######## spi_msg_arbiter_flat ########
## config.mk

```make
export PLATFORM = sky130hd
export DESIGN_NAME = spi_msg_arbiter_flat
export DESIGN_NICKNAME = d
export VERILOG_FILES = /design/src/rtl/spi_msg_arb_pkg.sv /design/src/rtl/spi_msg_arbiter_if.sv /design/src/rtl/rr_arbiter_n.sv /design/src/rtl/spi_msg_arbiter.sv /design/src/flat_wrapper.sv
export SDC_FILE = /design/constraint.sdc
export NUM_CORES = 1
export LEC_CHECK = 0
export ABC_AREA = 0
export CELL_PAD_IN_SITES_DETAIL_PLACEMENT = 0
export CELL_PAD_IN_SITES_GLOBAL_PLACEMENT = 1
export CORE_MARGIN = 2
export CORE_UTILIZATION = 38
export CTS_BUF_LIST = sky130_fd_sc_hd__clkbuf_16
export CTS_CLUSTER_SIZE = 10
export DETAILED_ROUTE_END_ITERATION = 7
export GPL_TIMING_DRIVEN = 0
export PLACE_DENSITY_LB_ADDON = 0.1
export SYNTH_ARGS = -nofsm -noshare
export SYNTH_HDL_FRONTEND = slang
export SYNTH_SLANG_ARGS = --single-unit
```

## constraint.sdc

```tcl
create_clock -name sys_clk -period 3.7 [get_ports sys_clk]
set_input_delay 0.555 -clock sys_clk [delete_from_list [all_inputs] [get_ports sys_clk]]
set_output_delay 0.555 -clock sys_clk [all_outputs]
set_load 0.05 [all_outputs]
```

## src/rtl/spi_msg_arb_pkg.sv

```systemverilog
// Shared types and constants for the SPI message arbiter: FSM states, the
// buffered word record and helpers for message length and round-robin wrap.
package spi_msg_arb_pkg;

  localparam int         LEN_W      = 9;
  localparam int         DATA_W     = 16;
  localparam logic [3:0] TAG_NIBBLE = 4'hA;

  typedef enum logic [2:0] {
    ST_IDLE,
    ST_GRANT,
    ST_READ,
    ST_DRAIN,
    ST_GAP
  } state_t;

  typedef struct packed {
    logic [DATA_W-1:0] data;
    logic              sop;
    logic              eop;
  } word_t;

  // A head-message length of zero encodes a full 256-word message.
  function automatic logic [LEN_W-1:0] msg_words(input logic [7:0] len);
    return (len == 8'd0) ? 9'd256 : {1'b0, len};
  endfunction

  function automatic int wrap_idx(input int base, input int off, input int n);
    return (base + off) % n;
  endfunction

endpackage

```

## src/rtl/spi_msg_arbiter_if.sv

```systemverilog
// Downstream word stream of the SPI message arbiter (valid/ready handshake).
interface spi_msg_arbiter_if #(
  parameter int CH_W = 2
);
  import spi_msg_arb_pkg::*;

  logic [DATA_W-1:0] out_data;
  logic              out_valid;
  logic              out_ready;
  logic              out_sop;
  logic              out_eop;
  logic [CH_W-1:0]   out_chan;

  modport master (
    output out_data, out_valid, out_sop, out_eop, out_chan,
    input  out_ready
  );

  modport slave (
    input  out_data, out_valid, out_sop, out_eop, out_chan,
    output out_ready
  );

endinterface

```

## src/rtl/rr_arbiter_n.sv

```systemverilog
// Combinational round-robin arbiter: grants the first requester at or after ptr.
module rr_arbiter_n
  import spi_msg_arb_pkg::*;
#(
  parameter int N_CH = 4,
  parameter int CH_W = 2
) (
  input  logic [N_CH-1:0] req,
  input  logic [CH_W-1:0] ptr,
  input  logic            en,
  output logic [N_CH-1:0] grant,
  output logic [CH_W-1:0] idx
);

  int c;

  // NOTE: every output of a combinational block gets a default first so no path leaves it unassigned (no latch).
  always_comb begin
    grant = '0;
    idx   = '0;
    c     = 0;
    if (en) begin
      // Scan farthest-first so the nearest requester is the last (winning) assignment.
      for (int i = N_CH - 1; i >= 0; i--) begin
        c = wrap_idx(int'(ptr), i, N_CH);
        if (req[c]) begin
          grant    = '0;
          grant[c] = 1'b1;
          idx      = CH_W'(c);
        end
      end
    end
  end

endmodule

```

## src/rtl/spi_msg_arbiter.sv

```systemverilog
// Round-robin controller draining one whole message per grant from N_CH SPI FIFOs
// into one 16-bit stream. Define SPI_MSG_ARB_CHAN_TAG_EN to prefix a channel tag word.
module spi_msg_arbiter
  import spi_msg_arb_pkg::*;
#(
  parameter int N_CH       = 4,
  parameter int CH_W       = 2,
  parameter int GAP_CYCLES = 3
) (
  input  logic                   sys_clk,
  input  logic                   rst,
  input  logic [N_CH-1:0]        got_full_msg,
  input  logic [8*N_CH-1:0]      msg_len,
  input  logic [DATA_W*N_CH-1:0] fifo_q,
  output logic [N_CH-1:0]        rd_req,
  spi_msg_arbiter_if.master      stream,
  output logic                   busy,
  output logic [15:0]            msg_cnt
);

`ifdef SPI_MSG_ARB_CHAN_TAG_EN
  localparam bit TAG_EN = 1'b1;
`else
  localparam bit TAG_EN = 1'b0;
`endif
  localparam int GAP_W = (GAP_CYCLES > 1) ? $clog2(GAP_CYCLES) : 1;

  state_t           state, state_nxt;
  logic [CH_W-1:0]  chan, rr_ptr, arb_idx;
  logic [N_CH-1:0]  arb_grant;
  logic             arb_en, arb_any;
  logic [LEN_W-1:0] len, issued, rcvd;
  logic             in_flight;
  logic [GAP_W-1:0] gap_cnt;
  word_t            buf0, buf1, push_word;
  logic [1:0]       cnt;
  logic [2:0]       occ;
  logic             push, pop, req_ok, drain_done;

  assign arb_en  = (state == ST_IDLE);
  assign arb_any = |arb_grant;

  rr_arbiter_n #(.N_CH(N_CH), .CH_W(CH_W)) u_rr (
    .req   (got_full_msg),
    .ptr   (rr_ptr),
    .en    (arb_en),
    .grant (arb_grant),
    .idx   (arb_idx)
  );

  assign stream.out_valid = (cnt != 2'd0);
  assign stream.out_data  = buf0.data;
  assign stream.out_sop   = stream.out_valid & buf0.sop;
  assign stream.out_eop   = stream.out_valid & buf0.eop;
  assign stream.out_chan  = chan;
  assign busy             = (state != ST_IDLE);

  assign pop  = stream.out_valid & stream.out_ready;
  assign push = in_flight | (TAG_EN && state == ST_GRANT);

  // Occupancy after this cycle's pop; a new request is allowed only if its word will fit.
  assign occ        = 3'(cnt) + 3'(in_flight) - 3'(pop);
  assign req_ok     = (issued < len) && (cnt != 2'd2) && (occ < 3'd2);
  assign drain_done = !in_flight && ((cnt == 2'd0) || (cnt == 2'd1 && pop));

  always_comb begin
    push_word = '{data: fifo_q[chan*DATA_W +: DATA_W],
                  sop:  !TAG_EN && (rcvd == '0),
                  eop:  rcvd == len - 1'b1};
    if (!in_flight) begin
      push_word = '{data: {TAG_NIBBLE, 4'(chan), len[7:0]}, sop: 1'b1, eop: 1'b0};
    end
  end

  always_comb begin
    state_nxt = state;
    rd_req    = '0;
    case (state)
      ST_IDLE:  if (arb_any) state_nxt = ST_GRANT;
      ST_GRANT: state_nxt = ST_READ;
      ST_READ: begin
        if (req_ok) begin
          rd_req[chan] = 1'b1;
          if (issued == len - 1'b1) state_nxt = ST_DRAIN;
        end
      end
      ST_DRAIN: if (drain_done) state_nxt = ST_GAP;
      ST_GAP:   if (gap_cnt == GAP_W'(GAP_CYCLES - 1)) state_nxt = ST_IDLE;
      default:  state_nxt = ST_IDLE;
    endcase
  end

  // NOTE: clocked state uses non-blocking assignments so every register samples pre-edge values.
  always_ff @(posedge sys_clk) begin
    if (rst) state <= ST_IDLE;
    else     state <= state_nxt;
  end

  always_ff @(posedge sys_clk) begin
    if (rst) begin
      chan      <= '0;
      rr_ptr    <= '0;
      len       <= '0;
      issued    <= '0;
      rcvd      <= '0;
      in_flight <= 1'b0;
      gap_cnt   <= '0;
      cnt       <= '0;
      buf0      <= '0;
      msg_cnt   <= '0;
    end else begin
      in_flight <= |rd_req;
      cnt       <= cnt + 2'(push) - 2'(pop);
      gap_cnt   <= (state == ST_GAP) ? gap_cnt + 1'b1 : '0;
      if (state == ST_IDLE && arb_any) begin
        chan   <= arb_idx;
        len    <= msg_words(msg_len[arb_idx*8 +: 8]);
        issued <= '0;
        rcvd   <= '0;
      end
      if (|rd_req) issued <= issued + 1'b1;
      if (in_flight) rcvd <= rcvd + 1'b1;
      if (state == ST_DRAIN && drain_done) begin
        msg_cnt <= msg_cnt + 1'b1;
        rr_ptr  <= (chan == CH_W'(N_CH - 1)) ? '0 : chan + 1'b1;
      end
      if (pop) buf0 <= buf1;
      if (push && (cnt - 2'(pop)) == 2'd0) buf0 <= push_word;
    end
  end

  // NOTE: the second skid slot is only read after being written, so it carries no reset.
  always_ff @(posedge sys_clk) begin
    if (push && (cnt - 2'(pop)) == 2'd1) buf1 <= push_word;
  end

endmodule
```

## src/flat_wrapper.sv

```systemverilog
// flat-port wrapper written by rule: the top's interface ports become plain ports
module spi_msg_arbiter_flat import spi_msg_arb_pkg::*;
#(
  parameter int N_CH       = 4,
  parameter int CH_W       = 2,
  parameter int GAP_CYCLES = 3
)
  (sys_clk, rst, got_full_msg, msg_len, fifo_q, rd_req, busy, msg_cnt, stream_out_data, stream_out_valid, stream_out_sop, stream_out_eop, stream_out_chan, stream_out_ready);
  spi_msg_arbiter_if #(.CH_W(CH_W)) stream_i ();
  input  logic sys_clk;
  input  logic rst;
  input  logic [N_CH-1:0] got_full_msg;
  input  logic [8*N_CH-1:0] msg_len;
  input  logic [DATA_W*N_CH-1:0] fifo_q;
  output logic [N_CH-1:0] rd_req;
  output logic busy;
  output logic [15:0] msg_cnt;
  output wire logic [$bits(stream_i.out_data)-1:0] stream_out_data;
  output wire logic [$bits(stream_i.out_valid)-1:0] stream_out_valid;
  output wire logic [$bits(stream_i.out_sop)-1:0] stream_out_sop;
  output wire logic [$bits(stream_i.out_eop)-1:0] stream_out_eop;
  output wire logic [$bits(stream_i.out_chan)-1:0] stream_out_chan;
  input wire logic [$bits(stream_i.out_ready)-1:0] stream_out_ready;
  assign stream_out_data = stream_i.out_data;
  assign stream_out_valid = stream_i.out_valid;
  assign stream_out_sop = stream_i.out_sop;
  assign stream_out_eop = stream_i.out_eop;
  assign stream_out_chan = stream_i.out_chan;
  assign stream_i.out_ready = stream_out_ready;
  spi_msg_arbiter #(.N_CH(N_CH), .CH_W(CH_W), .GAP_CYCLES(GAP_CYCLES)) u_core (.sys_clk(sys_clk), .rst(rst), .got_full_msg(got_full_msg), .msg_len(msg_len), .fifo_q(fifo_q), .rd_req(rd_req), .stream(stream_i), .busy(busy), .msg_cnt(msg_cnt));
endmodule
```

Figure 1. Wiring by layer (spi_msg_arbiter_flat).
The bar under the picture is 50 um long.
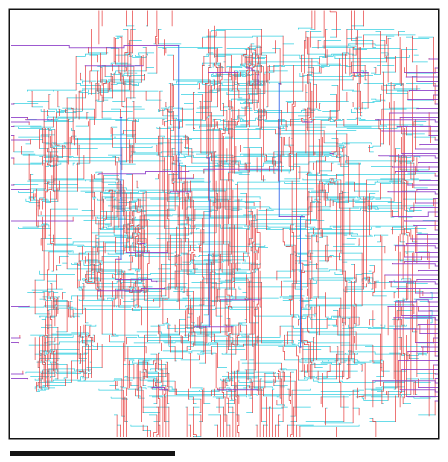
Cyan is met1, wire length 8020 um. Purple is met3, wire length 938 um. Blue is met4, wire length 214 um. Red is met2, wire length 8280 um.

==> flow_summary.rst <==
Implementation results
======================

.. list-table::
   :header-rows: 1

   * - Metric
     - Value
   * - FP Util
     - about two fifths
   * - Clock-pin transition on the worst setup and hold timing paths
     - about 70 ps
   * - Antenna violations before repair
     - 0
   * - Register cell area after layout
     - between 0.002 and 0.0025 mm^2
   * - Static leakage
     - just over 3 nW
   * - Stage-log warning count
     - 38
   * - Fraction of power consumed by the clock network
     - between 10% and 20%
   * - Non-clock buffer instance count of the final layout
     - 199
   * - Finished Layout Cells
     - slightly above 1000
   * - Clock root buffer master
     - clkbuf_16
   * - Number of vias in the routed layout
     - between 5000 and 6000
   * - Number of max-slew violations in the final report
     - 0
   * - Number of library cell types mapped by synthesis
     - about 65
   * - Dominant kind of cell
     - multi-input combinational cells
   * - Chip area estimate from yosys synthesis
     - ~0.0060 mm^2
   * - Final HPWL from detailed placement
     - between 10000 and 15000 um
   * - Layout cell share with drive strength beyond 1
     - about an eighth
   * - Total Neg Setup Slack
     - 0 ps
   * - Sequential fraction of total cell area
     - 24.8%
   * - Top layer reached by signal wires
     - met4
   * - Outcome
     - complete, no violations
   * - Routed length on met1
     - around 8000 um
   * - Total routed wirelength
     - 17500 um
   * - Category of the critical setup timing path
     - reg -> out
   * - Main area contributors after synthesis
     - dfxtp_1, mux2i_1, edfxtp_1
   * - # port buffers
     - roughly 140
   * - Post-Synthesis Net Count
     - roughly 770
   * - Critical path launch point type
     - register
   * - Number of instances resized during post-cts repair
     - 42
   * - Mapped cell area
     - about 0.006 mm^2
   * - GRT Overall Usage
     - 21.1%
   * - NonClk Buf Share
     - between 20 and 25%
   * - Chip height
     - between 100 and 150 um
Figure 2. Ports around the boundary (spi_msg_arbiter_flat).
Pins as bars across the die edge, other pins in grey.
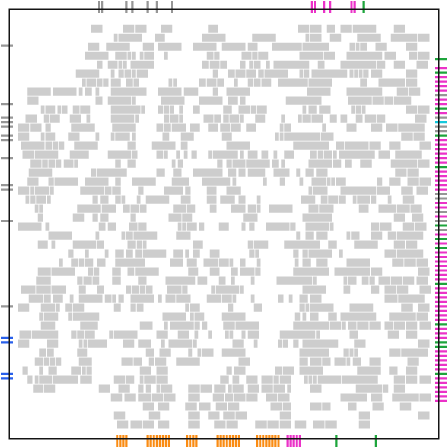
Blue is got_full_msg, pins 4, direction input, edge left. Green is stream_out_data, pins 16, direction output, edge 13 right, 2 bottom, 1 top. Cyan is stream_out_sop, pins 1, direction output, edge right. Magenta is fifo_q, pins 64, direction input, edge 53 right, 6 top, 5 bottom. Orange is msg_len, pins 32, direction input, edge bottom.
All pins by edge: 76 right, 39 bottom, 16 left, 14 top.


######## flot_sqrt_arbiter ########
Figure 3. Sequential cells coloured by netlist name (flot_sqrt_arbiter).
Other sequential cells in the stronger grey, the rest of the logic in the fainter grey.
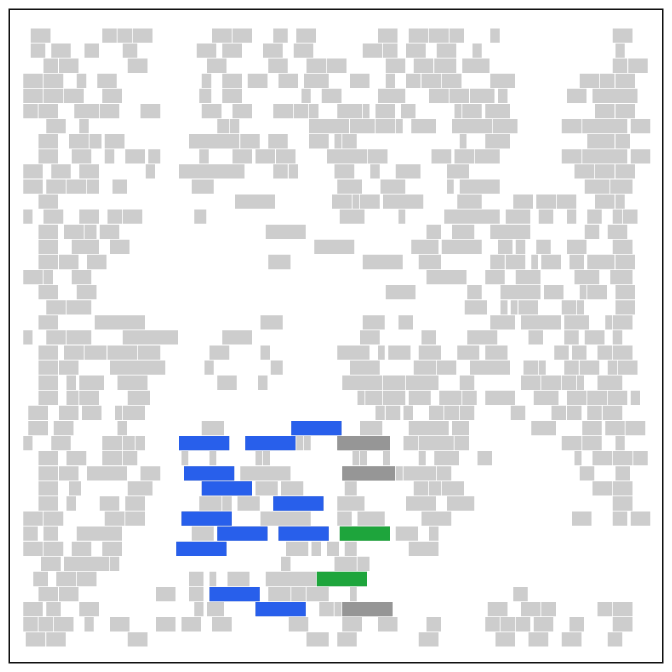
<file path="src/rtl/flot_sqrt_arbiter.sv">
// -----------------------------------------------------------------------------
// flot_sqrt_arbiter
//
// Shares one pipelined floating-point square-root unit among NREQ requesters.
// At most one operand is issued per cycle, chosen round-robin. A tag pipe
// matched to the unit latency remembers which requester owns each in-flight
// operation, so the result can be routed back. An IDLE/RUN/DRAIN FSM sequences
// the unit's clock enable and handles flush/disable by draining the pipe.
//
// Optional feature (compile-time macro SQRT_ARB_STATS_EN):
//   adds output stat_grants, one saturating 16-bit grant counter per requester,
//   cleared by nRST and whenever flush_done pulses.
//
// Ports
//   CLK, nRST      clock (rising edge) and asynchronous active-low reset
//   en             1 = accept requests; 0 = drain then idle
//   flush          1-cycle pulse: stop issuing, drain pipe, pulse flush_done
//   req_valid      per-requester operand valid
//   req_op         operands, requester i at [i*WIDTH +: WIDTH]
//   req_exce       per-requester exception-in flag
//   req_ready      one-hot grant (transfer when valid & ready)
//   sqrt_op        operand to the sqrt unit
//   sqrt_ce        clock enable to the sqrt unit
//   sqrt_exce_in   exception-in to the sqrt unit
//   sqrt_result    result from the sqrt unit
//   sqrt_exce_out  exception-out from the sqrt unit
//   rsp_valid      one-hot owner of the result currently on rsp_result
//   rsp_result     shared result bus (sqrt_result passed through)
//   rsp_exce       shared exception bus (sqrt_exce_out passed through)
//   busy           any operation in flight, or FSM not idle
//   flush_done     1-cycle pulse when a drain (or idle flush) completes
//   stat_grants    [SQRT_ARB_STATS_EN only] per-requester grant counters
// -----------------------------------------------------------------------------
module flot_sqrt_arbiter #(
  parameter int WIDTH     = 32,
  parameter int WIDTH_exp = 8,
  parameter int WIDTH_mat = 23,
  parameter int NREQ      = 4,
  parameter int ID_W      = 2,
  parameter int PIPE_LAT  = 4
) (
  input  logic                  CLK,
  input  logic                  nRST,
  input  logic                  en,
  input  logic                  flush,
  input  logic [NREQ-1:0]       req_valid,
  input  logic [NREQ*WIDTH-1:0] req_op,
  input  logic [NREQ-1:0]       req_exce,
  output logic [NREQ-1:0]       req_ready,
  output logic [WIDTH-1:0]      sqrt_op,
  output logic                  sqrt_ce,
  output logic                  sqrt_exce_in,
  input  logic [WIDTH-1:0]      sqrt_result,
  input  logic                  sqrt_exce_out,
  output logic [NREQ-1:0]       rsp_valid,
  output logic [WIDTH-1:0]      rsp_result,
  output logic                  rsp_exce,
  output logic                  busy,
  output logic                  flush_done
`ifdef SQRT_ARB_STATS_EN
  ,
  output logic [NREQ*16-1:0]    stat_grants
`endif
);

  // Elaboration-time sanity checks on the parameter set.
  if (1 + WIDTH_exp + WIDTH_mat != WIDTH) begin : g_bad_fp_fields
    $error("flot_sqrt_arbiter: WIDTH must equal 1 + WIDTH_exp + WIDTH_mat");
  end
  if ((1 << ID_W) < NREQ || NREQ < 2 || NREQ > 8) begin : g_bad_nreq
    $error("flot_sqrt_arbiter: NREQ must be 2..8 and fit in ID_W bits");
  end
  if (PIPE_LAT < 1) begin : g_bad_lat
    $error("flot_sqrt_arbiter: PIPE_LAT must be at least 1");
  end

  typedef enum logic [1:0] {
    S_IDLE  = 2'd0,
    S_RUN   = 2'd1,
    S_DRAIN = 2'd2
  } state_t;

  typedef struct packed {
    logic            valid;
    logic [ID_W-1:0] id;
  } tag_t;

  state_t          state;
  logic [ID_W-1:0] ptr;
  tag_t            tag_q [PIPE_LAT];

  logic            grant_valid;
  logic [ID_W-1:0] grant_id;
  logic            pipe_any;
  logic            upstream_any;

  // ---------------------------------------------------------------------------
  // Round-robin arbitration: scan ptr+1 .. ptr (wrapping), first valid wins.
  // Scanning from the far end down lets the nearest hit overwrite later ones.
  // Grants are suppressed in the cycle that leaves RUN (flush or en low).
  // ---------------------------------------------------------------------------
  always_comb begin
    // NOTE: every combinational output gets a default first so no path
    // through the block can leave it unassigned and infer a latch.
    grant_valid = 1'b0;
    grant_id    = '0;
    if (state == S_RUN && en && !flush) begin
      for (int k = NREQ; k >= 1; k--) begin
        if (req_valid[(int'(ptr) + k) % NREQ]) begin
          grant_valid = 1'b1;
          grant_id    = ID_W'((int'(ptr) + k) % NREQ);
        end
      end
    end
  end

  always_comb begin
    req_ready    = '0;
    sqrt_op      = '0;
    sqrt_exce_in = 1'b0;
    if (grant_valid) begin
      req_ready    = NREQ'(1) << grant_id;
      sqrt_op      = req_op[int'(grant_id)*WIDTH +: WIDTH];
      sqrt_exce_in = req_exce[grant_id];
    end
  end

  assign sqrt_ce = (state != S_IDLE);

  // ---------------------------------------------------------------------------
  // Tag pipe: tracks owner of each in-flight op, advancing in lockstep with
  // the sqrt unit (only while its CE is high).
  // ---------------------------------------------------------------------------
  always_ff @(posedge CLK or negedge nRST) begin
    if (!nRST) begin
      // NOTE: the tag pipe is small and its valid bits must be cleared on
      // reset, otherwise stale in-flight ops would produce responses after
      // reset release; so every stage is reset, not just a read pointer.
      for (int i = 0; i < PIPE_LAT; i++) tag_q[i] <= '0;
    end else if (sqrt_ce) begin
      // NOTE: non-blocking assignments make every stage sample the value of
      // its predecessor from before the clock edge, giving a true shift.
      tag_q[0] <= '{valid: grant_valid, id: grant_id};
      for (int i = 1; i < PIPE_LAT; i++) tag_q[i] <= tag_q[i-1];
    end
  end

  // upstream_any looks at every stage except the last: if it is clear, the
  // pipe will be empty after this cycle's shift, so the drain can complete
  // exactly one cycle after the final response.
  always_comb begin
    pipe_any     = 1'b0;
    upstream_any = 1'b0;
    for (int i = 0; i < PIPE_LAT; i++) pipe_any = pipe_any | tag_q[i].valid;
    for (int i = 0; i < PIPE_LAT - 1; i++) upstream_any = upstream_any | tag_q[i].valid;
  end

  always_comb begin
    rsp_valid = '0;
    if (tag_q[PIPE_LAT-1].valid && sqrt_ce) rsp_valid = NREQ'(1) << tag_q[PIPE_LAT-1].id;
  end

  assign rsp_result = sqrt_result;
  assign rsp_exce   = sqrt_exce_out;
  assign busy       = pipe_any || (state != S_IDLE);

  // ---------------------------------------------------------------------------
  // Round-robin pointer: remembers the last granted requester.
  // ---------------------------------------------------------------------------
  always_ff @(posedge CLK or negedge nRST) begin
    if (!nRST)            ptr <= ID_W'(NREQ - 1);
    else if (grant_valid) ptr <= grant_id;
  end

  // ---------------------------------------------------------------------------
  // Control FSM. Flush is ignored while draining; a flush coinciding with
  // en=0 in RUN still yields a single drain and a single flush_done.
  // ---------------------------------------------------------------------------
  always_ff @(posedge CLK or negedge nRST) begin
    if (!nRST) begin
      state      <= S_IDLE;
      flush_done <= 1'b0;
    end else begin
      flush_done <= 1'b0;
      case (state)
        S_IDLE: begin
          if (flush)   flush_done <= 1'b1;
          else if (en) state      <= S_RUN;
        end
        S_RUN: begin
          if (flush || !en) state <= S_DRAIN;
        end
        S_DRAIN: begin
          if (!upstream_any) begin
            flush_done <= 1'b1;
            state      <= en ? S_RUN : S_IDLE;
          end
        end
        default: state <= S_IDLE;
      endcase
    end
  end

`ifdef SQRT_ARB_STATS_EN
  // Per-requester grant counters, saturating; cleared with each flush_done.
  logic [15:0] grant_cnt [NREQ];

  always_ff @(posedge CLK or negedge nRST) begin
    if (!nRST) begin
      for (int i = 0; i < NREQ; i++) grant_cnt[i] <= '0;
    end else if (flush_done) begin
      for (int i = 0; i < NREQ; i++) grant_cnt[i] <= '0;
    end else if (grant_valid && grant_cnt[grant_id] != 16'hFFFF) begin
      grant_cnt[grant_id] <= grant_cnt[grant_id] + 16'd1;
    end
  end

  for (genvar g = 0; g < NREQ; g++) begin : g_stat
    assign stat_grants[g*16 +: 16] = grant_cnt[g];
  end
`endif

endmodule
</file>
<file path="config.mk">
export PLATFORM = sky130hd
export DESIGN_NAME = flot_sqrt_arbiter
export DESIGN_NICKNAME = d
export VERILOG_FILES = /design/src/rtl/flot_sqrt_arbiter.sv
export SDC_FILE = /design/constraint.sdc
export NUM_CORES = 1
export LEC_CHECK = 0
export CAP_MARGIN = 0
export CELL_PAD_IN_SITES_DETAIL_PLACEMENT = 0
export CELL_PAD_IN_SITES_GLOBAL_PLACEMENT = 1
export CORE_MARGIN = 2
export CORE_UTILIZATION = 18
export DETAILED_ROUTE_END_ITERATION = 8
export GPL_TIMING_DRIVEN = 0
export HOLD_SLACK_MARGIN = 0.02
export PLACE_DENSITY_LB_ADDON = 0.2
export RECOVER_POWER = 25
export SLEW_MARGIN = 10
export SYNTH_ARGS = -nofsm -noshare
export SYNTH_HDL_FRONTEND = slang
export SYNTH_SLANG_ARGS = --single-unit
</file>
<file path="constraint.sdc">
create_clock -name CLK -period 3.15 [get_ports CLK]
set_input_delay 0.945 -clock CLK [delete_from_list [all_inputs] [get_ports CLK]]
set_output_delay 0.945 -clock CLK [all_outputs]
set_load 0.005 [all_outputs]
</file>
==> flow_summary.rst <==
Implementation results
======================

.. list-table::
   :header-rows: 1

   * - Metric
     - Value
   * - Number of nets still failing antenna checks after routing
     - 0
   * - Number of endpoints failing setup at the final stage
     - 37
   * - Flip-flop and latch power
     - 0.382 mW
   * - End-of-flow core utilization
     - a little under half
   * - Commonest cells in the netlist
     - a211oi_1, mux2i_1, buf_4
   * - Endpoint class of the critical path
     - output pin
   * - Cell Pwr Density
     - about 400 mW/mm^2
   * - Depth of the worst hold-timing path
     - 2
   * - Clock-pin transition on the worst setup and hold timing paths
     - roughly 50 ps
   * - Final critical-path setup slack
     - -261 ps
   * - Total CTS buffers
     - 3
   * - Stage-log warning count
     - 28
   * - Data required time of the critical path
     - 2200 ps
   * - Routed length per placed instance
     - roughly 16 um
   * - Synthesized registers
     - 17
   * - Met2 capacity usage during global routing
     - 28.7%
   * - Power after layout
     - approximately 2.3 mW
   * - Hold Path End
     - ptr[0]
   * - Master of the slowest instance on the critical path
     - mux2_4
   * - Source of the worst hold timing path
     - ptr[0]
   * - Buffers inserted during post-CTS setup optimization
     - 28
   * - Violations in the final reports
     - negative setup slack
   * - Combinational share of cell area
     - about a third
   * - Category of the critical setup timing path
     - in -> out
   * - Post-synthesis to final-layout area growth
     - 147%
   * - R2R cell count
     - 7
   * - CTS sink cnt
     - 17
   * - Flop pwr share
     - 16.7%
   * - Combined area of the multi-input logic cells
     - 0.00185 mm^2
   * - Critical Path Start
     - req_valid[1]
   * - Switching fraction of total power
     - between 30% and 40%
   * - Outcome
     - complete, but fails checks
Notes on Figure 3 above:
Green is state, placed flops 2. Blue is tag_q, placed flops 12.
Another 3 sequential cells are not coloured.


######## regfile_port_ctrl ########
Figure 4. Sequential cells coloured by netlist name (regfile_port_ctrl).
Other sequential cells in the stronger grey, the rest of the logic in the fainter grey.
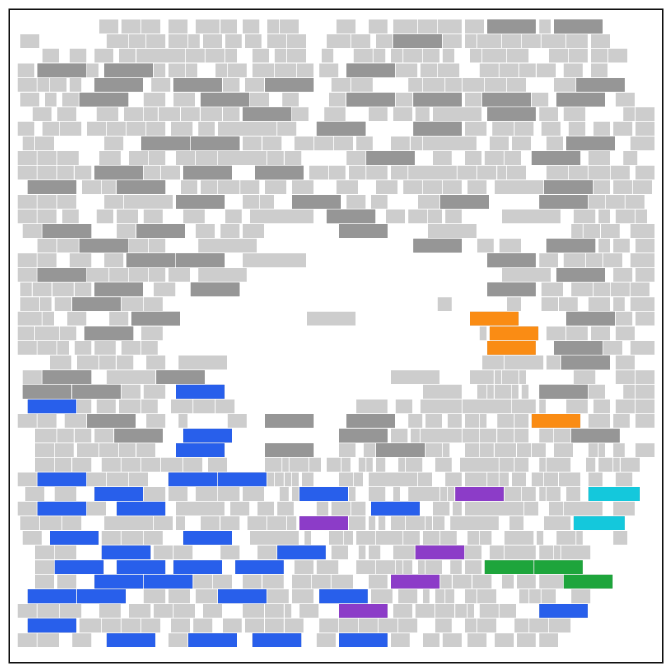
Figure 5. Clock network drawn from the DEF (regfile_port_ctrl).
The bar under the picture is 20 um long.
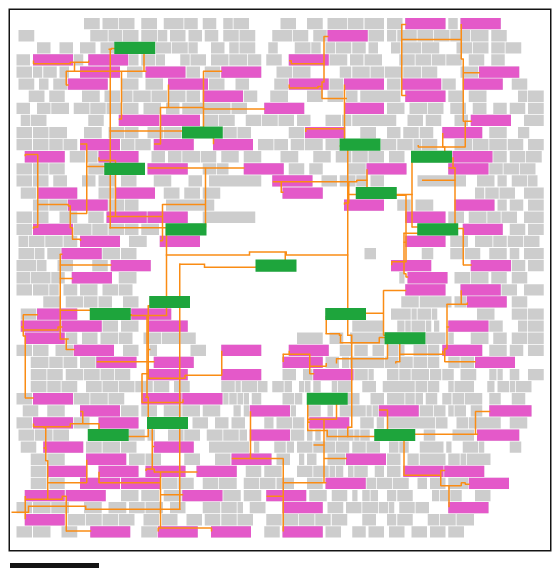
Figure 6. The metal 4 layer (regfile_port_ctrl).
Cells faint in the background.
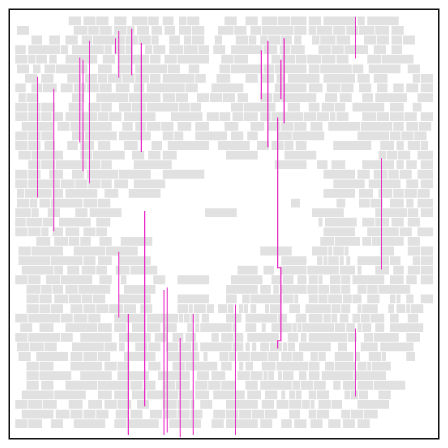
<file path="config.mk">
export PLATFORM = sky130hd
export DESIGN_NAME = regfile_port_ctrl
export DESIGN_NICKNAME = d
export VERILOG_FILES = /design/src/rtl/mips_decode_pkg.sv /design/src/rtl/rf_arbiter.sv /design/src/rtl/regfile_port_ctrl.sv
export SDC_FILE = /design/constraint.sdc
export NUM_CORES = 1
export LEC_CHECK = 0
export CORE_UTILIZATION = 40
export CTS_BUF_LIST = sky130_fd_sc_hd__clkbuf_4 sky130_fd_sc_hd__clkbuf_8 sky130_fd_sc_hd__clkbuf_16
export CTS_CLUSTER_DIAMETER = 120
export CTS_CLUSTER_SIZE = 16
export DETAILED_ROUTE_END_ITERATION = 10
export HOLD_SLACK_MARGIN = 0.12
export PLACE_DENSITY = 0.87
export SETUP_SLACK_MARGIN = 0.5
export SLEW_MARGIN = 20
export SYNTH_ARGS = -nofsm -noshare
export SYNTH_HDL_FRONTEND = slang
export SYNTH_HIERARCHICAL = 1
export SYNTH_SLANG_ARGS = --single-unit
</file>
<file path="constraint.sdc">
create_clock -name clk -period 3.8 [get_ports clk]
set_input_delay 0.57 -clock clk [delete_from_list [all_inputs] [get_ports clk]]
set_output_delay 0.57 -clock clk [all_outputs]
set_load 0.005 [all_outputs]
</file>
<file path="src/rtl/mips_decode_pkg.sv">
// ============================================================
// mips_decode_pkg: shared types and constants for the decode-stage RF port.
// Rev 1.0
// ============================================================
`default_nettype none

package mips_decode_pkg;

    localparam int REG_ADDR_W = 5;
    localparam int DATA_W     = 32;

    localparam logic [REG_ADDR_W-1:0] REG_ZERO = 5'd0;

    typedef enum logic [1:0] {
        IDLE    = 2'd0,
        RD_WAIT = 2'd1,
        HOLD    = 2'd2
    } state_e;

endpackage

`default_nettype wire

</file>
<file path="src/rtl/rf_arbiter.sv">
// ============================================================
// rf_arbiter: issue-slot read/write grant with write-starvation limit.
// Rev 1.0
// ============================================================
`default_nettype none

module rf_arbiter #(
    parameter int STARVE_MAX = 4
) (
    input  logic clk,
    input  logic rst_n,
    input  logic issue_slot,
    input  logic in_valid,
    input  logic wb_valid,
    output logic rd_grant,
    output logic wr_grant
);

    localparam int SW = $clog2(STARVE_MAX + 2);

    logic [SW-1:0] starve_q;
    logic [SW-1:0] starve_d;
    logic          starved;

    always_comb begin
        starved  = (starve_q == SW'(STARVE_MAX));
        rd_grant = issue_slot & in_valid & (~wb_valid | starved);
        wr_grant = issue_slot & wb_valid & ~rd_grant;
        starve_d = starve_q;
        if (rd_grant) begin
            starve_d = '0;
        end else if (wr_grant && in_valid) begin
            starve_d = starve_q + SW'(1);
        end
    end

    always_ff @(posedge clk or negedge rst_n) begin
        if (!rst_n) begin
            starve_q <= '0;
        end else begin
            starve_q <= starve_d;
        end
    end

endmodule

`default_nettype wire

</file>
<file path="src/rtl/regfile_port_ctrl.sv">
// ============================================================
// regfile_port_ctrl: sequences operand reads and writebacks onto the RF port.
// Rev 1.0
// ============================================================
`default_nettype none

module regfile_port_ctrl
    import mips_decode_pkg::*;
#(
    parameter int STARVE_MAX = 4,
    parameter int RD_TIMEOUT = 8
) (
    input  logic                  clk,
    input  logic                  rst_n,
    input  logic                  in_valid,
    output logic                  in_ready,
    input  logic [DATA_W-1:0]     in_instr,
    input  logic [REG_ADDR_W-1:0] in_rs,
    input  logic [REG_ADDR_W-1:0] in_rt,
    input  logic                  wb_valid,
    output logic                  wb_ready,
    input  logic [REG_ADDR_W-1:0] wb_reg,
    input  logic [DATA_W-1:0]     wb_data,
    output logic                  rf_rd_en,
    output logic [REG_ADDR_W-1:0] rf_rd_reg1,
    output logic [REG_ADDR_W-1:0] rf_rd_reg2,
    output logic                  rf_reg_write,
    output logic [REG_ADDR_W-1:0] rf_write_reg,
    output logic [DATA_W-1:0]     rf_write_data,
    input  logic [DATA_W-1:0]     rf_rd_data1,
    input  logic [DATA_W-1:0]     rf_rd_data2,
    input  logic                  rf_valid_out,
    output logic                  out_valid,
    input  logic                  out_ready,
    output logic [DATA_W-1:0]     out_instr,
    output logic [DATA_W-1:0]     out_rs_data,
    output logic [DATA_W-1:0]     out_rt_data,
    output logic                  rd_retry
);

    localparam int TW = $clog2(RD_TIMEOUT + 2);

    state_e                state_q, state_d;
    logic [DATA_W-1:0]     instr_q, instr_d;
    logic [REG_ADDR_W-1:0] rs_q, rs_d, rt_q, rt_d;
    logic [DATA_W-1:0]     rs_data_q, rs_data_d, rt_data_q, rt_data_d;
    logic [TW-1:0]         tmo_q, tmo_d;

    logic issue_slot;
    logic rd_grant;
    logic wr_grant;
    logic retry;

    // Gated by rst_n so nothing is granted while reset is held.
    always_comb begin
        issue_slot = rst_n & ((state_q == IDLE) | ((state_q == HOLD) & out_ready));
    end

    rf_arbiter #(
        .STARVE_MAX (STARVE_MAX)
    ) u_rf_arbiter (
        .clk        (clk),
        .rst_n      (rst_n),
        .issue_slot (issue_slot),
        .in_valid   (in_valid),
        .wb_valid   (wb_valid),
        .rd_grant   (rd_grant),
        .wr_grant   (wr_grant)
    );

    always_comb begin
        wb_ready      = issue_slot ? wr_grant : (state_q != IDLE);
        rf_reg_write  = wb_valid & wb_ready & (wb_reg != REG_ZERO);
        // A due reissue waits out any same-cycle write so the two never collide.
        retry         = (state_q == RD_WAIT) & ~rf_valid_out &
                        (tmo_q == TW'(RD_TIMEOUT)) & ~rf_reg_write;
        rf_rd_en      = rd_grant | retry;
        rf_rd_reg1    = rd_grant ? in_rs : (retry ? rs_q : '0);
        rf_rd_reg2    = rd_grant ? in_rt : (retry ? rt_q : '0);
        rf_write_reg  = rf_reg_write ? wb_reg  : '0;
        rf_write_data = rf_reg_write ? wb_data : '0;
        in_ready      = rd_grant;
        rd_retry      = retry;
        out_valid     = (state_q == HOLD);
        out_instr     = instr_q;
        out_rs_data   = rs_data_q;
        out_rt_data   = rt_data_q;
    end

    always_comb begin
        state_d   = state_q;
        instr_d   = instr_q;
        rs_d      = rs_q;
        rt_d      = rt_q;
        rs_data_d = rs_data_q;
        rt_data_d = rt_data_q;
        tmo_d     = '0;
        case (state_q)
            RD_WAIT: begin
                if (rf_valid_out) begin
                    rs_data_d = (rs_q == REG_ZERO) ? '0 : rf_rd_data1;
                    rt_data_d = (rt_q == REG_ZERO) ? '0 : rf_rd_data2;
                    state_d   = HOLD;
                end else if (!retry) begin
                    tmo_d = (tmo_q == TW'(RD_TIMEOUT)) ? tmo_q : tmo_q + TW'(1);
                end
            end
            HOLD: begin
                if (out_ready) begin
                    state_d = IDLE;
                end
            end
            default: state_d = state_q;
        endcase
        if (rd_grant) begin
            instr_d = in_instr;
            rs_d    = in_rs;
            rt_d    = in_rt;
            state_d = RD_WAIT;
        end
        // Writes landing after the read was issued are not in the RF response; forward them.
        if ((state_q != IDLE) && rf_reg_write) begin
            if (wb_reg == rs_q) rs_data_d = wb_data;
            if (wb_reg == rt_q) rt_data_d = wb_data;
        end
    end

    always_ff @(posedge clk or negedge rst_n) begin
        if (!rst_n) begin
            state_q   <= IDLE;
            instr_q   <= '0;
            rs_q      <= '0;
            rt_q      <= '0;
            rs_data_q <= '0;
            rt_data_q <= '0;
            tmo_q     <= '0;
        end else begin
            state_q   <= state_d;
            instr_q   <= instr_d;
            rs_q      <= rs_d;
            rt_q      <= rt_d;
            rs_data_q <= rs_data_d;
            rt_data_q <= rt_data_d;
            tmo_q     <= tmo_d;
        end
    end

endmodule

`default_nettype wire

</file>
==> flow_summary.rst <==
Implementation results
======================

.. list-table::
   :header-rows: 1

   * - Metric
     - Value
   * - Core Footprint
     - approximately 0.014 mm^2
   * - Cells in synth_stat.txt
     - 462
   * - Cell internal pwr
     - between 4 and 5 mW
   * - Fraction of power consumed by the clock network
     - 23.9%
   * - Flip-flop and latch power
     - roughly 2.1 mW
   * - CTS tree
     - yes
   * - Crit path arrival time
     - between 2000 and 3000 ps
   * - First-pass GRT wire length
     - 29300 um
   * - Filler cells
     - 939
   * - Antenna violations before repair
     - 0
   * - Clock-cell share
     - under 10%
   * - Number of tap cells inserted
     - between 150 and 200
   * - Outcome
     - complete, no violations
   * - Static leakage
     - about 4.5 nW
   * - Nets
     - 933
   * - Avg Vias per Cell
     - around 5.4
   * - Final hold slack
     - around 330 ps
   * - Total CTS buffers
     - 17
   * - Commonest cells in the netlist
     - dfrtp_1, mux2_2, a22o_1
   * - Number of flops mapped to enable cells by yosys
     - 0
   * - Yosys warning count
     - 6
   * - Most used logic cell in the final layout
     - clkdlybuf4s50_1
   * - Final standard cell area without fillers
     - around 0.0098 mm^2
   * - Diodes inserted
     - 0
   * - Number of failing hold endpoints at the final stage
     - 0
   * - Residual DRC
     - 0
   * - Worst stage delay on the critical path
     - about 490 ps
   * - Max Buffers Root-to-Sink
     - 2
   * - Flop pwr share
     - 30.1%
   * - # port buffers
     - about 300
   * - Quantity of hold-fixing buffers added after cts
     - 1
   * - Data required time of the critical path
     - between 3000 and 4000 ps
   * - Main logic family
     - multiplexers
   * - Die Wd
     - between 100 and 150 um
Notes on Figure 4 above:
Orange is tmo_q, placed flops 4, where middle right. Green is u_rf_arbiter/starve_q, placed flops 3. Purple is rs_q, placed flops 5. Blue is out_instr, placed flops 32. Cyan is state_q, placed flops 2.
Another 69 sequential cells are not coloured.

Notes on Figure 5 above:
Green is cells driving clock nets, count 17. Magenta is flip-flops, count 115. Orange is clock wires, length 1570 um.
Position of the flops: all over the die.

Notes on Figure 6 above:
The longest straight run is 55.1 um. The layer carries 725 um of wire.


######## half_adder ########
`config.mk`:
```
export PLATFORM = sky130hd
export DESIGN_NAME = half_adder
export DESIGN_NICKNAME = d
export VERILOG_FILES = /design/src/rtl/half_adder.sv
export SDC_FILE = /design/constraint.sdc
export NUM_CORES = 1
export LEC_CHECK = 0
export CORE_AREA = 3 3 43 45
export CTS_BUF_LIST = sky130_fd_sc_hd__clkbuf_8
export DETAILED_ROUTE_END_ITERATION = 6
export DIE_AREA = 0 0 46 48
export PLACE_DENSITY = 0.81
export SLEW_MARGIN = 20
export SYNTH_ARGS = -nofsm -noshare
export SYNTH_HDL_FRONTEND = slang
export SYNTH_SLANG_ARGS = --single-unit
```
`constraint.sdc`:
```
create_clock -name clk -period 0.8 [get_ports clk]
set_input_delay 0.12 -clock clk [delete_from_list [all_inputs] [get_ports clk]]
set_output_delay 0.12 -clock clk [all_outputs]
set_load 0.02 [all_outputs]
```
`src/rtl/half_adder.sv`:
```
// half_adder: registered, width-parameterised adder primitive for a CGRA tile.
// Computes a + b + (carry_listen & carry_in) and registers the sum and
// carry-out one clock after the operands are sampled. While on_off is low
// the outputs are driven to zero so downstream tiles see a quiet bus.
// Optional build macro HALF_ADDER_SATURATE_EN: an overflowing sum clamps c
// to all-ones (carry_out still reports the overflow).

module half_adder #(
  parameter int width = 8
) (
  input  logic             clk,
  input  logic             rst_n,
  input  logic [width-1:0] a,
  input  logic [width-1:0] b,
  input  logic             carry_in,
  input  logic             carry_listen,
  input  logic             on_off,
  output logic [width-1:0] c,
  output logic             carry_out,
  output logic             out_valid
);

  logic             cin_eff;
  logic [width:0]   sum;
  logic [width-1:0] c_next;

  // Gate the upstream carry so an unknown carry_in cannot leak through when ignored.
  always_comb begin
    cin_eff = carry_listen & carry_in;
  end

  // Zero-extended width+1 addition; the top bit is the carry out of bit width-1.
  always_comb begin
    sum = {1'b0, a} + {1'b0, b} + {{width{1'b0}}, cin_eff};
  end

`ifdef HALF_ADDER_SATURATE_EN
  // Clamp the low bits to all-ones whenever the addition overflows.
  always_comb begin
    c_next = sum[width] ? {width{1'b1}} : sum[width-1:0];
  end
`else
  // Plain modular wrap: keep only the low width bits.
  always_comb begin
    c_next = sum[width-1:0];
  end
`endif

  // Output registers: load the result while on, drive a quiet zero bus while off.
  always_ff @(posedge clk or negedge rst_n) begin
    if (!rst_n) begin
      c         <= '0;
      carry_out <= 1'b0;
      out_valid <= 1'b0;
    end else if (on_off) begin
      c         <= c_next;
      carry_out <= sum[width];
      out_valid <= 1'b1;
    end else begin
      c         <= '0;
      carry_out <= 1'b0;
      out_valid <= 1'b0;
    end
  end

endmodule

```
Figure 7. The metal 4 layer (half_adder).
Cells faint in the background.
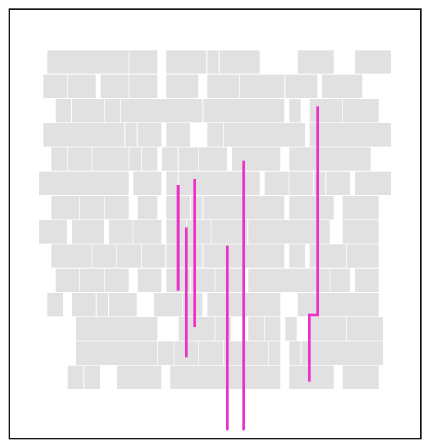
The wires run mostly vertical. The layer holds 5.1% of the routed length. 6 nets have wire on it. The longest straight run is 29.9 um.

Figure 8. Wiring by layer (half_adder).
The bar under the picture is 10 um long.
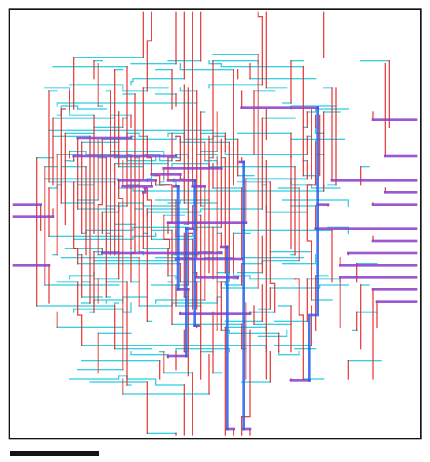
Cyan is met1, wire length 896 um. Purple is met3, wire length 187 um. Red is met2, wire length 1250 um. Blue is met4, wire length 124 um.

==> flow_summary.rst <==
Implementation results
======================

.. list-table::
   :header-rows: 1

   * - Metric
     - Value
   * - Residual DRC
     - 0
   * - Nonclk inv count
     - 6
   * - First-pass GRT wire length
     - around 3700 um
   * - Combinational share of cell area
     - between 30% and 40%
   * - Mapped cell area
     - approximately 640 um^2
   * - Category of the critical setup timing path
     - in -> reg
   * - Most frequent cell after synthesis
     - dfrtp_1
   * - Worst stage delay on the critical path
     - between 300 and 400 ps
   * - Outcome
     - complete, but fails checks
   * - Number of nets still failing antenna checks after routing
     - 0
   * - Number of placed instances with taps included
     - 124
   * - Clock-cell share
     - between 3 and 4%
   * - Avg Vias per Cell
     - 5.72
   * - Final critical-path setup slack
     - -676 ps
   * - Diodes inserted
     - 0
   * - Finished Layout Cells
     - 135
   * - Flip-flop and latch power
     - 0.586 mW
   * - Yosys xor share
     - 0%
   * - Violations in the final reports
     - negative setup slack
   * - Share of flip-flops with an asynchronous set or reset after synthesis
     - 100%
   * - Top layer reached by signal wires
     - met4
   * - Buffers inserted during post-CTS setup optimization
     - 4
   * - Number of endpoints failing setup at the final stage
     - 18
   * - Total Neg Setup Slack
     - -4760 ps
   * - Number of tap cells inserted
     - 16
   * - Flop pwr share
     - between 30% and 40%
   * - Worst path depth
     - 8
   * - # port buffers
     - 30
   * - Slew of the pin with the lowest slew margin
     - 255 ps
   * - Largest net degree at the start of global routing
     - 11
   * - Clock-pin transition on the worst setup and hold timing paths
     - 40 ps
   * - Met2 capacity usage during global routing
     - ~43%
Figure 9. Clock network drawn from the DEF (half_adder).
The bar under the picture is 10 um long.
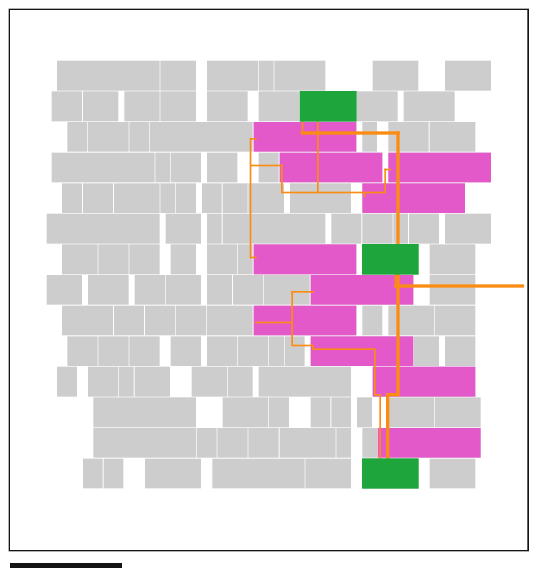
Orange is clock wires, length 132 um. Green is cells driving clock nets, count 3. Magenta is flip-flops, count 10.
There are 4 routed clock nets.


######## judge_sequencer ########
Figure 10. Track usage over the die (judge_sequencer).
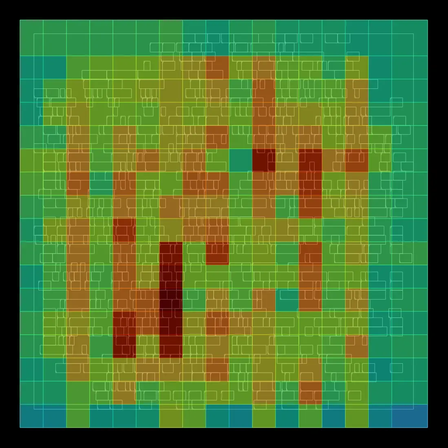
Figure 11. Sequential cells coloured by netlist name (judge_sequencer).
Other sequential cells in the stronger grey, the rest of the logic in the fainter grey.
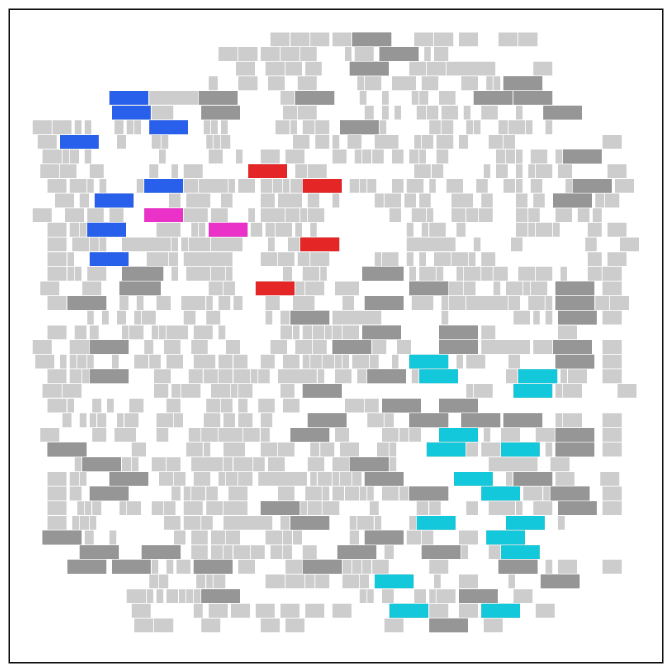
==> src/rtl/judge_pkg.sv <==
// Shared definitions for the judge sequencer: FSM state encoding and
// the latency limits of the compare pipeline.
package judge_pkg;

    // Largest supported DUT/golden latency in cycles.
    localparam int LAT_MAX = 8;

    // Width of the drain cycle counter (must hold LAT_MAX - 1).
    localparam int DRAIN_W = 4;

    // Run sequencing states.
    typedef enum logic [1:0] {
        ST_IDLE   = 2'b00,
        ST_RUN    = 2'b01,
        ST_DRAIN  = 2'b10,
        ST_REPORT = 2'b11
    } state_t;

endpackage

==> src/rtl/judge_delay_line.sv <==
// LAT-stage shift register carrying {valid, idx} of each issued stimulus
// step so the comparator knows which step the current DUT/golden output
// pair belongs to. Cleared synchronously by rst.
module judge_delay_line #(
    parameter int LAT   = 1,
    parameter int CNT_W = 16
) (
    input  logic             clk,
    input  logic             rst,
    input  logic             in_valid,
    input  logic [CNT_W-1:0] in_idx,
    output logic             out_valid,
    output logic [CNT_W-1:0] out_idx
);

    logic             valid_r [LAT];
    logic [CNT_W-1:0] idx_r   [LAT];

    // Shift the issued step tag one stage per cycle; rst empties every stage.
    always_ff @(posedge clk) begin
        if (rst) begin
            for (int i = 0; i < LAT; i++) begin
                valid_r[i] <= 1'b0;
                idx_r[i]   <= {CNT_W{1'b0}};
            end
        end else begin
            valid_r[0] <= in_valid;
            idx_r[0]   <= in_idx;
            for (int i = 1; i < LAT; i++) begin
                valid_r[i] <= valid_r[i-1];
                idx_r[i]   <= idx_r[i-1];
            end
        end
    end

    assign out_valid = valid_r[LAT-1];
    assign out_idx   = idx_r[LAT-1];

endmodule

==> src/rtl/judge_sequencer.sv <==
// Sequences one judged run: issues num_steps stimulus strobes, compares
// the masked DUT output with the golden output LAT cycles later, counts
// mismatching samples (saturating), remembers the first failing step and
// presents a pass/fail verdict until the collector accepts it.
//
// Build option: define STOP_ON_FIRST_MISMATCH_EN to stop issuing stimulus
// as soon as the first mismatch is seen; samples already in flight are
// still compared and counted.
module judge_sequencer
    import judge_pkg::*;
#(
    parameter int DW    = 8,
    parameter int CNT_W = 16,
    parameter int LAT   = 1
) (
    input  logic             clk,
    input  logic             rst,
    input  logic             start,
    input  logic [CNT_W-1:0] num_steps,
    input  logic [DW-1:0]    dut_y,
    input  logic [DW-1:0]    ref_y,
    input  logic [DW-1:0]    cmp_mask,
    output logic             stim_en,
    output logic [CNT_W-1:0] stim_idx,
    output logic             busy,
    output logic             mismatch,
    output logic [CNT_W-1:0] err_count,
    output logic [CNT_W-1:0] first_err,
    output logic             res_valid,
    output logic             res_pass,
    input  logic             res_ready
);

    localparam logic [CNT_W-1:0]   CNT_ZERO   = {CNT_W{1'b0}};
    localparam logic [CNT_W-1:0]   CNT_ONE    = {{(CNT_W-1){1'b0}}, 1'b1};
    localparam logic [CNT_W-1:0]   CNT_ALL1   = {CNT_W{1'b1}};
    localparam logic [DRAIN_W-1:0] DRAIN_ZERO = {DRAIN_W{1'b0}};
    localparam logic [DRAIN_W-1:0] DRAIN_ONE  = {{(DRAIN_W-1){1'b0}}, 1'b1};
    // Last drain cycle: the final in-flight sample is compared in it.
    localparam logic [DRAIN_W-1:0] DRAIN_LAST = DRAIN_W'(LAT - 1);

    // A sample mismatches when any compared bit differs.
    function automatic logic masked_diff(
        input logic [DW-1:0] a,
        input logic [DW-1:0] b,
        input logic [DW-1:0] m
    );
        return |((a ^ b) & m);
    endfunction

    state_t             state_r;
    logic [CNT_W-1:0]   num_r;
    logic [DW-1:0]      mask_r;
    logic [DRAIN_W-1:0] drain_r;

    logic               dly_valid_s;
    logic [CNT_W-1:0]   dly_idx_s;
    logic               cmp_mis_s;
    logic [CNT_W-1:0]   err_next_s;
    logic               last_step_s;
    logic               stop_s;

    judge_delay_line #(
        .LAT   (LAT),
        .CNT_W (CNT_W)
    ) u_delay (
        .clk       (clk),
        .rst       (rst),
        .in_valid  (stim_en),
        .in_idx    (stim_idx),
        .out_valid (dly_valid_s),
        .out_idx   (dly_idx_s)
    );

    // Compare the output pair belonging to the step that left the delay line.
    always_comb begin
        cmp_mis_s = 1'b0;
        if (dly_valid_s) begin
            cmp_mis_s = masked_diff(dut_y, ref_y, mask_r);
        end else begin
            cmp_mis_s = 1'b0;
        end
    end

    // Next error count, pinned at all-ones once saturated.
    always_comb begin
        err_next_s = err_count;
        if (cmp_mis_s && (err_count != CNT_ALL1)) begin
            err_next_s = err_count + CNT_ONE;
        end else begin
            err_next_s = err_count;
        end
    end

    assign last_step_s = (stim_idx == (num_r - CNT_ONE));

`ifdef STOP_ON_FIRST_MISMATCH_EN
    assign stop_s = cmp_mis_s;
`else
    assign stop_s = 1'b0;
`endif

    // Run FSM with registered strobes, counters and verdict.
    always_ff @(posedge clk) begin
        if (rst) begin
            state_r   <= ST_IDLE;
            num_r     <= CNT_ZERO;
            mask_r    <= {DW{1'b0}};
            drain_r   <= DRAIN_ZERO;
            stim_en   <= 1'b0;
            stim_idx  <= CNT_ZERO;
            busy      <= 1'b0;
            mismatch  <= 1'b0;
            err_count <= CNT_ZERO;
            first_err <= CNT_ZERO;
            res_valid <= 1'b0;
            res_pass  <= 1'b0;
        end else begin
            // Compare results are folded in every cycle; the delay line is
            // empty outside RUN/DRAIN so nothing changes there.
            mismatch  <= cmp_mis_s;
            err_count <= err_next_s;
            if (cmp_mis_s && (err_count == CNT_ZERO)) begin
                first_err <= dly_idx_s;
            end

            case (state_r)
                ST_IDLE: begin
                    if (start) begin
                        num_r     <= num_steps;
                        mask_r    <= cmp_mask;
                        err_count <= CNT_ZERO;
                        first_err <= CNT_ZERO;
                        busy      <= 1'b1;
                        if (num_steps == CNT_ZERO) begin
                            // Empty run: verdict is an immediate pass.
                            state_r   <= ST_REPORT;
                            res_valid <= 1'b1;
                            res_pass  <= 1'b1;
                        end else begin
                            state_r  <= ST_RUN;
                            stim_en  <= 1'b1;
                            stim_idx <= CNT_ZERO;
                        end
                    end
                end

                ST_RUN: begin
                    if (last_step_s || stop_s) begin
                        state_r  <= ST_DRAIN;
                        stim_en  <= 1'b0;
                        stim_idx <= CNT_ZERO;
                        drain_r  <= DRAIN_ZERO;
                    end else begin
                        stim_idx <= stim_idx + CNT_ONE;
                    end
                end

                ST_DRAIN: begin
                    if (drain_r == DRAIN_LAST) begin
                        // Last in-flight sample is being compared now, so
                        // the verdict uses the updated count.
                        state_r   <= ST_REPORT;
                        res_valid <= 1'b1;
                        res_pass  <= (err_next_s == CNT_ZERO);
                    end else begin
                        drain_r <= drain_r + DRAIN_ONE;
                    end
                end

                ST_REPORT: begin
                    if (res_ready) begin
                        // start in this cycle is deliberately not accepted.
                        state_r   <= ST_IDLE;
                        res_valid <= 1'b0;
                        res_pass  <= 1'b0;
                        busy      <= 1'b0;
                    end
                end

                default: begin
                    state_r   <= ST_IDLE;
                    stim_en   <= 1'b0;
                    stim_idx  <= CNT_ZERO;
                    busy      <= 1'b0;
                    res_valid <= 1'b0;
                    res_pass  <= 1'b0;
                end
            endcase
        end
    end

endmodule
==> config.mk <==
export PLATFORM = sky130hd
export DESIGN_NAME = judge_sequencer
export DESIGN_NICKNAME = d
export VERILOG_FILES = /design/src/rtl/judge_pkg.sv /design/src/rtl/judge_delay_line.sv /design/src/rtl/judge_sequencer.sv
export SDC_FILE = /design/constraint.sdc
export NUM_CORES = 1
export LEC_CHECK = 0
export CAP_MARGIN = 20
export CORE_MARGIN = 4
export CORE_UTILIZATION = 40
export CTS_CLUSTER_SIZE = 30
export DETAILED_ROUTE_END_ITERATION = 8
export PLACE_DENSITY_LB_ADDON = 0.15
export RECOVER_POWER = 100
export SYNTH_ARGS = -nofsm -noshare
export SYNTH_HDL_FRONTEND = slang
export SYNTH_SLANG_ARGS = --single-unit
==> constraint.sdc <==
create_clock -name clk -period 2.8 [get_ports clk]
set_clock_uncertainty 0.15 [all_clocks]
set_input_delay 0.42 -clock clk [delete_from_list [all_inputs] [get_ports clk]]
set_output_delay 0.42 -clock clk [all_outputs]
set_load 0.03 [all_outputs]
==> flow_summary.rst <==
Implementation results
======================

.. list-table::
   :header-rows: 1

   * - Metric
     - Value
   * - Buffers inserted during post-CTS setup optimization
     - 1
   * - Final critical-path setup slack
     - -159 ps
   * - Quantity of hold-fixing buffers added after cts
     - 0
   * - Area fraction in mux cells
     - under 10%
   * - Most used logic cell in the final layout
     - dfxtp_1
   * - Category of the critical setup timing path
     - reg -> reg
   * - Slew of the pin with the lowest slew margin
     - 1030 ps
   * - Global placer's final weighted congestion
     - 0.851
   * - CTS tree
     - yes
   * - Count of pins on the block boundary
     - roughly 97
   * - Register share after synthesis
     - approximately 39%
   * - Starting DRC count in detailed routing
     - 241
   * - CTS H-tree depth
     - 3
   * - Static leakage
     - 2.73 nW
   * - Combined area of the multi-input logic cells
     - between 0.002 and 0.003 mm^2
   * - Antenna violations before repair
     - 0
   * - Post-Synthesis Net Count
     - about 670
   * - Commonest cells in the netlist
     - dfxtp_1, nand2_1, nor2_1
   * - R2R cell count
     - 9
   * - Syn_area_per_cell
     - between 8 and 9 um^2
   * - Master of the slowest instance on the critical path
     - a2111o_2
   * - Hold Path End
     - mask_r[2]
   * - Critical path launch point type
     - register
   * - Destination of the worst register-to-register timing path
     - state_r[1]
   * - Power after layout
     - approximately 4.2 mW
   * - Source of the worst hold timing path
     - mask_r[2]
   * - FF-to-FF setup slack
     - -160 ps
   * - Final HPWL from detailed placement
     - roughly 10000 um
   * - Cell internal pwr
     - between 2 and 3 mW
   * - Flop pwr share
     - a little under two fifths
   * - Commonest cells after routing, fill and taps aside
     - dfxtp_1, nand2_1, nor2_1
   * - Cell Pwr Density
     - approximately 610 mW/mm^2
   * - Final standard cell area without fillers
     - approximately 0.0070 mm^2
   * - Outcome
     - complete, but fails checks
   * - Routed length on met1
     - 6530 um
   * - Worst stage delay on the critical path
     - 540 ps
   * - Violations in the final reports
     - negative setup slack
   * - Hold/Removal Path Class
     - reg -> reg
   * - Number of endpoints failing setup at the final stage
     - 21
   * - Combinational share of cell area
     - a little over two fifths
   * - Mapped cell area
     - about 0.005 mm^2
   * - Final hold slack
     - roughly 300 ps
   * - Fraction of power consumed by the clock network
     - roughly 30%
Notes on Figure 10 above:
met3 track demand over resource: 4.01%
end-of-flow core utilization: 55.5%
met2 capacity usage during global routing: 30.0%
GRT Overall Usage: 19.1%
routed length per placed instance: 14.7 um

Notes on Figure 11 above:
Magenta is state_r, placed flops 2. Red is drain_r, placed flops 4. Cyan is u_delay.idx_r, placed flops 16. Blue is mask_r, placed flops 8, where upper left.
Another 70 sequential cells are not coloured.


######## ftoi_conv_flat ########
Figure 12. Clock network drawn from the DEF (ftoi_conv_flat).
The bar under the picture is 50 um long.
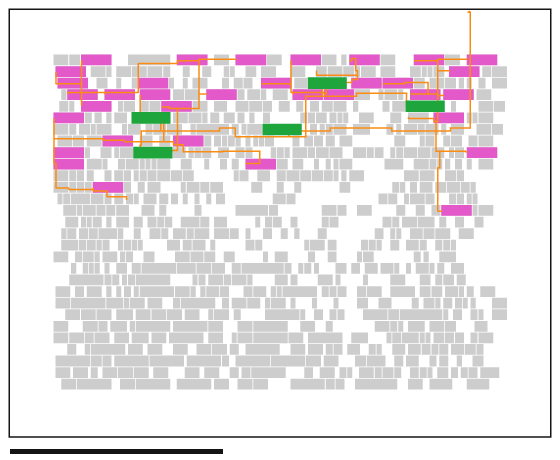
===== src/rtl/ftoi_conv_if.sv =====
// Operand/result bundle for the binary32 -> int32 converter.
// The producer drives in_valid/x; the converter returns out_valid/y/exception one cycle later.
interface ftoi_conv_if;
    logic        in_valid;
    logic [31:0] x;
    logic        out_valid;
    logic [31:0] y;
    logic        exception;

    modport master (
        output in_valid,
        output x,
        input  out_valid,
        input  y,
        input  exception
    );

    modport slave (
        input  in_valid,
        input  x,
        output out_valid,
        output y,
        output exception
    );
endinterface


===== src/rtl/ftoi_conv.sv =====
// Single-cycle registered IEEE-754 binary32 to int32 conversion.
// Rounds to nearest with ties away from zero, and saturates with an exception flag on overflow, Inf and NaN.
module ftoi_conv (
    input  logic        clk,
    input  logic        rst,
    ftoi_conv_if.slave  bus_io
);

    typedef enum logic [1:0] {
        CLS_ROUND    = 2'd0,
        CLS_LSHIFT   = 2'd1,
        CLS_MIN_INT  = 2'd2,
        CLS_OVERFLOW = 2'd3
    } cls_e;

    localparam logic [31:0] INT_MAX = 32'h7FFF_FFFF;
    localparam logic [31:0] INT_MIN = 32'h8000_0000;

    logic        sgn;
    logic [7:0]  expo;
    logic [22:0] man;
    logic [23:0] sig;
    cls_e        cls;
    logic [7:0]  rsh;
    logic [2:0]  lsh;
    logic [23:0] twice;
    logic [31:0] mag;
    logic        is_nan;
    logic [31:0] y_d;
    logic        exc_d;
    logic        out_valid_q;
    logic [31:0] y_q;
    logic        exc_q;

    assign sgn    = bus_io.x[31];
    assign expo   = bus_io.x[30:23];
    assign man    = bus_io.x[22:0];
    assign sig    = {expo != 8'd0, man};
    assign is_nan = (expo == 8'hFF) && (man != 23'd0);

    // Below exponent 150 the value carries fraction bits; shifting so that one
    // fraction bit survives yields twice the truncated magnitude plus the round bit.
    assign rsh   = 8'd149 - expo;
    assign lsh   = 3'(expo - 8'd150);
    assign twice = sig >> rsh;

    // NOTE: every output of an always_comb block gets a default first, so no
    // path through the case/if tree can leave a value unassigned and infer a latch.
    always_comb begin
        cls   = CLS_ROUND;
        mag   = 32'd0;
        y_d   = 32'd0;
        exc_d = 1'b0;

        if (expo >= 8'd159) begin
            cls = CLS_OVERFLOW;
        end else if (expo == 8'd158) begin
            cls = (bus_io.x == 32'hCF00_0000) ? CLS_MIN_INT : CLS_OVERFLOW;
        end else if (expo >= 8'd150) begin
            cls = CLS_LSHIFT;
        end

        case (cls)
            CLS_ROUND:  mag = 32'(({1'b0, twice} + 25'd1) >> 1);
            CLS_LSHIFT: mag = {8'd0, sig} << lsh;
            default:    mag = 32'd0;
        endcase

        case (cls)
            CLS_ROUND, CLS_LSHIFT: y_d = sgn ? (32'd0 - mag) : mag;
            CLS_MIN_INT:           y_d = INT_MIN;
            default: begin
                y_d   = (sgn && !is_nan) ? INT_MIN : INT_MAX;
                exc_d = 1'b1;
            end
        endcase
    end

    // NOTE: registered state uses non-blocking assignments so every flop samples
    // the pre-edge values regardless of the order the simulator evaluates blocks.
    always_ff @(posedge clk) begin
        if (rst) begin
            out_valid_q <= 1'b0;
            y_q         <= 32'd0;
            exc_q       <= 1'b0;
        end else begin
            out_valid_q <= bus_io.in_valid;
            if (bus_io.in_valid) begin
                y_q   <= y_d;
                exc_q <= exc_d;
            end
        end
    end

    assign bus_io.out_valid = out_valid_q;
    assign bus_io.y         = y_q;
    assign bus_io.exception = exc_q;

endmodule


===== src/flat_wrapper.sv =====
// flat-port wrapper written by rule: the top's interface ports become plain ports
module ftoi_conv_flat 
  (clk, rst, bus_io_in_valid, bus_io_x, bus_io_out_valid, bus_io_y, bus_io_exception);
  ftoi_conv_if bus_io_i ();
  input  logic clk;
  input  logic rst;
  input wire logic [$bits(bus_io_i.in_valid)-1:0] bus_io_in_valid;
  input wire logic [$bits(bus_io_i.x)-1:0] bus_io_x;
  output wire logic [$bits(bus_io_i.out_valid)-1:0] bus_io_out_valid;
  output wire logic [$bits(bus_io_i.y)-1:0] bus_io_y;
  output wire logic [$bits(bus_io_i.exception)-1:0] bus_io_exception;
  assign bus_io_i.in_valid = bus_io_in_valid;
  assign bus_io_i.x = bus_io_x;
  assign bus_io_out_valid = bus_io_i.out_valid;
  assign bus_io_y = bus_io_i.y;
  assign bus_io_exception = bus_io_i.exception;
  ftoi_conv u_core (.clk(clk), .rst(rst), .bus_io(bus_io_i));
endmodule

===== config.mk =====
export PLATFORM = sky130hd
export DESIGN_NAME = ftoi_conv_flat
export DESIGN_NICKNAME = d
export VERILOG_FILES = /design/src/rtl/ftoi_conv_if.sv /design/src/rtl/ftoi_conv.sv /design/src/flat_wrapper.sv
export SDC_FILE = /design/constraint.sdc
export NUM_CORES = 1
export LEC_CHECK = 0
export ABC_CLOCK_PERIOD_IN_PS = 19200
export CAP_MARGIN = 0
export CORE_ASPECT_RATIO = 0.75
export CORE_MARGIN = 10
export CORE_UTILIZATION = 62
export DETAILED_ROUTE_END_ITERATION = 10
export PLACE_DENSITY = 0.88
export SYNTH_ARGS = -nofsm -noshare
export SYNTH_HDL_FRONTEND = slang
export SYNTH_SLANG_ARGS = --single-unit

===== constraint.sdc =====
create_clock -name clk -period 19.2 [get_ports clk]
set_input_delay 4.8 -clock clk [delete_from_list [all_inputs] [get_ports clk]]
set_output_delay 4.8 -clock clk [all_outputs]
set_load 0.05 [all_outputs]

==> flow_summary.rst <==
Implementation results
======================

.. list-table::
   :header-rows: 1

   * - Metric
     - Value
   * - Layout clock buffer count
     - 6
   * - Final hold slack
     - roughly 470 ps
   * - Number of vias in the routed layout
     - 6060
   * - CTS tree
     - yes
   * - Number of placed instances with taps included
     - between 800 and 900
   * - Number of nets still failing antenna checks after routing
     - 0
   * - FF-to-FF setup slack
     - 18080 ps
   * - Cell breakdown of the critical path
     - clkdlybuf4s50_1 -> ha_1 -> xor2_4 -> mux4_2 -> mux2i_1 -> o2bb2ai_1 -> ha_1 -> a21boi_0 -> a32oi_1 -> nor4_2 -> nand4_1 -> xnor2_1 -> nor2_1 -> nand4b_1 -> nor3_2 -> o21ai_0 -> a311oi_1
   * - Starting DRC count in detailed routing
     - between 1000 and 1500
   * - Outcome
     - complete, no violations
   * - Non-clock buffer instance count of the final layout
     - 80
   * - # port buffers
     - around 70
   * - Crit path arrival time
     - between 10000 and 15000 ps
   * - Total CTS buffers
     - 5
   * - Number of tap cells inserted
     - approximately 110
   * - Quantity of hold-fixing buffers added after cts
     - 0
   * - Total routed wirelength
     - approximately 19000 um
   * - Die Wd
     - 127 um
   * - GRT busiest layer
     - met2
   * - First-pass GRT wire length
     - 31000 um
   * - Met3 track demand over resource
     - 6.42%
   * - Endpoint class of the critical path
     - register
   * - Clock root buffer master
     - clkbuf_16
   * - Master of the slowest instance on the critical path
     - nor4_2
   * - Routed length on met2
     - around 8400 um
   * - Depth of the worst hold-timing path
     - 2
## Picture notes: Figure 12
Magenta is flip-flops, count 34. Orange is clock wires, length 535 um. Green is cells driving clock nets, count 5.
Position of the flops: a horizontal strip, top.


######## mem_sram_ctrl ########
File: config.mk
export PLATFORM = sky130hd
export DESIGN_NAME = mem_sram_ctrl
export DESIGN_NICKNAME = d
export VERILOG_FILES = /design/src/rtl/mem_sram_ctrl.sv
export SDC_FILE = /design/constraint.sdc
export NUM_CORES = 1
export LEC_CHECK = 0
export ABC_AREA = 1
export CAP_MARGIN = 20
export CORE_ASPECT_RATIO = 2
export CORE_MARGIN = 2
export CORE_UTILIZATION = 25
export DETAILED_ROUTE_END_ITERATION = 12
export GPL_TIMING_DRIVEN = 0
export PLACE_DENSITY_LB_ADDON = 0.08
export SLEW_MARGIN = 0
export SYNTH_ARGS = -nofsm -noshare
export SYNTH_HDL_FRONTEND = slang
export SYNTH_SLANG_ARGS = --single-unit
File: constraint.sdc
create_clock -name clk -period 14.5 [get_ports clk]
set_clock_uncertainty 0.1 [all_clocks]
set_input_delay 4.35 -clock clk [delete_from_list [all_inputs] [get_ports clk]]
set_output_delay 4.35 -clock clk [all_outputs]
set_load 0.01 [all_outputs]
File: src/rtl/mem_sram_ctrl.sv
// MEM-stage controller: each 32-bit load/store runs as two 16-bit phases on an async SRAM, and ready freezes the pipeline until the access ends.
// Optional stall counter is enabled by defining MEM_SRAM_STALL_CNT_EN.
module mem_sram_ctrl #(
  parameter int BASE_ADDR   = 1024,
  parameter int WAIT_CYCLES = 2,
  parameter int SRAM_AW     = 18
) (
  input  logic               clk,
  input  logic               rst,
  input  logic               rd_en,
  input  logic               wr_en,
  input  logic [31:0]        address,
  input  logic [31:0]        wdata,
  output logic [31:0]        rdata,
  output logic               ready,
  output logic [SRAM_AW-1:0] sram_addr,
  output logic [15:0]        sram_dq_o,
  input  logic [15:0]        sram_dq_i,
  output logic               sram_dq_oe,
  output logic               sram_we_n,
  output logic [31:0]        stall_cycles
);

  localparam logic [1:0] S_IDLE = 2'd0;
  localparam logic [1:0] S_LOW  = 2'd1;
  localparam logic [1:0] S_HIGH = 2'd2;
  localparam logic [1:0] S_DONE = 2'd3;
  localparam logic [3:0] LAST   = 4'(WAIT_CYCLES - 1);

  logic [1:0]         state_q, state_d;
  logic [3:0]         cnt_q, cnt_d;
  logic               op_wr_q, op_wr_d;
  logic [29:0]        word_q, word_d;
  logic [31:0]        wdata_q, wdata_d;
  logic [15:0]        rdata_lo_q, rdata_lo_d;
  logic [31:0]        rdata_q, rdata_d;
  logic [SRAM_AW-1:0] sram_addr_q, sram_addr_d;
  logic [15:0]        dq_o_q, dq_o_d;
  logic               dq_oe_q, dq_oe_d;
  logic               we_n_q, we_n_d;

  // Byte offset from the SRAM window; the low two bits select a byte and are dropped.
  logic [31:0] offset;
  logic [29:0] word_in;
  logic        unused_byte_sel;
  assign offset          = address - 32'(BASE_ADDR);
  assign word_in         = offset[31:2];
  assign unused_byte_sel = ^offset[1:0];

  function automatic logic [SRAM_AW-1:0] hw_addr(input logic [29:0] w, input logic hi);
    logic [30:0] full;
    full = {w, hi};
    return full[SRAM_AW-1:0];
  endfunction

  always_comb begin
    state_d     = state_q;
    cnt_d       = cnt_q;
    op_wr_d     = op_wr_q;
    word_d      = word_q;
    wdata_d     = wdata_q;
    rdata_lo_d  = rdata_lo_q;
    rdata_d     = rdata_q;
    sram_addr_d = sram_addr_q;
    dq_o_d      = dq_o_q;
    dq_oe_d     = dq_oe_q;
    we_n_d      = we_n_q;
    case (state_q)
      S_IDLE: begin
        if (wr_en || rd_en) begin
          state_d     = S_LOW;
          cnt_d       = 4'd0;
          op_wr_d     = wr_en;
          word_d      = word_in;
          wdata_d     = wdata;
          sram_addr_d = hw_addr(word_in, 1'b0);
          dq_o_d      = wr_en ? wdata[15:0] : dq_o_q;
          dq_oe_d     = wr_en;
          we_n_d      = !wr_en;
        end
      end
      S_LOW: begin
        if (cnt_q == LAST) begin
          state_d     = S_HIGH;
          cnt_d       = 4'd0;
          sram_addr_d = hw_addr(word_q, 1'b1);
          if (op_wr_q) dq_o_d = wdata_q[31:16];
          else         rdata_lo_d = sram_dq_i;
        end else begin
          cnt_d = cnt_q + 4'd1;
        end
      end
      S_HIGH: begin
        if (cnt_q == LAST) begin
          state_d = S_DONE;
          cnt_d   = 4'd0;
          dq_oe_d = 1'b0;
          we_n_d  = 1'b1;
          if (!op_wr_q) rdata_d = {sram_dq_i, rdata_lo_q};
        end else begin
          cnt_d = cnt_q + 4'd1;
        end
      end
      default: state_d = S_IDLE;
    endcase
  end

  always_ff @(posedge clk or posedge rst) begin
    if (rst) begin
      state_q     <= S_IDLE;
      cnt_q       <= '0;
      op_wr_q     <= 1'b0;
      word_q      <= '0;
      wdata_q     <= '0;
      rdata_lo_q  <= '0;
      rdata_q     <= '0;
      sram_addr_q <= '0;
      dq_o_q      <= '0;
      dq_oe_q     <= 1'b0;
      we_n_q      <= 1'b1;
    end else begin
      state_q     <= state_d;
      cnt_q       <= cnt_d;
      op_wr_q     <= op_wr_d;
      word_q      <= word_d;
      wdata_q     <= wdata_d;
      rdata_lo_q  <= rdata_lo_d;
      rdata_q     <= rdata_d;
      sram_addr_q <= sram_addr_d;
      dq_o_q      <= dq_o_d;
      dq_oe_q     <= dq_oe_d;
      we_n_q      <= we_n_d;
    end
  end

  assign ready      = (state_q == S_IDLE && !rd_en && !wr_en) || (state_q == S_DONE);
  assign rdata      = rdata_q;
  assign sram_addr  = sram_addr_q;
  assign sram_dq_o  = dq_o_q;
  assign sram_dq_oe = dq_oe_q;
  assign sram_we_n  = we_n_q;

`ifdef MEM_SRAM_STALL_CNT_EN
  logic [31:0] stall_q;
  always_ff @(posedge clk or posedge rst) begin
    if (rst)        stall_q <= '0;
    else if (!ready) stall_q <= stall_q + 32'd1;
  end
  assign stall_cycles = stall_q;
`else
  assign stall_cycles = '0;
`endif

endmodule

Figure 13. The metal 4 layer (mem_sram_ctrl).
Cells faint in the background.
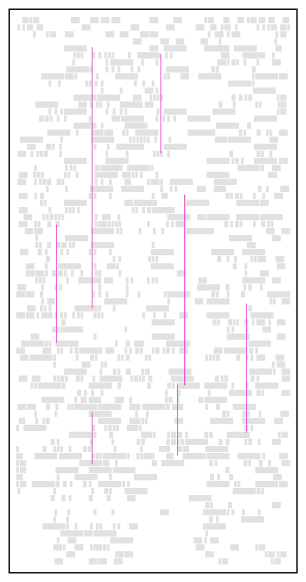
The longest straight run is 101 um. 5 nets have wire on it. The wires run mostly vertical.

Figure 14. Track usage over the die (mem_sram_ctrl).
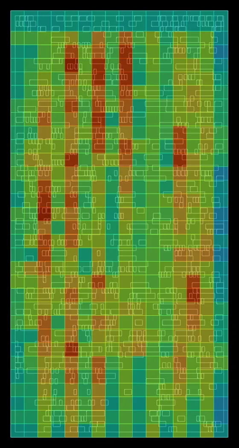
routed length per placed instance: 14.4 um
met2 capacity usage during global routing: 28.3%
met3 track demand over resource: 3.34%
GRT busiest layer: met2
GRT Overall Usage: 14.6%

==> flow_summary.rst <==
Implementation results
======================

.. list-table::
   :header-rows: 1

   * - Metric
     - Value
   * - Number of placed instances with taps included
     - 1161
   * - DR pass1 iterations
     - 4
   * - Final HPWL from detailed placement
     - approximately 13000 um
   * - Worst path depth
     - 6
   * - Count of pins on the block boundary
     - roughly 190
   * - Number of flops mapped to enable cells by yosys
     - 0
   * - Register cell area after layout
     - ~0.0031 mm^2
   * - Yosys xor share
     - less than 1%
   * - Maximum fanout count along the critical path
     - 5
   * - Area enclosed by the die boundary
     - roughly 0.024 mm^2
   * - Buffers inserted during post-CTS setup optimization
     - 0
   * - Top layer reached by signal wires
     - met4
   * - End-of-flow core utilization
     - roughly 36%
   * - FP Util
     - ~25%
   * - Outcome
     - complete, no violations
   * - Critical path launch point type
     - input pin

######## instr_fetch_unit ########
## config.mk

```make
export PLATFORM = sky130hd
export DESIGN_NAME = instr_fetch_unit
export DESIGN_NICKNAME = d
export VERILOG_FILES = /design/src/rtl/instr_fetch_unit.sv
export SDC_FILE = /design/constraint.sdc
export NUM_CORES = 1
export LEC_CHECK = 0
export CAP_MARGIN = 20
export CORE_MARGIN = 2
export CORE_UTILIZATION = 53
export DETAILED_ROUTE_END_ITERATION = 16
export PLACE_DENSITY = 0.83
export SYNTH_ARGS = -nofsm -noshare
export SYNTH_HDL_FRONTEND = slang
export SYNTH_SLANG_ARGS = --single-unit
```

## constraint.sdc

```tcl
create_clock -name clk -period 7.75 [get_ports clk]
set_input_delay 1.9375 -clock clk [delete_from_list [all_inputs] [get_ports clk]]
set_output_delay 1.9375 -clock clk [all_outputs]
set_load 0.02 [all_outputs]
```

## src/rtl/instr_fetch_unit.sv

```systemverilog
// Instruction fetch front end: drives the instruction memory address, captures returned words
// into a small in-order buffer and presents them to decode over a valid/ready handshake.
module instr_fetch_unit #(
  parameter int                  PC_WIDTH   = 4,
  parameter int                  DATA_WIDTH = 8,
  parameter int                  BUF_DEPTH  = 2,
  parameter logic [PC_WIDTH-1:0] RESET_PC   = '0
) (
  input  logic                  clk,
  input  logic                  rst_n,
  input  logic                  enable,
  input  logic                  redirect_valid,
  input  logic [PC_WIDTH-1:0]   redirect_pc,
  output logic [PC_WIDTH-1:0]   pc,
  input  logic [DATA_WIDTH-1:0] mem_data,
  output logic                  instr_valid,
  output logic [DATA_WIDTH-1:0] instr_data,
  output logic [PC_WIDTH-1:0]   instr_pc,
  input  logic                  instr_ready,
  output logic                  fetching
);

  localparam int PTR_W = (BUF_DEPTH > 1) ? $clog2(BUF_DEPTH) : 1;
  localparam int CNT_W = $clog2(BUF_DEPTH + 1);

  typedef enum logic {IDLE, RUN} state_e;

  typedef struct packed {
    logic [DATA_WIDTH-1:0] data;
    logic [PC_WIDTH-1:0]   addr;
  } entry_t;

  state_e              state_q;
  logic [PC_WIDTH-1:0] pc_q, pc_d;
  logic                inflight_q, inflight_d;
  logic [PC_WIDTH-1:0] inflight_pc_q, inflight_pc_d;
  logic [CNT_W-1:0]    count_q, count_d;
  logic [PTR_W-1:0]    rd_ptr_q, rd_ptr_d;
  logic [PTR_W-1:0]    wr_ptr_q, wr_ptr_d;
  entry_t              buf_q [BUF_DEPTH];
  entry_t              head;

  logic                pop;
  logic                push;
  logic                issue;
  logic [CNT_W:0]      occupancy;

  function automatic logic [PTR_W-1:0] ptr_inc(input logic [PTR_W-1:0] p);
    return (p == PTR_W'(BUF_DEPTH - 1)) ? '0 : p + PTR_W'(1);
  endfunction

  // Redirect masks both ends of the buffer: the head is not consumed and the arriving word is stale.
  assign pop  = instr_valid & instr_ready & ~redirect_valid;
  assign push = inflight_q & ~redirect_valid;

  // Words held or on their way, after this cycle's pop; issue only if one more still fits.
  assign occupancy = (CNT_W+1)'(count_q) + (CNT_W+1)'(inflight_q) - (CNT_W+1)'(pop);
  assign issue     = (state_q == RUN) & ~redirect_valid & (occupancy < (CNT_W+1)'(BUF_DEPTH));

  // NOTE: every always_comb output gets a default first so no path can infer a latch.
  always_comb begin
    pc_d          = pc_q;
    inflight_d    = issue;
    inflight_pc_d = inflight_pc_q;
    count_d       = count_q;
    rd_ptr_d      = rd_ptr_q;
    wr_ptr_d      = wr_ptr_q;

    if (redirect_valid) begin
      pc_d     = redirect_pc;
      count_d  = '0;
      rd_ptr_d = '0;
      wr_ptr_d = '0;
    end else begin
      if (issue) begin
        pc_d          = pc_q + PC_WIDTH'(1);
        inflight_pc_d = pc_q;
      end
      if (push) wr_ptr_d = ptr_inc(wr_ptr_q);
      if (pop)  rd_ptr_d = ptr_inc(rd_ptr_q);
      case ({push, pop})
        2'b10:   count_d = count_q + CNT_W'(1);
        2'b01:   count_d = count_q - CNT_W'(1);
        default: count_d = count_q;
      endcase
    end
  end

  // NOTE: sequential state uses non-blocking assignments so all registers update from pre-edge values.
  always_ff @(posedge clk) begin
    if (!rst_n) begin
      state_q       <= IDLE;
      pc_q          <= RESET_PC;
      inflight_q    <= 1'b0;
      inflight_pc_q <= '0;
      count_q       <= '0;
      rd_ptr_q      <= '0;
      wr_ptr_q      <= '0;
    end else begin
      case (state_q)
        IDLE:    if (enable)  state_q <= RUN;
        RUN:     if (!enable) state_q <= IDLE;
        default: state_q <= IDLE;
      endcase
      pc_q          <= pc_d;
      inflight_q    <= inflight_d;
      inflight_pc_q <= inflight_pc_d;
      count_q       <= count_d;
      rd_ptr_q      <= rd_ptr_d;
      wr_ptr_q      <= wr_ptr_d;
    end
  end

  // NOTE: buffer storage is not reset; count_q gates validity and empty entries are never shown.
  always_ff @(posedge clk) begin
    if (push) buf_q[wr_ptr_q] <= '{data: mem_data, addr: inflight_pc_q};
  end

  assign head        = buf_q[rd_ptr_q];
  assign pc          = pc_q;
  assign fetching    = (state_q == RUN);
  assign instr_valid = (count_q != '0);
  assign instr_data  = instr_valid ? head.data : '0;
  assign instr_pc    = instr_valid ? head.addr : '0;

endmodule

```

==> flow_summary.rst <==
Implementation results
======================

.. list-table::
   :header-rows: 1

   * - Metric
     - Value
   * - Last element of the critical path
     - pc[3]
   * - Quantity of hold-fixing buffers added after cts
     - 0
   * - Power after layout
     - 0.349 mW
   * - First-pass GRT wire length
     - 4960 um
   * - Global placer's final weighted congestion
     - between 0.9 and 1
   * - Endpoint class of the critical path
     - register
   * - Top area contributor share
     - 44.2%
   * - Main area contributors after synthesis
     - edfxtp_1, dfxtp_1, mux2i_1
   * - Total routed wirelength
     - 3040 um
   * - Max Buffers Root-to-Sink
     - 2
   * - Cell breakdown of the critical path
     - clkdlybuf4s50_1 -> inv_1 -> and4_1 -> o21ai_0 -> fa_1 -> nand2_1 -> or4_1 -> a31oi_1
   * - Total grt overflow
     - 0
   * - Yosys xor share
     - about 2.8%
   * - Nets
     - between 150 and 200
   * - Starting DRC count in detailed routing
     - 36
   * - Critical path's top delay family
     - simple AND/OR/NAND/NOR gates
   * - Final standard cell area without fillers
     - about 0.0020 mm^2
   * - Outcome
     - complete, no violations
   * - FF-to-FF setup slack
     - 5210 ps
   * - Most used logic cell in the final layout
     - clkdlybuf4s50_1
   * - Avg Vias per Cell
     - about 5.6
   * - Met3 track demand over resource
     - 6.55%
   * - Depth of the worst hold-timing path
     - 0
   * - Critical path launch point type
     - input pin
   * - Master of the slowest instance on the critical path
     - or4_1
   * - Number of failing hold endpoints at the final stage
     - 0
Figure 15. Track usage over the die (instr_fetch_unit).
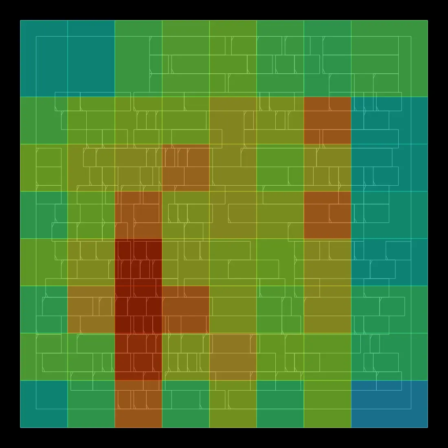
routing usage on met1: 23.9%
met2 capacity usage during global routing: 31.1%
end-of-flow core utilization: 68.6%

Figure 16. The metal 4 layer (instr_fetch_unit).
Cells faint in the background.
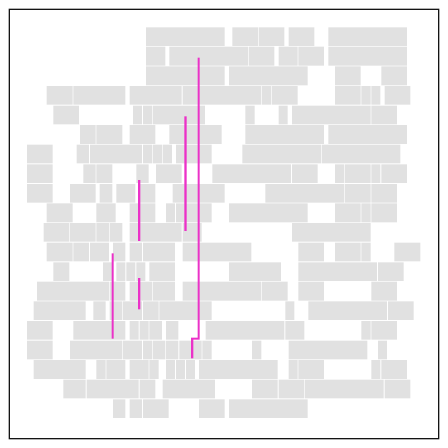
The wires run mostly vertical. The layer carries 81.8 um of wire. The longest straight run is 38.9 um. 5 nets have wire on it.

Figure 17. Clock network drawn from the DEF (instr_fetch_unit).
The bar under the picture is 20 um long.
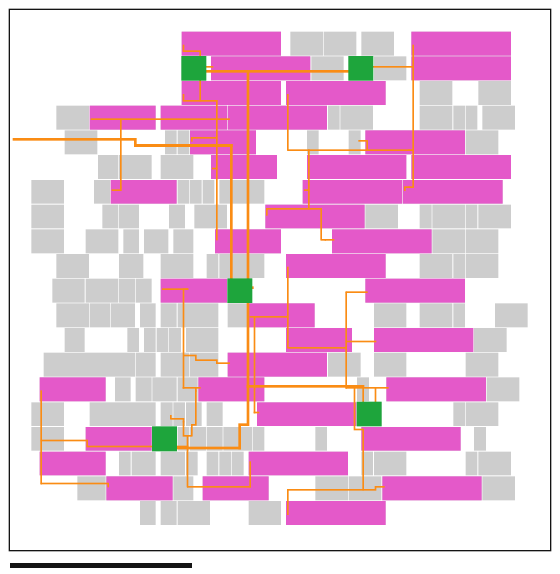
Orange is clock wires, length 409 um. Green is cells driving clock nets, count 5. Magenta is flip-flops, count 39.
There are 6 routed clock nets.


######## uart_rx ########
**config.mk**
```make
export PLATFORM = sky130hd
export DESIGN_NAME = uart_rx
export DESIGN_NICKNAME = d
export VERILOG_FILES = /design/src/rtl/uart_rx_pkg.sv /design/src/rtl/uart_rx_sync.sv /design/src/rtl/uart_rx.sv
export SDC_FILE = /design/constraint.sdc
export NUM_CORES = 1
export LEC_CHECK = 0
export CORE_MARGIN = 5
export CORE_UTILIZATION = 40
export DETAILED_ROUTE_END_ITERATION = 10
export DONT_BUFFER_PORTS = 1
export PLACE_DENSITY = 0.52
export SYNTH_ARGS = -nofsm -noshare
export SYNTH_HDL_FRONTEND = slang
export SYNTH_HIERARCHICAL = 1
export SYNTH_SLANG_ARGS = --single-unit
```
**constraint.sdc**
```tcl
create_clock -name clk_10 -period 2.7 [get_ports clk_10]
set_clock_uncertainty 0.2 [all_clocks]
set_input_delay 0.81 -clock clk_10 [delete_from_list [all_inputs] [get_ports clk_10]]
set_output_delay 0.81 -clock clk_10 [all_outputs]
set_load 0.05 [all_outputs]
```
**src/rtl/uart_rx_pkg.sv**
```systemverilog
// uart_rx_pkg: shared types and constants for the uart_rx receiver.
//   rx_state_t : receiver FSM states (PARITY used only when UART_RX_PARITY_EN is defined)
//   BAUD_W     : baud counter width
//   DATA_BITS  : data bits per frame
package uart_rx_pkg;

    localparam int BAUD_W    = 16;
    localparam int DATA_BITS = 8;

    typedef enum logic [2:0] {
        IDLE   = 3'd0,
        START  = 3'd1,
        DATA   = 3'd2,
        PARITY = 3'd3,
        STOP   = 3'd4,
        BREAK  = 3'd5
    } rx_state_t;

endpackage

```
**src/rtl/uart_rx_sync.sv**
```systemverilog
// uart_rx_sync: SYNC_STAGES-deep flop chain for an asynchronous input pin.
// All stages preset to 1 on reset so an idle (high) line looks idle at once.
//   clk : sampling clock
//   rst : synchronous, active-high reset (presets the chain to 1)
//   d   : raw asynchronous input
//   q   : synchronised output, SYNC_STAGES cycles behind d
module uart_rx_sync #(
    parameter int SYNC_STAGES = 2
) (
    input  logic clk,
    input  logic rst,
    input  logic d,
    output logic q
);

    logic [SYNC_STAGES-1:0] ff;

    always_ff @(posedge clk) begin
        if (rst) ff <= '1;
        else     ff <= {ff[SYNC_STAGES-2:0], d};
    end

    assign q = ff[SYNC_STAGES-1];

endmodule

```
**src/rtl/uart_rx.sv**
```systemverilog
// uart_rx: asynchronous 8N1 serial receiver (8E1 with UART_RX_PARITY_EN defined).
// Samples each bit at mid-bit and delivers one byte per frame as a one-cycle strobe.
//   clk_10     : system clock
//   rst        : synchronous, active-high reset
//   uart       : raw serial line, idle high
//   data       : last good byte; held until the next good frame
//   data_valid : one-cycle strobe, data valid this cycle
//   frame_err  : one-cycle strobe, stop bit sampled low
//   parity_err : one-cycle strobe, parity mismatch (constant 0 unless UART_RX_PARITY_EN)
//   busy       : FSM is not in IDLE
// Optional feature macro: UART_RX_PARITY_EN
module uart_rx
    import uart_rx_pkg::*;
#(
    parameter int CLKS_PER_BIT = 87,
    parameter int SYNC_STAGES  = 2
) (
    input  logic       clk_10,
    input  logic       rst,
    input  logic       uart,
    output logic [7:0] data,
    output logic       data_valid,
    output logic       frame_err,
    output logic       parity_err,
    output logic       busy
);

    // Terminal counts: START waits half a bit to land on the start-bit centre,
    // every later state waits a full bit from there.
    localparam logic [BAUD_W-1:0] HALF_LAST = BAUD_W'(CLKS_PER_BIT / 2 - 1);
    localparam logic [BAUD_W-1:0] FULL_LAST = BAUD_W'(CLKS_PER_BIT - 1);

    logic                 rx_s;
    rx_state_t            state;
    logic [BAUD_W-1:0]    cnt;
    logic [2:0]           bit_idx;
    logic [DATA_BITS-1:0] shreg;

    uart_rx_sync #(.SYNC_STAGES(SYNC_STAGES)) u_sync (
        .clk (clk_10),
        .rst (rst),
        .d   (uart),
        .q   (rx_s)
    );

    assign busy = (state != IDLE);

`ifdef UART_RX_PARITY_EN
    logic par_bad;
`else
    assign parity_err = 1'b0;
`endif

    always_ff @(posedge clk_10) begin
        if (rst) begin
            state      <= IDLE;
            cnt        <= '0;
            bit_idx    <= '0;
            shreg      <= '0;
            data       <= '0;
            data_valid <= 1'b0;
            frame_err  <= 1'b0;
`ifdef UART_RX_PARITY_EN
            parity_err <= 1'b0;
            par_bad    <= 1'b0;
`endif
        end else begin
            data_valid <= 1'b0;
            frame_err  <= 1'b0;
`ifdef UART_RX_PARITY_EN
            parity_err <= 1'b0;
`endif
            case (state)
                IDLE: begin
                    cnt <= '0;
                    if (!rx_s) state <= START;
                end
                START: begin
                    if (cnt == HALF_LAST) begin
                        cnt <= '0;
                        // Line back high at mid-start: a glitch, not a frame.
                        if (!rx_s) begin
                            state   <= DATA;
                            bit_idx <= '0;
                        end else begin
                            state <= IDLE;
                        end
                    end else begin
                        cnt <= cnt + 1'b1;
                    end
                end
                DATA: begin
                    if (cnt == FULL_LAST) begin
                        cnt            <= '0;
                        shreg[bit_idx] <= rx_s;
                        bit_idx        <= bit_idx + 3'd1;
                        if (bit_idx == 3'd7) begin
`ifdef UART_RX_PARITY_EN
                            state <= PARITY;
`else
                            state <= STOP;
`endif
                        end
                    end else begin
                        cnt <= cnt + 1'b1;
                    end
                end
`ifdef UART_RX_PARITY_EN
                PARITY: begin
                    if (cnt == FULL_LAST) begin
                        cnt     <= '0;
                        // Even parity: data bits XOR parity bit must be 0.
                        par_bad <= (^shreg) ^ rx_s;
                        state   <= STOP;
                    end else begin
                        cnt <= cnt + 1'b1;
                    end
                end
`endif
                STOP: begin
                    if (cnt == FULL_LAST) begin
                        cnt <= '0;
                        if (rx_s) begin
                            // Back to IDLE at mid-stop so a start edge half a
                            // bit later is still caught.
                            state <= IDLE;
`ifdef UART_RX_PARITY_EN
                            if (par_bad) begin
                                parity_err <= 1'b1;
                            end else begin
                                data       <= shreg;
                                data_valid <= 1'b1;
                            end
`else
                            data       <= shreg;
                            data_valid <= 1'b1;
`endif
                        end else begin
                            frame_err <= 1'b1;
                            state     <= BREAK;
                        end
                    end else begin
                        cnt <= cnt + 1'b1;
                    end
                end
                BREAK: begin
                    // Held-low line: wait for idle instead of decoding 0x00s.
                    cnt <= '0;
                    if (rx_s) state <= IDLE;
                end
                default: begin
                    cnt   <= '0;
                    state <= IDLE;
                end
            endcase
        end
    end

endmodule

```
Figure 18. Ports around the boundary (uart_rx).
Pins as bars across the die edge, other pins in grey.
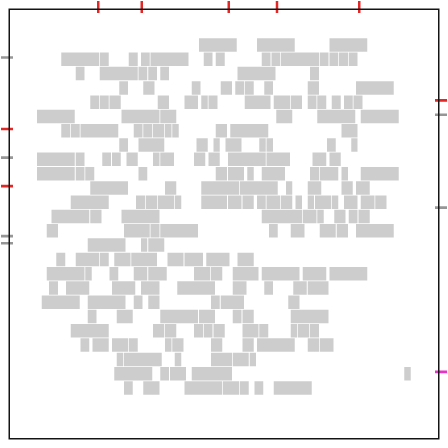
Red is data, pins 8, direction output, edge 5 top, 2 left, 1 right. Magenta is parity_err, pins 1, direction output, edge right.
All pins by edge: 6 left, 5 top, 4 right.

==> flow_summary.rst <==
Implementation results
======================

.. list-table::
   :header-rows: 1

   * - Metric
     - Value
   * - Simple share
     - 31.2%
   * - R2R cell count
     - 6
   * - Largest net degree at the start of global routing
     - approximately 48
   * - Combinational group share of total power
     - 2.3%
   * - Chip height
     - ~81 um
   * - Count of pins on the block boundary
     - 15
   * - Register with the highest flop count
     - cnt
   * - Routed length on met1
     - approximately 2300 um
   * - Cell breakdown of the critical path
     - or3_1
   * - Number of max-slew violations in the final report
     - 0
   * - GRT Overall Usage
     - between 10 and 15%
   * - Reported max-cap violation count
     - 0
   * - Dominant kind of cell
     - multi-input combinational cells
   * - Yosys warning count
     - 6
   * - Number of tap cells inserted
     - approximately 70
   * - Syn_area_per_cell
     - 8.77 um^2
   * - Outcome
     - complete, no violations
   * - Finished Layout Cells
     - approximately 300
   * - Hold/Removal Path Class
     - reg -> reg
   * - Post-Synthesis Cells
     - 233
   * - Max-slew headroom at the worst pin
     - roughly two thirds
   * - Routing usage on met1
     - between 20% and 30%
   * - Avg Vias per Cell
     - approximately 5.4
   * - Commonest cells in the netlist
     - dfxtp_1, a21oi_1, nor3_1
   * - Number of global-route vias before repair
     - 1464
   * - Flip-flop and latch power
     - about 0.63 mW
   * - Main logic family
     - simple AND/OR/NAND/NOR gates
   * - Slew of the pin with the lowest slew margin
     - about 510 ps
   * - Fraction of power consumed by the clock network
     - about two fifths
   * - # port buffers
     - 0
   * - Residual DRC
     - 0
   * - Commonest cells after routing, fill and taps aside
     - dfxtp_1, a21oi_1, nor3_1
   * - Top layer reached by signal wires
     - met4
   * - Cell area reported after detailed placement
     - 0.00209 mm^2
   * - Layout clock buffer count
     - 6
   * - Top power group
     - sequential cells
   * - Register share after synthesis
     - between 40% and 50%
   * - Post-synthesis to final-layout area growth
     - 6.80%

######## alu_logic_pipe ########
Figure 19. Clock network drawn from the DEF (alu_logic_pipe).
The bar under the picture is 50 um long.
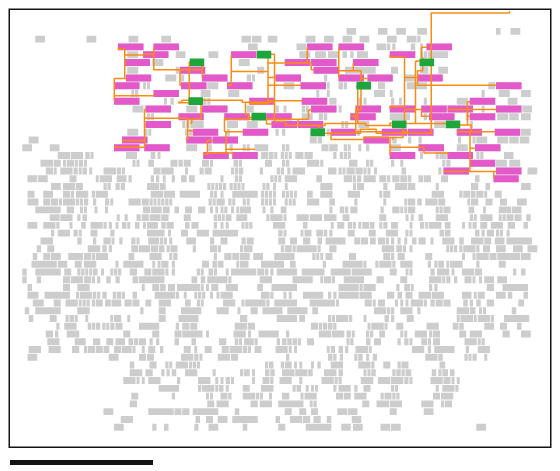
Figure 20. Sequential cells coloured by netlist name (alu_logic_pipe).
Other sequential cells in the stronger grey, the rest of the logic in the fainter grey.
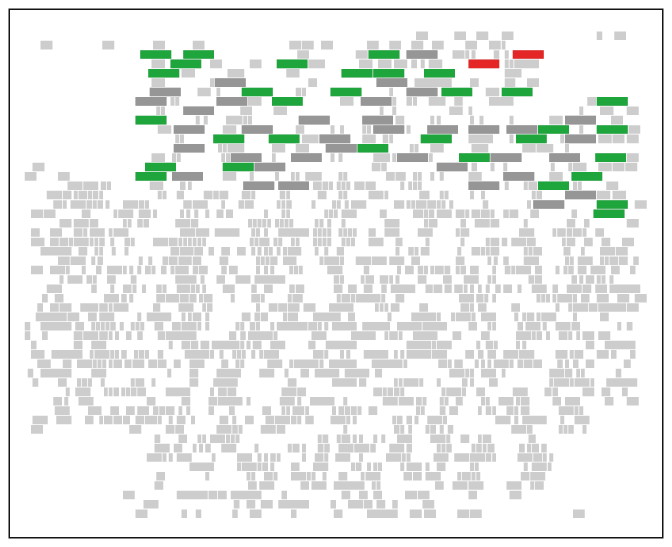
$ cat config.mk
export PLATFORM = sky130hd
export DESIGN_NAME = alu_logic_pipe
export DESIGN_NICKNAME = d
export VERILOG_FILES = /design/src/rtl/alu_logic_pipe.sv
export SDC_FILE = /design/constraint.sdc
export NUM_CORES = 1
export LEC_CHECK = 0
export ABC_AREA = 1
export CORE_ASPECT_RATIO = 0.8
export CORE_MARGIN = 4
export CORE_UTILIZATION = 30
export CTS_BUF_LIST = sky130_fd_sc_hd__clkbuf_4 sky130_fd_sc_hd__clkbuf_8
export DETAILED_ROUTE_END_ITERATION = 8
export PLACE_DENSITY_LB_ADDON = 0.15
export SYNTH_ARGS = -nofsm -noshare
export SYNTH_HDL_FRONTEND = slang
export SYNTH_SLANG_ARGS = --single-unit
$ cat constraint.sdc
create_clock -name clk -period 1.85 [get_ports clk]
set_input_delay 0.185 -clock clk [delete_from_list [all_inputs] [get_ports clk]]
set_output_delay 0.185 -clock clk [all_outputs]
set_load 0.02 [all_outputs]
$ cat src/rtl/alu_logic_pipe.sv
// Pipelined bitwise/reduction logic unit with valid/ready on both sides.
// Ports: clk, rst_n; in_valid/in_ready/op/a/b in; out_valid/out_ready/result/zero/parity out.
module alu_logic_pipe #(
    parameter int WIDTH  = 32,
    parameter int STAGES = 2
) (
    input  logic             clk,
    input  logic             rst_n,
    input  logic             in_valid,
    output logic             in_ready,
    input  logic [2:0]       op,
    input  logic [WIDTH-1:0] a,
    input  logic [WIDTH-1:0] b,
    output logic             out_valid,
    input  logic             out_ready,
    output logic [WIDTH-1:0] result,
    output logic             zero,
    output logic             parity
);

    localparam int CW = $clog2(WIDTH + 1);

    generate
        if (STAGES < 1 || STAGES > 4) begin : g_bad_stages
            $error("alu_logic_pipe: STAGES must be 1..4");
        end
        if (WIDTH < 2) begin : g_bad_width
            $error("alu_logic_pipe: WIDTH must be >= 2");
        end
    endgenerate

    logic [WIDTH-1:0] ab;
    logic [CW-1:0]    popc;
    logic [WIDTH-1:0] res_d;

    always_comb begin
        ab   = a & b;
        popc = '0;
        for (int i = 0; i < WIDTH; i++) begin
            popc = popc + CW'(ab[i]);
        end
        res_d = '0;
        case (op)
            3'b000: res_d = ab;
            3'b001: res_d = a | b;
            3'b010: res_d = a ^ b;
            3'b011: res_d = ~(a | b);
            3'b100: res_d = a & ~b;
            3'b101: res_d = a | ~b;
            3'b110: res_d = a;
            3'b111: res_d = WIDTH'(popc);
        endcase
    end

    logic [STAGES-1:0] vld_q;
    logic [WIDTH-1:0]  res_q  [STAGES];
    logic              zero_q [STAGES];
    logic              par_q  [STAGES];

    // rdy[k]: stage k may load this cycle (empty, or its content moves on).
    logic [STAGES-1:0] rdy;
    logic              chain;

    always_comb begin
        chain = out_ready;
        for (int k = STAGES - 1; k >= 0; k--) begin
            rdy[k] = ~vld_q[k] | chain;
            chain  = rdy[k];
        end
    end

    assign in_ready = rdy[0];

    always_ff @(posedge clk or negedge rst_n) begin
        if (!rst_n) begin
            vld_q <= '0;
            for (int k = 0; k < STAGES; k++) begin
                res_q[k]  <= '0;
                zero_q[k] <= 1'b0;
                par_q[k]  <= 1'b0;
            end
        end else begin
            if (rdy[0]) begin
                vld_q[0] <= in_valid;
                if (in_valid) begin
                    res_q[0]  <= res_d;
                    zero_q[0] <= (res_d == '0);
                    par_q[0]  <= ^res_d;
                end
            end
            for (int k = 1; k < STAGES; k++) begin
                if (rdy[k]) begin
                    vld_q[k] <= vld_q[k-1];
                    // Empty slots keep stale data; only valid bits matter.
                    if (vld_q[k-1]) begin
                        res_q[k]  <= res_q[k-1];
                        zero_q[k] <= zero_q[k-1];
                        par_q[k]  <= par_q[k-1];
                    end
                end
            end
        end
    end

    assign out_valid = vld_q[STAGES-1];
    assign result    = res_q[STAGES-1];
    assign zero      = zero_q[STAGES-1];
    assign parity    = par_q[STAGES-1];

endmodule

==> flow_summary.rst <==
Implementation results
======================

.. list-table::
   :header-rows: 1

   * - Metric
     - Value
   * - Outcome
     - complete, but fails checks
   * - Violations in the final reports
     - negative setup slack
   * - Routed length on met2
     - between 10000 and 15000 um
   * - Count of pins on the block boundary
     - 107
   * - Combinational group power
     - ~5.7 mW
   * - Slew of the pin with the lowest slew margin
     - 538 ps
   * - Last element of the critical path
     - par_q[1]
   * - Cell type with the largest total area after synthesis
     - ha_1
   * - Chip area estimate from yosys synthesis
     - 0.00789 mm^2
   * - FP Util
     - a little over 30%
   * - Final standard cell area without fillers
     - about 0.011 mm^2
   * - Number of endpoints failing setup at the final stage
     - 8
   * - Final critical-path setup slack
     - -3460 ps
   * - Reported max-cap violation count
     - 0
   * - Sequential fraction of total cell area
     - about 16%
   * - Mapped cell area
     - between 0.007 and 0.008 mm^2
   * - Worst path depth
     - 29
   * - Antenna violations before repair
     - 0
   * - Routed length on met1
     - 12200 um
   * - Power after layout
     - roughly 9 mW
   * - Clock root buffer master
     - clkbuf_8
   * - GRT busiest layer
     - met2
   * - Worst stage delay on the critical path
     - around 600 ps
   * - Finished Layout Cells
     - 1668
   * - Pre-CTS setup slack
     - -4280 ps
## Picture notes: Figure 19
Green is cells driving clock nets, count 9. Orange is clock wires, length 963 um. Magenta is flip-flops, count 70.
There are 10 routed clock nets. Position of the flops: a horizontal strip, top.

## Picture notes: Figure 20
Red is vld_q, placed flops 2. Green is result, placed flops 32, where a horizontal strip, top.


######## mc_core_seq_flat ########
`config.mk`:
```
export PLATFORM = sky130hd
export DESIGN_NAME = mc_core_seq_flat
export DESIGN_NICKNAME = d
export VERILOG_FILES = /design/src/rtl/mc_core_seq_if.sv /design/src/rtl/mc_core_seq.sv /design/src/flat_wrapper.sv
export SDC_FILE = /design/constraint.sdc
export NUM_CORES = 1
export LEC_CHECK = 0
export CELL_PAD_IN_SITES_DETAIL_PLACEMENT = 0
export CELL_PAD_IN_SITES_GLOBAL_PLACEMENT = 2
export CORE_MARGIN = 2
export CORE_UTILIZATION = 35
export CTS_CLUSTER_SIZE = 10
export DETAILED_ROUTE_END_ITERATION = 16
export PLACE_DENSITY = 0.66
export SETUP_SLACK_MARGIN = 0.5
export SLEW_MARGIN = 10
export SYNTH_ARGS = -nofsm -noshare
export SYNTH_HDL_FRONTEND = slang
export SYNTH_SLANG_ARGS = --single-unit
```
`constraint.sdc`:
```
create_clock -name clk -period 17.6 [get_ports clk]
set_input_delay 4.4 -clock clk [delete_from_list [all_inputs] [get_ports clk]]
set_output_delay 4.4 -clock clk [all_outputs]
set_load 0.005 [all_outputs]
```
`src/rtl/mc_core_seq_if.sv`:
```
// mc_core_seq_if: shared instruction/data memory bus with req/ready handshake
interface mc_core_seq_if #(
  parameter int DATA_W = 16,
  parameter int ADDR_W = 16
);
  logic              mem_req;
  logic              mem_we;
  logic [ADDR_W-1:0] mem_addr;
  logic [DATA_W-1:0] mem_wdata;
  logic [DATA_W-1:0] mem_rdata;
  logic              mem_ready;
  modport master(output mem_req, mem_we, mem_addr, mem_wdata, input mem_rdata, mem_ready);
  modport slave(input mem_req, mem_we, mem_addr, mem_wdata, output mem_rdata, mem_ready);
endinterface

```
`src/rtl/mc_core_seq.sv`:
```
// mc_core_seq: parametrised multicycle CPU core; define MC_CORE_MUL_EN to make opcode B an unsigned MUL
module mc_core_seq #(
  parameter int          DATA_W   = 16,
  parameter int          ADDR_W   = 16,
  parameter int          NREG     = 16,
  parameter int unsigned RESET_PC = 0
) (
  input  logic              clk,
  input  logic              rst,
  mc_core_seq_if.master     bus,
  output logic [ADDR_W-1:0] pc_o,
  output logic [3:0]        flags_o,
  output logic              retire,
  output logic              illegal,
  output logic              halted
);
`ifdef MC_CORE_MUL_EN
  localparam bit MUL_EN = 1'b1;
`else
  localparam bit MUL_EN = 1'b0;
`endif
  localparam logic [2:0] S_FETCH  = 3'd0;
  localparam logic [2:0] S_DECODE = 3'd1;
  localparam logic [2:0] S_EXEC   = 3'd2;
  localparam logic [2:0] S_MEM    = 3'd3;
  localparam logic [2:0] S_WB     = 3'd4;
  localparam logic [2:0] S_HALT   = 3'd5;
  localparam int M = DATA_W - 1;

  logic [2:0]        state;
  logic [15:0]       ir;
  logic [ADDR_W-1:0] pc;
  logic [DATA_W-1:0] a, b, acc, mdr, mar;
  logic [3:0]        flags;
  logic [DATA_W-1:0] regs [NREG];

  logic [3:0]        op, rd, rs, rt;
  logic [DATA_W-1:0] se4, se8, se12;
  logic [DATA_W-1:0] rf_rs, rf_rt, rf_rd, b_sel;
  logic              legal, is_mul, flag_upd, c_res, v_res;
  logic [DATA_W:0]   sum;
  logic [DATA_W-1:0] diff, prod, res;

  assign op = ir[15:12];
  assign rd = ir[11:8];
  assign rs = ir[7:4];
  assign rt = ir[3:0];
  assign se4  = {{(DATA_W-4){ir[3]}}, ir[3:0]};
  assign se8  = {{(DATA_W-8){ir[7]}}, ir[7:0]};
  assign se12 = {{(DATA_W-12){ir[11]}}, ir[11:0]};

  // register reads: out-of-range indices read as zero
  always_comb begin
    rf_rs = int'(rs) < NREG ? regs[rs] : '0;
    rf_rt = int'(rt) < NREG ? regs[rt] : '0;
    rf_rd = int'(rd) < NREG ? regs[rd] : '0;
  end

  // decode: legality and the B operand source
  always_comb begin
    is_mul   = MUL_EN && op == 4'hB;
    legal    = op <= 4'hA || op == 4'hF || is_mul;
    flag_upd = op <= 4'h5 || is_mul;
    b_sel    = (op <= 4'h4 || is_mul) ? rf_rt :
               (op == 4'h5 || op == 4'h7 || op == 4'h8) ? se4 :
               (op == 4'h6 || op == 4'h9) ? se8 : se12;
  end

  // ALU: loads/stores reuse the adder for the effective address, LI passes B through
  always_comb begin
    sum   = {1'b0, a} + {1'b0, b};
    diff  = a - b;
    prod  = a * b;
    res   = op == 4'h1 ? diff :
            op == 4'h2 ? (a & b) :
            op == 4'h3 ? (a | b) :
            op == 4'h4 ? (a ^ b) :
            op == 4'h6 ? b :
            is_mul     ? prod : sum[M:0];
    c_res = (op == 4'h0 || op == 4'h5) ? sum[DATA_W] : op == 4'h1 ? (a >= b) : 1'b0;
    v_res = (op == 4'h0 || op == 4'h5) ? (a[M] == b[M] && sum[M] != a[M]) :
            op == 4'h1 ? (a[M] != b[M] && diff[M] != a[M]) : 1'b0;
  end

  assign bus.mem_req   = !rst && (state == S_FETCH || state == S_MEM);
  assign bus.mem_we    = state == S_MEM && op == 4'h8;
  assign bus.mem_addr  = state == S_MEM ? mar[ADDR_W-1:0] : pc;
  assign bus.mem_wdata = mdr;
  assign pc_o          = pc;
  assign flags_o       = flags;
  assign halted        = state == S_HALT;

  // register file: written only in WB, indices beyond NREG are dropped
  always_ff @(posedge clk or posedge rst)
    if (rst) begin
      for (int i = 0; i < NREG; i++) regs[i] <= '0;
    end else if (state == S_WB && int'(rd) < NREG) begin
      regs[rd] <= acc;
    end

  // control FSM and datapath registers
  always_ff @(posedge clk or posedge rst)
    if (rst) begin
      state   <= S_FETCH;
      pc      <= ADDR_W'(RESET_PC);
      ir      <= '0;
      a       <= '0;
      b       <= '0;
      acc     <= '0;
      mdr     <= '0;
      mar     <= '0;
      flags   <= '0;
      retire  <= 1'b0;
      illegal <= 1'b0;
    end else begin
      retire  <= 1'b0;
      illegal <= 1'b0;
      case (state)
        S_FETCH:
          if (bus.mem_ready) begin
            ir    <= bus.mem_rdata[15:0];
            pc    <= pc + ADDR_W'(1);
            state <= S_DECODE;
          end
        S_DECODE: begin
          a   <= rf_rs;
          b   <= b_sel;
          mdr <= rf_rd;
          if (op == 4'hF) state <= S_HALT;
          else if (!legal) begin
            illegal <= 1'b1;
            retire  <= 1'b1;
            state   <= S_FETCH;
          end else state <= S_EXEC;
        end
        S_EXEC: begin
          acc <= res;
          mar <= res;
          if (flag_upd) flags <= {res[M], res == '0, c_res, v_res};
          if (op == 4'h7 || op == 4'h8) state <= S_MEM;
          else if (op == 4'h9 || op == 4'hA) begin
            if (op == 4'hA || mdr == '0) pc <= pc + b[ADDR_W-1:0];
            retire <= 1'b1;
            state  <= S_FETCH;
          end else state <= S_WB;
        end
        S_MEM:
          if (bus.mem_ready) begin
            if (op == 4'h7) begin
              acc   <= bus.mem_rdata;
              state <= S_WB;
            end else begin
              retire <= 1'b1;
              state  <= S_FETCH;
            end
          end
        S_WB: begin
          retire <= 1'b1;
          state  <= S_FETCH;
        end
        default: state <= S_HALT;
      endcase
    end
endmodule

```
`src/flat_wrapper.sv`:
```
// flat-port wrapper written by rule: the top's interface ports become plain ports
module mc_core_seq_flat 
#(
  parameter int          DATA_W   = 16,
  parameter int          ADDR_W   = 16,
  parameter int          NREG     = 16,
  parameter int unsigned RESET_PC = 0
)
  (clk, rst, pc_o, flags_o, retire, illegal, halted, bus_mem_req, bus_mem_we, bus_mem_addr, bus_mem_wdata, bus_mem_rdata, bus_mem_ready);
  mc_core_seq_if #(.DATA_W(DATA_W), .ADDR_W(ADDR_W)) bus_i ();
  input  logic clk;
  input  logic rst;
  output logic [ADDR_W-1:0] pc_o;
  output logic [3:0] flags_o;
  output logic retire;
  output logic illegal;
  output logic halted;
  output wire logic [$bits(bus_i.mem_req)-1:0] bus_mem_req;
  output wire logic [$bits(bus_i.mem_we)-1:0] bus_mem_we;
  output wire logic [$bits(bus_i.mem_addr)-1:0] bus_mem_addr;
  output wire logic [$bits(bus_i.mem_wdata)-1:0] bus_mem_wdata;
  input wire logic [$bits(bus_i.mem_rdata)-1:0] bus_mem_rdata;
  input wire logic [$bits(bus_i.mem_ready)-1:0] bus_mem_ready;
  assign bus_mem_req = bus_i.mem_req;
  assign bus_mem_we = bus_i.mem_we;
  assign bus_mem_addr = bus_i.mem_addr;
  assign bus_mem_wdata = bus_i.mem_wdata;
  assign bus_i.mem_rdata = bus_mem_rdata;
  assign bus_i.mem_ready = bus_mem_ready;
  mc_core_seq #(.DATA_W(DATA_W), .ADDR_W(ADDR_W), .NREG(NREG), .RESET_PC(RESET_PC)) u_core (.clk(clk), .rst(rst), .bus(bus_i), .pc_o(pc_o), .flags_o(flags_o), .retire(retire), .illegal(illegal), .halted(halted));
endmodule
```
==> flow_summary.rst <==
Implementation results
======================

.. list-table::
   :header-rows: 1

   * - Metric
     - Value
   * - Number of global-route vias before repair
     - around 17000
   * - Routed length on met1
     - roughly 37000 um
   * - Chip height
     - 267 um
   * - Depth of the worst hold-timing path
     - 2
   * - Die Wd
     - about 270 um
   * - Starting DRC count in detailed routing
     - between 1000 and 1500
   * - Outcome
     - complete, no violations
   * - First-pass GRT wire length
     - 123000 um
   * - Worst stage delay on the critical path
     - 540 ps
   * - Pre-CTS setup slack
     - approximately 7400 ps
   * - Final standard cell area without fillers
     - around 0.027 mm^2
   * - Most used logic cell in the final layout
     - dfrtp_1
   * - Cell breakdown of the critical path
     - clkdlybuf4s50_1 -> nor4_1 -> clkdlybuf4s50_1
   * - Simple share
     - about 8.8%
   * - Combinational group power
     - about 0.13 mW
   * - Total grt overflow
     - 0
   * - Combinational share of cell area
     - 51.1%
Figure 21. Track usage over the die (mc_core_seq_flat).
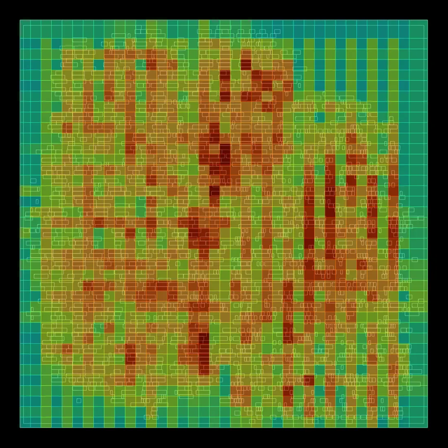
met3 track demand over resource: 3.71%
GRT busiest layer: met2

Figure 22. Ports around the boundary (mc_core_seq_flat).
Pins as bars across the die edge, other pins in grey.
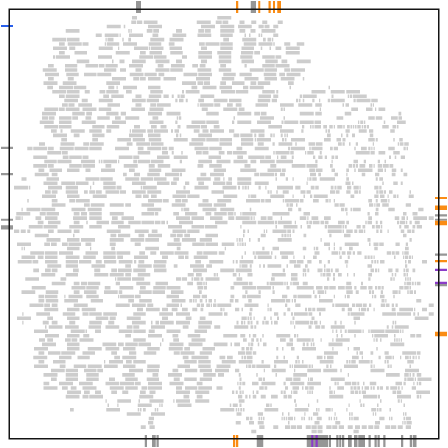
Purple is flags_o, pins 4, direction output, edge 2 right, 2 bottom. Blue is clk, pins 1, direction input, edge left. Orange is bus_mem_rdata, pins 16, direction input, edge 8 right, 6 top, 2 bottom.
All pins by edge: 44 bottom, 14 right, 12 top, 6 left.


######## pkt_rr_arbiter ########
Figure 23. Ports around the boundary (pkt_rr_arbiter).
Pins as bars across the die edge, other pins in grey.
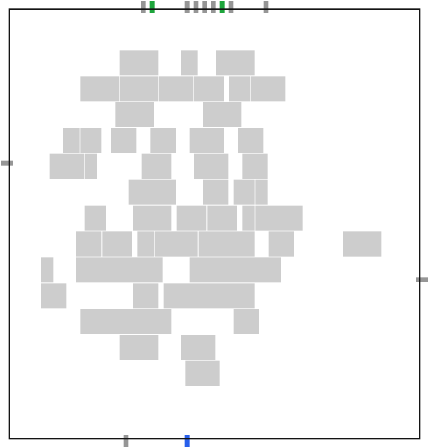
Figure 24. Clock network drawn from the DEF (pkt_rr_arbiter).
The bar under the picture is 10 um long.
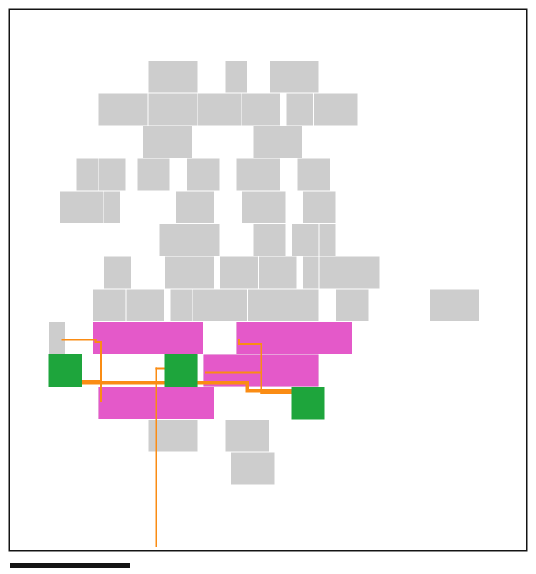
Figure 25. Wiring by layer (pkt_rr_arbiter).
The bar under the picture is 10 um long.
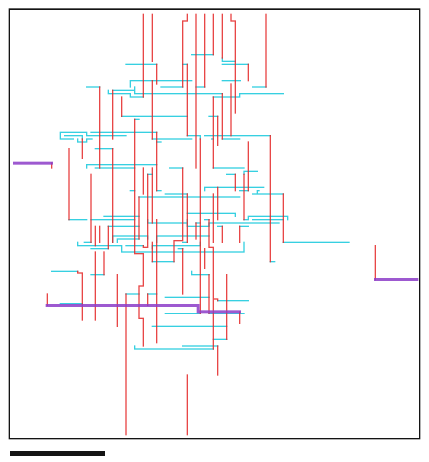
==> src/rtl/pkt_rr_arbiter.sv <==
`default_nettype none
// ============================================================================
// Module   : pkt_rr_arbiter
// Purpose  : Packet-level round-robin arbiter. Picks one requester and keeps
//            its grant locked until that requester transfers its
//            end-of-packet word. Then the search resumes after the last
//            winner.
// Ports    : clk_i        - clock, rising-edge active
//            rst_n_i      - asynchronous active-low reset
//            req_i        - per-requester word valid
//            eop_i        - per-requester last-word-of-packet marker
//            ready_i      - downstream accepts the muxed word
//            grant_o      - registered one-hot (or zero) mux select
//            grant_idx_o  - binary index of grant_o (0 when idle)
//            valid_o      - muxed word valid (|(grant_o & req_i))
//            ack_o        - pop strobe to the granted requester
// Config   : `define PKT_RR_ARB_BACK_TO_BACK_EN makes the end-of-packet
//            cycle hand the grant straight to the next requester. There is
//            no idle bubble.
// Revision : 1.0 - initial release
// ============================================================================
module pkt_rr_arbiter #(
  parameter int INPUT_CNT = 2,
  parameter int IDX_W     = (INPUT_CNT > 1) ? $clog2(INPUT_CNT) : 1
) (
  input  logic                 clk_i,
  input  logic                 rst_n_i,
  input  logic [INPUT_CNT-1:0] req_i,
  input  logic [INPUT_CNT-1:0] eop_i,
  input  logic                 ready_i,
  output logic [INPUT_CNT-1:0] grant_o,
  output logic [IDX_W-1:0]     grant_idx_o,
  output logic                 valid_o,
  output logic [INPUT_CNT-1:0] ack_o
);

  localparam logic [0:0]       c_ST_IDLE   = 1'b0;
  localparam logic [0:0]       c_ST_LOCKED = 1'b1;
  // After reset the last winner is the top index. Input 0 is searched first.
  localparam logic [IDX_W-1:0] c_LAST_RST  = IDX_W'(INPUT_CNT - 1);
  localparam logic [IDX_W:0]   c_CNT_EXT   = (IDX_W+1)'(INPUT_CNT);

  logic [0:0]           r_state;
  logic [0:0]           w_state_nxt;
  logic [INPUT_CNT-1:0] r_grant;
  logic [INPUT_CNT-1:0] w_grant_nxt;
  logic [IDX_W-1:0]     r_grant_idx;
  logic [IDX_W-1:0]     w_grant_idx_nxt;
  logic [IDX_W-1:0]     r_last;
  logic [IDX_W-1:0]     w_last_nxt;

  logic [INPUT_CNT-1:0] w_cand;
  logic [INPUT_CNT-1:0] w_win_oh;
  logic [IDX_W-1:0]     w_win_idx;
  logic [IDX_W:0]       w_sum;
  logic                 w_found;
  logic [INPUT_CNT-1:0] w_ack;
  logic                 w_eop_xfer;

  // --------------------------------------------------------------------------
  // Round-robin search: the first candidate at r_last+1, r_last+2, ... mod N.
  // The current holder is masked out. This changes nothing in IDLE, where
  // r_grant is zero. During a back-to-back hand-over it keeps the finishing
  // requester from winning again while any other requester is waiting.
  // The loop runs from farthest to nearest, so the nearest hit is written
  // last and wins.
  // --------------------------------------------------------------------------
  always_comb begin : p_search
    w_cand    = req_i & ~r_grant;
    w_found   = 1'b0;
    w_win_idx = '0;
    w_sum     = '0;
    for (int k = INPUT_CNT; k >= 1; k--) begin
      w_sum = {1'b0, r_last} + (IDX_W+1)'(k);
      if (w_sum >= c_CNT_EXT) begin
        w_sum = w_sum - c_CNT_EXT;
      end
      if (w_cand[w_sum[IDX_W-1:0]]) begin
        w_found   = 1'b1;
        w_win_idx = w_sum[IDX_W-1:0];
      end
    end
    w_win_oh = '0;
    if (w_found) begin
      w_win_oh[w_win_idx] = 1'b1;
    end
  end

  // --------------------------------------------------------------------------
  // State register
  // --------------------------------------------------------------------------
  always_ff @(posedge clk_i or negedge rst_n_i) begin
    if (!rst_n_i) begin
      r_state     <= c_ST_IDLE;
      r_grant     <= '0;
      r_grant_idx <= '0;
      r_last      <= c_LAST_RST;
    end else begin
      r_state     <= w_state_nxt;
      r_grant     <= w_grant_nxt;
      r_grant_idx <= w_grant_idx_nxt;
      r_last      <= w_last_nxt;
    end
  end

  // --------------------------------------------------------------------------
  // Next-state logic
  // --------------------------------------------------------------------------
  always_comb begin : p_next
    w_state_nxt     = r_state;
    w_grant_nxt     = r_grant;
    w_grant_idx_nxt = r_grant_idx;
    w_last_nxt      = r_last;
    case (r_state)
      c_ST_IDLE: begin
        if (w_found) begin
          w_state_nxt     = c_ST_LOCKED;
          w_grant_nxt     = w_win_oh;
          w_grant_idx_nxt = w_win_idx;
          w_last_nxt      = w_win_idx;
        end
      end
      c_ST_LOCKED: begin
        // The grant is held through stalls, req drops and competing requests.
        // Only an accepted end-of-packet word releases it.
        if (w_eop_xfer) begin
`ifdef PKT_RR_ARB_BACK_TO_BACK_EN
          // r_last already equals the current winner, so the search above
          // yields the successor in this cycle.
          if (w_found) begin
            w_grant_nxt     = w_win_oh;
            w_grant_idx_nxt = w_win_idx;
            w_last_nxt      = w_win_idx;
          end else begin
            w_state_nxt     = c_ST_IDLE;
            w_grant_nxt     = '0;
            w_grant_idx_nxt = '0;
          end
`else
          w_state_nxt     = c_ST_IDLE;
          w_grant_nxt     = '0;
          w_grant_idx_nxt = '0;
`endif
        end
      end
      default: begin
        w_state_nxt     = c_ST_IDLE;
        w_grant_nxt     = '0;
        w_grant_idx_nxt = '0;
      end
    endcase
  end

  // --------------------------------------------------------------------------
  // Output logic. Masking with r_grant makes non-granted req/eop bits inert.
  // --------------------------------------------------------------------------
  always_comb begin : p_out
    w_ack      = r_grant & req_i & {INPUT_CNT{ready_i}};
    w_eop_xfer = |(w_ack & eop_i);
  end

  assign grant_o     = r_grant;
  assign grant_idx_o = r_grant_idx;
  assign valid_o     = |(r_grant & req_i);
  assign ack_o       = w_ack;

endmodule
`default_nettype wire

==> config.mk <==
export PLATFORM = sky130hd
export DESIGN_NAME = pkt_rr_arbiter
export DESIGN_NICKNAME = d
export VERILOG_FILES = /design/src/rtl/pkt_rr_arbiter.sv
export SDC_FILE = /design/constraint.sdc
export NUM_CORES = 1
export LEC_CHECK = 0
export CORE_AREA = 3 3 40 42
export DETAILED_ROUTE_END_ITERATION = 7
export DIE_AREA = 0 0 43 45
export HOLD_SLACK_MARGIN = 0.02
export SYNTH_ARGS = -nofsm -noshare
export SYNTH_HDL_FRONTEND = slang
export SYNTH_SLANG_ARGS = --single-unit
==> constraint.sdc <==
create_clock -name clk_i -period 1.1 [get_ports clk_i]
set_clock_uncertainty 0.1 [all_clocks]
set_input_delay 0.11 -clock clk_i [delete_from_list [all_inputs] [get_ports clk_i]]
set_output_delay 0.11 -clock clk_i [all_outputs]
set_load 0.02 [all_outputs]
==> flow_summary.rst <==
Implementation results
======================

.. list-table::
   :header-rows: 1

   * - Metric
     - Value
   * - Outcome
     - complete, but fails checks
   * - Violations in the final reports
     - negative setup slack
   * - Non-clock buffer instance count of the final layout
     - 20
   * - Routed length on met2
     - 389 um
   * - Final HPWL from detailed placement
     - 535 um
   * - Residual DRC
     - 0
   * - Total met3 wirelength after detailed routing
     - about 29 um
   * - Total CTS buffers
     - 3
   * - Pre-CTS setup slack
     - -518 ps
   * - Cells in synth_stat.txt
     - 28
   * - Flop pwr share
     - between 20% and 30%
   * - Fraction of power consumed by the clock network
     - between 10% and 20%
   * - Diodes inserted
     - 0
   * - Synthesized registers
     - 4
   * - Count of buffering cells on the critical path with inverters included
     - 1
   * - Setup repair after global routing missed its margin
     - true
   * - Number of flip-flops under the largest register name
     - 2
   * - Simple share
     - 28.7%
   * - Main logic family
     - simple AND/OR/NAND/NOR gates
   * - Final critical-path setup slack
     - -117 ps
   * - Combinational group power
     - between 0.7 and 0.8 mW
   * - Total grt overflow
     - 0
   * - Number of endpoints failing setup at the final stage
     - 8
Notes on Figure 23 above:
Blue is rst_n_i, pins 1, direction input, edge bottom. Green is ack_o, pins 2, direction output, edge top.

Notes on Figure 24 above:
Orange is clock wires, length 66.7 um. Magenta is flip-flops, count 4. Green is cells driving clock nets, count 3.
There are 4 routed clock nets.

Notes on Figure 25 above:
Purple is met3, wire length 29.2 um. Cyan is met1, wire length 286 um. Red is met2, wire length 390 um.


######## button_debounce_repeat ########
Figure 26. Sequential cells coloured by netlist name (button_debounce_repeat).
Other sequential cells in the stronger grey, the rest of the logic in the fainter grey.
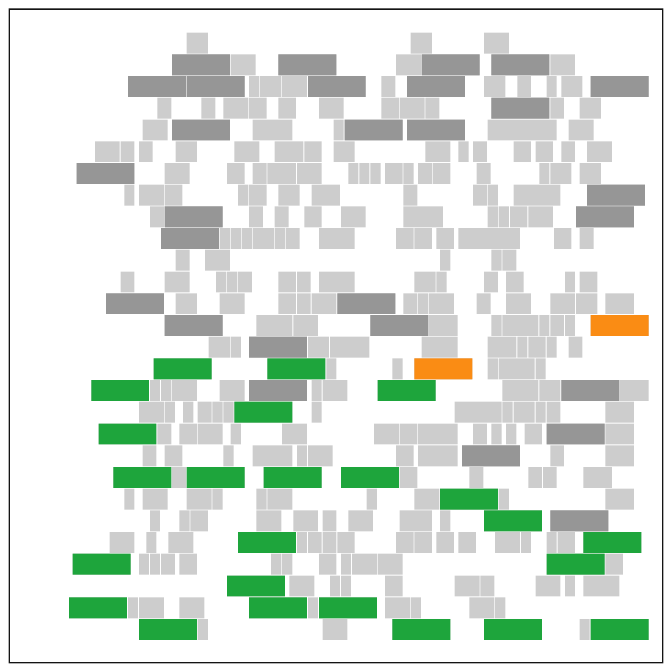
Figure 27. Close-up of the layout (button_debounce_repeat).
The bar under the picture is 10 um long. Window x 0 to 40, y 0 to 40 um. Cells in grey, sequential cells in the stronger grey; small squares are vias.
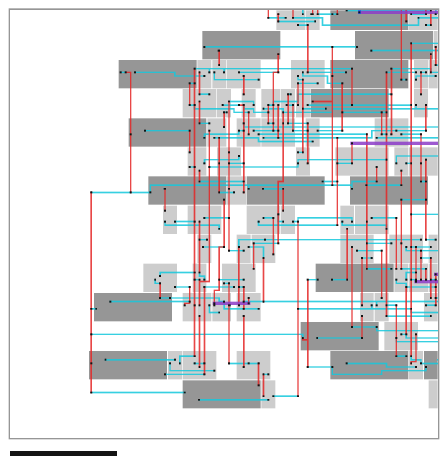
<file path="src/rtl/debounce_pkg.sv">
// Shared definitions for the button debounce / auto-repeat slice.
//
// Contents:
//   state_t                  - repeat FSM states (RELEASED, HELD_WAIT, REPEAT)
//   DEFAULT_DEBOUNCE_CYCLES  - 10 ms at the 25 MHz board clock
//   DEFAULT_HOLD_CYCLES      - 500 ms from press to first auto-repeat step
//   DEFAULT_REPEAT_CYCLES    - 100 ms between auto-repeat steps
//   DEFAULT_CNT_W            - counter width able to hold the largest count
package debounce_pkg;

    typedef enum logic [1:0] {
        RELEASED  = 2'd0,
        HELD_WAIT = 2'd1,
        REPEAT    = 2'd2
    } state_t;

    localparam int DEFAULT_DEBOUNCE_CYCLES = 250000;
    localparam int DEFAULT_HOLD_CYCLES     = 12500000;
    localparam int DEFAULT_REPEAT_CYCLES   = 2500000;
    localparam int DEFAULT_CNT_W           = 24;

endpackage

</file>
<file path="src/rtl/debounce_filter.sv">
// Contact-bounce filter: the registered level only follows syncSignal once
// DEBOUNCE_CYCLES consecutive samples disagree with it. Any agreeing sample
// restarts the count.
//
// Ports:
//   clk            system clock
//   reset          synchronous active-high reset
//   syncSignal     synchronised raw button level (1 = pressed)
//   level          debounced level, registered
//   press_pulse    one-cycle pulse in the first cycle level reads 1
//   release_pulse  one-cycle pulse in the first cycle level reads 0
//   riseEvent      combinational: level will rise on this edge
//   fallEvent      combinational: level will fall on this edge
module debounce_filter
    import debounce_pkg::*;
#(
    parameter int DEBOUNCE_CYCLES = DEFAULT_DEBOUNCE_CYCLES,
    parameter int CNT_W           = DEFAULT_CNT_W
) (
    input  logic clk,
    input  logic reset,
    input  logic syncSignal,
    output logic level,
    output logic press_pulse,
    output logic release_pulse,
    output logic riseEvent,
    output logic fallEvent
);

    localparam logic [CNT_W-1:0] DEB_MAX = CNT_W'(DEBOUNCE_CYCLES - 1);

    logic [CNT_W-1:0] debCnt;
    logic             flip;

    // The flip decision is exported so the repeat FSM can react on the very
    // edge the level changes, keeping step_pulse aligned with press_pulse.
    always_comb begin
        flip      = (syncSignal != level) && (debCnt == DEB_MAX);
        riseEvent = flip && syncSignal;
        fallEvent = flip && !syncSignal;
    end

    // Debounce counter, level register and edge pulses.
    always_ff @(posedge clk) begin
        if (reset) begin
            debCnt        <= '0;
            level         <= 1'b0;
            press_pulse   <= 1'b0;
            release_pulse <= 1'b0;
        end else begin
            press_pulse   <= riseEvent;
            release_pulse <= fallEvent;
            if (syncSignal == level) begin
                debCnt <= '0;
            end else if (flip) begin
                level  <= syncSignal;
                debCnt <= '0;
            end else begin
                debCnt <= debCnt + 1'b1;
            end
        end
    end

endmodule

</file>
<file path="src/rtl/button_debounce_repeat.sv">
// Debounced push-button with single-cycle press/release pulses and an
// auto-repeating step pulse: one step on press, another HOLD_CYCLES later,
// then one every REPEAT_CYCLES while the button stays held and repeat_en=1.
//
// Ports:
//   clk            system clock
//   reset          synchronous active-high reset
//   syncSignal     synchronised raw button level (1 = pressed)
//   repeat_en      1 = auto-repeat enabled, sampled every cycle
//   level          debounced level, registered
//   press_pulse    one cycle on a debounced rise
//   release_pulse  one cycle on a debounced fall
//   step_pulse     one cycle on press and on each auto-repeat
module button_debounce_repeat
    import debounce_pkg::*;
#(
    parameter int DEBOUNCE_CYCLES = DEFAULT_DEBOUNCE_CYCLES,
    parameter int HOLD_CYCLES     = DEFAULT_HOLD_CYCLES,
    parameter int REPEAT_CYCLES   = DEFAULT_REPEAT_CYCLES,
    parameter int CNT_W           = DEFAULT_CNT_W
) (
    input  logic clk,
    input  logic reset,
    input  logic syncSignal,
    input  logic repeat_en,
    output logic level,
    output logic press_pulse,
    output logic release_pulse,
    output logic step_pulse
);

    localparam logic [CNT_W-1:0] HOLD_MAX   = CNT_W'(HOLD_CYCLES - 1);
    localparam logic [CNT_W-1:0] REPEAT_MAX = CNT_W'(REPEAT_CYCLES - 1);

    logic             riseEvent;
    logic             fallEvent;
    state_t           state;
    state_t           stateNext;
    logic [CNT_W-1:0] holdCnt;
    logic [CNT_W-1:0] holdNext;
    logic             stepNext;

    debounce_filter #(
        .DEBOUNCE_CYCLES (DEBOUNCE_CYCLES),
        .CNT_W           (CNT_W)
    ) filter (
        .clk           (clk),
        .reset         (reset),
        .syncSignal    (syncSignal),
        .level         (level),
        .press_pulse   (press_pulse),
        .release_pulse (release_pulse),
        .riseEvent     (riseEvent),
        .fallEvent     (fallEvent)
    );

    // State, hold counter and step pulse registers.
    always_ff @(posedge clk) begin
        if (reset) begin
            state      <= RELEASED;
            holdCnt    <= '0;
            step_pulse <= 1'b0;
        end else begin
            state      <= stateNext;
            holdCnt    <= holdNext;
            step_pulse <= stepNext;
        end
    end

    // A fall overrides everything, including a repeat expiry on the same
    // edge. With repeat_en low the hold count parks at HOLD_MAX so that
    // re-enabling produces a step on the very next edge.
    always_comb begin
        stateNext = state;
        holdNext  = holdCnt;
        stepNext  = 1'b0;
        if (fallEvent) begin
            stateNext = RELEASED;
            holdNext  = '0;
        end else begin
            case (state)
                RELEASED: begin
                    holdNext = '0;
                    if (riseEvent) begin
                        stateNext = HELD_WAIT;
                        stepNext  = 1'b1;
                    end
                end
                HELD_WAIT: begin
                    if (holdCnt >= HOLD_MAX) begin
                        holdNext = HOLD_MAX;
                        if (repeat_en) begin
                            stateNext = REPEAT;
                            holdNext  = '0;
                            stepNext  = 1'b1;
                        end
                    end else begin
                        holdNext = holdCnt + 1'b1;
                    end
                end
                REPEAT: begin
                    if (!repeat_en) begin
                        stateNext = HELD_WAIT;
                        holdNext  = HOLD_MAX;
                    end else if (holdCnt >= REPEAT_MAX) begin
                        holdNext = '0;
                        stepNext = 1'b1;
                    end else begin
                        holdNext = holdCnt + 1'b1;
                    end
                end
                default: begin
                    stateNext = RELEASED;
                    holdNext  = '0;
                end
            endcase
        end
    end

endmodule

</file>
<file path="config.mk">
export PLATFORM = sky130hd
export DESIGN_NAME = button_debounce_repeat
export DESIGN_NICKNAME = d
export VERILOG_FILES = /design/src/rtl/debounce_pkg.sv /design/src/rtl/debounce_filter.sv /design/src/rtl/button_debounce_repeat.sv
export SDC_FILE = /design/constraint.sdc
export NUM_CORES = 1
export LEC_CHECK = 0
export CORE_MARGIN = 1.5
export CORE_UTILIZATION = 45
export CTS_CLUSTER_SIZE = 12
export DETAILED_ROUTE_END_ITERATION = 10
export GPL_TIMING_DRIVEN = 0
export PLACE_DENSITY = 0.6
export REMOVE_ABC_BUFFERS = 1
export SETUP_SLACK_MARGIN = 0.05
export SLEW_MARGIN = 20
export SYNTH_ARGS = -nofsm -noshare
export SYNTH_HDL_FRONTEND = slang
export SYNTH_SLANG_ARGS = --single-unit
</file>
<file path="constraint.sdc">
create_clock -name clk -period 5.2 [get_ports clk]
set_input_delay 1.04 -clock clk [delete_from_list [all_inputs] [get_ports clk]]
set_output_delay 1.04 -clock clk [all_outputs]
set_load 0.01 [all_outputs]
</file>
==> flow_summary.rst <==
Implementation results
======================

.. list-table::
   :header-rows: 1

   * - Metric
     - Value
   * - Area fraction in full adders, half adders and majority gates
     - under 10%
   * - Total CTS buffers
     - 5
   * - Finished Layout Cells
     - just under 400
   * - Number of nets still failing antenna checks after routing
     - 0
   * - Max-slew headroom at the worst pin
     - between 30% and 40%
   * - Main area contributors after synthesis
     - dfxtp_1, xnor2_1, nor2_1
   * - Cell area reported after detailed placement
     - between 0.002 and 0.003 mm^2
   * - Stage-log warning count
     - 28
   * - Outcome
     - complete, no violations
   * - Die Wd
     - around 82 um
   * - Number of placed instances with taps included
     - slightly below 400
   * - Minimum period implied by the final worst setup slack
     - 3370 ps
   * - Cell type with the largest total area after synthesis
     - dfxtp_1
   * - Cell breakdown of the critical path
     - clkdlybuf4s50_1 -> inv_1 -> a41oi_2 -> nand2_1 -> or4_1 -> o31ai_1
   * - Number of global-route vias before repair
     - 2006
   * - Placement row count
     - 28
   * - Diodes inserted
     - 0
   * - Dominant kind of cell
     - multi-input combinational cells
## Picture notes: Figure 26
Orange is state, placed flops 2. Green is filter.debCnt, placed flops 24.
Another 28 sequential cells are not coloured.

## Picture notes: Figure 27
Purple is met3. Cyan is met1. Red is met2. Blue is met4.
Most frequent: nor2_1 (18), dfxtp_1 (16), xnor2_1 (8). 72 logic cells have their middle in the window. Netlist names of flops here include filter.debCnt (14), holdCnt (2). Sequential cells in the window: 16.


######## spi_fifo_bridge ########
Figure 28. Ports around the boundary (spi_fifo_bridge).
Pins as bars across the die edge, other pins in grey.
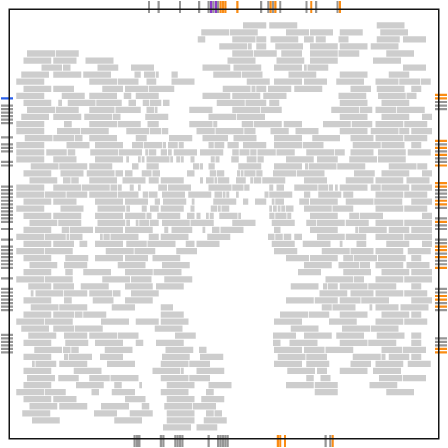
Figure 29. Clock network drawn from the DEF (spi_fifo_bridge).
The bar under the picture is 50 um long.
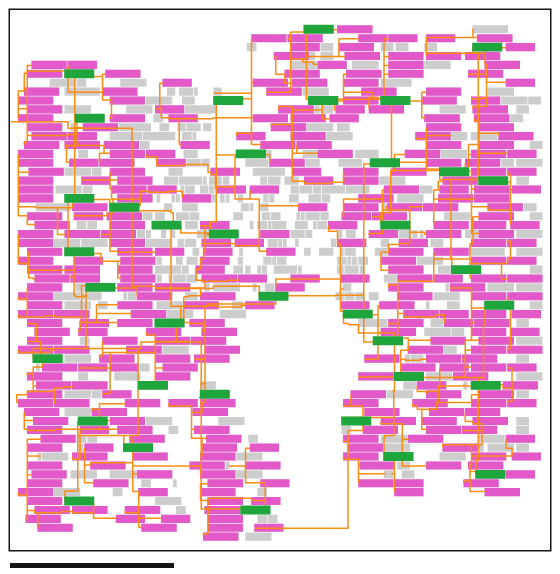
--- config.mk ---
export PLATFORM = sky130hd
export DESIGN_NAME = spi_fifo_bridge
export DESIGN_NICKNAME = d
export VERILOG_FILES = /design/src/rtl/spi_fifo_bridge.sv
export SDC_FILE = /design/constraint.sdc
export NUM_CORES = 1
export LEC_CHECK = 0
export ABC_CLOCK_PERIOD_IN_PS = 4130
export CORE_MARGIN = 2
export CORE_UTILIZATION = 50
export DETAILED_ROUTE_END_ITERATION = 6
export DONT_BUFFER_PORTS = 1
export GPL_ROUTABILITY_DRIVEN = 0
export GPL_TIMING_DRIVEN = 0
export HOLD_SLACK_MARGIN = 0.1
export PLACE_DENSITY = 0.76
export SLEW_MARGIN = 20
export SYNTH_ARGS = -nofsm -noshare
export SYNTH_HDL_FRONTEND = slang
export SYNTH_SLANG_ARGS = --single-unit
export TNS_END_PERCENT = 30
--- constraint.sdc ---
create_clock -name clk -period 4.13 [get_ports clk]
set_input_delay 1.239 -clock clk [delete_from_list [all_inputs] [get_ports clk]]
set_output_delay 1.239 -clock clk [all_outputs]
set_load 0.05 [all_outputs]
--- src/rtl/spi_fifo_bridge.sv ---
// CPU-facing register front end for one SPI core: TX FIFO feeding the core's launch
// handshake, RX FIFO capturing received words, status/control registers and a level irq.
module spi_fifo_bridge #(
  parameter int W_Data     = 32,
  parameter int FIFO_DEPTH = 4,
  parameter int W_Ptr      = 2
) (
  input  logic              clk,
  input  logic              rst,
  input  logic [1:0]        cpu_addr,
  input  logic              cpu_wr_en,
  input  logic              cpu_rd_en,
  input  logic [W_Data-1:0] cpu_wdata,
  output logic [W_Data-1:0] cpu_rdata,
  output logic              irq,
  input  logic              spi_transmit_ready,
  output logic [W_Data-1:0] spi_data_to_transmit,
  output logic              spi_data_transmit_valid,
  input  logic [W_Data-1:0] spi_data_in,
  input  logic              spi_data_in_valid
);

  typedef enum logic [1:0] {IDLE, LAUNCH, WAIT_BUSY, WAIT_DONE} state_t;

  localparam logic [W_Ptr:0] FULL_CNT = (W_Ptr+1)'(FIFO_DEPTH);

  logic [W_Data-1:0] tx_mem [FIFO_DEPTH];
  logic [W_Data-1:0] rx_mem [FIFO_DEPTH];
  logic [W_Ptr-1:0]  tx_wptr_q, tx_rptr_q, rx_wptr_q, rx_rptr_q;
  logic [W_Ptr:0]    tx_cnt_q, rx_cnt_q;
  logic              tx_ovf_q, rx_ovf_q, enable_q, irq_en_q, rx_valid_prev_q, irq_q;
  logic [W_Data-1:0] rdata_q, rdata_d, tx_data_q, tx_data_d;
  state_t            state_q, state_d;
  logic [1:0]        tmo_q, tmo_d;

  logic tx_empty, tx_full, rx_empty, rx_full, busy;
  logic wr_tx, wr_ctrl, rd_rx, clr_ovf;
  logic tx_pop, tx_push, tx_drop, rx_capture, rx_pop, rx_push, rx_drop;
  logic [W_Data-1:0] status, ctrl_rd;

  assign tx_empty = (tx_cnt_q == '0);
  assign tx_full  = (tx_cnt_q == FULL_CNT);
  assign rx_empty = (rx_cnt_q == '0);
  assign rx_full  = (rx_cnt_q == FULL_CNT);
  assign busy     = (state_q != IDLE) || !tx_empty;

  assign wr_tx   = cpu_wr_en && (cpu_addr == 2'd0);
  assign wr_ctrl = cpu_wr_en && (cpu_addr == 2'd3);
  assign rd_rx   = cpu_rd_en && (cpu_addr == 2'd1);
  assign clr_ovf = wr_ctrl && cpu_wdata[2];

  // A pop in the same cycle frees a slot, so a push into a full FIFO still lands.
  assign tx_pop     = (state_q == LAUNCH) && !tx_empty;
  assign tx_push    = wr_tx && (!tx_full || tx_pop);
  assign tx_drop    = wr_tx && tx_full && !tx_pop;
  assign rx_capture = spi_data_in_valid && !rx_valid_prev_q;
  assign rx_pop     = rd_rx && !rx_empty;
  assign rx_push    = rx_capture && (!rx_full || rx_pop);
  assign rx_drop    = rx_capture && rx_full && !rx_pop;

  assign status  = {{(W_Data-7){1'b0}}, tx_full, busy, rx_ovf_q, tx_ovf_q, rx_full, rx_empty, tx_empty};
  assign ctrl_rd = {{(W_Data-2){1'b0}}, irq_en_q, enable_q};

  always_ff @(posedge clk) begin
    if (tx_push) tx_mem[tx_wptr_q] <= cpu_wdata;
    if (rx_push) rx_mem[rx_wptr_q] <= spi_data_in;
  end

  always_comb begin
    rdata_d = rdata_q;
    if (cpu_rd_en) begin
      case (cpu_addr)
        2'd1:    rdata_d = rx_empty ? '0 : rx_mem[rx_rptr_q];
        2'd2:    rdata_d = status;
        2'd3:    rdata_d = ctrl_rd;
        default: rdata_d = '0;
      endcase
    end
  end

  always_comb begin
    state_d   = state_q;
    tmo_d     = tmo_q;
    tx_data_d = tx_data_q;
    case (state_q)
      IDLE: begin
        if (enable_q && !tx_empty && spi_transmit_ready) begin
          state_d   = LAUNCH;
          tx_data_d = tx_mem[tx_rptr_q];
        end
      end
      LAUNCH: begin
        state_d = WAIT_BUSY;
        tmo_d   = '0;
      end
      WAIT_BUSY: begin
        // A core that never drops ready is assumed to have taken the word.
        if (!spi_transmit_ready)  state_d = WAIT_DONE;
        else if (tmo_q == 2'd3)   state_d = IDLE;
        else                      tmo_d   = tmo_q + 2'd1;
      end
      WAIT_DONE: begin
        if (spi_transmit_ready) state_d = IDLE;
      end
      default: state_d = IDLE;
    endcase
  end

  always_ff @(posedge clk or posedge rst) begin
    if (rst) begin
      tx_wptr_q       <= '0;
      tx_rptr_q       <= '0;
      tx_cnt_q        <= '0;
      rx_wptr_q       <= '0;
      rx_rptr_q       <= '0;
      rx_cnt_q        <= '0;
      tx_ovf_q        <= 1'b0;
      rx_ovf_q        <= 1'b0;
      enable_q        <= 1'b0;
      irq_en_q        <= 1'b0;
      rx_valid_prev_q <= 1'b0;
      irq_q           <= 1'b0;
      rdata_q         <= '0;
      tx_data_q       <= '0;
      state_q         <= IDLE;
      tmo_q           <= '0;
    end else begin
      if (tx_push) tx_wptr_q <= tx_wptr_q + W_Ptr'(1);
      if (tx_pop)  tx_rptr_q <= tx_rptr_q + W_Ptr'(1);
      tx_cnt_q <= tx_cnt_q + (W_Ptr+1)'(tx_push) - (W_Ptr+1)'(tx_pop);
      if (rx_push) rx_wptr_q <= rx_wptr_q + W_Ptr'(1);
      if (rx_pop)  rx_rptr_q <= rx_rptr_q + W_Ptr'(1);
      rx_cnt_q <= rx_cnt_q + (W_Ptr+1)'(rx_push) - (W_Ptr+1)'(rx_pop);
      if (tx_drop)      tx_ovf_q <= 1'b1;
      else if (clr_ovf) tx_ovf_q <= 1'b0;
      if (rx_drop)      rx_ovf_q <= 1'b1;
      else if (clr_ovf) rx_ovf_q <= 1'b0;
      if (wr_ctrl) begin
        enable_q <= cpu_wdata[0];
        irq_en_q <= cpu_wdata[1];
      end
      rx_valid_prev_q <= spi_data_in_valid;
      irq_q           <= irq_en_q && (!rx_empty || tx_ovf_q || rx_ovf_q);
      rdata_q         <= rdata_d;
      tx_data_q       <= tx_data_d;
      state_q         <= state_d;
      tmo_q           <= tmo_d;
    end
  end

  assign cpu_rdata               = rdata_q;
  assign irq                     = irq_q;
  assign spi_data_to_transmit    = tx_data_q;
  assign spi_data_transmit_valid = (state_q == LAUNCH);

endmodule
==> flow_summary.rst <==
Implementation results
======================

.. list-table::
   :header-rows: 1

   * - Metric
     - Value
   * - Outcome
     - complete, no violations
   * - Highest clock frequency the design can meet
     - around 0.33 GHz
   * - Total grt overflow
     - 0
   * - Cell breakdown of the critical path
     - buf_2 -> nand3b_4 -> a21oi_1 -> inv_1 -> ha_1 -> inv_1 -> ha_1 -> fa_1 -> xnor2_1 -> xnor2_1
   * - Dominant kind of cell
     - flip-flops and latches
   * - Syn_area_per_cell
     - between 20 and 25 um^2
   * - Clk_skew
     - between 15 and 20 ps
   * - Largest net degree at the start of global routing
     - between 50 and 60
   * - Chip area estimate from yosys synthesis
     - between 0.01 and 0.015 mm^2
   * - GRT busiest layer
     - met2
   * - R2R cell count
     - 9
   * - Num sequential
     - 344
   * - Met2 capacity usage during global routing
     - a little under a third
   * - Core Footprint
     - 0.0253 mm^2
   * - FP Util
     - 51.2%
   * - Main area contributors after synthesis
     - edfxtp_1, dfrtp_1, mux4_2
   * - Clock-pin transition on the worst setup and hold timing paths
     - approximately 60 ps
   * - Hold Path End
     - tx_cnt_q[2]
   * - NonClk Buf Share
     - 2.80%
## Picture notes: Figure 28
Purple is cpu_addr, pins 2, direction input, edge top. Orange is cpu_wdata, pins 32, direction input, edge 20 right, 8 top, 4 bottom. Blue is clk, pins 1, direction input, edge left.
All pins by edge: 47 left, 46 right, 24 top, 21 bottom.

## Picture notes: Figure 29
Orange is clock wires, length 3660 um. Magenta is flip-flops, count 344. Green is cells driving clock nets, count 36.
There are 37 routed clock nets. Position of the flops: all over the die.


######## qdma_sched ########
Figure 30. Ports around the boundary (qdma_sched).
Pins as bars across the die edge, other pins in grey.
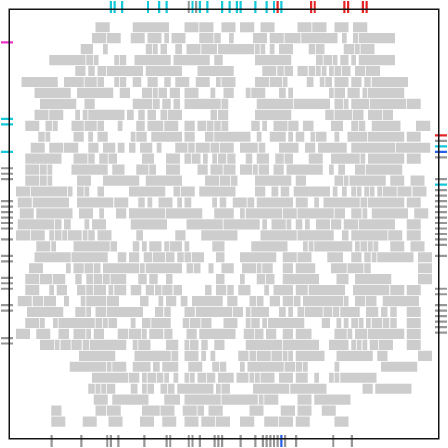
==> src/rtl/qdma_pkg.sv <==
// Shared sizes, FSM state type and round-robin helper for the two-channel
// QBUS block DMA scheduler.
package qdma_pkg;

    localparam int ADDR_W = 22;
    localparam int CNT_W  = 8;
    localparam int N_CHAN = 2;

    typedef enum logic [1:0] {
        IDLE    = 2'd0,
        ISSUE   = 2'd1,
        ACTIVE  = 2'd2,
        RELEASE = 2'd3
    } qdma_state_e;

    // On a tie the channel not served last wins; a lone requester always wins.
    function automatic logic rr_pick(input logic [N_CHAN-1:0] req, input logic last);
        logic win;
        if (req[0] && req[1]) begin
            win = ~last;
        end else if (req[1]) begin
            win = 1'b1;
        end else begin
            win = 1'b0;
        end
        return win;
    endfunction

endpackage

==> src/rtl/qdma_chan.sv <==
// One block descriptor: busy flag, direction, current word address and the
// number of words still to move (0 loaded means 256).
module qdma_chan
    import qdma_pkg::*;
(
    input  logic              clk,
    input  logic              reset_n,
    input  logic              load,
    input  logic              ld_wr,
    input  logic [ADDR_W-1:0] ld_addr,
    input  logic [CNT_W-1:0]  ld_cnt,
    input  logic              advance,
    input  logic              terminate,
    output logic              busy,
    output logic              wr,
    output logic [ADDR_W-1:0] addr,
    output logic              last
);

    logic              busy_r;
    logic              wr_r;
    logic [ADDR_W-1:0] addr_r;
    logic [CNT_W-1:0]  rem_r;

    // Descriptor register: load only when idle, step or drop while busy.
    always_ff @(posedge clk or negedge reset_n) begin
        if (!reset_n) begin
            busy_r <= 1'b0;
            wr_r   <= 1'b0;
            addr_r <= '0;
            rem_r  <= '0;
        end else if (terminate) begin
            busy_r <= 1'b0;
        end else if (advance) begin
            addr_r <= addr_r + ADDR_W'(2);
            rem_r  <= rem_r - CNT_W'(1);
            if (rem_r == CNT_W'(1)) begin
                busy_r <= 1'b0;
            end
        end else if (load && !busy_r) begin
            busy_r <= 1'b1;
            wr_r   <= ld_wr;
            addr_r <= ld_addr;
            rem_r  <= ld_cnt;
        end
    end

    assign busy = busy_r;
    assign wr   = wr_r;
    assign addr = addr_r;
    assign last = (rem_r == CNT_W'(1));

endmodule

==> src/rtl/qdma_sched.sv <==
// Two-requester block DMA scheduler: round-robin arbitration, one QBUS word
// per grant, sticky NXM error handling and per-channel status pulses.
module qdma_sched
    import qdma_pkg::*;
(
    input  logic              clk,
    input  logic              reset_n,
    input  logic [N_CHAN-1:0] start,
    input  logic [N_CHAN-1:0] wr,
    input  logic [ADDR_W-1:0] addr0,
    input  logic [ADDR_W-1:0] addr1,
    input  logic [CNT_W-1:0]  cnt0,
    input  logic [CNT_W-1:0]  cnt1,
    input  logic              bus_master,
    input  logic              dma_complete,
    input  logic              nxm,
    output logic              dma_read,
    output logic              dma_write,
    output logic [ADDR_W-1:0] dma_addr,
    output logic              dma_sel,
    output logic [N_CHAN-1:0] busy,
    output logic [N_CHAN-1:0] word_ack,
    output logic [N_CHAN-1:0] done,
    output logic [N_CHAN-1:0] err
);

    qdma_state_e       state_r, state_s;
    logic              dma_read_r, dma_read_s;
    logic              dma_write_r, dma_write_s;
    logic [ADDR_W-1:0] dma_addr_r, dma_addr_s;
    logic              dma_sel_r, dma_sel_s;
    logic              last_r, last_s;
    logic              err_flag_r, err_flag_s;
    logic [N_CHAN-1:0] word_ack_r, word_ack_s;
    logic [N_CHAN-1:0] done_r, done_s;
    logic [N_CHAN-1:0] err_r, err_s;

    logic [N_CHAN-1:0] load_s, adv_s, term_s;
    logic [N_CHAN-1:0] chan_busy_s, chan_wr_s, chan_last_s;
    logic [ADDR_W-1:0] ld_addr_s   [N_CHAN];
    logic [CNT_W-1:0]  ld_cnt_s    [N_CHAN];
    logic [ADDR_W-1:0] chan_addr_s [N_CHAN];
    logic              win_s;

    assign ld_addr_s[0] = addr0;
    assign ld_addr_s[1] = addr1;
    assign ld_cnt_s[0]  = cnt0;
    assign ld_cnt_s[1]  = cnt1;

    // A start landing on the cycle its channel reports done/err is dropped.
    assign load_s = start & ~done_r & ~err_r;
    assign win_s  = rr_pick(chan_busy_s, last_r);

    for (genvar i = 0; i < N_CHAN; i++) begin : g_chan
        qdma_chan u_chan (
            .clk       (clk),
            .reset_n   (reset_n),
            .load      (load_s[i]),
            .ld_wr     (wr[i]),
            .ld_addr   (ld_addr_s[i]),
            .ld_cnt    (ld_cnt_s[i]),
            .advance   (adv_s[i]),
            .terminate (term_s[i]),
            .busy      (chan_busy_s[i]),
            .wr        (chan_wr_s[i]),
            .addr      (chan_addr_s[i]),
            .last      (chan_last_s[i])
        );
    end

    // Next-state, next-output and channel-update decode.
    always_comb begin
        state_s     = state_r;
        dma_read_s  = 1'b0;
        dma_write_s = 1'b0;
        dma_addr_s  = dma_addr_r;
        dma_sel_s   = dma_sel_r;
        last_s      = last_r;
        err_flag_s  = err_flag_r;
        word_ack_s  = '0;
        done_s      = '0;
        err_s       = '0;
        adv_s       = '0;
        term_s      = '0;
        case (state_r)
            IDLE: begin
                if (|chan_busy_s) begin
                    dma_sel_s  = win_s;
                    dma_addr_s = chan_addr_s[win_s];
                    last_s     = win_s;
                    state_s    = ISSUE;
                end else begin
                    state_s    = IDLE;
                end
            end
            ISSUE: begin
                dma_write_s = chan_wr_s[dma_sel_r];
                dma_read_s  = ~chan_wr_s[dma_sel_r];
                if (bus_master) begin
                    state_s = ACTIVE;
                end else begin
                    state_s = ISSUE;
                end
            end
            ACTIVE: begin
                // NXM wins over a simultaneous complete; a late complete lands in RELEASE.
                if (nxm) begin
                    err_flag_s = 1'b1;
                    state_s    = RELEASE;
                end else if (dma_complete) begin
                    word_ack_s[dma_sel_r] = ~err_flag_r;
                    state_s               = RELEASE;
                end else begin
                    dma_read_s  = dma_read_r;
                    dma_write_s = dma_write_r;
                    state_s     = ACTIVE;
                end
            end
            RELEASE: begin
                if (!bus_master) begin
                    state_s = IDLE;
                    if (err_flag_r) begin
                        err_s[dma_sel_r]  = 1'b1;
                        term_s[dma_sel_r] = 1'b1;
                        err_flag_s        = 1'b0;
                    end else begin
                        adv_s[dma_sel_r]  = 1'b1;
                        done_s[dma_sel_r] = chan_last_s[dma_sel_r];
                    end
                end else begin
                    state_s = RELEASE;
                end
            end
            default: begin
                state_s = IDLE;
            end
        endcase
    end

    // State and registered outputs; reset leaves channel 0 favoured.
    always_ff @(posedge clk or negedge reset_n) begin
        if (!reset_n) begin
            state_r     <= IDLE;
            dma_read_r  <= 1'b0;
            dma_write_r <= 1'b0;
            dma_addr_r  <= '0;
            dma_sel_r   <= 1'b0;
            last_r      <= 1'b1;
            err_flag_r  <= 1'b0;
            word_ack_r  <= '0;
            done_r      <= '0;
            err_r       <= '0;
        end else begin
            state_r     <= state_s;
            dma_read_r  <= dma_read_s;
            dma_write_r <= dma_write_s;
            dma_addr_r  <= dma_addr_s;
            dma_sel_r   <= dma_sel_s;
            last_r      <= last_s;
            err_flag_r  <= err_flag_s;
            word_ack_r  <= word_ack_s;
            done_r      <= done_s;
            err_r       <= err_s;
        end
    end

    assign dma_read  = dma_read_r;
    assign dma_write = dma_write_r;
    assign dma_addr  = dma_addr_r;
    assign dma_sel   = dma_sel_r;
    assign busy      = chan_busy_s;
    assign word_ack  = word_ack_r;
    assign done      = done_r;
    assign err       = err_r;

endmodule
==> config.mk <==
export PLATFORM = sky130hd
export DESIGN_NAME = qdma_sched
export DESIGN_NICKNAME = d
export VERILOG_FILES = /design/src/rtl/qdma_pkg.sv /design/src/rtl/qdma_chan.sv /design/src/rtl/qdma_sched.sv
export SDC_FILE = /design/constraint.sdc
export NUM_CORES = 1
export LEC_CHECK = 0
export ABC_CLOCK_PERIOD_IN_PS = 2500
export CAP_MARGIN = 20
export CORE_UTILIZATION = 50
export CTS_BUF_LIST = sky130_fd_sc_hd__clkbuf_8
export DETAILED_ROUTE_END_ITERATION = 8
export PLACE_DENSITY = 0.77
export SKIP_LAST_GASP = 1
export SLEW_MARGIN = 5
export SYNTH_ARGS = -nofsm -noshare
export SYNTH_HDL_FRONTEND = slang
export SYNTH_SLANG_ARGS = --single-unit
==> constraint.sdc <==
create_clock -name clk -period 2.5 [get_ports clk]
set_clock_uncertainty 0.15 [all_clocks]
set_input_delay 0.5 -clock clk [delete_from_list [all_inputs] [get_ports clk]]
set_output_delay 0.5 -clock clk [all_outputs]
set_load 0.02 [all_outputs]
==> flow_summary.rst <==
Implementation results
======================

.. list-table::
   :header-rows: 1

   * - Metric
     - Value
   * - Number of instances resized during post-cts repair
     - 0
   * - Yosys warning count
     - 0
   * - Max Buffers Root-to-Sink
     - 2
   * - Mapped cell area
     - approximately 0.0054 mm^2
   * - Outcome
     - complete, no violations
   * - Non-clock buffer instance count of the final layout
     - 142
   * - Sequential fraction of total cell area
     - a little over a third
   * - Syn_area_per_cell
     - roughly 9.3 um^2
   * - Number of max-slew violations in the final report
     - 0
   * - Minimum period implied by the final worst setup slack
     - between 2000 and 2500 ps
   * - GRT Overall Usage
     - about 29%
   * - Top power group
     - combinational logic
   * - Count of pins on the block boundary
     - approximately 100
   * - Master of the slowest instance on the critical path
     - clkdlybuf4s50_1
   * - Filler cells
     - between 800 and 900
   * - Hold/Removal Path Class
     - reg -> reg
   * - Category of the critical setup timing path
     - reg -> out
   * - Register share after synthesis
     - between 40% and 50%
   * - Critical path's top delay family
     - buffers and inverters
   * - GRT busiest layer
     - met2
   * - Hold Path End
     - g_chan[1].u_chan.addr[0]
   * - Setup repair after global routing missed its margin
     - false
   * - Placement row count
     - 37
   * - Commonest cells in the netlist
     - dfrtp_1, nand2_1, o21ai_0
   * - Number of placed instances with taps included
     - just over 800
   * - Clock-cell share
     - roughly 3.0%
   * - Number of endpoints failing setup at the final stage
     - 0
   * - Number of nets still failing antenna checks after routing
     - 0
   * - Final clock period utilization by the worst path
     - between 80% and 90%
   * - Area fraction in mux cells
     - 5.04%
   * - Total CTS buffers
     - 9
   * - Data required time of the critical path
     - ~1900 ps
   * - Routed length per placed instance
     - ~19 um
   * - Number of flip-flops under the largest register name
     - about 44
   * - # port buffers
     - 101
   * - Quantity of hold-fixing buffers added after cts
     - 1
   * - Max VDD drop
     - 0.664 mV
   * - Source-to-sink clock delay at the later pin of the worst-skew pair
     - 390 ps
   * - Multi-input gates
     - approximately 430
   * - Routed length on met2
     - about 7300 um
   * - Depth of the worst hold-timing path
     - 2
   * - Flip-flop and latch power
     - approximately 3.3 mW
Notes on Figure 30 above:
Red is cnt1, pins 8, direction input, edge 7 top, 1 right. Magenta is clk, pins 1, direction input, edge left. Blue is start, pins 2, direction input, edge 1 bottom, 1 right. Cyan is addr1, pins 22, direction input, edge 17 top, 3 left, 2 right.
All pins by edge: 27 right, 26 bottom, 26 top, 23 left.


######## fetch_queue ########
Figure 31. Sequential cells coloured by netlist name (fetch_queue).
Other sequential cells in the stronger grey, the rest of the logic in the fainter grey.
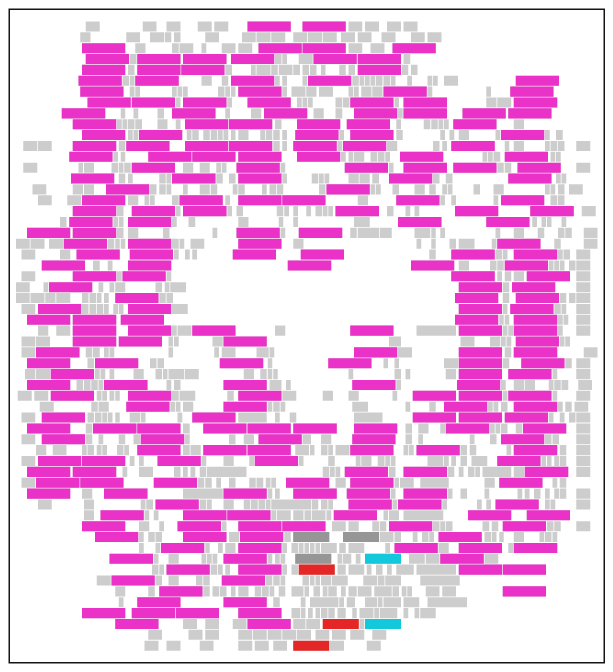
## src/rtl/fetch_queue_pkg.sv

```systemverilog
// Shared fetch/decode definitions.
// Purpose : opcode encodings, the canonical NOP word and the queue entry
//           record used by the fetch stage, the fetch queue and decode.
// Ports   : none (package).
package fetch_queue_pkg;

    // Major opcodes (instr[6:0]) recognised by fetch and decode.
    localparam logic [6:0] OPC_LUI    = 7'b0110111;
    localparam logic [6:0] OPC_AUIPC  = 7'b0010111;
    localparam logic [6:0] OPC_JAL    = 7'b1101111;
    localparam logic [6:0] OPC_JALR   = 7'b1100111;
    localparam logic [6:0] OPC_BRANCH = 7'b1100011;
    localparam logic [6:0] OPC_LOAD   = 7'b0000011;
    localparam logic [6:0] OPC_STORE  = 7'b0100011;
    localparam logic [6:0] OPC_OP_IMM = 7'b0010011;
    localparam logic [6:0] OPC_OP     = 7'b0110011;
    localparam logic [6:0] OPC_SYSTEM = 7'b1110011;

    // addi x0, x0, 0 -- presented to decode whenever no entry is valid.
    localparam logic [31:0] NOP_INSTR = 32'h0000_0013;

    // One queued fetch result.
    typedef struct packed {
        logic [31:0] pc;
        logic [31:0] instr;
        logic        halt;
    } fq_entry_t;

endpackage

```

## src/rtl/fetch_queue.sv

```systemverilog
// Fetch queue between the fetch and decode stages.
// Purpose : small FIFO decoupling fetch from decode. Supports flush on
//           redirect, back-pressure on full, and a sticky halt once decode
//           consumes an entry flagged as an illegal opcode.
// Ports   : clk, rst (async, active-low)
//           push_valid/push_pc/push_instr/push_halt : entry from fetch
//           flush      : redirect, discards every queued entry
//           pop_ready  : decode accepts the head entry
//           IF_stall   : queue full, fetch holds its PC
//           out_valid/out_pc/out_instr/out_halt : head entry for decode
//           count      : number of valid entries
//           halted     : a halt entry has been consumed
module fetch_queue
    import fetch_queue_pkg::*;
#(
    parameter int DEPTH = 4
) (
    input  logic                       clk,
    input  logic                       rst,
    input  logic                       push_valid,
    input  logic [31:0]                push_pc,
    input  logic [31:0]                push_instr,
    input  logic                       push_halt,
    input  logic                       flush,
    input  logic                       pop_ready,
    output logic                       IF_stall,
    output logic                       out_valid,
    output logic [31:0]                out_pc,
    output logic [31:0]                out_instr,
    output logic                       out_halt,
    output logic [$clog2(DEPTH+1)-1:0] count,
    output logic                       halted
);

    localparam int PTR_W = $clog2(DEPTH);
    localparam int CNT_W = $clog2(DEPTH + 1);

    fq_entry_t          mem [DEPTH];
    logic [PTR_W-1:0]   rd_ptr;
    logic [PTR_W-1:0]   wr_ptr;
    fq_entry_t          head;
    fq_entry_t          new_entry;
    logic               full;
    logic               push_fire;
    logic               pop_fire;

    // Full/empty come only from count; the pointers wrap naturally because
    // DEPTH is a power of two.
    assign full      = (count == CNT_W'(DEPTH));
    assign head      = mem[rd_ptr];
    assign new_entry = '{pc: push_pc, instr: push_instr, halt: push_halt};

    // A push while full is refused even if a pop frees a slot this cycle,
    // so IF_stall alone tells fetch whether its word was taken.
    assign push_fire = push_valid && !full && !flush && !halted;
    assign pop_fire  = out_valid && pop_ready && !flush;

    // Storage is not reset; count and the pointers decide what is valid.
    always_ff @(posedge clk) begin
        if (push_fire) begin
            mem[wr_ptr] <= new_entry;
        end
    end

    // Pointer, occupancy and halt bookkeeping. Flush beats push and pop
    // but leaves halted alone.
    always_ff @(posedge clk or negedge rst) begin
        if (!rst) begin
            rd_ptr <= '0;
            wr_ptr <= '0;
            count  <= '0;
            halted <= 1'b0;
        end else if (flush) begin
            rd_ptr <= '0;
            wr_ptr <= '0;
            count  <= '0;
        end else begin
            if (push_fire) begin
                wr_ptr <= wr_ptr + PTR_W'(1);
            end
            if (pop_fire) begin
                rd_ptr <= rd_ptr + PTR_W'(1);
                if (head.halt) begin
                    halted <= 1'b1;
                end
            end
            case ({push_fire, pop_fire})
                2'b10:   count <= count + CNT_W'(1);
                2'b01:   count <= count - CNT_W'(1);
                default: count <= count;
            endcase
        end
    end

    // Head presentation: NOP with zero PC whenever nothing may be decoded.
    always_comb begin
        IF_stall  = full;
        out_valid = (count != '0) && !halted;
        out_pc    = 32'h0;
        out_instr = NOP_INSTR;
        out_halt  = 1'b0;
        if (out_valid) begin
            out_pc    = head.pc;
            out_instr = head.instr;
            out_halt  = head.halt;
        end
    end

endmodule

```

## config.mk

```make
export PLATFORM = sky130hd
export DESIGN_NAME = fetch_queue
export DESIGN_NICKNAME = d
export VERILOG_FILES = /design/src/rtl/fetch_queue_pkg.sv /design/src/rtl/fetch_queue.sv
export SDC_FILE = /design/constraint.sdc
export NUM_CORES = 1
export LEC_CHECK = 0
export ABC_AREA = 1
export CAP_MARGIN = 20
export CORE_ASPECT_RATIO = 1.1
export CORE_UTILIZATION = 45
export CTS_BUF_LIST = sky130_fd_sc_hd__clkbuf_4
export DETAILED_ROUTE_END_ITERATION = 7
export GPL_TIMING_DRIVEN = 0
export MAX_ROUTING_LAYER = met4
export PLACE_DENSITY = 0.81
export SLEW_MARGIN = 20
export SYNTH_ARGS = -nofsm -noshare
export SYNTH_HDL_FRONTEND = slang
export SYNTH_SLANG_ARGS = --single-unit
```

## constraint.sdc

```tcl
create_clock -name clk -period 4.2 [get_ports clk]
set_clock_uncertainty 0.05 [all_clocks]
set_input_delay 0.84 -clock clk [delete_from_list [all_inputs] [get_ports clk]]
set_output_delay 0.84 -clock clk [all_outputs]
set_load 0.005 [all_outputs]
```

==> flow_summary.rst <==
Implementation results
======================

.. list-table::
   :header-rows: 1

   * - Metric
     - Value
   * - Top layer reached by signal wires
     - met4
   * - Met2 capacity usage during global routing
     - between 30% and 40%
   * - Final standard cell area without fillers
     - 0.0135 mm^2
   * - Area share of and-or/or-and cells after synthesis
     - a little under a tenth
   * - Final hold slack
     - 394 ps
   * - GRT Overall Usage
     - 21.2%
   * - Share of flip-flops with an asynchronous set or reset after synthesis
     - under 10%
   * - Avg Vias per Cell
     - 5.11
   * - Flop pwr share
     - 59.8%
   * - FF-to-FF setup slack
     - ~2000 ps
   * - Power after layout
     - slightly below 5 mW
   * - Yosys xor share
     - less than 1%
   * - Destination of the worst register-to-register timing path
     - mem[0][31]
   * - Multi-input gates
     - just under 500
   * - Count of pins on the block boundary
     - 141
   * - Outcome
     - complete, no violations
   * - Final clock period utilization by the worst path
     - 86.8%
   * - Dominant kind of cell
     - flip-flops and latches
About Figure 31:
Red is count, placed flops 3. Magenta is mem, placed flops 260, where all over the die. Cyan is wr_ptr, placed flops 2.
Another 3 sequential cells are not coloured.


######## transition_test_ctrl ########
Figure 32. Wiring by layer (transition_test_ctrl).
The bar under the picture is 20 um long.
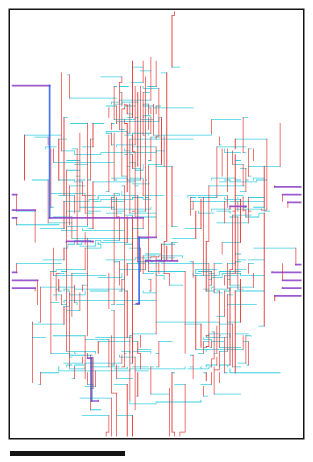
Figure 33. Track usage over the die (transition_test_ctrl).
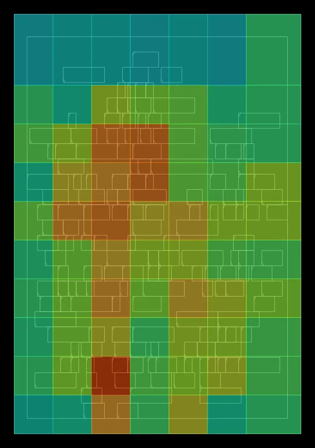
--- config.mk ---
export PLATFORM = sky130hd
export DESIGN_NAME = transition_test_ctrl
export DESIGN_NICKNAME = d
export VERILOG_FILES = /design/src/rtl/transition_test_ctrl.sv
export SDC_FILE = /design/constraint.sdc
export NUM_CORES = 1
export LEC_CHECK = 0
export CORE_ASPECT_RATIO = 1.5
export CORE_MARGIN = 2
export CORE_UTILIZATION = 35
export DETAILED_ROUTE_END_ITERATION = 8
export SLEW_MARGIN = 5
export SYNTH_ARGS = -nofsm -noshare
export SYNTH_HDL_FRONTEND = slang
export SYNTH_SLANG_ARGS = --single-unit
--- constraint.sdc ---
create_clock -name clk -period 3.2 [get_ports clk]
set_input_delay 0.8 -clock clk [delete_from_list [all_inputs] [get_ports clk]]
set_output_delay 0.8 -clock clk [all_outputs]
set_load 0.01 [all_outputs]
--- src/rtl/transition_test_ctrl.sv ---
// Two-pattern transition (delay-fault) test sequencer for a single 2-input cell.
// Holds V1 to settle, launches V2, then samples the cell output and keeps a fail tally.
module transition_test_ctrl #(
    parameter int unsigned SETTLE_CYCLES  = 2,
    parameter int unsigned CAPTURE_CYCLES = 1
) (
    input  logic       clk,
    input  logic       rst,
    input  logic       start,
    input  logic [1:0] v1,
    input  logic [1:0] v2,
    input  logic       exp_init,
    input  logic       exp_final,
    input  logic       clr_cnt,
    input  logic       dut_y,
    output logic       dut_a,
    output logic       dut_b,
    output logic       busy,
    output logic       done,
    output logic       pass,
    output logic [7:0] fail_count
);

    typedef enum logic [1:0] {IDLE, INIT, LAUNCH, DONE} state_t;

    localparam logic [3:0] SETTLE_LD  = 4'(SETTLE_CYCLES - 1);
    localparam logic [3:0] CAPTURE_LD = 4'(CAPTURE_CYCLES - 1);

    state_t     state, state_nxt;
    logic [3:0] cnt, cnt_nxt;
    logic [1:0] drv, drv_nxt;
    logic [1:0] v1_q, v1_nxt;
    logic [1:0] v2_q, v2_nxt;
    logic       ei_q, ei_nxt;
    logic       ef_q, ef_nxt;
    logic       init_ok, init_ok_nxt;
    logic       pass_nxt;
    logic [7:0] fc_nxt;

    always_ff @(posedge clk) begin
        if (rst) begin
            state      <= IDLE;
            cnt        <= '0;
            drv        <= '0;
            v1_q       <= '0;
            v2_q       <= '0;
            ei_q       <= 1'b0;
            ef_q       <= 1'b0;
            init_ok    <= 1'b0;
            pass       <= 1'b0;
            fail_count <= '0;
        end else begin
            state      <= state_nxt;
            cnt        <= cnt_nxt;
            drv        <= drv_nxt;
            v1_q       <= v1_nxt;
            v2_q       <= v2_nxt;
            ei_q       <= ei_nxt;
            ef_q       <= ef_nxt;
            init_ok    <= init_ok_nxt;
            pass       <= pass_nxt;
            fail_count <= fc_nxt;
        end
    end

    always_comb begin
        state_nxt   = state;
        cnt_nxt     = cnt;
        drv_nxt     = drv;
        v1_nxt      = v1_q;
        v2_nxt      = v2_q;
        ei_nxt      = ei_q;
        ef_nxt      = ef_q;
        init_ok_nxt = init_ok;
        pass_nxt    = pass;
        fc_nxt      = fail_count;
        unique case (state)
            IDLE: begin
                if (start) begin
                    v1_nxt    = v1;
                    v2_nxt    = v2;
                    ei_nxt    = exp_init;
                    ef_nxt    = exp_final;
                    drv_nxt   = v1;
                    cnt_nxt   = SETTLE_LD;
                    state_nxt = INIT;
                end
            end
            INIT: begin
                if (cnt == 4'd0) begin
                    init_ok_nxt = (dut_y == ei_q);
                    drv_nxt     = v2_q;
                    cnt_nxt     = CAPTURE_LD;
                    state_nxt   = LAUNCH;
                end else begin
                    cnt_nxt = cnt - 4'd1;
                end
            end
            LAUNCH: begin
                if (cnt == 4'd0) begin
                    pass_nxt  = init_ok & (dut_y == ef_q);
                    state_nxt = DONE;
                    if (!pass_nxt && fail_count != 8'hff)
                        fc_nxt = fail_count + 8'd1;
                end else begin
                    cnt_nxt = cnt - 4'd1;
                end
            end
            DONE: begin
                drv_nxt   = '0;
                state_nxt = IDLE;
            end
            default: state_nxt = IDLE;
        endcase
        // A clear coinciding with a failing result still leaves zero.
        if (clr_cnt)
            fc_nxt = '0;
    end

    assign dut_a = drv[1];
    assign dut_b = drv[0];
    assign busy  = (state != IDLE);
    assign done  = (state == DONE);

endmodule
==> flow_summary.rst <==
Implementation results
======================

.. list-table::
   :header-rows: 1

   * - Metric
     - Value
   * - Reported max-cap violation count
     - 0
   * - Register cell area after layout
     - 440 um^2
   * - Register with the highest flop count
     - fail_count
   * - Clk_skew
     - around 7.5 ps
   * - Quantity of hold-fixing buffers added after cts
     - 0
   * - Highest clock frequency the design can meet
     - about 0.4 GHz
   * - Source-to-sink clock delay at the later pin of the worst-skew pair
     - 260 ps
   * - Number of library cell types mapped by synthesis
     - 34
   * - Critical path's top delay family
     - buffers and inverters
   * - Stage-log warning count
     - 32
   * - Total grt overflow
     - 0
   * - Setup repair after global routing missed its margin
     - false
   * - Area share of and-or/or-and cells after synthesis
     - a little over a fifth
   * - Layout clock buffer count
     - 3
   * - # port buffers
     - 23
   * - Diodes inserted
     - 0
   * - Total met3 wirelength after detailed routing
     - about 81 um
   * - Top layer reached by signal wires
     - met4
   * - Nonclk inv count
     - 8
   * - Register share after synthesis
     - between 30% and 40%
   * - Non-clock buffer instance count of the final layout
     - 24
   * - Outcome
     - complete, no violations
   * - Core Footprint
     - between 0.003 and 0.004 mm^2
   * - Worst stage delay on the critical path
     - approximately 540 ps
   * - Flip-flop and latch power
     - 0.349 mW
   * - Cells in synth_stat.txt
     - roughly 140
   * - Commonest cells in the netlist
     - dfxtp_1, a21oi_1, nand2_1
Notes on Figure 32 above:
Cyan is met1, wire length 1010 um. Purple is met3, wire length 81.5 um. Blue is met4, wire length 42.2 um. Red is met2, wire length 1390 um.

Notes on Figure 33 above:
routing usage on met1: 15.2%
GRT busiest layer: met2
met2 capacity usage during global routing: 29.9%


######## dp_ram_clr_flat ########
--- src/rtl/dp_ram_clr_if.sv ---
// Bus bundle for dp_ram_clr: clear control, port A read/write and port B read.
// The master side drives requests; the slave side is the RAM.
interface dp_ram_clr_if #(
    parameter int DATA_WIDTH = 32,
    parameter int ADDR_WIDTH = 5
);
    logic                      clr;
    logic                      busy;
    logic                      ena;
    logic                      wena;
    logic [DATA_WIDTH/8-1:0]   be;
    logic [ADDR_WIDTH-1:0]     addr;
    logic [DATA_WIDTH-1:0]     data_in;
    logic [DATA_WIDTH-1:0]     data_out;
    logic                      enb;
    logic [ADDR_WIDTH-1:0]     addr_b;
    logic [DATA_WIDTH-1:0]     data_out_b;

    modport master (
        output clr, ena, wena, be, addr, data_in, enb, addr_b,
        input  busy, data_out, data_out_b
    );

    modport slave (
        input  clr, ena, wena, be, addr, data_in, enb, addr_b,
        output busy, data_out, data_out_b
    );
endinterface

--- src/rtl/dp_ram_clr.sv ---
// Dual-port RAM (A: read/write with byte enables, B: read-only), registered reads,
// zeroed by a hardware sweep after every reset and on a clr pulse.
module dp_ram_clr #(
    parameter int DATA_WIDTH = 32,
    parameter int ADDR_WIDTH = 5,
    parameter int RD_MODE    = 0
) (
    input  logic           clk,
    input  logic           rst_n,
    dp_ram_clr_if.slave    bus
);
    localparam int DEPTH = 2 ** ADDR_WIDTH;
    localparam int NBYTE = DATA_WIDTH / 8;

    typedef enum logic {CLEAR, READY} state_t;

    state_t                  state, state_nxt;
    logic [ADDR_WIDTH-1:0]   cnt, cnt_nxt;
    logic [DATA_WIDTH-1:0]   mem [DEPTH];

    logic                    mem_we;
    logic [ADDR_WIDTH-1:0]   mem_addr;
    logic [DATA_WIDTH-1:0]   mem_wdata;
    logic                    a_rd, b_rd, a_wr;
    logic [DATA_WIDTH-1:0]   old_a, old_b, merged, new_a, new_b;

    assign old_a = mem[bus.addr];
    assign old_b = mem[bus.addr_b];

    always_comb begin
        merged = old_a;
        for (int i = 0; i < NBYTE; i++) begin
            if (bus.be[i]) merged[8*i +: 8] = bus.data_in[8*i +: 8];
        end
    end

    // Write-first mode forwards the merged word to both ports on a same-edge write.
    assign a_wr  = a_rd && bus.wena;
    assign new_a = (RD_MODE != 0) ? merged : old_a;
    assign new_b = ((RD_MODE != 0) && a_wr && (bus.addr_b == bus.addr)) ? merged : old_b;

    always_ff @(posedge clk or negedge rst_n) begin
        if (!rst_n) begin
            state <= CLEAR;
            cnt   <= '0;
        end else begin
            // NOTE: non-blocking assignments for all registered state, so every
            // flop samples pre-edge values regardless of statement order.
            state <= state_nxt;
            cnt   <= cnt_nxt;
        end
    end

    always_comb begin
        // NOTE: every output of this block gets a default first; a path that
        // skipped an assignment would otherwise infer a latch.
        state_nxt = state;
        cnt_nxt   = cnt;
        mem_we    = 1'b0;
        mem_addr  = bus.addr;
        mem_wdata = merged;
        a_rd      = 1'b0;
        b_rd      = 1'b0;
        unique case (state)
            CLEAR: begin
                mem_we    = 1'b1;
                mem_addr  = cnt;
                mem_wdata = '0;
                if (cnt == ADDR_WIDTH'(DEPTH - 1)) begin
                    state_nxt = READY;
                    cnt_nxt   = '0;
                end else begin
                    cnt_nxt = cnt + ADDR_WIDTH'(1);
                end
            end
            READY: begin
                if (bus.clr) begin
                    state_nxt = CLEAR;
                end else begin
                    a_rd   = bus.ena;
                    b_rd   = bus.enb;
                    mem_we = bus.ena && bus.wena;
                end
            end
        endcase
    end

    assign bus.busy = (state == CLEAR);

    // NOTE: the array has no reset; zeroing is done by the sweep, which keeps
    // the memory mappable onto plain RAM cells.
    always_ff @(posedge clk) begin
        if (mem_we) mem[mem_addr] <= mem_wdata;
    end

    // Read registers drop to zero while sweeping and on the edge that starts a sweep.
    always_ff @(posedge clk or negedge rst_n) begin
        if (!rst_n) begin
            bus.data_out   <= '0;
            bus.data_out_b <= '0;
        end else if (state == CLEAR || bus.clr) begin
            bus.data_out   <= '0;
            bus.data_out_b <= '0;
        end else begin
            if (a_rd) bus.data_out   <= new_a;
            if (b_rd) bus.data_out_b <= new_b;
        end
    end
endmodule

--- src/flat_wrapper.sv ---
// flat-port wrapper written by rule: the top's interface ports become plain ports
module dp_ram_clr_flat 
#(
    parameter int DATA_WIDTH = 32,
    parameter int ADDR_WIDTH = 5,
    parameter int RD_MODE    = 0
)
  (clk, rst_n, bus_clr, bus_ena, bus_wena, bus_be, bus_addr, bus_data_in, bus_enb, bus_addr_b, bus_busy, bus_data_out, bus_data_out_b);
  dp_ram_clr_if #(.DATA_WIDTH(DATA_WIDTH), .ADDR_WIDTH(ADDR_WIDTH)) bus_i ();
  input  logic clk;
  input  logic rst_n;
  input wire logic [$bits(bus_i.clr)-1:0] bus_clr;
  input wire logic [$bits(bus_i.ena)-1:0] bus_ena;
  input wire logic [$bits(bus_i.wena)-1:0] bus_wena;
  input wire logic [$bits(bus_i.be)-1:0] bus_be;
  input wire logic [$bits(bus_i.addr)-1:0] bus_addr;
  input wire logic [$bits(bus_i.data_in)-1:0] bus_data_in;
  input wire logic [$bits(bus_i.enb)-1:0] bus_enb;
  input wire logic [$bits(bus_i.addr_b)-1:0] bus_addr_b;
  output wire logic [$bits(bus_i.busy)-1:0] bus_busy;
  output wire logic [$bits(bus_i.data_out)-1:0] bus_data_out;
  output wire logic [$bits(bus_i.data_out_b)-1:0] bus_data_out_b;
  assign bus_i.clr = bus_clr;
  assign bus_i.ena = bus_ena;
  assign bus_i.wena = bus_wena;
  assign bus_i.be = bus_be;
  assign bus_i.addr = bus_addr;
  assign bus_i.data_in = bus_data_in;
  assign bus_i.enb = bus_enb;
  assign bus_i.addr_b = bus_addr_b;
  assign bus_busy = bus_i.busy;
  assign bus_data_out = bus_i.data_out;
  assign bus_data_out_b = bus_i.data_out_b;
  dp_ram_clr #(.DATA_WIDTH(DATA_WIDTH), .ADDR_WIDTH(ADDR_WIDTH), .RD_MODE(RD_MODE)) u_core (.clk(clk), .rst_n(rst_n), .bus(bus_i));
endmodule
--- config.mk ---
export PLATFORM = sky130hd
export DESIGN_NAME = dp_ram_clr_flat
export DESIGN_NICKNAME = d
export VERILOG_FILES = /design/src/rtl/dp_ram_clr_if.sv /design/src/rtl/dp_ram_clr.sv /design/src/flat_wrapper.sv
export SDC_FILE = /design/constraint.sdc
export NUM_CORES = 1
export LEC_CHECK = 0
export CORE_MARGIN = 2
export CORE_UTILIZATION = 42
export DETAILED_ROUTE_END_ITERATION = 6
export PLACE_DENSITY_LB_ADDON = 0.08
export SLEW_MARGIN = 30
export SYNTH_ARGS = -nofsm -noshare
export SYNTH_HDL_FRONTEND = slang
export SYNTH_SLANG_ARGS = --single-unit
--- constraint.sdc ---
create_clock -name clk -period 4.5 [get_ports clk]
set_input_delay 0.9 -clock clk [delete_from_list [all_inputs] [get_ports clk]]
set_output_delay 0.9 -clock clk [all_outputs]
set_load 0.01 [all_outputs]
Figure 34. Track usage over the die (dp_ram_clr_flat).
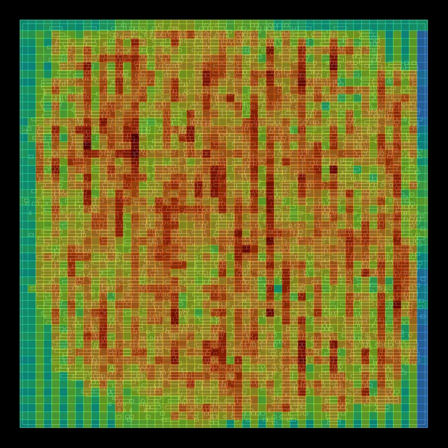
end-of-flow core utilization: 49.1%
GRT busiest layer: met2

==> flow_summary.rst <==
Implementation results
======================

.. list-table::
   :header-rows: 1

   * - Metric
     - Value
   * - CTS tree
     - yes
   * - Registers with the most flip-flops
     - u_core.mem (1024), u_core.bus.data_out (32), u_core.bus.data_out_b (32)
   * - Power after layout
     - around 28 mW
   * - Total met3 wirelength after detailed routing
     - approximately 13000 um
   * - Minimum period implied by the final worst setup slack
     - about 3800 ps
   * - Number of library cell types mapped by synthesis
     - ~44
   * - Max Buffers Root-to-Sink
     - 3
   * - Top area contributor share
     - between 50% and 60%
   * - NonClk Buf Share
     - 5.89%
   * - Clk_skew
     - between 20 and 30 ps
   * - Worst stage delay on the critical path
     - roughly 730 ps
   * - Number of placed instances with taps included
     - a little under 5000
   * - Post-synthesis to final-layout area growth
     - 16.2%
   * - Top layer reached by signal wires
     - met4
   * - Layout cell share with drive strength beyond 1
     - a little under 20%
   * - Yosys xor share
     - 0%
   * - Buffers inserted during post-CTS setup optimization
     - 0
   * - Simple share
     - between 1.5 and 2%
   * - Max-slew headroom at the worst pin
     - approximately 32%
   * - Mapped cell area
     - roughly 0.051 mm^2
   * - Routed length on met2
     - 86500 um
   * - Outcome
     - complete, no violations
   * - Last element of the critical path
     - bus_busy
   * - Number of vias in the routed layout
     - roughly 33000
   * - Total grt overflow
     - 0
   * - Register with the highest flop count
     - u_core.mem
   * - Register share after synthesis
     - 63.1%
   * - Total Neg Setup Slack
     - 0 ps
   * - Count of buffering cells on the critical path with inverters included
     - 3
   * - Combined area of the multi-input logic cells
     - approximately 0.018 mm^2
   * - Final critical-path setup slack
     - approximately 670 ps
   * - R2R cell count
     - 4
   * - Register cell area after layout
     - between 0.03 and 0.04 mm^2
   * - Main area contributors after synthesis
     - edfxtp_1, mux2i_1, mux4_2
   * - GRT Overall Usage
     - between 20% and 30%
   * - Chip area estimate from yosys synthesis
     - approximately 0.051 mm^2
   * - Met3 track demand over resource
     - under 10%
   * - Static leakage
     - approximately 21 nW
   * - Finished Layout Cells
     - 5194
   * - Cell type with the largest total area after synthesis
     - edfxtp_1
   * - Category of the critical setup timing path
     - reg -> out

######## board_material_evaluator ########
Figure 35. The metal 4 layer (board_material_evaluator).
Cells faint in the background.
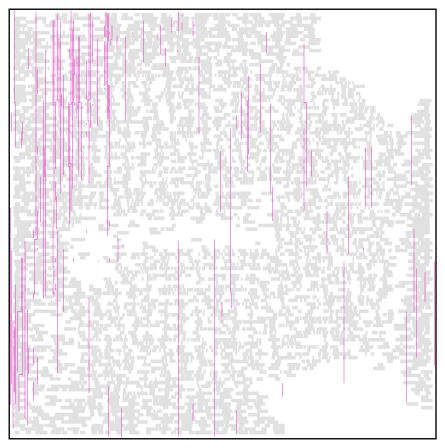
Figure 36. Sequential cells coloured by netlist name (board_material_evaluator).
Other sequential cells in the stronger grey, the rest of the logic in the fainter grey.
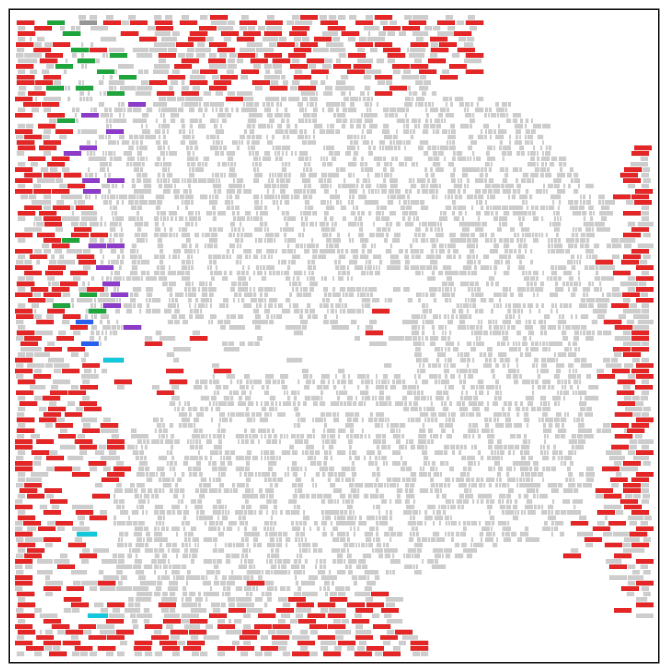
==> src/rtl/board_material_evaluator_pkg.sv <==
`default_nettype none
// ----------------------------------------------------------------------------
// Package  : board_material_evaluator_pkg
// Shared chess types, piece-plane indices, default values and score select.
// Revision : 1.0
// ----------------------------------------------------------------------------
package board_material_evaluator_pkg;

  localparam int NUM_PLANES = 5;

  localparam int PIECE_KNIGHT = 0;
  localparam int PIECE_BISHOP = 1;
  localparam int PIECE_ROOK   = 2;
  localparam int PIECE_QUEEN  = 3;
  localparam int PIECE_PAWN   = 4;

  localparam int DEFAULT_VAL_KNIGHT = 320;
  localparam int DEFAULT_VAL_BISHOP = 330;
  localparam int DEFAULT_VAL_ROOK   = 500;
  localparam int DEFAULT_VAL_QUEEN  = 900;
  localparam int DEFAULT_VAL_PAWN   = 100;
  localparam int DEFAULT_MATE_SCORE = 30000;

  typedef logic [5:0]         coord_t;
  typedef logic signed [15:0] score_t;

  typedef struct packed {
    logic [NUM_PLANES-1:0][63:0] planes;
    logic [63:0]                 pieces_w;
    coord_t                      king_w;
    coord_t                      king_b;
    logic [1:0]                  checkmate;
    logic [7:0]                  ply50;
  } board_t;

  localparam logic [1:0] ST_IDLE = 2'd0;
  localparam logic [1:0] ST_SCAN = 2'd1;
  localparam logic [1:0] ST_DONE = 2'd2;

  // Mate flags outrank the 50-move draw, which outranks material.
  function automatic score_t select_score(input board_t b, input score_t acc,
                                          input score_t mate);
    score_t result;
    if (b.checkmate == 2'b11)   result = '0;
    else if (b.checkmate[1])    result = mate;
    else if (b.checkmate[0])    result = -mate;
    else if (b.ply50 >= 8'd100) result = '0;
    else                        result = acc;
    return result;
  endfunction

endpackage
`default_nettype wire

==> src/rtl/board_material_evaluator_square_chunk_scorer.sv <==
`default_nettype none
// ----------------------------------------------------------------------------
// Module   : board_material_evaluator_square_chunk_scorer
// Combinational signed material sum over one slice of squares.
// Revision : 1.0
// ----------------------------------------------------------------------------
module board_material_evaluator_square_chunk_scorer
  import board_material_evaluator_pkg::*;
#(
  parameter int SQ_PER_CYCLE = 8,
  parameter int VAL_KNIGHT   = DEFAULT_VAL_KNIGHT,
  parameter int VAL_BISHOP   = DEFAULT_VAL_BISHOP,
  parameter int VAL_ROOK     = DEFAULT_VAL_ROOK,
  parameter int VAL_QUEEN    = DEFAULT_VAL_QUEEN,
  parameter int VAL_PAWN     = DEFAULT_VAL_PAWN
) (
  input  logic [NUM_PLANES-1:0][SQ_PER_CYCLE-1:0] plane_slice,
  input  logic [SQ_PER_CYCLE-1:0]                 white_slice,
  output score_t                                  chunk_sum
);

  localparam score_t c_values [NUM_PLANES] = '{
    score_t'(VAL_KNIGHT), score_t'(VAL_BISHOP), score_t'(VAL_ROOK),
    score_t'(VAL_QUEEN),  score_t'(VAL_PAWN)
  };

  score_t w_sum;

  // Overlapping planes on one square simply accumulate; no legality check.
  always_comb begin
    w_sum = '0;
    for (int s = 0; s < SQ_PER_CYCLE; s++) begin
      for (int p = 0; p < NUM_PLANES; p++) begin
        if (plane_slice[p][s]) begin
          if (white_slice[s]) w_sum = w_sum + c_values[p];
          else                w_sum = w_sum - c_values[p];
        end
      end
    end
  end

  assign chunk_sum = w_sum;

endmodule
`default_nettype wire

==> src/rtl/board_material_evaluator.sv <==
`default_nettype none
// ----------------------------------------------------------------------------
// Module   : board_material_evaluator
// Multi-cycle White-perspective material scorer with mate/50-move overrides.
// Revision : 1.0
// ----------------------------------------------------------------------------
module board_material_evaluator
  import board_material_evaluator_pkg::*;
#(
  parameter int SQ_PER_CYCLE = 8,
  parameter int VAL_KNIGHT   = DEFAULT_VAL_KNIGHT,
  parameter int VAL_BISHOP   = DEFAULT_VAL_BISHOP,
  parameter int VAL_ROOK     = DEFAULT_VAL_ROOK,
  parameter int VAL_QUEEN    = DEFAULT_VAL_QUEEN,
  parameter int VAL_PAWN     = DEFAULT_VAL_PAWN,
  parameter int MATE_SCORE   = DEFAULT_MATE_SCORE
) (
  input  logic   clk_in,
  input  logic   rst_in,
  input  board_t board_in,
  input  logic   captured_in,
  input  logic   valid_in,
  output logic   ready_out,
  output board_t board_out,
  output logic   captured_out,
  output score_t score_out,
  output logic   valid_out,
  input  logic   ready_in
);

  localparam int NCHUNK  = 64 / SQ_PER_CYCLE;
  localparam int CHUNK_W = (NCHUNK > 1) ? $clog2(NCHUNK) : 1;

  logic [1:0]         r_state;
  logic [1:0]         w_next_state;
  board_t             r_board;
  logic               r_captured;
  score_t             r_acc;
  score_t             r_score;
  logic [CHUNK_W-1:0] r_chunk;

  logic [5:0]                             w_base;
  logic                                   w_last;
  logic [NUM_PLANES-1:0][SQ_PER_CYCLE-1:0] w_plane_slice;
  logic [SQ_PER_CYCLE-1:0]                 w_white_slice;
  score_t                                 w_chunk_sum;
  score_t                                 w_acc_next;

  assign w_base     = 6'(int'(r_chunk) * SQ_PER_CYCLE);
  assign w_last     = (r_chunk == CHUNK_W'(NCHUNK - 1));
  assign w_acc_next = r_acc + w_chunk_sum;

  always_comb begin
    for (int p = 0; p < NUM_PLANES; p++) begin
      w_plane_slice[p] = r_board.planes[p][w_base +: SQ_PER_CYCLE];
    end
    w_white_slice = r_board.pieces_w[w_base +: SQ_PER_CYCLE];
  end

  board_material_evaluator_square_chunk_scorer #(
    .SQ_PER_CYCLE (SQ_PER_CYCLE),
    .VAL_KNIGHT   (VAL_KNIGHT),
    .VAL_BISHOP   (VAL_BISHOP),
    .VAL_ROOK     (VAL_ROOK),
    .VAL_QUEEN    (VAL_QUEEN),
    .VAL_PAWN     (VAL_PAWN)
  ) u_square_chunk_scorer (
    .plane_slice (w_plane_slice),
    .white_slice (w_white_slice),
    .chunk_sum   (w_chunk_sum)
  );

  always_ff @(posedge clk_in or negedge rst_in) begin
    if (!rst_in) r_state <= ST_IDLE;
    else         r_state <= w_next_state;
  end

  always_comb begin
    w_next_state = r_state;
    case (r_state)
      ST_IDLE: if (valid_in) w_next_state = ST_SCAN;
      ST_SCAN: if (w_last)   w_next_state = ST_DONE;
      ST_DONE: if (ready_in) w_next_state = ST_IDLE;
      default:               w_next_state = ST_IDLE;
    endcase
  end

  always_comb begin
    ready_out = (r_state == ST_IDLE);
    valid_out = (r_state == ST_DONE);
  end

  // The final score is resolved on the last scan edge so DONE holds a stable register.
  always_ff @(posedge clk_in or negedge rst_in) begin
    if (!rst_in) begin
      r_board    <= '0;
      r_captured <= 1'b0;
      r_acc      <= '0;
      r_score    <= '0;
      r_chunk    <= '0;
    end else begin
      case (r_state)
        ST_IDLE: begin
          if (valid_in) begin
            r_board    <= board_in;
            r_captured <= captured_in;
            r_acc      <= '0;
            r_chunk    <= '0;
          end
        end
        ST_SCAN: begin
          r_acc   <= w_acc_next;
          r_chunk <= r_chunk + 1'b1;
          if (w_last) r_score <= select_score(r_board, w_acc_next, score_t'(MATE_SCORE));
        end
        default: ;
      endcase
    end
  end

  assign board_out    = r_board;
  assign captured_out = r_captured;
  assign score_out    = r_score;

endmodule
`default_nettype wire

==> config.mk <==
export PLATFORM = sky130hd
export DESIGN_NAME = board_material_evaluator
export DESIGN_NICKNAME = d
export VERILOG_FILES = /design/src/rtl/board_material_evaluator_pkg.sv /design/src/rtl/board_material_evaluator_square_chunk_scorer.sv /design/src/rtl/board_material_evaluator.sv
export SDC_FILE = /design/constraint.sdc
export NUM_CORES = 2
export LEC_CHECK = 0
export CAP_MARGIN = 20
export CORE_AREA = 2 2 322 324
export CTS_CLUSTER_DIAMETER = 80
export DETAILED_ROUTE_END_ITERATION = 16
export DIE_AREA = 0 0 324 326
export DONT_BUFFER_PORTS = 1
export GPL_TIMING_DRIVEN = 1
export PLACE_DENSITY = 0.59
export SLEW_MARGIN = 40
export SYNTH_ARGS = -nofsm -noshare
export SYNTH_HDL_FRONTEND = slang
export SYNTH_SLANG_ARGS = --single-unit
export TNS_END_PERCENT = 50
==> constraint.sdc <==
create_clock -name clk_in -period 112.5 [get_ports clk_in]
set_input_delay 16.875 -clock clk_in [delete_from_list [all_inputs] [get_ports clk_in]]
set_output_delay 16.875 -clock clk_in [all_outputs]
set_load 0.005 [all_outputs]
==> flow_summary.rst <==
Implementation results
======================

.. list-table::
   :header-rows: 1

   * - Metric
     - Value
   * - Cell area reported after detailed placement
     - roughly 0.048 mm^2
   * - Num sequential
     - around 440
   * - Area enclosed by the die boundary
     - 0.106 mm^2
   * - Count of pins on the block boundary
     - 836
   * - Yosys xor share
     - under 10%
   * - Outcome
     - complete, no violations
   * - Destination of the worst register-to-register timing path
     - score_out[15]
   * - Setup repair after global routing missed its margin
     - false
   * - CTS H-tree depth
     - 2
   * - GRT busiest layer
     - met2
   * - Non-clock buffer instance count of the final layout
     - slightly below 70
   * - Die Wd
     - around 320 um
   * - Number of flops mapped to enable cells by yosys
     - 0
   * - Residual DRC
     - 0
   * - Total Neg Setup Slack
     - 0 ps
   * - Final HPWL from detailed placement
     - between 100000 and 150000 um
   * - Most used logic cell in the final layout
     - mux2_2
   * - Minimum period implied by the final worst setup slack
     - 42410 ps
   * - GRT Overall Usage
     - 30.1%
   * - Post-synthesis to final-layout area growth
     - 7.84%
   * - Area fraction in mux cells
     - 19.0%
   * - Most frequent cell after synthesis
     - mux2_2
   * - Area share of and-or/or-and cells after synthesis
     - about a fifth
   * - Cells in synth_stat.txt
     - 5010
   * - Layout clock buffer count
     - between 70 and 80
   * - Maximum fanout count along the critical path
     - approximately 43
   * - Last element of the critical path
     - score_out[15]
   * - CTS sink cnt
     - 443
   * - Count of buffering cells on the critical path with inverters included
     - 8
   * - Main area contributors after synthesis
     - dfrtp_1, ha_1, mux2_2
   * - FF-to-FF setup slack
     - 70090 ps
   * - Multi-input gates
     - approximately 4200
   * - Critical path launch point type
     - register
   * - Yosys warning count
     - 0
   * - Register cell area after layout
     - ~0.011 mm^2
   * - Final critical-path setup slack
     - around 70000 ps
   * - Number of max-slew violations in the final report
     - 0
Notes on Figure 35 above:
99 nets have wire on it. The layer carries 6190 um of wire. The wires run mostly vertical. The layer holds 3.8% of the routed length. The longest straight run is 186 um.

Notes on Figure 36 above:
Blue is r_state, placed flops 2. Purple is r_acc, placed flops 15. Cyan is r_chunk, placed flops 3. Green is score_out, placed flops 16. Red is board_out, placed flops 406, where all over the die.


######## vm2002_coin_acceptor ########
[src/rtl/vm2002_pkg.sv]
// Shared types and helpers for the vm2002 vending machine credit path.
package vm2002_pkg;

    localparam int unsigned NICKEL_CENTS  = 5;
    localparam int unsigned DIME_CENTS    = 10;
    localparam int unsigned QUARTER_CENTS = 25;

    // Wide enough for the largest coin denomination.
    localparam int unsigned COIN_W = 5;

    typedef enum logic [1:0] {
        NICKEL      = 2'd0,
        DIME        = 2'd1,
        QUARTER     = 2'd2,
        ILLEGALCOIN = 2'd3
    } coins_t;

    typedef enum logic {
        IDLE   = 1'b0,
        REFUND = 1'b1
    } acceptor_state_t;

    function automatic logic [COIN_W-1:0] coin_value(input coins_t c);
        logic [COIN_W-1:0] v;
        unique case (c)
            NICKEL:  v = COIN_W'(NICKEL_CENTS);
            DIME:    v = COIN_W'(DIME_CENTS);
            QUARTER: v = COIN_W'(QUARTER_CENTS);
            default: v = '0;
        endcase
        return v;
    endfunction

endpackage

[src/rtl/vm2002_change_sel.sv]
// Greedy change picker: largest coin not exceeding the outstanding credit.
module vm2002_change_sel
    import vm2002_pkg::*;
#(
    parameter int unsigned CREDIT_W = 9
) (
    input  logic [CREDIT_W-1:0] credit,
    output coins_t              change_coin
);

    always_comb begin
        change_coin = NICKEL;
        if (credit >= CREDIT_W'(QUARTER_CENTS)) begin
            change_coin = QUARTER;
        end else if (credit >= CREDIT_W'(DIME_CENTS)) begin
            change_coin = DIME;
        end
    end

endmodule

[src/rtl/vm2002_coin_acceptor.sv]
// Coin validation, credit accumulation, debit service and coin-by-coin refund.
module vm2002_coin_acceptor
    import vm2002_pkg::*;
#(
    parameter int unsigned CREDIT_W   = 9,
    parameter int unsigned MAX_CREDIT = 300
) (
    input  logic                clk,
    input  logic                reset,
    input  logic                coin_valid,
    input  coins_t              coin,
    output logic                coin_accept,
    output logic                coin_reject,
    output logic [CREDIT_W-1:0] credit,
    input  logic                debit_valid,
    input  logic [CREDIT_W-1:0] debit_amount,
    output logic                debit_ok,
    output logic                debit_err,
    input  logic                refund_req,
    output logic                change_valid,
    output coins_t              change_coin,
    input  logic                change_ack,
    output logic                busy
);

    localparam int unsigned SUM_W = CREDIT_W + 1;

    acceptor_state_t     state_q, state_d;
    logic [CREDIT_W-1:0] credit_q, credit_d;
    logic                coin_accept_q, coin_accept_d;
    logic                coin_reject_q, coin_reject_d;
    logic                debit_ok_q, debit_ok_d;
    logic                debit_err_q, debit_err_d;

    coins_t              sel_coin;
    logic [SUM_W-1:0]    coin_sum;
    logic                coin_ok;
    logic                debit_good;
    logic [CREDIT_W-1:0] refund_rem;
    logic [SUM_W-1:0]    idle_next;

    vm2002_change_sel #(
        .CREDIT_W(CREDIT_W)
    ) u_change_sel (
        .credit      (credit_q),
        .change_coin (sel_coin)
    );

    // Ceiling check is one bit wider than the credit so it cannot wrap.
    assign coin_sum   = SUM_W'(credit_q) + SUM_W'(coin_value(coin));
    assign coin_ok    = (coin != ILLEGALCOIN) && (coin_sum <= SUM_W'(MAX_CREDIT));
    assign debit_good = (debit_amount != '0) && (debit_amount <= credit_q) &&
                        ((debit_amount % CREDIT_W'(NICKEL_CENTS)) == '0);
    assign refund_rem = credit_q - CREDIT_W'(coin_value(sel_coin));

    always_comb begin
        state_d       = state_q;
        credit_d      = credit_q;
        coin_accept_d = 1'b0;
        coin_reject_d = 1'b0;
        debit_ok_d    = 1'b0;
        debit_err_d   = 1'b0;
        idle_next     = SUM_W'(credit_q);

        unique case (state_q)
            IDLE: begin
                if (coin_valid) begin
                    if (coin_ok) begin
                        coin_accept_d = 1'b1;
                        idle_next     = coin_sum;
                    end else begin
                        coin_reject_d = 1'b1;
                    end
                end
                // Debit is judged on the pre-cycle credit, so a coin arriving
                // in the same cycle can never fund it.
                if (debit_valid) begin
                    if (debit_good) begin
                        debit_ok_d = 1'b1;
                        idle_next  = idle_next - SUM_W'(debit_amount);
                    end else begin
                        debit_err_d = 1'b1;
                    end
                end
                credit_d = CREDIT_W'(idle_next);
                if (refund_req && (idle_next != '0)) begin
                    state_d = REFUND;
                end
            end
            REFUND: begin
                coin_reject_d = coin_valid;
                debit_err_d   = debit_valid;
                if (change_ack) begin
                    credit_d = refund_rem;
                    if (refund_rem == '0) begin
                        state_d = IDLE;
                    end
                end
            end
            default: state_d = IDLE;
        endcase
    end

    always_ff @(posedge clk) begin
        if (reset) begin
            state_q       <= IDLE;
            credit_q      <= '0;
            coin_accept_q <= 1'b0;
            coin_reject_q <= 1'b0;
            debit_ok_q    <= 1'b0;
            debit_err_q   <= 1'b0;
        end else begin
            state_q       <= state_d;
            credit_q      <= credit_d;
            coin_accept_q <= coin_accept_d;
            coin_reject_q <= coin_reject_d;
            debit_ok_q    <= debit_ok_d;
            debit_err_q   <= debit_err_d;
        end
    end

    assign coin_accept  = coin_accept_q;
    assign coin_reject  = coin_reject_q;
    assign debit_ok     = debit_ok_q;
    assign debit_err    = debit_err_q;
    assign credit       = credit_q;
    assign busy         = (state_q == REFUND);
    assign change_valid = (state_q == REFUND);
    assign change_coin  = (state_q == REFUND) ? sel_coin : NICKEL;

endmodule
[config.mk]
export PLATFORM = sky130hd
export DESIGN_NAME = vm2002_coin_acceptor
export DESIGN_NICKNAME = d
export VERILOG_FILES = /design/src/rtl/vm2002_pkg.sv /design/src/rtl/vm2002_change_sel.sv /design/src/rtl/vm2002_coin_acceptor.sv
export SDC_FILE = /design/constraint.sdc
export NUM_CORES = 1
export LEC_CHECK = 0
export CAP_MARGIN = 20
export CORE_MARGIN = 1.5
export CORE_UTILIZATION = 40
export DETAILED_ROUTE_END_ITERATION = 10
export HOLD_SLACK_MARGIN = 0.06
export SLEW_MARGIN = 40
export SYNTH_ARGS = -nofsm -noshare
export SYNTH_HDL_FRONTEND = slang
export SYNTH_SLANG_ARGS = --single-unit
[constraint.sdc]
create_clock -name clk -period 6.2 [get_ports clk]
set_input_delay 0.62 -clock clk [delete_from_list [all_inputs] [get_ports clk]]
set_output_delay 0.62 -clock clk [all_outputs]
set_load 0.1 [all_outputs]
Figure 37. Close-up of the layout (vm2002_coin_acceptor).
The bar under the picture is 10 um long. Window x 1 to 41, y 1 to 41 um. Cells in grey, sequential cells in the stronger grey; small squares are vias.
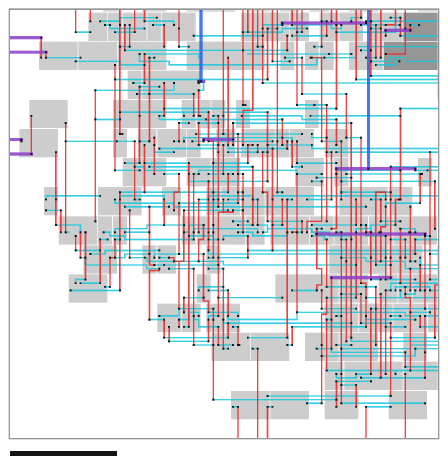
Cyan is met1. Red is met2. Purple is met3. Blue is met4.
97 logic cells have their middle in the window. Netlist names of flops here include credit (1). Most frequent: inv_1 (12), clkdlybuf4s50_1 (9), nand2_1 (8). Sequential cells in the window: 1.

==> flow_summary.rst <==
Implementation results
======================

.. list-table::
   :header-rows: 1

   * - Metric
     - Value
   * - Yosys warning count
     - 0
   * - FF-to-FF setup slack
     - 1180 ps
   * - Source of the worst hold timing path
     - busy
   * - Post-synthesis to final-layout area growth
     - 11.7%
   * - # port buffers
     - 33
   * - Number of flip-flops under the largest register name
     - 9
   * - Stage-log warning count
     - 29
   * - Syn_area_per_cell
     - between 7 and 8 um^2
   * - Met2 capacity usage during global routing
     - between 30% and 40%
   * - Max-slew headroom at the worst pin
     - 46.8%
   * - Share of flip-flops with an asynchronous set or reset after synthesis
     - 0%
   * - Final hold slack
     - 666 ps
   * - Final clock period utilization by the worst path
     - approximately 90%
   * - Final standard cell area without fillers
     - ~0.0031 mm^2
   * - Main logic family
     - AND-OR/OR-AND gates
   * - GRT busiest layer
     - met2
   * - Simple share
     - 26.0%
   * - Minimum period implied by the final worst setup slack
     - approximately 5600 ps
   * - Core Footprint
     - 0.00649 mm^2
   * - Area enclosed by the die boundary
     - between 0.007 and 0.008 mm^2
   * - CTS tree
     - yes
   * - Layout cell share with drive strength beyond 1
     - 11.2%
   * - Count of pins on the block boundary
     - 34
   * - Commonest cells in the netlist
     - ha_1, nor2_1, inv_1
   * - Worst path depth
     - 21
   * - Total routed wirelength
     - 7910 um
   * - Most frequent cell after synthesis
     - ha_1
   * - First-pass GRT wire length
     - around 14000 um
   * - Sequential fraction of total cell area
     - under 10%
   * - Routed length on met1
     - 3950 um
   * - Hold/Removal Path Class
     - reg -> reg
   * - Avg Vias per Cell
     - between 6 and 7
   * - Slew of the pin with the lowest slew margin
     - 788 ps
   * - Combined area of the multi-input logic cells
     - approximately 0.0023 mm^2
   * - Outcome
     - complete, no violations
   * - Cell type with the largest total area after synthesis
     - ha_1
   * - CTS sink cnt
     - 14
   * - Critical path launch point type
     - input pin
   * - Crit path arrival time
     - between 5000 and 6000 ps
   * - Depth of the worst hold-timing path
     - 2
   * - Highest clock frequency the design can meet
     - between 0.15 and 0.2 GHz
   * - Switching fraction of total power
     - approximately 60%
   * - Combinational share of cell area
     - ~75%
   * - Number of library cell types mapped by synthesis
     - around 77

######## ir_fetch_unit ########
Figure 38. Clock network drawn from the DEF (ir_fetch_unit).
The bar under the picture is 20 um long.
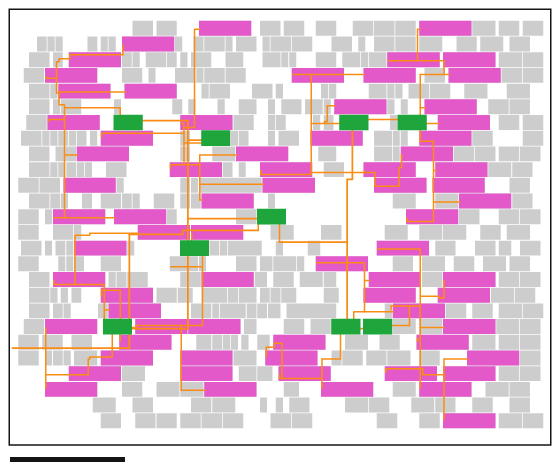
Figure 39. Track usage over the die (ir_fetch_unit).
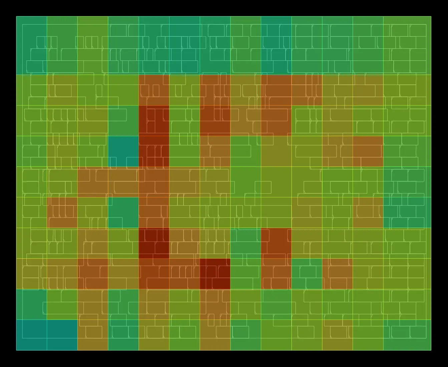
--- src/rtl/ir_fetch_unit_pkg.sv ---
// rtl/ir_fetch_unit_pkg.sv - shared FSM state type, fault NOP word and timer width for the IR fetch unit
package ir_fetch_unit_pkg;

  typedef enum logic [1:0] {
    S_IDLE  = 2'd0,
    S_REQ   = 2'd1,
    S_DONE  = 2'd2,
    S_DRAIN = 2'd3
  } fetch_state_t;

  localparam int          TIMEOUT_DEFAULT  = 15;
  localparam logic [31:0] NOP_WORD_DEFAULT = 32'hD503201F;
  localparam int          TIMER_W          = $clog2(TIMEOUT_DEFAULT + 1);

endpackage

--- src/rtl/fetch_timer.sv ---
// rtl/fetch_timer.sv - cycle counter for outstanding memory requests
// expired flags the cycle whose increment would reach TIMEOUT, so the FSM leaves on that edge.
module fetch_timer
  import ir_fetch_unit_pkg::*;
#(
  parameter int TIMEOUT = TIMEOUT_DEFAULT
) (
  input  logic clk,
  input  logic rst,
  input  logic clear,
  input  logic enable,
  output logic expired
);

  logic [TIMER_W-1:0] count;

  always_ff @(posedge clk or posedge rst) begin
    if (rst) begin
      count <= '0;
    end else if (clear) begin
      count <= '0;
    end else if (enable) begin
      count <= count + 1'b1;
    end
  end

  assign expired = (count == TIMER_W'(TIMEOUT - 1));

endmodule

--- src/rtl/ir_fetch_unit.sv ---
// rtl/ir_fetch_unit.sv - instruction-register fetch FSM with misalignment, timeout and flush handling
module ir_fetch_unit
  import ir_fetch_unit_pkg::*;
#(
  parameter int          TIMEOUT  = TIMEOUT_DEFAULT,
  parameter logic [31:0] NOP_WORD = NOP_WORD_DEFAULT
) (
  input  logic        clk,
  input  logic        rst,
  input  logic        fetch_req,
  input  logic [31:0] pc_in,
  input  logic        flush,
  input  logic [31:0] mem_rdata,
  input  logic        mem_ack,
  output logic        mem_req,
  output logic [31:0] mem_addr,
  output logic [31:0] IR,
  output logic        ir_valid,
  output logic        busy,
  output logic        fault
);

  fetch_state_t state, state_next;

  logic accept;
  logic misaligned;
  logic timer_clear;
  logic timer_en;
  logic timer_expired;
  logic ir_load_mem;
  logic ir_load_nop;

  assign misaligned = (pc_in[1:0] != 2'b00);

  fetch_timer #(
    .TIMEOUT(TIMEOUT)
  ) u_fetch_timer (
    .clk    (clk),
    .rst    (rst),
    .clear  (timer_clear),
    .enable (timer_en),
    .expired(timer_expired)
  );

  always_comb begin
    state_next  = state;
    accept      = 1'b0;
    timer_clear = 1'b0;
    timer_en    = 1'b0;
    ir_load_mem = 1'b0;
    ir_load_nop = 1'b0;
    case (state)
      S_IDLE: begin
        if (fetch_req && !flush) begin
          accept      = 1'b1;
          timer_clear = 1'b1;
          if (misaligned) begin
            ir_load_nop = 1'b1;
            state_next  = S_DONE;
          end else begin
            state_next  = S_REQ;
          end
        end
      end
      S_REQ: begin
        if (mem_ack) begin
          if (flush) begin
            state_next  = S_IDLE;
          end else begin
            ir_load_mem = 1'b1;
            state_next  = S_DONE;
          end
        end else begin
          timer_en = 1'b1;
          // A flush landing on the timeout cycle has nothing left to drain.
          if (flush) begin
            state_next = timer_expired ? S_IDLE : S_DRAIN;
          end else if (timer_expired) begin
            ir_load_nop = 1'b1;
            state_next  = S_DONE;
          end
        end
      end
      S_DONE: begin
        state_next = S_IDLE;
      end
      S_DRAIN: begin
        if (mem_ack) begin
          state_next = S_IDLE;
        end else begin
          timer_en = 1'b1;
          if (timer_expired) begin
            state_next = S_IDLE;
          end
        end
      end
      default: begin
        state_next = S_IDLE;
      end
    endcase
  end

  always_ff @(posedge clk or posedge rst) begin
    if (rst) begin
      state    <= S_IDLE;
      IR       <= '0;
      mem_addr <= '0;
      fault    <= 1'b0;
    end else begin
      state <= state_next;
      if (accept) begin
        mem_addr <= pc_in;
      end
      if (ir_load_mem) begin
        IR <= mem_rdata;
      end else if (ir_load_nop) begin
        IR <= NOP_WORD;
      end
      if (ir_load_nop) begin
        fault <= 1'b1;
      end else if (accept) begin
        fault <= 1'b0;
      end
    end
  end

  assign mem_req  = (state == S_REQ) || (state == S_DRAIN);
  assign ir_valid = (state == S_DONE) && !flush;
  assign busy     = (state != S_IDLE);

endmodule

--- config.mk ---
export PLATFORM = sky130hd
export DESIGN_NAME = ir_fetch_unit
export DESIGN_NICKNAME = d
export VERILOG_FILES = /design/src/rtl/ir_fetch_unit_pkg.sv /design/src/rtl/fetch_timer.sv /design/src/rtl/ir_fetch_unit.sv
export SDC_FILE = /design/constraint.sdc
export NUM_CORES = 1
export LEC_CHECK = 0
export CORE_ASPECT_RATIO = 0.8
export CORE_MARGIN = 1
export CORE_UTILIZATION = 44
export DETAILED_ROUTE_END_ITERATION = 10
export GPL_TIMING_DRIVEN = 0
export PLACE_DENSITY = 0.94
export SYNTH_ARGS = -nofsm -noshare
export SYNTH_HDL_FRONTEND = slang
export SYNTH_SLANG_ARGS = --single-unit
--- constraint.sdc ---
create_clock -name clk -period 6.2 [get_ports clk]
set_clock_uncertainty 0.05 [all_clocks]
set_input_delay 1.24 -clock clk [delete_from_list [all_inputs] [get_ports clk]]
set_output_delay 1.24 -clock clk [all_outputs]
set_load 0.05 [all_outputs]
==> flow_summary.rst <==
Implementation results
======================

.. list-table::
   :header-rows: 1

   * - Metric
     - Value
   * - Nets
     - approximately 470
   * - Reported max-cap violation count
     - 0
   * - Yosys xor share
     - less than 1%
   * - Number of endpoints failing setup at the final stage
     - 0
   * - Layout cell share with drive strength beyond 1
     - a little under a fifth
   * - Startpoint of the worst register-to-register path
     - state[0]
   * - NonClk Buf Share
     - between 30% and 40%
   * - FF-to-FF setup slack
     - about 4500 ps
   * - Filler cells
     - around 440
   * - Number of library cell types mapped by synthesis
     - 33
   * - Flip-flop and latch power
     - between 0.5 and 0.6 mW
   * - Number of instances resized during post-cts repair
     - 0
   * - Highest clock frequency the design can meet
     - between 0.2 and 0.25 GHz
   * - Static leakage
     - between 1.5 and 2 nW
   * - Number of max-slew violations in the final report
     - 0
   * - FP Util
     - between 40 and 50%
   * - Chip height
     - 75.3 um
   * - Non-clock buffer instance count of the final layout
     - about 150
   * - Register share after synthesis
     - between 60 and 70%
   * - Depth of the worst hold-timing path
     - 1
   * - Final hold slack
     - 447 ps
   * - Share of flip-flops with an asynchronous set or reset after synthesis
     - 100%
   * - Buffers inserted during post-CTS setup optimization
     - 0
   * - Post-Synthesis Net Count
     - approximately 320
   * - CTS H-tree depth
     - 3
   * - Worst stage delay on the critical path
     - between 800 and 900 ps
   * - Die Wd
     - slightly above 90 um
   * - Outcome
     - complete, no violations
   * - Area enclosed by the die boundary
     - 0.00704 mm^2
   * - Most frequent cell after synthesis
     - dfrtp_1
   * - Residual DRC
     - 0
   * - Final clock period utilization by the worst path
     - approximately two thirds
   * - Last element of the critical path
     - ir_valid
   * - Met2 capacity usage during global routing
     - roughly a third
About Figure 38:
Orange is clock wires, length 813 um. Magenta is flip-flops, count 71. Green is cells driving clock nets, count 9.
There are 10 routed clock nets.

About Figure 39:
routing usage on met1: 26.4%
routed length per placed instance: 14.8 um
met3 track demand over resource: 6.87%
GRT busiest layer: met2


######## dcache_controller ########
File: config.mk
export PLATFORM = sky130hd
export DESIGN_NAME = dcache_controller
export DESIGN_NICKNAME = d
export VERILOG_FILES = /design/src/rtl/dcache_pkg.sv /design/src/rtl/dcache_word_counter.sv /design/src/rtl/dcache_controller.sv
export SDC_FILE = /design/constraint.sdc
export NUM_CORES = 1
export LEC_CHECK = 0
export CORE_AREA = 5 5 42 44
export CTS_BUF_LIST = sky130_fd_sc_hd__clkbuf_4
export DETAILED_ROUTE_END_ITERATION = 10
export DIE_AREA = 0 0 47 49
export GPL_ROUTABILITY_DRIVEN = 0
export PLACE_DENSITY = 0.67
export SKIP_CTS_REPAIR_TIMING = 1
export SYNTH_ARGS = -nofsm -noshare
export SYNTH_HDL_FRONTEND = slang
export SYNTH_SLANG_ARGS = --single-unit
File: constraint.sdc
create_clock -name clk -period 3.4 [get_ports clk]
set_input_delay 0.51 -clock clk [delete_from_list [all_inputs] [get_ports clk]]
set_output_delay 0.51 -clock clk [all_outputs]
set_load 0.05 [all_outputs]
File: src/rtl/dcache_pkg.sv
// Shared types and line geometry for the L1 data cache.
// Used by the controller FSM and its word counter.
package dcache_pkg;

  typedef enum logic [1:0] {
    LOAD,
    STORE,
    CLFLUSH
  } memory_operation_e;

  typedef enum logic [1:0] {
    SIZE_BYTE,
    SIZE_HALF,
    SIZE_WORD
  } memory_operation_size_e;

  typedef enum logic [1:0] {
    IDLE,
    COMPARE,
    WRITEBACK,
    ALLOCATE
  } dcache_state_e;

  function automatic int unsigned words_per_line(int unsigned line_size, int unsigned xlen);
    return line_size / (xlen / 8);
  endfunction

  localparam int unsigned WORDS = words_per_line(32, 32);

endpackage

File: src/rtl/dcache_word_counter.sv
// Beat counter for line writeback/refill; wraps at WORDS-1 and flags the last beat.
module dcache_word_counter #(
  parameter int unsigned WORDS = 8,
  localparam int unsigned W    = $clog2(WORDS)
) (
  input  logic         clk,
  input  logic         reset,
  input  logic         clr_i,
  input  logic         en_i,
  output logic [W-1:0] count_o,
  output logic         last_o
);

  logic [W-1:0] count_q;

  assign last_o  = (count_q == W'(WORDS - 1));
  assign count_o = count_q;

  // NOTE: sequential state uses <= so every flop samples pre-edge values.
  always_ff @(posedge clk) begin
    if (reset || clr_i) begin
      count_q <= '0;
    end else if (en_i) begin
      count_q <= last_o ? '0 : count_q + 1'b1;
    end
  end

endmodule

File: src/rtl/dcache_controller.sv
// Sequencing FSM for the direct-mapped write-back L1 D-cache: hit handling,
// dirty writeback and refill one L2 word per beat, pipeline acknowledge.
module dcache_controller
  import dcache_pkg::*;
#(
  parameter int unsigned LINE_SIZE = 32,
  parameter int unsigned XLEN      = 32
) (
  input  logic                                             clk,
  input  logic                                             reset,
  input  logic                                             pipe_req_valid,
  input  memory_operation_e                                pipe_req_type,
  output logic                                             pipe_word_valid,
  input  logic                                             hit,
  input  logic                                             dirty,
  output logic [$clog2(words_per_line(LINE_SIZE, XLEN))-1:0] word_idx,
  output logic                                             victim_sel,
  output logic                                             fill_we,
  output logic                                             store_we,
  output logic                                             tag_we,
  output logic                                             valid_clr,
  output logic                                             dirty_set,
  output logic                                             dirty_clr,
  output logic                                             l2_access,
  output logic                                             l2_write,
  input  logic                                             l2_word_valid
);

  localparam int unsigned N_WORDS = words_per_line(LINE_SIZE, XLEN);

  dcache_state_e state_q;
  logic          last_word;
  logic          beat;

  assign beat = l2_word_valid && (state_q == WRITEBACK || state_q == ALLOCATE);

  // Every exit from COMPARE into a line transfer starts at word 0.
  dcache_word_counter #(.WORDS(N_WORDS)) u_word_counter (
    .clk     (clk),
    .reset   (reset),
    .clr_i   (state_q == COMPARE),
    .en_i    (beat),
    .count_o (word_idx),
    .last_o  (last_word)
  );

  always_ff @(posedge clk) begin
    if (reset) begin
      state_q <= IDLE;
    end else begin
      unique case (state_q)
        IDLE: if (pipe_req_valid) state_q <= COMPARE;
        COMPARE: begin
          if (hit) begin
            state_q <= (pipe_req_type == CLFLUSH && dirty) ? WRITEBACK : IDLE;
          end else if (pipe_req_type == CLFLUSH) begin
            state_q <= IDLE;
          end else begin
            state_q <= dirty ? WRITEBACK : ALLOCATE;
          end
        end
        WRITEBACK: if (l2_word_valid && last_word)
          state_q <= (pipe_req_type == CLFLUSH) ? IDLE : ALLOCATE;
        ALLOCATE: if (l2_word_valid && last_word) state_q <= COMPARE;
        default: state_q <= IDLE;
      endcase
    end
  end

  // NOTE: every output gets a default before the case so no latch is inferred.
  always_comb begin
    pipe_word_valid = 1'b0;
    victim_sel      = 1'b0;
    fill_we         = 1'b0;
    store_we        = 1'b0;
    tag_we          = 1'b0;
    valid_clr       = 1'b0;
    dirty_set       = 1'b0;
    dirty_clr       = 1'b0;
    l2_access       = 1'b0;
    l2_write        = 1'b0;
    unique case (state_q)
      COMPARE: begin
        if (hit) begin
          unique case (pipe_req_type)
            LOAD: pipe_word_valid = 1'b1;
            STORE: begin
              store_we        = 1'b1;
              dirty_set       = 1'b1;
              pipe_word_valid = 1'b1;
            end
            CLFLUSH: if (!dirty) begin
              valid_clr       = 1'b1;
              pipe_word_valid = 1'b1;
            end
            default: ;
          endcase
        end else if (pipe_req_type == CLFLUSH) begin
          pipe_word_valid = 1'b1;
        end
      end
      WRITEBACK: begin
        l2_access  = 1'b1;
        l2_write   = 1'b1;
        victim_sel = 1'b1;
        if (l2_word_valid && last_word && pipe_req_type == CLFLUSH) begin
          dirty_clr       = 1'b1;
          valid_clr       = 1'b1;
          pipe_word_valid = 1'b1;
        end
      end
      ALLOCATE: begin
        l2_access = 1'b1;
        fill_we   = l2_word_valid;
        if (l2_word_valid && last_word) begin
          tag_we    = 1'b1;
          dirty_clr = 1'b1;
        end
      end
      default: ;
    endcase
  end

endmodule

Figure 40. Track usage over the die (dcache_controller).
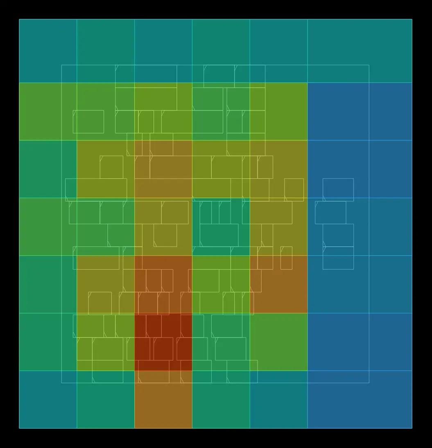
end-of-flow core utilization: 48.6%
GRT busiest layer: met2

Figure 41. Wiring by layer (dcache_controller).
The bar under the picture is 10 um long.
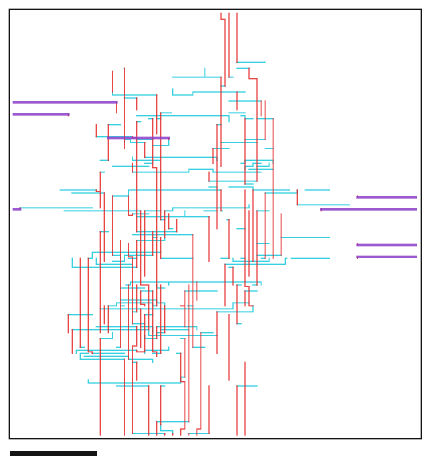
Cyan is met1, wire length 463 um. Purple is met3, wire length 56.4 um. Red is met2, wire length 551 um.

==> flow_summary.rst <==
Implementation results
======================

.. list-table::
   :header-rows: 1

   * - Metric
     - Value
   * - Dominant kind of cell
     - multi-input combinational cells
   * - Commonest cells after routing, fill and taps aside
     - clkdlybuf4s50_1, ha_1, nand2_1, dfxtp_1
   * - Met3 track demand over resource
     - around 2.6%
   * - Post-Synthesis Cells
     - ~53
   * - Source of the worst hold timing path
     - u_word_counter.count_o[1]
   * - Largest net degree at the start of global routing
     - 8
   * - Met2 capacity usage during global routing
     - 18.3%
   * - Cell breakdown of the critical path
     - clkdlybuf4s50_1 -> nand2b_1 -> or3_1 -> a21boi_1 -> clkdlybuf4s50_1
   * - Max-slew headroom at the worst pin
     - 65.8%
   * - Number of global-route vias before repair
     - approximately 500
   * - Number of nets still failing antenna checks after routing
     - 0
   * - FP Util
     - 31.8%
   * - Reported max-cap violation count
     - 0
   * - Final standard cell area without fillers
     - a little under 700 um^2
   * - Number of vias in the routed layout
     - between 400 and 500
   * - Fraction of power consumed by the clock network
     - 36.7%
   * - Outcome
     - complete, no violations
   * - Main area contributors after synthesis
     - dfxtp_1, ha_1, a21oi_1
   * - Avg Vias per Cell
     - 4.92

######## tt_sweep ########
<file path="src/rtl/tt_pkg.sv">
// Shared constants and state encoding for the truth-table sweep tools.
// Four-input functions give sixteen minterms; counts need five bits.
package tt_pkg;
  localparam int NUM_VARS     = 4;
  localparam int NUM_MINTERMS = 16;
  localparam int IDX_W        = 4;
  localparam int CNT_W        = 5;

  typedef logic [1:0] state_t;

  localparam state_t ST_IDLE   = 2'd0;
  localparam state_t ST_WAIT   = 2'd1;
  localparam state_t ST_SAMPLE = 2'd2;
  localparam state_t ST_DONE   = 2'd3;
endpackage

</file>
<file path="src/rtl/tt_popcount.sv">
// Combinational popcount of a 16-entry truth table.
// Five-bit result so an all-ones table reads 16.
module tt_popcount
  import tt_pkg::*;
(
  input  logic [NUM_MINTERMS-1:0] vec_i,
  output logic [CNT_W-1:0]        count_o
);

  // Sum the set bits of the table.
  always_comb begin
    count_o = '0;
    for (int i = 0; i < NUM_MINTERMS; i++) begin
      count_o = count_o + CNT_W'(vec_i[i]);
    end
  end

endmodule

</file>
<file path="src/rtl/tt_sweep.sv">
// Steps a 4-input function through all minterms, samples f_s,
// and publishes the truth table, its popcount and a match flag.
module tt_sweep
  import tt_pkg::*;
#(
  parameter int unsigned SETTLE_CYCLES = 1
) (
  input  logic                    clk,
  input  logic                    rst,
  input  logic                    start,
  input  logic [NUM_MINTERMS-1:0] expected,
  input  logic                    f_s,
  output logic                    a,
  output logic                    b,
  output logic                    c,
  output logic                    d,
  output logic                    busy,
  output logic                    done,
  output logic [NUM_MINTERMS-1:0] tt,
  output logic [CNT_W-1:0]        minterm_count,
  output logic                    match
);

  localparam logic [3:0] RELOAD = 4'(SETTLE_CYCLES);
  localparam state_t     HOLD_ST =
    (SETTLE_CYCLES == 0) ? ST_SAMPLE : ST_WAIT;

  state_t                  state_q, state_d;
  logic [IDX_W-1:0]        idx_q, idx_d;
  logic [3:0]              cnt_q, cnt_d;
  logic [NUM_MINTERMS-1:0] shadow_q, shadow_d;
  logic [NUM_MINTERMS-1:0] exp_q, exp_d;
  logic [NUM_MINTERMS-1:0] tt_q, tt_d;
  logic [CNT_W-1:0]        mcnt_q, mcnt_d;
  logic                    match_q, match_d;
  logic [NUM_MINTERMS-1:0] shadow_nx;
  logic [CNT_W-1:0]        pc;

  tt_popcount u_pc (
    .vec_i   (shadow_nx),
    .count_o (pc)
  );

  // Shadow table with the current sample merged in.
  always_comb begin
    shadow_nx        = shadow_q;
    shadow_nx[idx_q] = f_s;
  end

  // Sweep sequencing; results commit only on DONE entry.
  always_comb begin
    state_d  = state_q;
    idx_d    = idx_q;
    cnt_d    = cnt_q;
    shadow_d = shadow_q;
    exp_d    = exp_q;
    tt_d     = tt_q;
    mcnt_d   = mcnt_q;
    match_d  = match_q;
    unique case (1'b1)
      (state_q == ST_IDLE): begin
        if (start) begin
          idx_d    = '0;
          exp_d    = expected;
          shadow_d = '0;
          cnt_d    = RELOAD;
          state_d  = HOLD_ST;
        end
      end
      (state_q == ST_WAIT): begin
        cnt_d = cnt_q - 4'd1;
        if (cnt_q <= 4'd1) begin
          state_d = ST_SAMPLE;
        end
      end
      (state_q == ST_SAMPLE): begin
        shadow_d = shadow_nx;
        if (idx_q == 4'd15) begin
          idx_d   = '0;
          tt_d    = shadow_nx;
          mcnt_d  = pc;
          match_d = (shadow_nx == exp_q);
          state_d = ST_DONE;
        end else begin
          idx_d   = idx_q + 4'd1;
          cnt_d   = RELOAD;
          state_d = HOLD_ST;
        end
      end
      (state_q == ST_DONE): begin
        state_d = ST_IDLE;
      end
      default: begin
        state_d = ST_IDLE;
      end
    endcase
  end

  // State registers with synchronous reset.
  always_ff @(posedge clk) begin
    if (rst) begin
      state_q  <= ST_IDLE;
      idx_q    <= '0;
      cnt_q    <= '0;
      shadow_q <= '0;
      exp_q    <= '0;
      tt_q     <= '0;
      mcnt_q   <= '0;
      match_q  <= 1'b0;
    end else begin
      state_q  <= state_d;
      idx_q    <= idx_d;
      cnt_q    <= cnt_d;
      shadow_q <= shadow_d;
      exp_q    <= exp_d;
      tt_q     <= tt_d;
      mcnt_q   <= mcnt_d;
      match_q  <= match_d;
    end
  end

  assign {a, b, c, d}  = idx_q;
  assign busy          = (state_q == ST_WAIT) ||
                         (state_q == ST_SAMPLE);
  assign done          = (state_q == ST_DONE);
  assign tt            = tt_q;
  assign minterm_count = mcnt_q;
  assign match         = match_q;

endmodule

</file>
<file path="config.mk">
export PLATFORM = sky130hd
export DESIGN_NAME = tt_sweep
export DESIGN_NICKNAME = d
export VERILOG_FILES = /design/src/rtl/tt_pkg.sv /design/src/rtl/tt_popcount.sv /design/src/rtl/tt_sweep.sv
export SDC_FILE = /design/constraint.sdc
export NUM_CORES = 1
export LEC_CHECK = 0
export ABC_AREA = 1
export CAP_MARGIN = 20
export CORE_ASPECT_RATIO = 0.6
export CORE_MARGIN = 5
export CORE_UTILIZATION = 55
export DETAILED_ROUTE_END_ITERATION = 8
export PLACE_DENSITY = 0.81
export SYNTH_ARGS = -nofsm -noshare
export SYNTH_HDL_FRONTEND = slang
export SYNTH_SLANG_ARGS = --single-unit
export TNS_END_PERCENT = 5
</file>
<file path="constraint.sdc">
create_clock -name clk -period 7.2 [get_ports clk]
set_clock_uncertainty 0.15 [all_clocks]
set_input_delay 1.8 -clock clk [delete_from_list [all_inputs] [get_ports clk]]
set_output_delay 1.8 -clock clk [all_outputs]
set_load 0.02 [all_outputs]
</file>
Figure 42. Track usage over the die (tt_sweep).
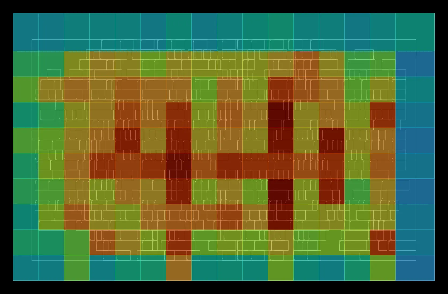
met3 track demand over resource: 7.58%
end-of-flow core utilization: 68.6%

Figure 43. Ports around the boundary (tt_sweep).
Pins as bars across the die edge, other pins in grey.
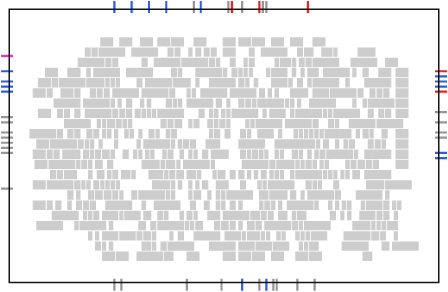
Blue is tt, pins 16, direction output, edge 5 right, 5 top, 4 left, 2 bottom. Red is minterm_count, pins 5, direction output, edge 3 top, 2 right. Magenta is clk, pins 1, direction input, edge left.

==> flow_summary.rst <==
Implementation results
======================

.. list-table::
   :header-rows: 1

   * - Metric
     - Value
   * - Outcome
     - complete, no violations
   * - Residual DRC
     - 0
   * - Power after layout
     - around 1.2 mW
   * - Flop pwr share
     - between 30 and 40%
   * - Total grt overflow
     - 0
   * - Main logic family
     - simple AND/OR/NAND/NOR gates
   * - Flip-flop and latch power
     - roughly 0.43 mW
   * - GRT busiest layer
     - met2
   * - FF-to-FF setup slack
     - 1930 ps
   * - Area enclosed by the die boundary
     - about 0.0083 mm^2
   * - Number of library cell types mapped by synthesis
     - 27
   * - Combined area of the multi-input logic cells
     - around 0.0019 mm^2
   * - First-pass GRT wire length
     - 16000 um
   * - Top area contributor share
     - 35.9%
   * - Area share of and-or/or-and cells after synthesis
     - 15.9%
   * - Chip height
     - approximately 72 um
   * - Worst stage delay on the critical path
     - 520 ps
   * - Clock group power
     - 0.323 mW
   * - Main area contributors after synthesis
     - dfxtp_1, nand2_1, a21oi_1
   * - Area fraction in full adders, half adders and majority gates
     - about 11%
   * - Routed length on met1
     - around 4500 um
   * - Register cell area after layout
     - about 0.0013 mm^2
   * - CTS sink cnt
     - ~64
   * - Buffers inserted during post-CTS setup optimization
     - 0
   * - Post-Synthesis Cells
     - 509
   * - Depth of the worst hold-timing path
     - 2
   * - Final standard cell area without fillers
     - 0.00427 mm^2
   * - Number of endpoints failing setup at the final stage
     - 0
Figure 44. Clock network drawn from the DEF (tt_sweep).
The bar under the picture is 20 um long.
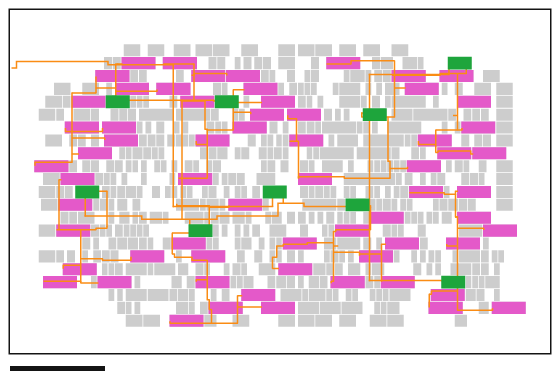
Magenta is flip-flops, count 64. Orange is clock wires, length 870 um. Green is cells driving clock nets, count 9.
Position of the flops: all over the die. There are 10 routed clock nets.


######## a2_encoder ########
<file path="src/rtl/pkg_system_mdr.sv">
// Shared MDR system definitions: data width, encoder state type,
// counter width and two's-complement saturation limits.
package pkg_system_mdr;

    localparam int IVW   = 8;
    localparam int CNT_W = $clog2(IVW);

    typedef enum logic [1:0] {
        IDLE,
        CONV,
        DONE
    } state_t;

    localparam logic [IVW-1:0] MAX_POS = {1'b0, {(IVW-1){1'b1}}};
    localparam logic [IVW-1:0] MIN_NEG = {1'b1, {(IVW-1){1'b0}}};

endpackage

</file>
<file path="src/rtl/a2_encoder.sv">
// Serial sign-magnitude to two's-complement encoder, one bit per clock.
// Build option: define A2_ENCODER_SAT_EN to saturate overflowed results.
module a2_encoder
    import pkg_system_mdr::*;
(
    input  logic           clk,
    input  logic           rst,
    input  logic           i_Start,
    input  logic [IVW-1:0] i_Mag,
    input  logic           i_Signo,
    output logic [IVW-1:0] o_Val,
    output logic           o_Ovf,
    output logic           o_Busy,
    output logic           o_Done
);

    state_t             state_q;
    logic [IVW-1:0]     shift_q;
    logic [IVW-1:0]     mag_q;
    logic [IVW-1:0]     res_q;
    logic [CNT_W-1:0]   cnt_q;
    logic               seen_q;
    logic               sign_q;
    logic [IVW-1:0]     val_q;
    logic               ovf_q;
    logic               busy_q;
    logic               done_q;

    logic               bit_b;
    logic               nbit;
    logic [IVW-1:0]     res_d;
    logic [IVW-1:0]     val_d;
    logic               ovf_d;
    logic               last;

    // Next serial bit: copy through the first 1, then invert (negative only)
    always_comb begin
        bit_b = shift_q[0];
        nbit  = (!sign_q && seen_q) ? ~bit_b : bit_b;
        res_d = {nbit, res_q[IVW-1:1]};
        last  = (cnt_q == CNT_W'(IVW - 1));
        ovf_d = sign_q ? mag_q[IVW-1]
                       : (mag_q[IVW-1] && (|mag_q[IVW-2:0]));
`ifdef A2_ENCODER_SAT_EN
        if (ovf_d) begin
            val_d = sign_q ? MAX_POS : MIN_NEG;
        end else begin
            val_d = res_d;
        end
`else
        val_d = res_d;
`endif
    end

    // Control FSM and serial datapath with registered outputs
    always_ff @(posedge clk or posedge rst) begin
        if (rst) begin
            state_q <= IDLE;
            shift_q <= '0;
            mag_q   <= '0;
            res_q   <= '0;
            cnt_q   <= '0;
            seen_q  <= 1'b0;
            sign_q  <= 1'b0;
            val_q   <= '0;
            ovf_q   <= 1'b0;
            busy_q  <= 1'b0;
            done_q  <= 1'b0;
        end else begin
            done_q <= 1'b0;
            unique case (state_q)
                IDLE, DONE: begin
                    if (i_Start) begin
                        shift_q <= i_Mag;
                        mag_q   <= i_Mag;
                        sign_q  <= i_Signo;
                        res_q   <= '0;
                        cnt_q   <= '0;
                        seen_q  <= 1'b0;
                        busy_q  <= 1'b1;
                        state_q <= CONV;
                    end else begin
                        state_q <= IDLE;
                    end
                end
                CONV: begin
                    shift_q <= shift_q >> 1;
                    res_q   <= res_d;
                    seen_q  <= seen_q | bit_b;
                    cnt_q   <= cnt_q + CNT_W'(1);
                    if (last) begin
                        val_q   <= val_d;
                        ovf_q   <= ovf_d;
                        busy_q  <= 1'b0;
                        done_q  <= 1'b1;
                        state_q <= DONE;
                    end
                end
                default: begin
                    busy_q  <= 1'b0;
                    state_q <= IDLE;
                end
            endcase
        end
    end

    assign o_Val  = val_q;
    assign o_Ovf  = ovf_q;
    assign o_Busy = busy_q;
    assign o_Done = done_q;

endmodule

</file>
<file path="config.mk">
export PLATFORM = sky130hd
export DESIGN_NAME = a2_encoder
export DESIGN_NICKNAME = d
export VERILOG_FILES = /design/src/rtl/pkg_system_mdr.sv /design/src/rtl/a2_encoder.sv
export SDC_FILE = /design/constraint.sdc
export NUM_CORES = 1
export LEC_CHECK = 0
export ABC_AREA = 1
export ABC_CLOCK_PERIOD_IN_PS = 1300
export CAP_MARGIN = 20
export CORE_MARGIN = 5
export CORE_UTILIZATION = 50
export CTS_BUF_LIST = sky130_fd_sc_hd__clkbuf_8
export CTS_CLUSTER_DIAMETER = 120
export DETAILED_ROUTE_END_ITERATION = 6
export PLACE_DENSITY = 0.77
export RECOVER_POWER = 50
export SLEW_MARGIN = 25
export SYNTH_ARGS = -nofsm -noshare
export SYNTH_HDL_FRONTEND = slang
export SYNTH_SLANG_ARGS = --single-unit
</file>
<file path="constraint.sdc">
create_clock -name clk -period 1.3 [get_ports clk]
set_input_delay 0.26 -clock clk [delete_from_list [all_inputs] [get_ports clk]]
set_output_delay 0.26 -clock clk [all_outputs]
set_load 0.005 [all_outputs]
</file>
==> flow_summary.rst <==
Implementation results
======================

.. list-table::
   :header-rows: 1

   * - Metric
     - Value
   * - Chip area estimate from yosys synthesis
     - between 0.0015 and 0.002 mm^2
   * - Layout clock buffer count
     - 5
   * - Critical Path Start
     - cnt_q[0]
   * - Combinational group power
     - between 1.5 and 2 mW
   * - Antenna violations before repair
     - 0
   * - Number of vias in the routed layout
     - 1243
   * - Dominant kind of cell
     - flip-flops and latches
   * - Final critical-path setup slack
     - between 70 and 80 ps
   * - Post-Synthesis Cells
     - approximately 180
   * - Filler cells
     - between 200 and 300
   * - Number of instances resized during post-cts repair
     - 12
   * - Routed length on met2
     - between 1500 and 2000 um
   * - Hold/Removal Path Class
     - reg -> reg
   * - Multi-input gates
     - 112
   * - Total grt overflow
     - 0
   * - Mapped cell area
     - around 0.0016 mm^2
   * - Outcome
     - complete, no violations
   * - Slew of the pin with the lowest slew margin
     - 548 ps
   * - Total met3 wirelength after detailed routing
     - approximately 130 um
Figure 45. Wiring by layer (a2_encoder).
The bar under the picture is 20 um long.
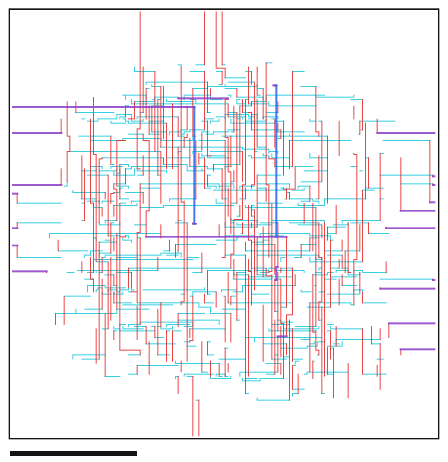
Red is met2, wire length 1610 um. Blue is met4, wire length 42.2 um. Cyan is met1, wire length 1370 um. Purple is met3, wire length 130 um.

Figure 46. Ports around the boundary (a2_encoder).
Pins as bars across the die edge, other pins in grey.
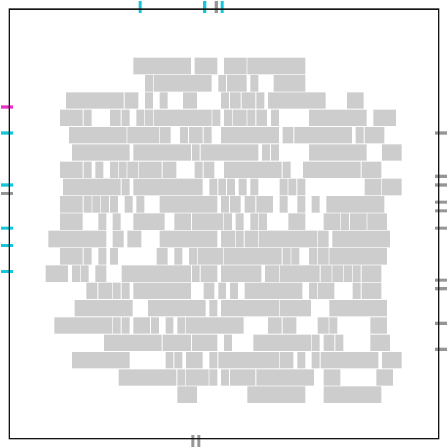
Cyan is i_Mag, pins 8, direction input, edge 5 left, 3 top. Magenta is clk, pins 1, direction input, edge left.
All pins by edge: 10 right, 7 left, 4 top, 2 bottom.

Figure 47. Track usage over the die (a2_encoder).
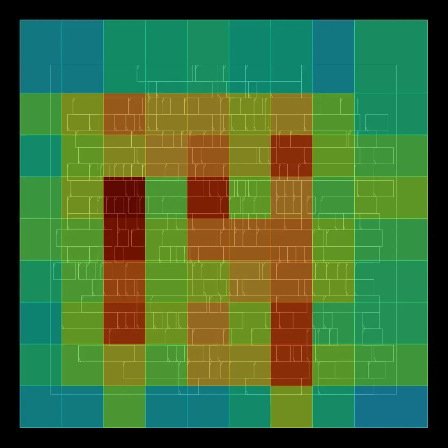
routed length per placed instance: 12.1 um
routing usage on met1: 20.2%
met3 track demand over resource: 4.33%
GRT Overall Usage: 16.4%


######## alu_arbiter ########
--- src/rtl/alu_arbiter.sv ---
// alu_arbiter: round-robin sequencer sharing one combinational 32-bit ALU
// between N_REQ requesters. Each accepted request is registered onto the ALU
// inputs, the result is captured one cycle later and returned on a single
// response channel tagged with the requester index.
// Optional feature: define ALU_ARB_ILLEGAL_OP_EN to flag ops > 6 via rsp_err
// instead of forwarding them to the ALU.
module alu_arbiter #(
    parameter int unsigned N_REQ = 2,
    parameter int unsigned ID_W  = 1
) (
    input  logic                  clk,
    input  logic                  rst_n,
    input  logic [N_REQ-1:0]      req_valid,
    output logic [N_REQ-1:0]      req_ready,
    input  logic [32*N_REQ-1:0]   req_a,
    input  logic [32*N_REQ-1:0]   req_b,
    input  logic [5*N_REQ-1:0]    req_op,
    output logic [31:0]           alu_a,
    output logic [31:0]           alu_b,
    output logic [4:0]            alu_op,
    input  logic [31:0]           alu_out,
    output logic                  rsp_valid,
    input  logic                  rsp_ready,
    output logic [31:0]           rsp_data,
    output logic [ID_W-1:0]       rsp_id,
    output logic                  rsp_err,
    output logic                  busy
);

    localparam int unsigned DATA_W = 32;
    localparam int unsigned OP_W   = 5;

    typedef enum logic [1:0] {
        IDLE = 2'd0,
        EXEC = 2'd1,
        RESP = 2'd2
    } state_t;

    state_t              state_q;
    state_t              state_d;
    logic [ID_W-1:0]     last_grant;
    logic [ID_W-1:0]     grant_idx;
    logic                grant_found;
    logic                accept;
    logic [DATA_W-1:0]   sel_a;
    logic [DATA_W-1:0]   sel_b;
    logic [OP_W-1:0]     sel_op;

    // Round-robin search starting just after the last granted requester
    always_comb begin
        grant_found = 1'b0;
        grant_idx   = '0;
        for (int unsigned k = 1; k <= N_REQ; k++) begin
            int unsigned cand;
            cand = 32'(last_grant) + k;
            if (cand >= N_REQ) begin
                cand = cand - N_REQ;
            end
            if (!grant_found && req_valid[ID_W'(cand)]) begin
                grant_found = 1'b1;
                grant_idx   = ID_W'(cand);
            end
        end
    end

    // Operand mux for the granted requester
    always_comb begin
        sel_a  = '0;
        sel_b  = '0;
        sel_op = '0;
        for (int unsigned i = 0; i < N_REQ; i++) begin
            if (ID_W'(i) == grant_idx) begin
                sel_a  = req_a[i*DATA_W +: DATA_W];
                sel_b  = req_b[i*DATA_W +: DATA_W];
                sel_op = req_op[i*OP_W +: OP_W];
            end
        end
    end

    // State register
    always_ff @(posedge clk or negedge rst_n) begin
        if (!rst_n) begin
            state_q <= IDLE;
        end else begin
            state_q <= state_d;
        end
    end

    // Next-state logic and combinational grant strobe
    always_comb begin
        state_d   = state_q;
        req_ready = '0;
        accept    = 1'b0;
        case (state_q)
            IDLE: begin
                if (grant_found) begin
                    req_ready = N_REQ'(1) << grant_idx;
                    accept    = 1'b1;
                    state_d   = EXEC;
                end
            end
            EXEC: begin
                state_d = RESP;
            end
            RESP: begin
                if (rsp_ready) begin
                    state_d = IDLE;
                end
            end
            default: begin
                state_d = IDLE;
            end
        endcase
    end

`ifdef ALU_ARB_ILLEGAL_OP_EN
    localparam logic [OP_W-1:0] OP_MAX = OP_W'(6);

    logic sel_illegal;
    logic illegal_q;

    assign sel_illegal = (sel_op > OP_MAX);

    // Datapath: ALU operand capture, result capture, response flags
    always_ff @(posedge clk or negedge rst_n) begin
        if (!rst_n) begin
            alu_a      <= '0;
            alu_b      <= '0;
            alu_op     <= '0;
            last_grant <= ID_W'(N_REQ - 1);
            rsp_id     <= '0;
            rsp_data   <= '0;
            rsp_err    <= 1'b0;
            rsp_valid  <= 1'b0;
            illegal_q  <= 1'b0;
            busy       <= 1'b0;
        end else begin
            if (accept) begin
                last_grant <= grant_idx;
                rsp_id     <= grant_idx;
                illegal_q  <= sel_illegal;
                // Illegal ops leave the ALU inputs untouched
                if (!sel_illegal) begin
                    alu_a  <= sel_a;
                    alu_b  <= sel_b;
                    alu_op <= sel_op;
                end
            end
            if (state_q == EXEC) begin
                rsp_data  <= illegal_q ? '0 : alu_out;
                rsp_err   <= illegal_q;
                rsp_valid <= 1'b1;
            end else if ((state_q == RESP) && rsp_ready) begin
                rsp_valid <= 1'b0;
            end
            busy <= (state_d != IDLE);
        end
    end
`else
    assign rsp_err = 1'b0;

    // Datapath: ALU operand capture, result capture, response flags
    always_ff @(posedge clk or negedge rst_n) begin
        if (!rst_n) begin
            alu_a      <= '0;
            alu_b      <= '0;
            alu_op     <= '0;
            last_grant <= ID_W'(N_REQ - 1);
            rsp_id     <= '0;
            rsp_data   <= '0;
            rsp_valid  <= 1'b0;
            busy       <= 1'b0;
        end else begin
            if (accept) begin
                last_grant <= grant_idx;
                rsp_id     <= grant_idx;
                alu_a      <= sel_a;
                alu_b      <= sel_b;
                alu_op     <= sel_op;
            end
            if (state_q == EXEC) begin
                rsp_data  <= alu_out;
                rsp_valid <= 1'b1;
            end else if ((state_q == RESP) && rsp_ready) begin
                rsp_valid <= 1'b0;
            end
            busy <= (state_d != IDLE);
        end
    end
`endif

endmodule

--- config.mk ---
export PLATFORM = sky130hd
export DESIGN_NAME = alu_arbiter
export DESIGN_NICKNAME = d
export VERILOG_FILES = /design/src/rtl/alu_arbiter.sv
export SDC_FILE = /design/constraint.sdc
export NUM_CORES = 1
export LEC_CHECK = 0
export ABC_AREA = 1
export CORE_UTILIZATION = 39
export DETAILED_ROUTE_END_ITERATION = 10
export GPL_TIMING_DRIVEN = 1
export PLACE_DENSITY = 0.81
export SKIP_LAST_GASP = 1
export SYNTH_ARGS = -nofsm -noshare
export SYNTH_HDL_FRONTEND = slang
export SYNTH_SLANG_ARGS = --single-unit
--- constraint.sdc ---
create_clock -name clk -period 1.8 [get_ports clk]
set_clock_uncertainty 0.2 [all_clocks]
set_input_delay 0.36 -clock clk [delete_from_list [all_inputs] [get_ports clk]]
set_output_delay 0.36 -clock clk [all_outputs]
set_load 0.01 [all_outputs]
Figure 48. Ports around the boundary (alu_arbiter).
Pins as bars across the die edge, other pins in grey.
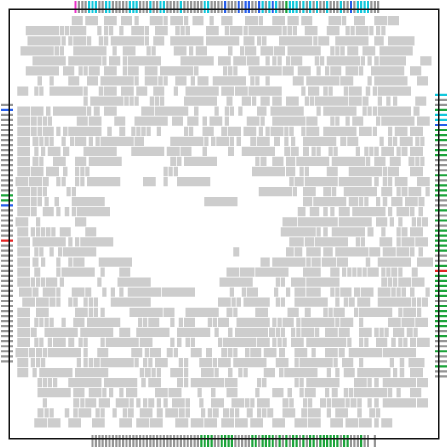
Cyan is rsp_data, pins 32, direction output, edge 29 top, 3 right. Blue is req_op, pins 10, direction input, edge 7 top, 2 left, 1 right. Green is req_b, pins 64, direction input, edge 31 right, 30 bottom, 2 left, 1 top. Red is req_valid, pins 2, direction input, edge 1 right, 1 left. Magenta is clk, pins 1, direction input, edge top.
All pins by edge: 90 top, 83 bottom, 57 right, 52 left.

==> flow_summary.rst <==
Implementation results
======================

.. list-table::
   :header-rows: 1

   * - Metric
     - Value
   * - Finished Layout Cells
     - around 1100
   * - Yosys xor share
     - 0%
   * - Number of library cell types mapped by synthesis
     - 18
   * - Met3 track demand over resource
     - under 10%
   * - Violations in the final reports
     - negative setup slack
   * - R2R cell count
     - 7
   * - Non-clock buffer instance count of the final layout
     - ~300
   * - Core Footprint
     - 0.0126 mm^2
   * - Number of endpoints failing setup at the final stage
     - 1
   * - Number of nets still failing antenna checks after routing
     - 0
   * - Final clock period utilization by the worst path
     - 103%
   * - Final critical-path setup slack
     - -48.6 ps
   * - Crit path arrival time
     - approximately 1300 ps
   * - Stage-log warning count
     - 28
   * - FF-to-FF setup slack
     - about 80 ps
   * - Routed length per placed instance
     - between 10 and 15 um
   * - Outcome
     - complete, but fails checks
   * - Yosys warning count
     - 0
   * - Combined area of the multi-input logic cells
     - ~0.0021 mm^2
   * - Num sequential
     - 107
   * - Simple share
     - roughly two fifths
   * - Commonest cells in the netlist
     - nand2_1, dfrtp_1, nand3_1
   * - Residual DRC
     - 0
   * - Count of pins on the block boundary
     - 282
   * - Diodes inserted
     - 0
   * - Flop pwr share
     - 34.4%
   * - Routing usage on met1
     - between 20% and 30%
   * - Sequential fraction of total cell area
     - between 30% and 40%

######## wei_ram_fetch ########
[src/rtl/wei_ram_fetch_pkg.sv]
// Shared definitions for the weight-RAM fetch path: sequencer states and output buffer depth.
package pe_pkg;

   localparam int unsigned FIFO_DEPTH = 2;

   typedef enum logic [1:0] {
      S_IDLE  = 2'd0,
      S_FETCH = 2'd1,
      S_DRAIN = 2'd2,
      S_ZDONE = 2'd3
   } fetch_state_e;

endpackage

[src/rtl/wei_ram_fetch_fifo.sv]
// Two-entry register FIFO buffering RAM read data; push and pop in the same cycle are legal even when full.
module wei_skid_fifo
   import pe_pkg::*;
#(
   parameter int unsigned WIDTH = 29
) (
   input  logic             clk,
   input  logic             rst_n,
   input  logic             i_push,
   input  logic [WIDTH-1:0] i_data,
   input  logic             i_pop,
   output logic [WIDTH-1:0] o_data,
   output logic             o_full,
   output logic             o_empty,
   output logic [1:0]       o_count
);

   logic [WIDTH-1:0] r_mem [2];
   logic             r_wr_ptr;
   logic             r_rd_ptr;
   logic [1:0]       r_count;
   logic             w_push;
   logic             w_pop;

   assign o_full  = (r_count == 2'(FIFO_DEPTH));
   assign o_empty = (r_count == 2'd0);
   assign o_count = r_count;
   assign o_data  = r_mem[r_rd_ptr];

   // A push into a full FIFO is only accepted when the head leaves in the same cycle.
   assign w_pop  = i_pop & ~o_empty;
   assign w_push = i_push & (~o_full | w_pop);

   always_ff @(posedge clk or negedge rst_n) begin
      if (!rst_n) begin
         r_mem[0] <= '0;
         r_mem[1] <= '0;
         r_wr_ptr <= 1'b0;
         r_rd_ptr <= 1'b0;
         r_count  <= 2'd0;
      end else begin
         if (w_push) begin
            r_mem[r_wr_ptr] <= i_data;
            r_wr_ptr        <= ~r_wr_ptr;
         end
         if (w_pop) begin
            r_rd_ptr <= ~r_rd_ptr;
         end
         case ({w_push, w_pop})
            2'b10:   r_count <= r_count + 2'd1;
            2'b01:   r_count <= r_count - 2'd1;
            default: r_count <= r_count;
         endcase
      end
   end

endmodule

[src/rtl/wei_ram_fetch.sv]
// Weight RAM read sequencer: issues credit-limited reads, absorbs the 1-cycle RAM latency,
// and streams the words to the PE as valid/ready with a last marker.
module wei_ram_fetch
   import pe_pkg::*;
#(
   parameter int unsigned SRAM_DEPTH_BIT = 6,
   parameter int unsigned SRAM_DEPTH     = 64,
   parameter int unsigned SRAM_WIDTH     = 28
) (
   input  logic                      clk,
   input  logic                      rst_n,
   input  logic                      cfg_start,
   input  logic [SRAM_DEPTH_BIT-1:0] cfg_base_addr,
   input  logic [SRAM_DEPTH_BIT:0]   cfg_len,
   input  logic                      ram_wr_busy,
   output logic                      ram_read_en,
   output logic [SRAM_DEPTH_BIT-1:0] ram_addr_r,
   input  logic [SRAM_WIDTH-1:0]     ram_data_out,
   output logic                      wei_vld,
   input  logic                      wei_rdy,
   output logic [SRAM_WIDTH-1:0]     wei_data,
   output logic                      wei_last,
   output logic                      busy,
   output logic                      done
);

   localparam int unsigned CW = SRAM_DEPTH_BIT + 1;

   fetch_state_e              r_state;
   fetch_state_e              w_state_nxt;
   logic [SRAM_DEPTH_BIT-1:0] r_base;
   logic [CW-1:0]             r_len;
   logic [CW-1:0]             r_issued;
   logic [CW-1:0]             r_returned;
   logic                      r_rd_pend;

   logic [CW-1:0]             w_len_m1;
   logic                      w_start_fetch;
   logic                      w_read_en;
   logic                      w_push;
   logic                      w_pop;
   logic                      w_push_last;
   logic [SRAM_WIDTH:0]       w_head;
   logic                      w_head_last;
   logic                      w_fifo_full;
   logic                      w_fifo_empty;
   logic [1:0]                w_fifo_cnt;
   logic [2:0]                w_occ;
   logic                      w_done;

   assign w_len_m1      = r_len - CW'(1);
   assign w_start_fetch = (r_state == S_IDLE) & cfg_start & (cfg_len != '0);

   // Credit is judged after this cycle's pop so a steady 1-word-per-cycle stream needs only two slots.
   assign w_occ     = {1'b0, w_fifo_cnt} + {2'b00, r_rd_pend} - {2'b00, w_pop};
   assign w_read_en = (r_state == S_FETCH) & ~ram_wr_busy & (w_occ < 3'(FIFO_DEPTH));

   assign w_push      = r_rd_pend;
   assign w_push_last = (r_returned == w_len_m1);
   assign w_head_last = w_head[SRAM_WIDTH];
   assign w_pop       = wei_vld & wei_rdy;

   assign ram_read_en = w_read_en;
   assign ram_addr_r  = r_base + r_issued[SRAM_DEPTH_BIT-1:0];
   assign wei_vld     = ~w_fifo_empty;
   assign wei_data    = w_head[SRAM_WIDTH-1:0];
   assign wei_last    = wei_vld & w_head_last;
   assign busy        = (r_state == S_FETCH) | (r_state == S_DRAIN);
   assign done        = w_done;

   wei_skid_fifo #(
      .WIDTH (SRAM_WIDTH + 1)
   ) u_fifo (
      .clk     (clk),
      .rst_n   (rst_n),
      .i_push  (w_push),
      .i_data  ({w_push_last, ram_data_out}),
      .i_pop   (w_pop),
      .o_data  (w_head),
      .o_full  (w_fifo_full),
      .o_empty (w_fifo_empty),
      .o_count (w_fifo_cnt)
   );

   always_comb begin
      w_state_nxt = r_state;
      w_done      = 1'b0;
      case (r_state)
         S_IDLE: begin
            if (cfg_start) begin
               w_state_nxt = (cfg_len == '0) ? S_ZDONE : S_FETCH;
            end
         end
         S_FETCH: begin
            if (w_read_en && (r_issued == w_len_m1)) begin
               w_state_nxt = S_DRAIN;
            end
         end
         S_DRAIN: begin
            if (w_pop && w_head_last) begin
               w_done      = 1'b1;
               w_state_nxt = S_IDLE;
            end
         end
         S_ZDONE: begin
            w_done      = 1'b1;
            w_state_nxt = S_IDLE;
         end
         default: w_state_nxt = S_IDLE;
      endcase
   end

   always_ff @(posedge clk or negedge rst_n) begin
      if (!rst_n) begin
         r_state    <= S_IDLE;
         r_base     <= '0;
         r_len      <= '0;
         r_issued   <= '0;
         r_returned <= '0;
         r_rd_pend  <= 1'b0;
      end else begin
         r_state   <= w_state_nxt;
         r_rd_pend <= w_read_en;
         if (w_start_fetch) begin
            r_base     <= cfg_base_addr;
            r_len      <= cfg_len;
            r_issued   <= '0;
            r_returned <= '0;
         end else begin
            if (w_read_en) r_issued <= r_issued + CW'(1);
            if (w_push)    r_returned <= r_returned + CW'(1);
         end
      end
   end

   a_no_overflow: assert property (@(posedge clk) disable iff (!rst_n)
      !(w_push && w_fifo_full && !w_pop));

   a_len_range: assert property (@(posedge clk) disable iff (!rst_n)
      (w_start_fetch |-> (cfg_len <= CW'(SRAM_DEPTH))));

endmodule

[config.mk]
export PLATFORM = sky130hd
export DESIGN_NAME = wei_ram_fetch
export DESIGN_NICKNAME = d
export VERILOG_FILES = /design/src/rtl/wei_ram_fetch_pkg.sv /design/src/rtl/wei_ram_fetch_fifo.sv /design/src/rtl/wei_ram_fetch.sv
export SDC_FILE = /design/constraint.sdc
export NUM_CORES = 1
export LEC_CHECK = 0
export ABC_AREA = 0
export CORE_AREA = 2 2 98 100
export CTS_CLUSTER_SIZE = 30
export DETAILED_ROUTE_END_ITERATION = 7
export DIE_AREA = 0 0 100 102
export HOLD_SLACK_MARGIN = 0.15
export PLACE_DENSITY = 0.77
export SYNTH_ARGS = -nofsm -noshare
export SYNTH_HDL_FRONTEND = slang
export SYNTH_HIERARCHICAL = 1
export SYNTH_SLANG_ARGS = --single-unit
export TNS_END_PERCENT = 10
[constraint.sdc]
create_clock -name clk -period 3.6 [get_ports clk]
set_input_delay 0.36 -clock clk [delete_from_list [all_inputs] [get_ports clk]]
set_output_delay 0.36 -clock clk [all_outputs]
set_load 0.05 [all_outputs]
Figure 49. Sequential cells coloured by netlist name (wei_ram_fetch).
Other sequential cells in the stronger grey, the rest of the logic in the fainter grey.
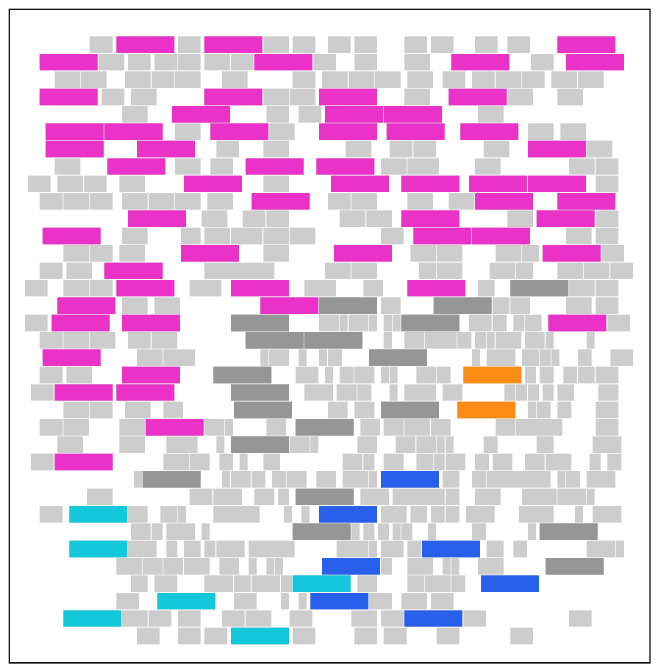
Cyan is r_base, placed flops 6, where lower left. Magenta is u_fifo/r_mem, placed flops 58. Orange is u_fifo/o_count, placed flops 2. Blue is r_len, placed flops 7.

Figure 50. Clock network drawn from the DEF (wei_ram_fetch).
The bar under the picture is 20 um long.
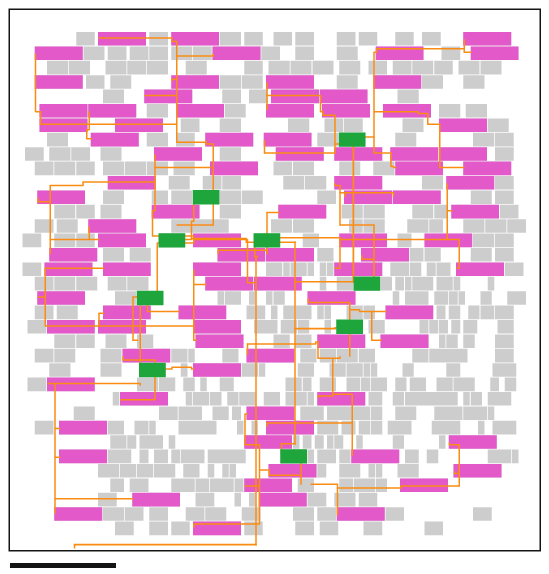
Magenta is flip-flops, count 92. Orange is clock wires, length 1110 um. Green is cells driving clock nets, count 9.
Position of the flops: all over the die. There are 10 routed clock nets.

Figure 51. Track usage over the die (wei_ram_fetch).
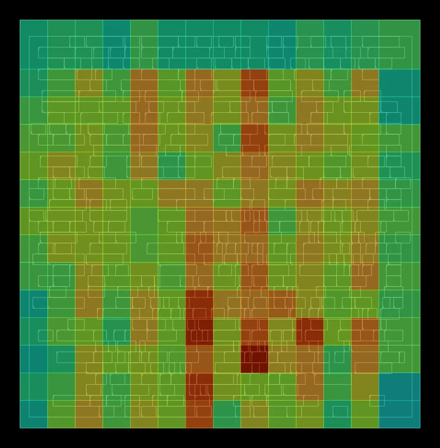
met3 track demand over resource: 3.01%
end-of-flow core utilization: 64.9%

==> flow_summary.rst <==
Implementation results
======================

.. list-table::
   :header-rows: 1

   * - Metric
     - Value
   * - Chip height
     - approximately 100 um
   * - Yosys warning count
     - 6
   * - Total CTS buffers
     - 9
   * - Routing usage on met1
     - around a quarter
   * - Diodes inserted
     - 0
   * - Layout cell share with drive strength beyond 1
     - between 20% and 30%
   * - Setup repair after global routing missed its margin
     - false
   * - Critical path's top delay family
     - simple AND/OR/NAND/NOR gates
   * - Combinational share of cell area
     - 39.0%
   * - Outcome
     - complete, no violations
   * - Register cell area after layout
     - 0.00230 mm^2
   * - Combinational group share of total power
     - about 33%
   * - Num sequential
     - around 90
   * - Clock group power
     - between 0.7 and 0.8 mW
   * - Number of placed instances with taps included
     - 564


==> screenshots <==
Sequential cells coloured by netlist name.
Other sequential cells in the stronger grey, the rest of the logic in the fainter grey.
shot_01.png
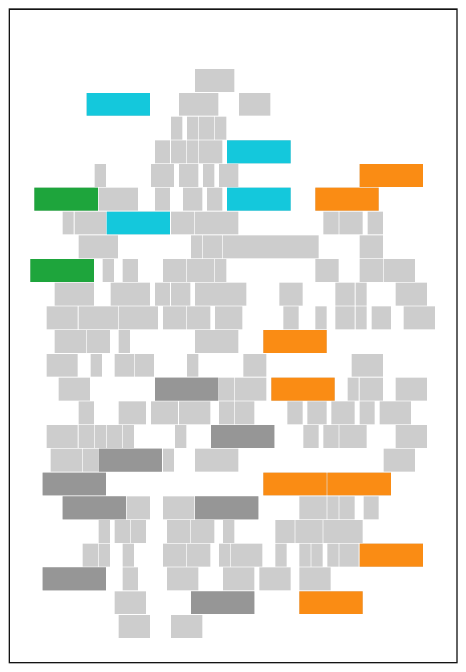
shot_02.png
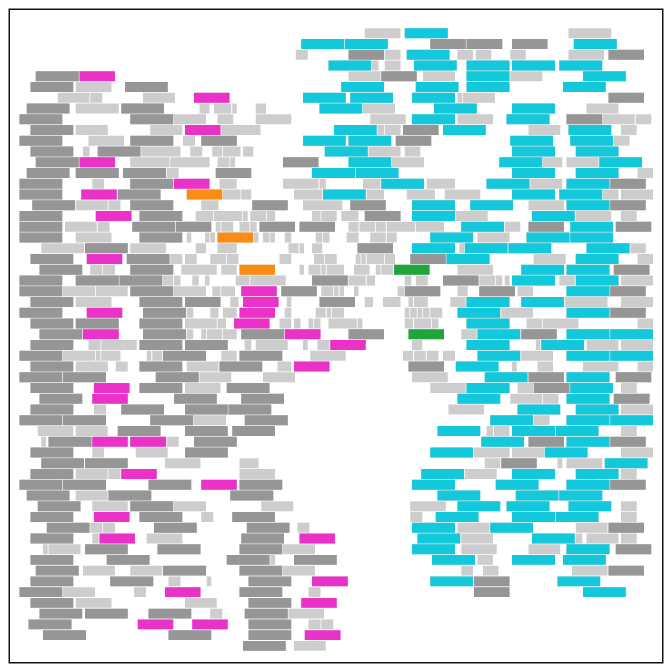
shot_03.png
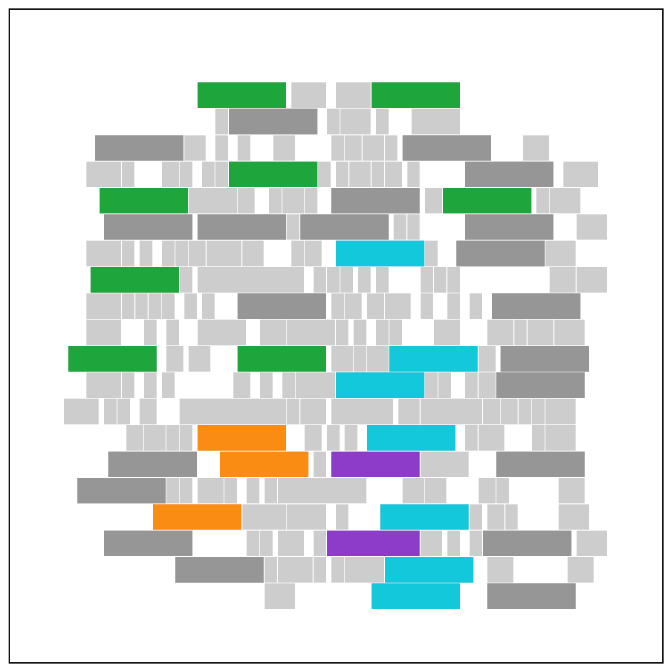
shot_04.png
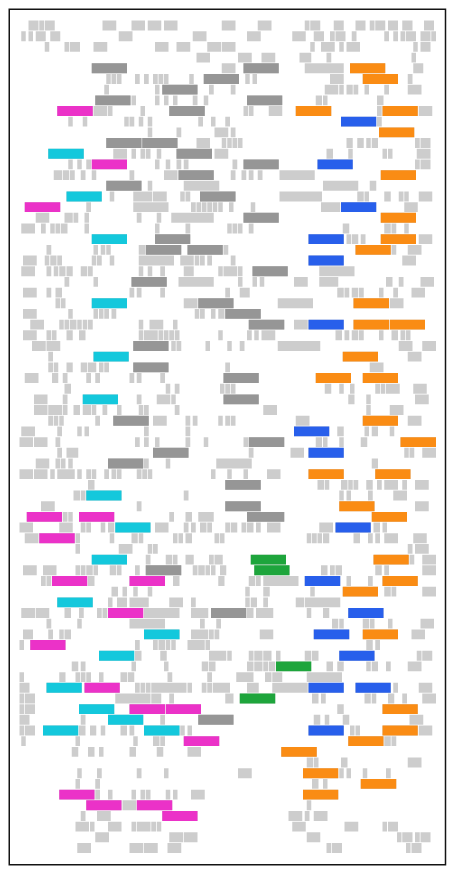
shot_05.png
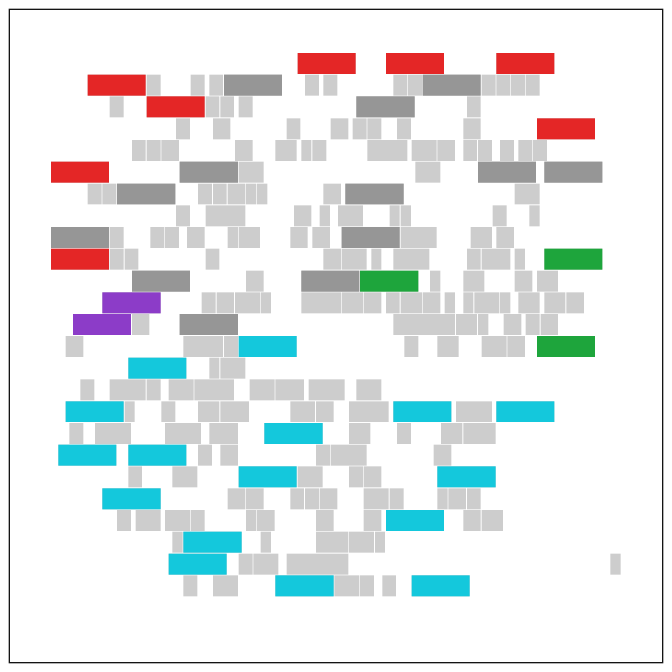
shot_06.png
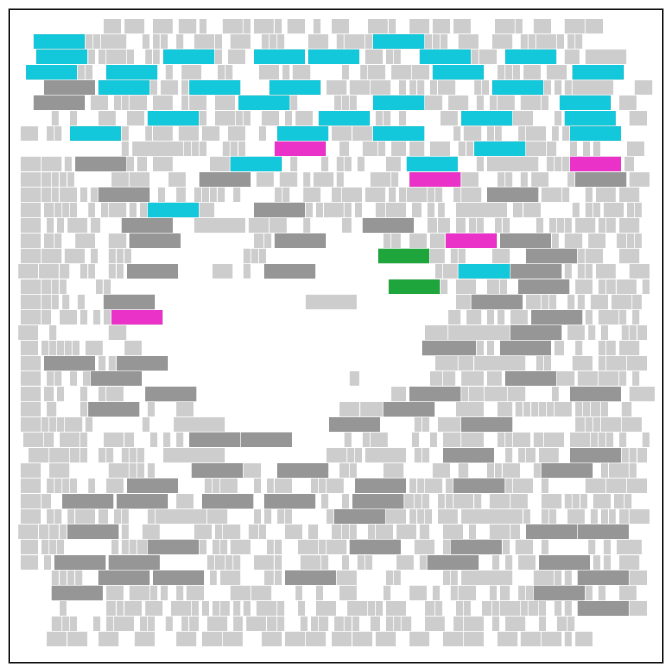
| from | picture |
|---|---|
| mem_sram_ctrl | shot_04.png |
| a2_encoder | shot_03.png |
| alu_arbiter | shot_06.png |
| uart_rx | shot_05.png |
| transition_test_ctrl | shot_01.png |
| spi_fifo_bridge | shot_02.png |


==> notes/layouts.md <==
Pictures saved along the way, in no particular order.

Clock network drawn from the DEF.
panel A
The bar under the picture is 10 um long.
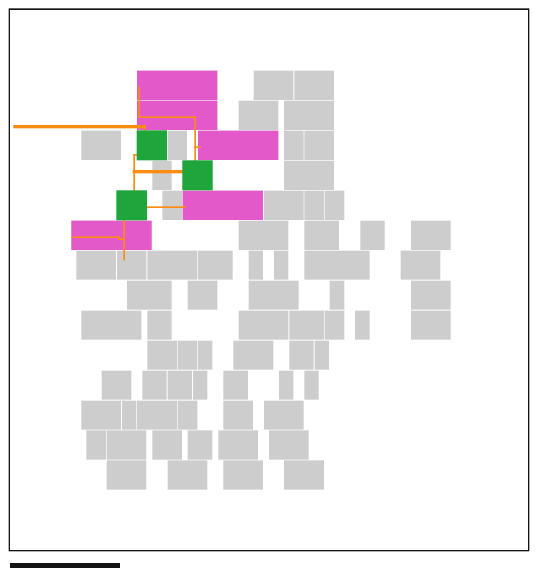
panel B
The bar under the picture is 100 um long.
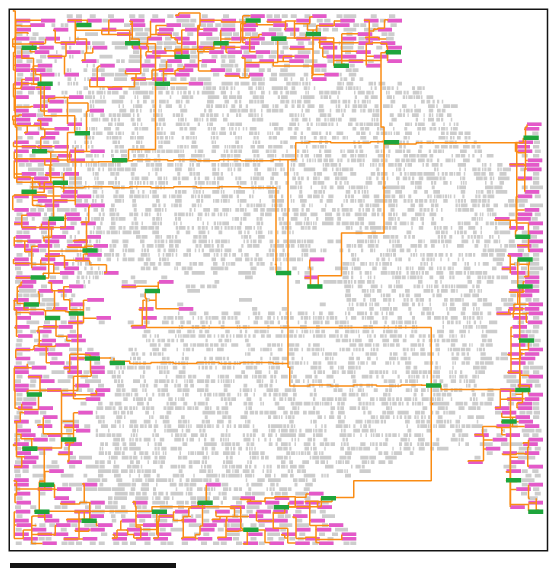
panel C
The bar under the picture is 20 um long.
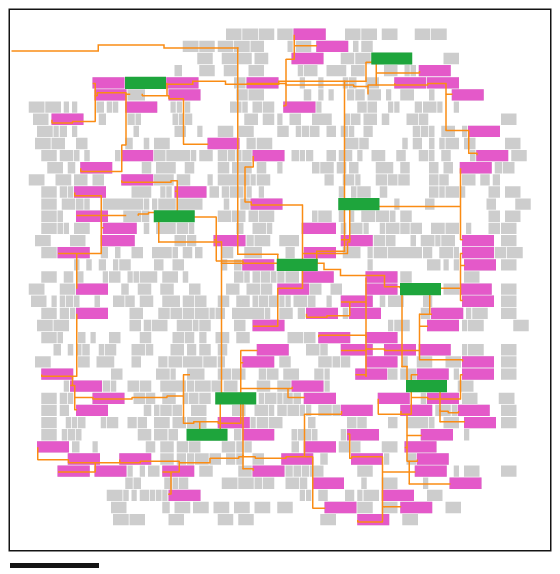
panel D
The bar under the picture is 50 um long.
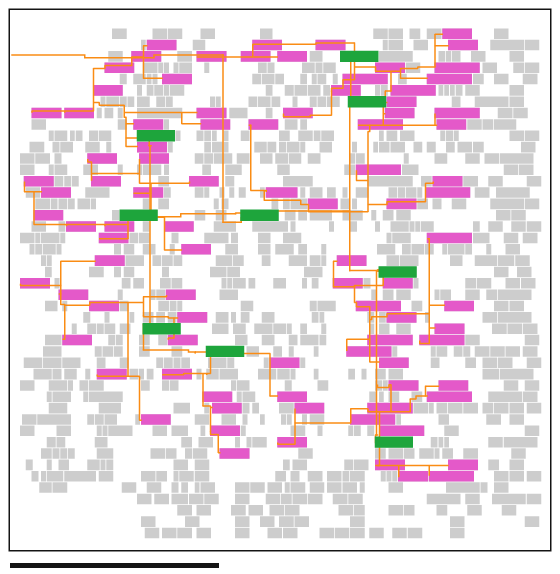
panel C: judge_sequencer
panel B: board_material_evaluator
panel A: dcache_controller
panel D: spi_msg_arbiter_flat

Power is estimated from default activity; no workload was simulated.
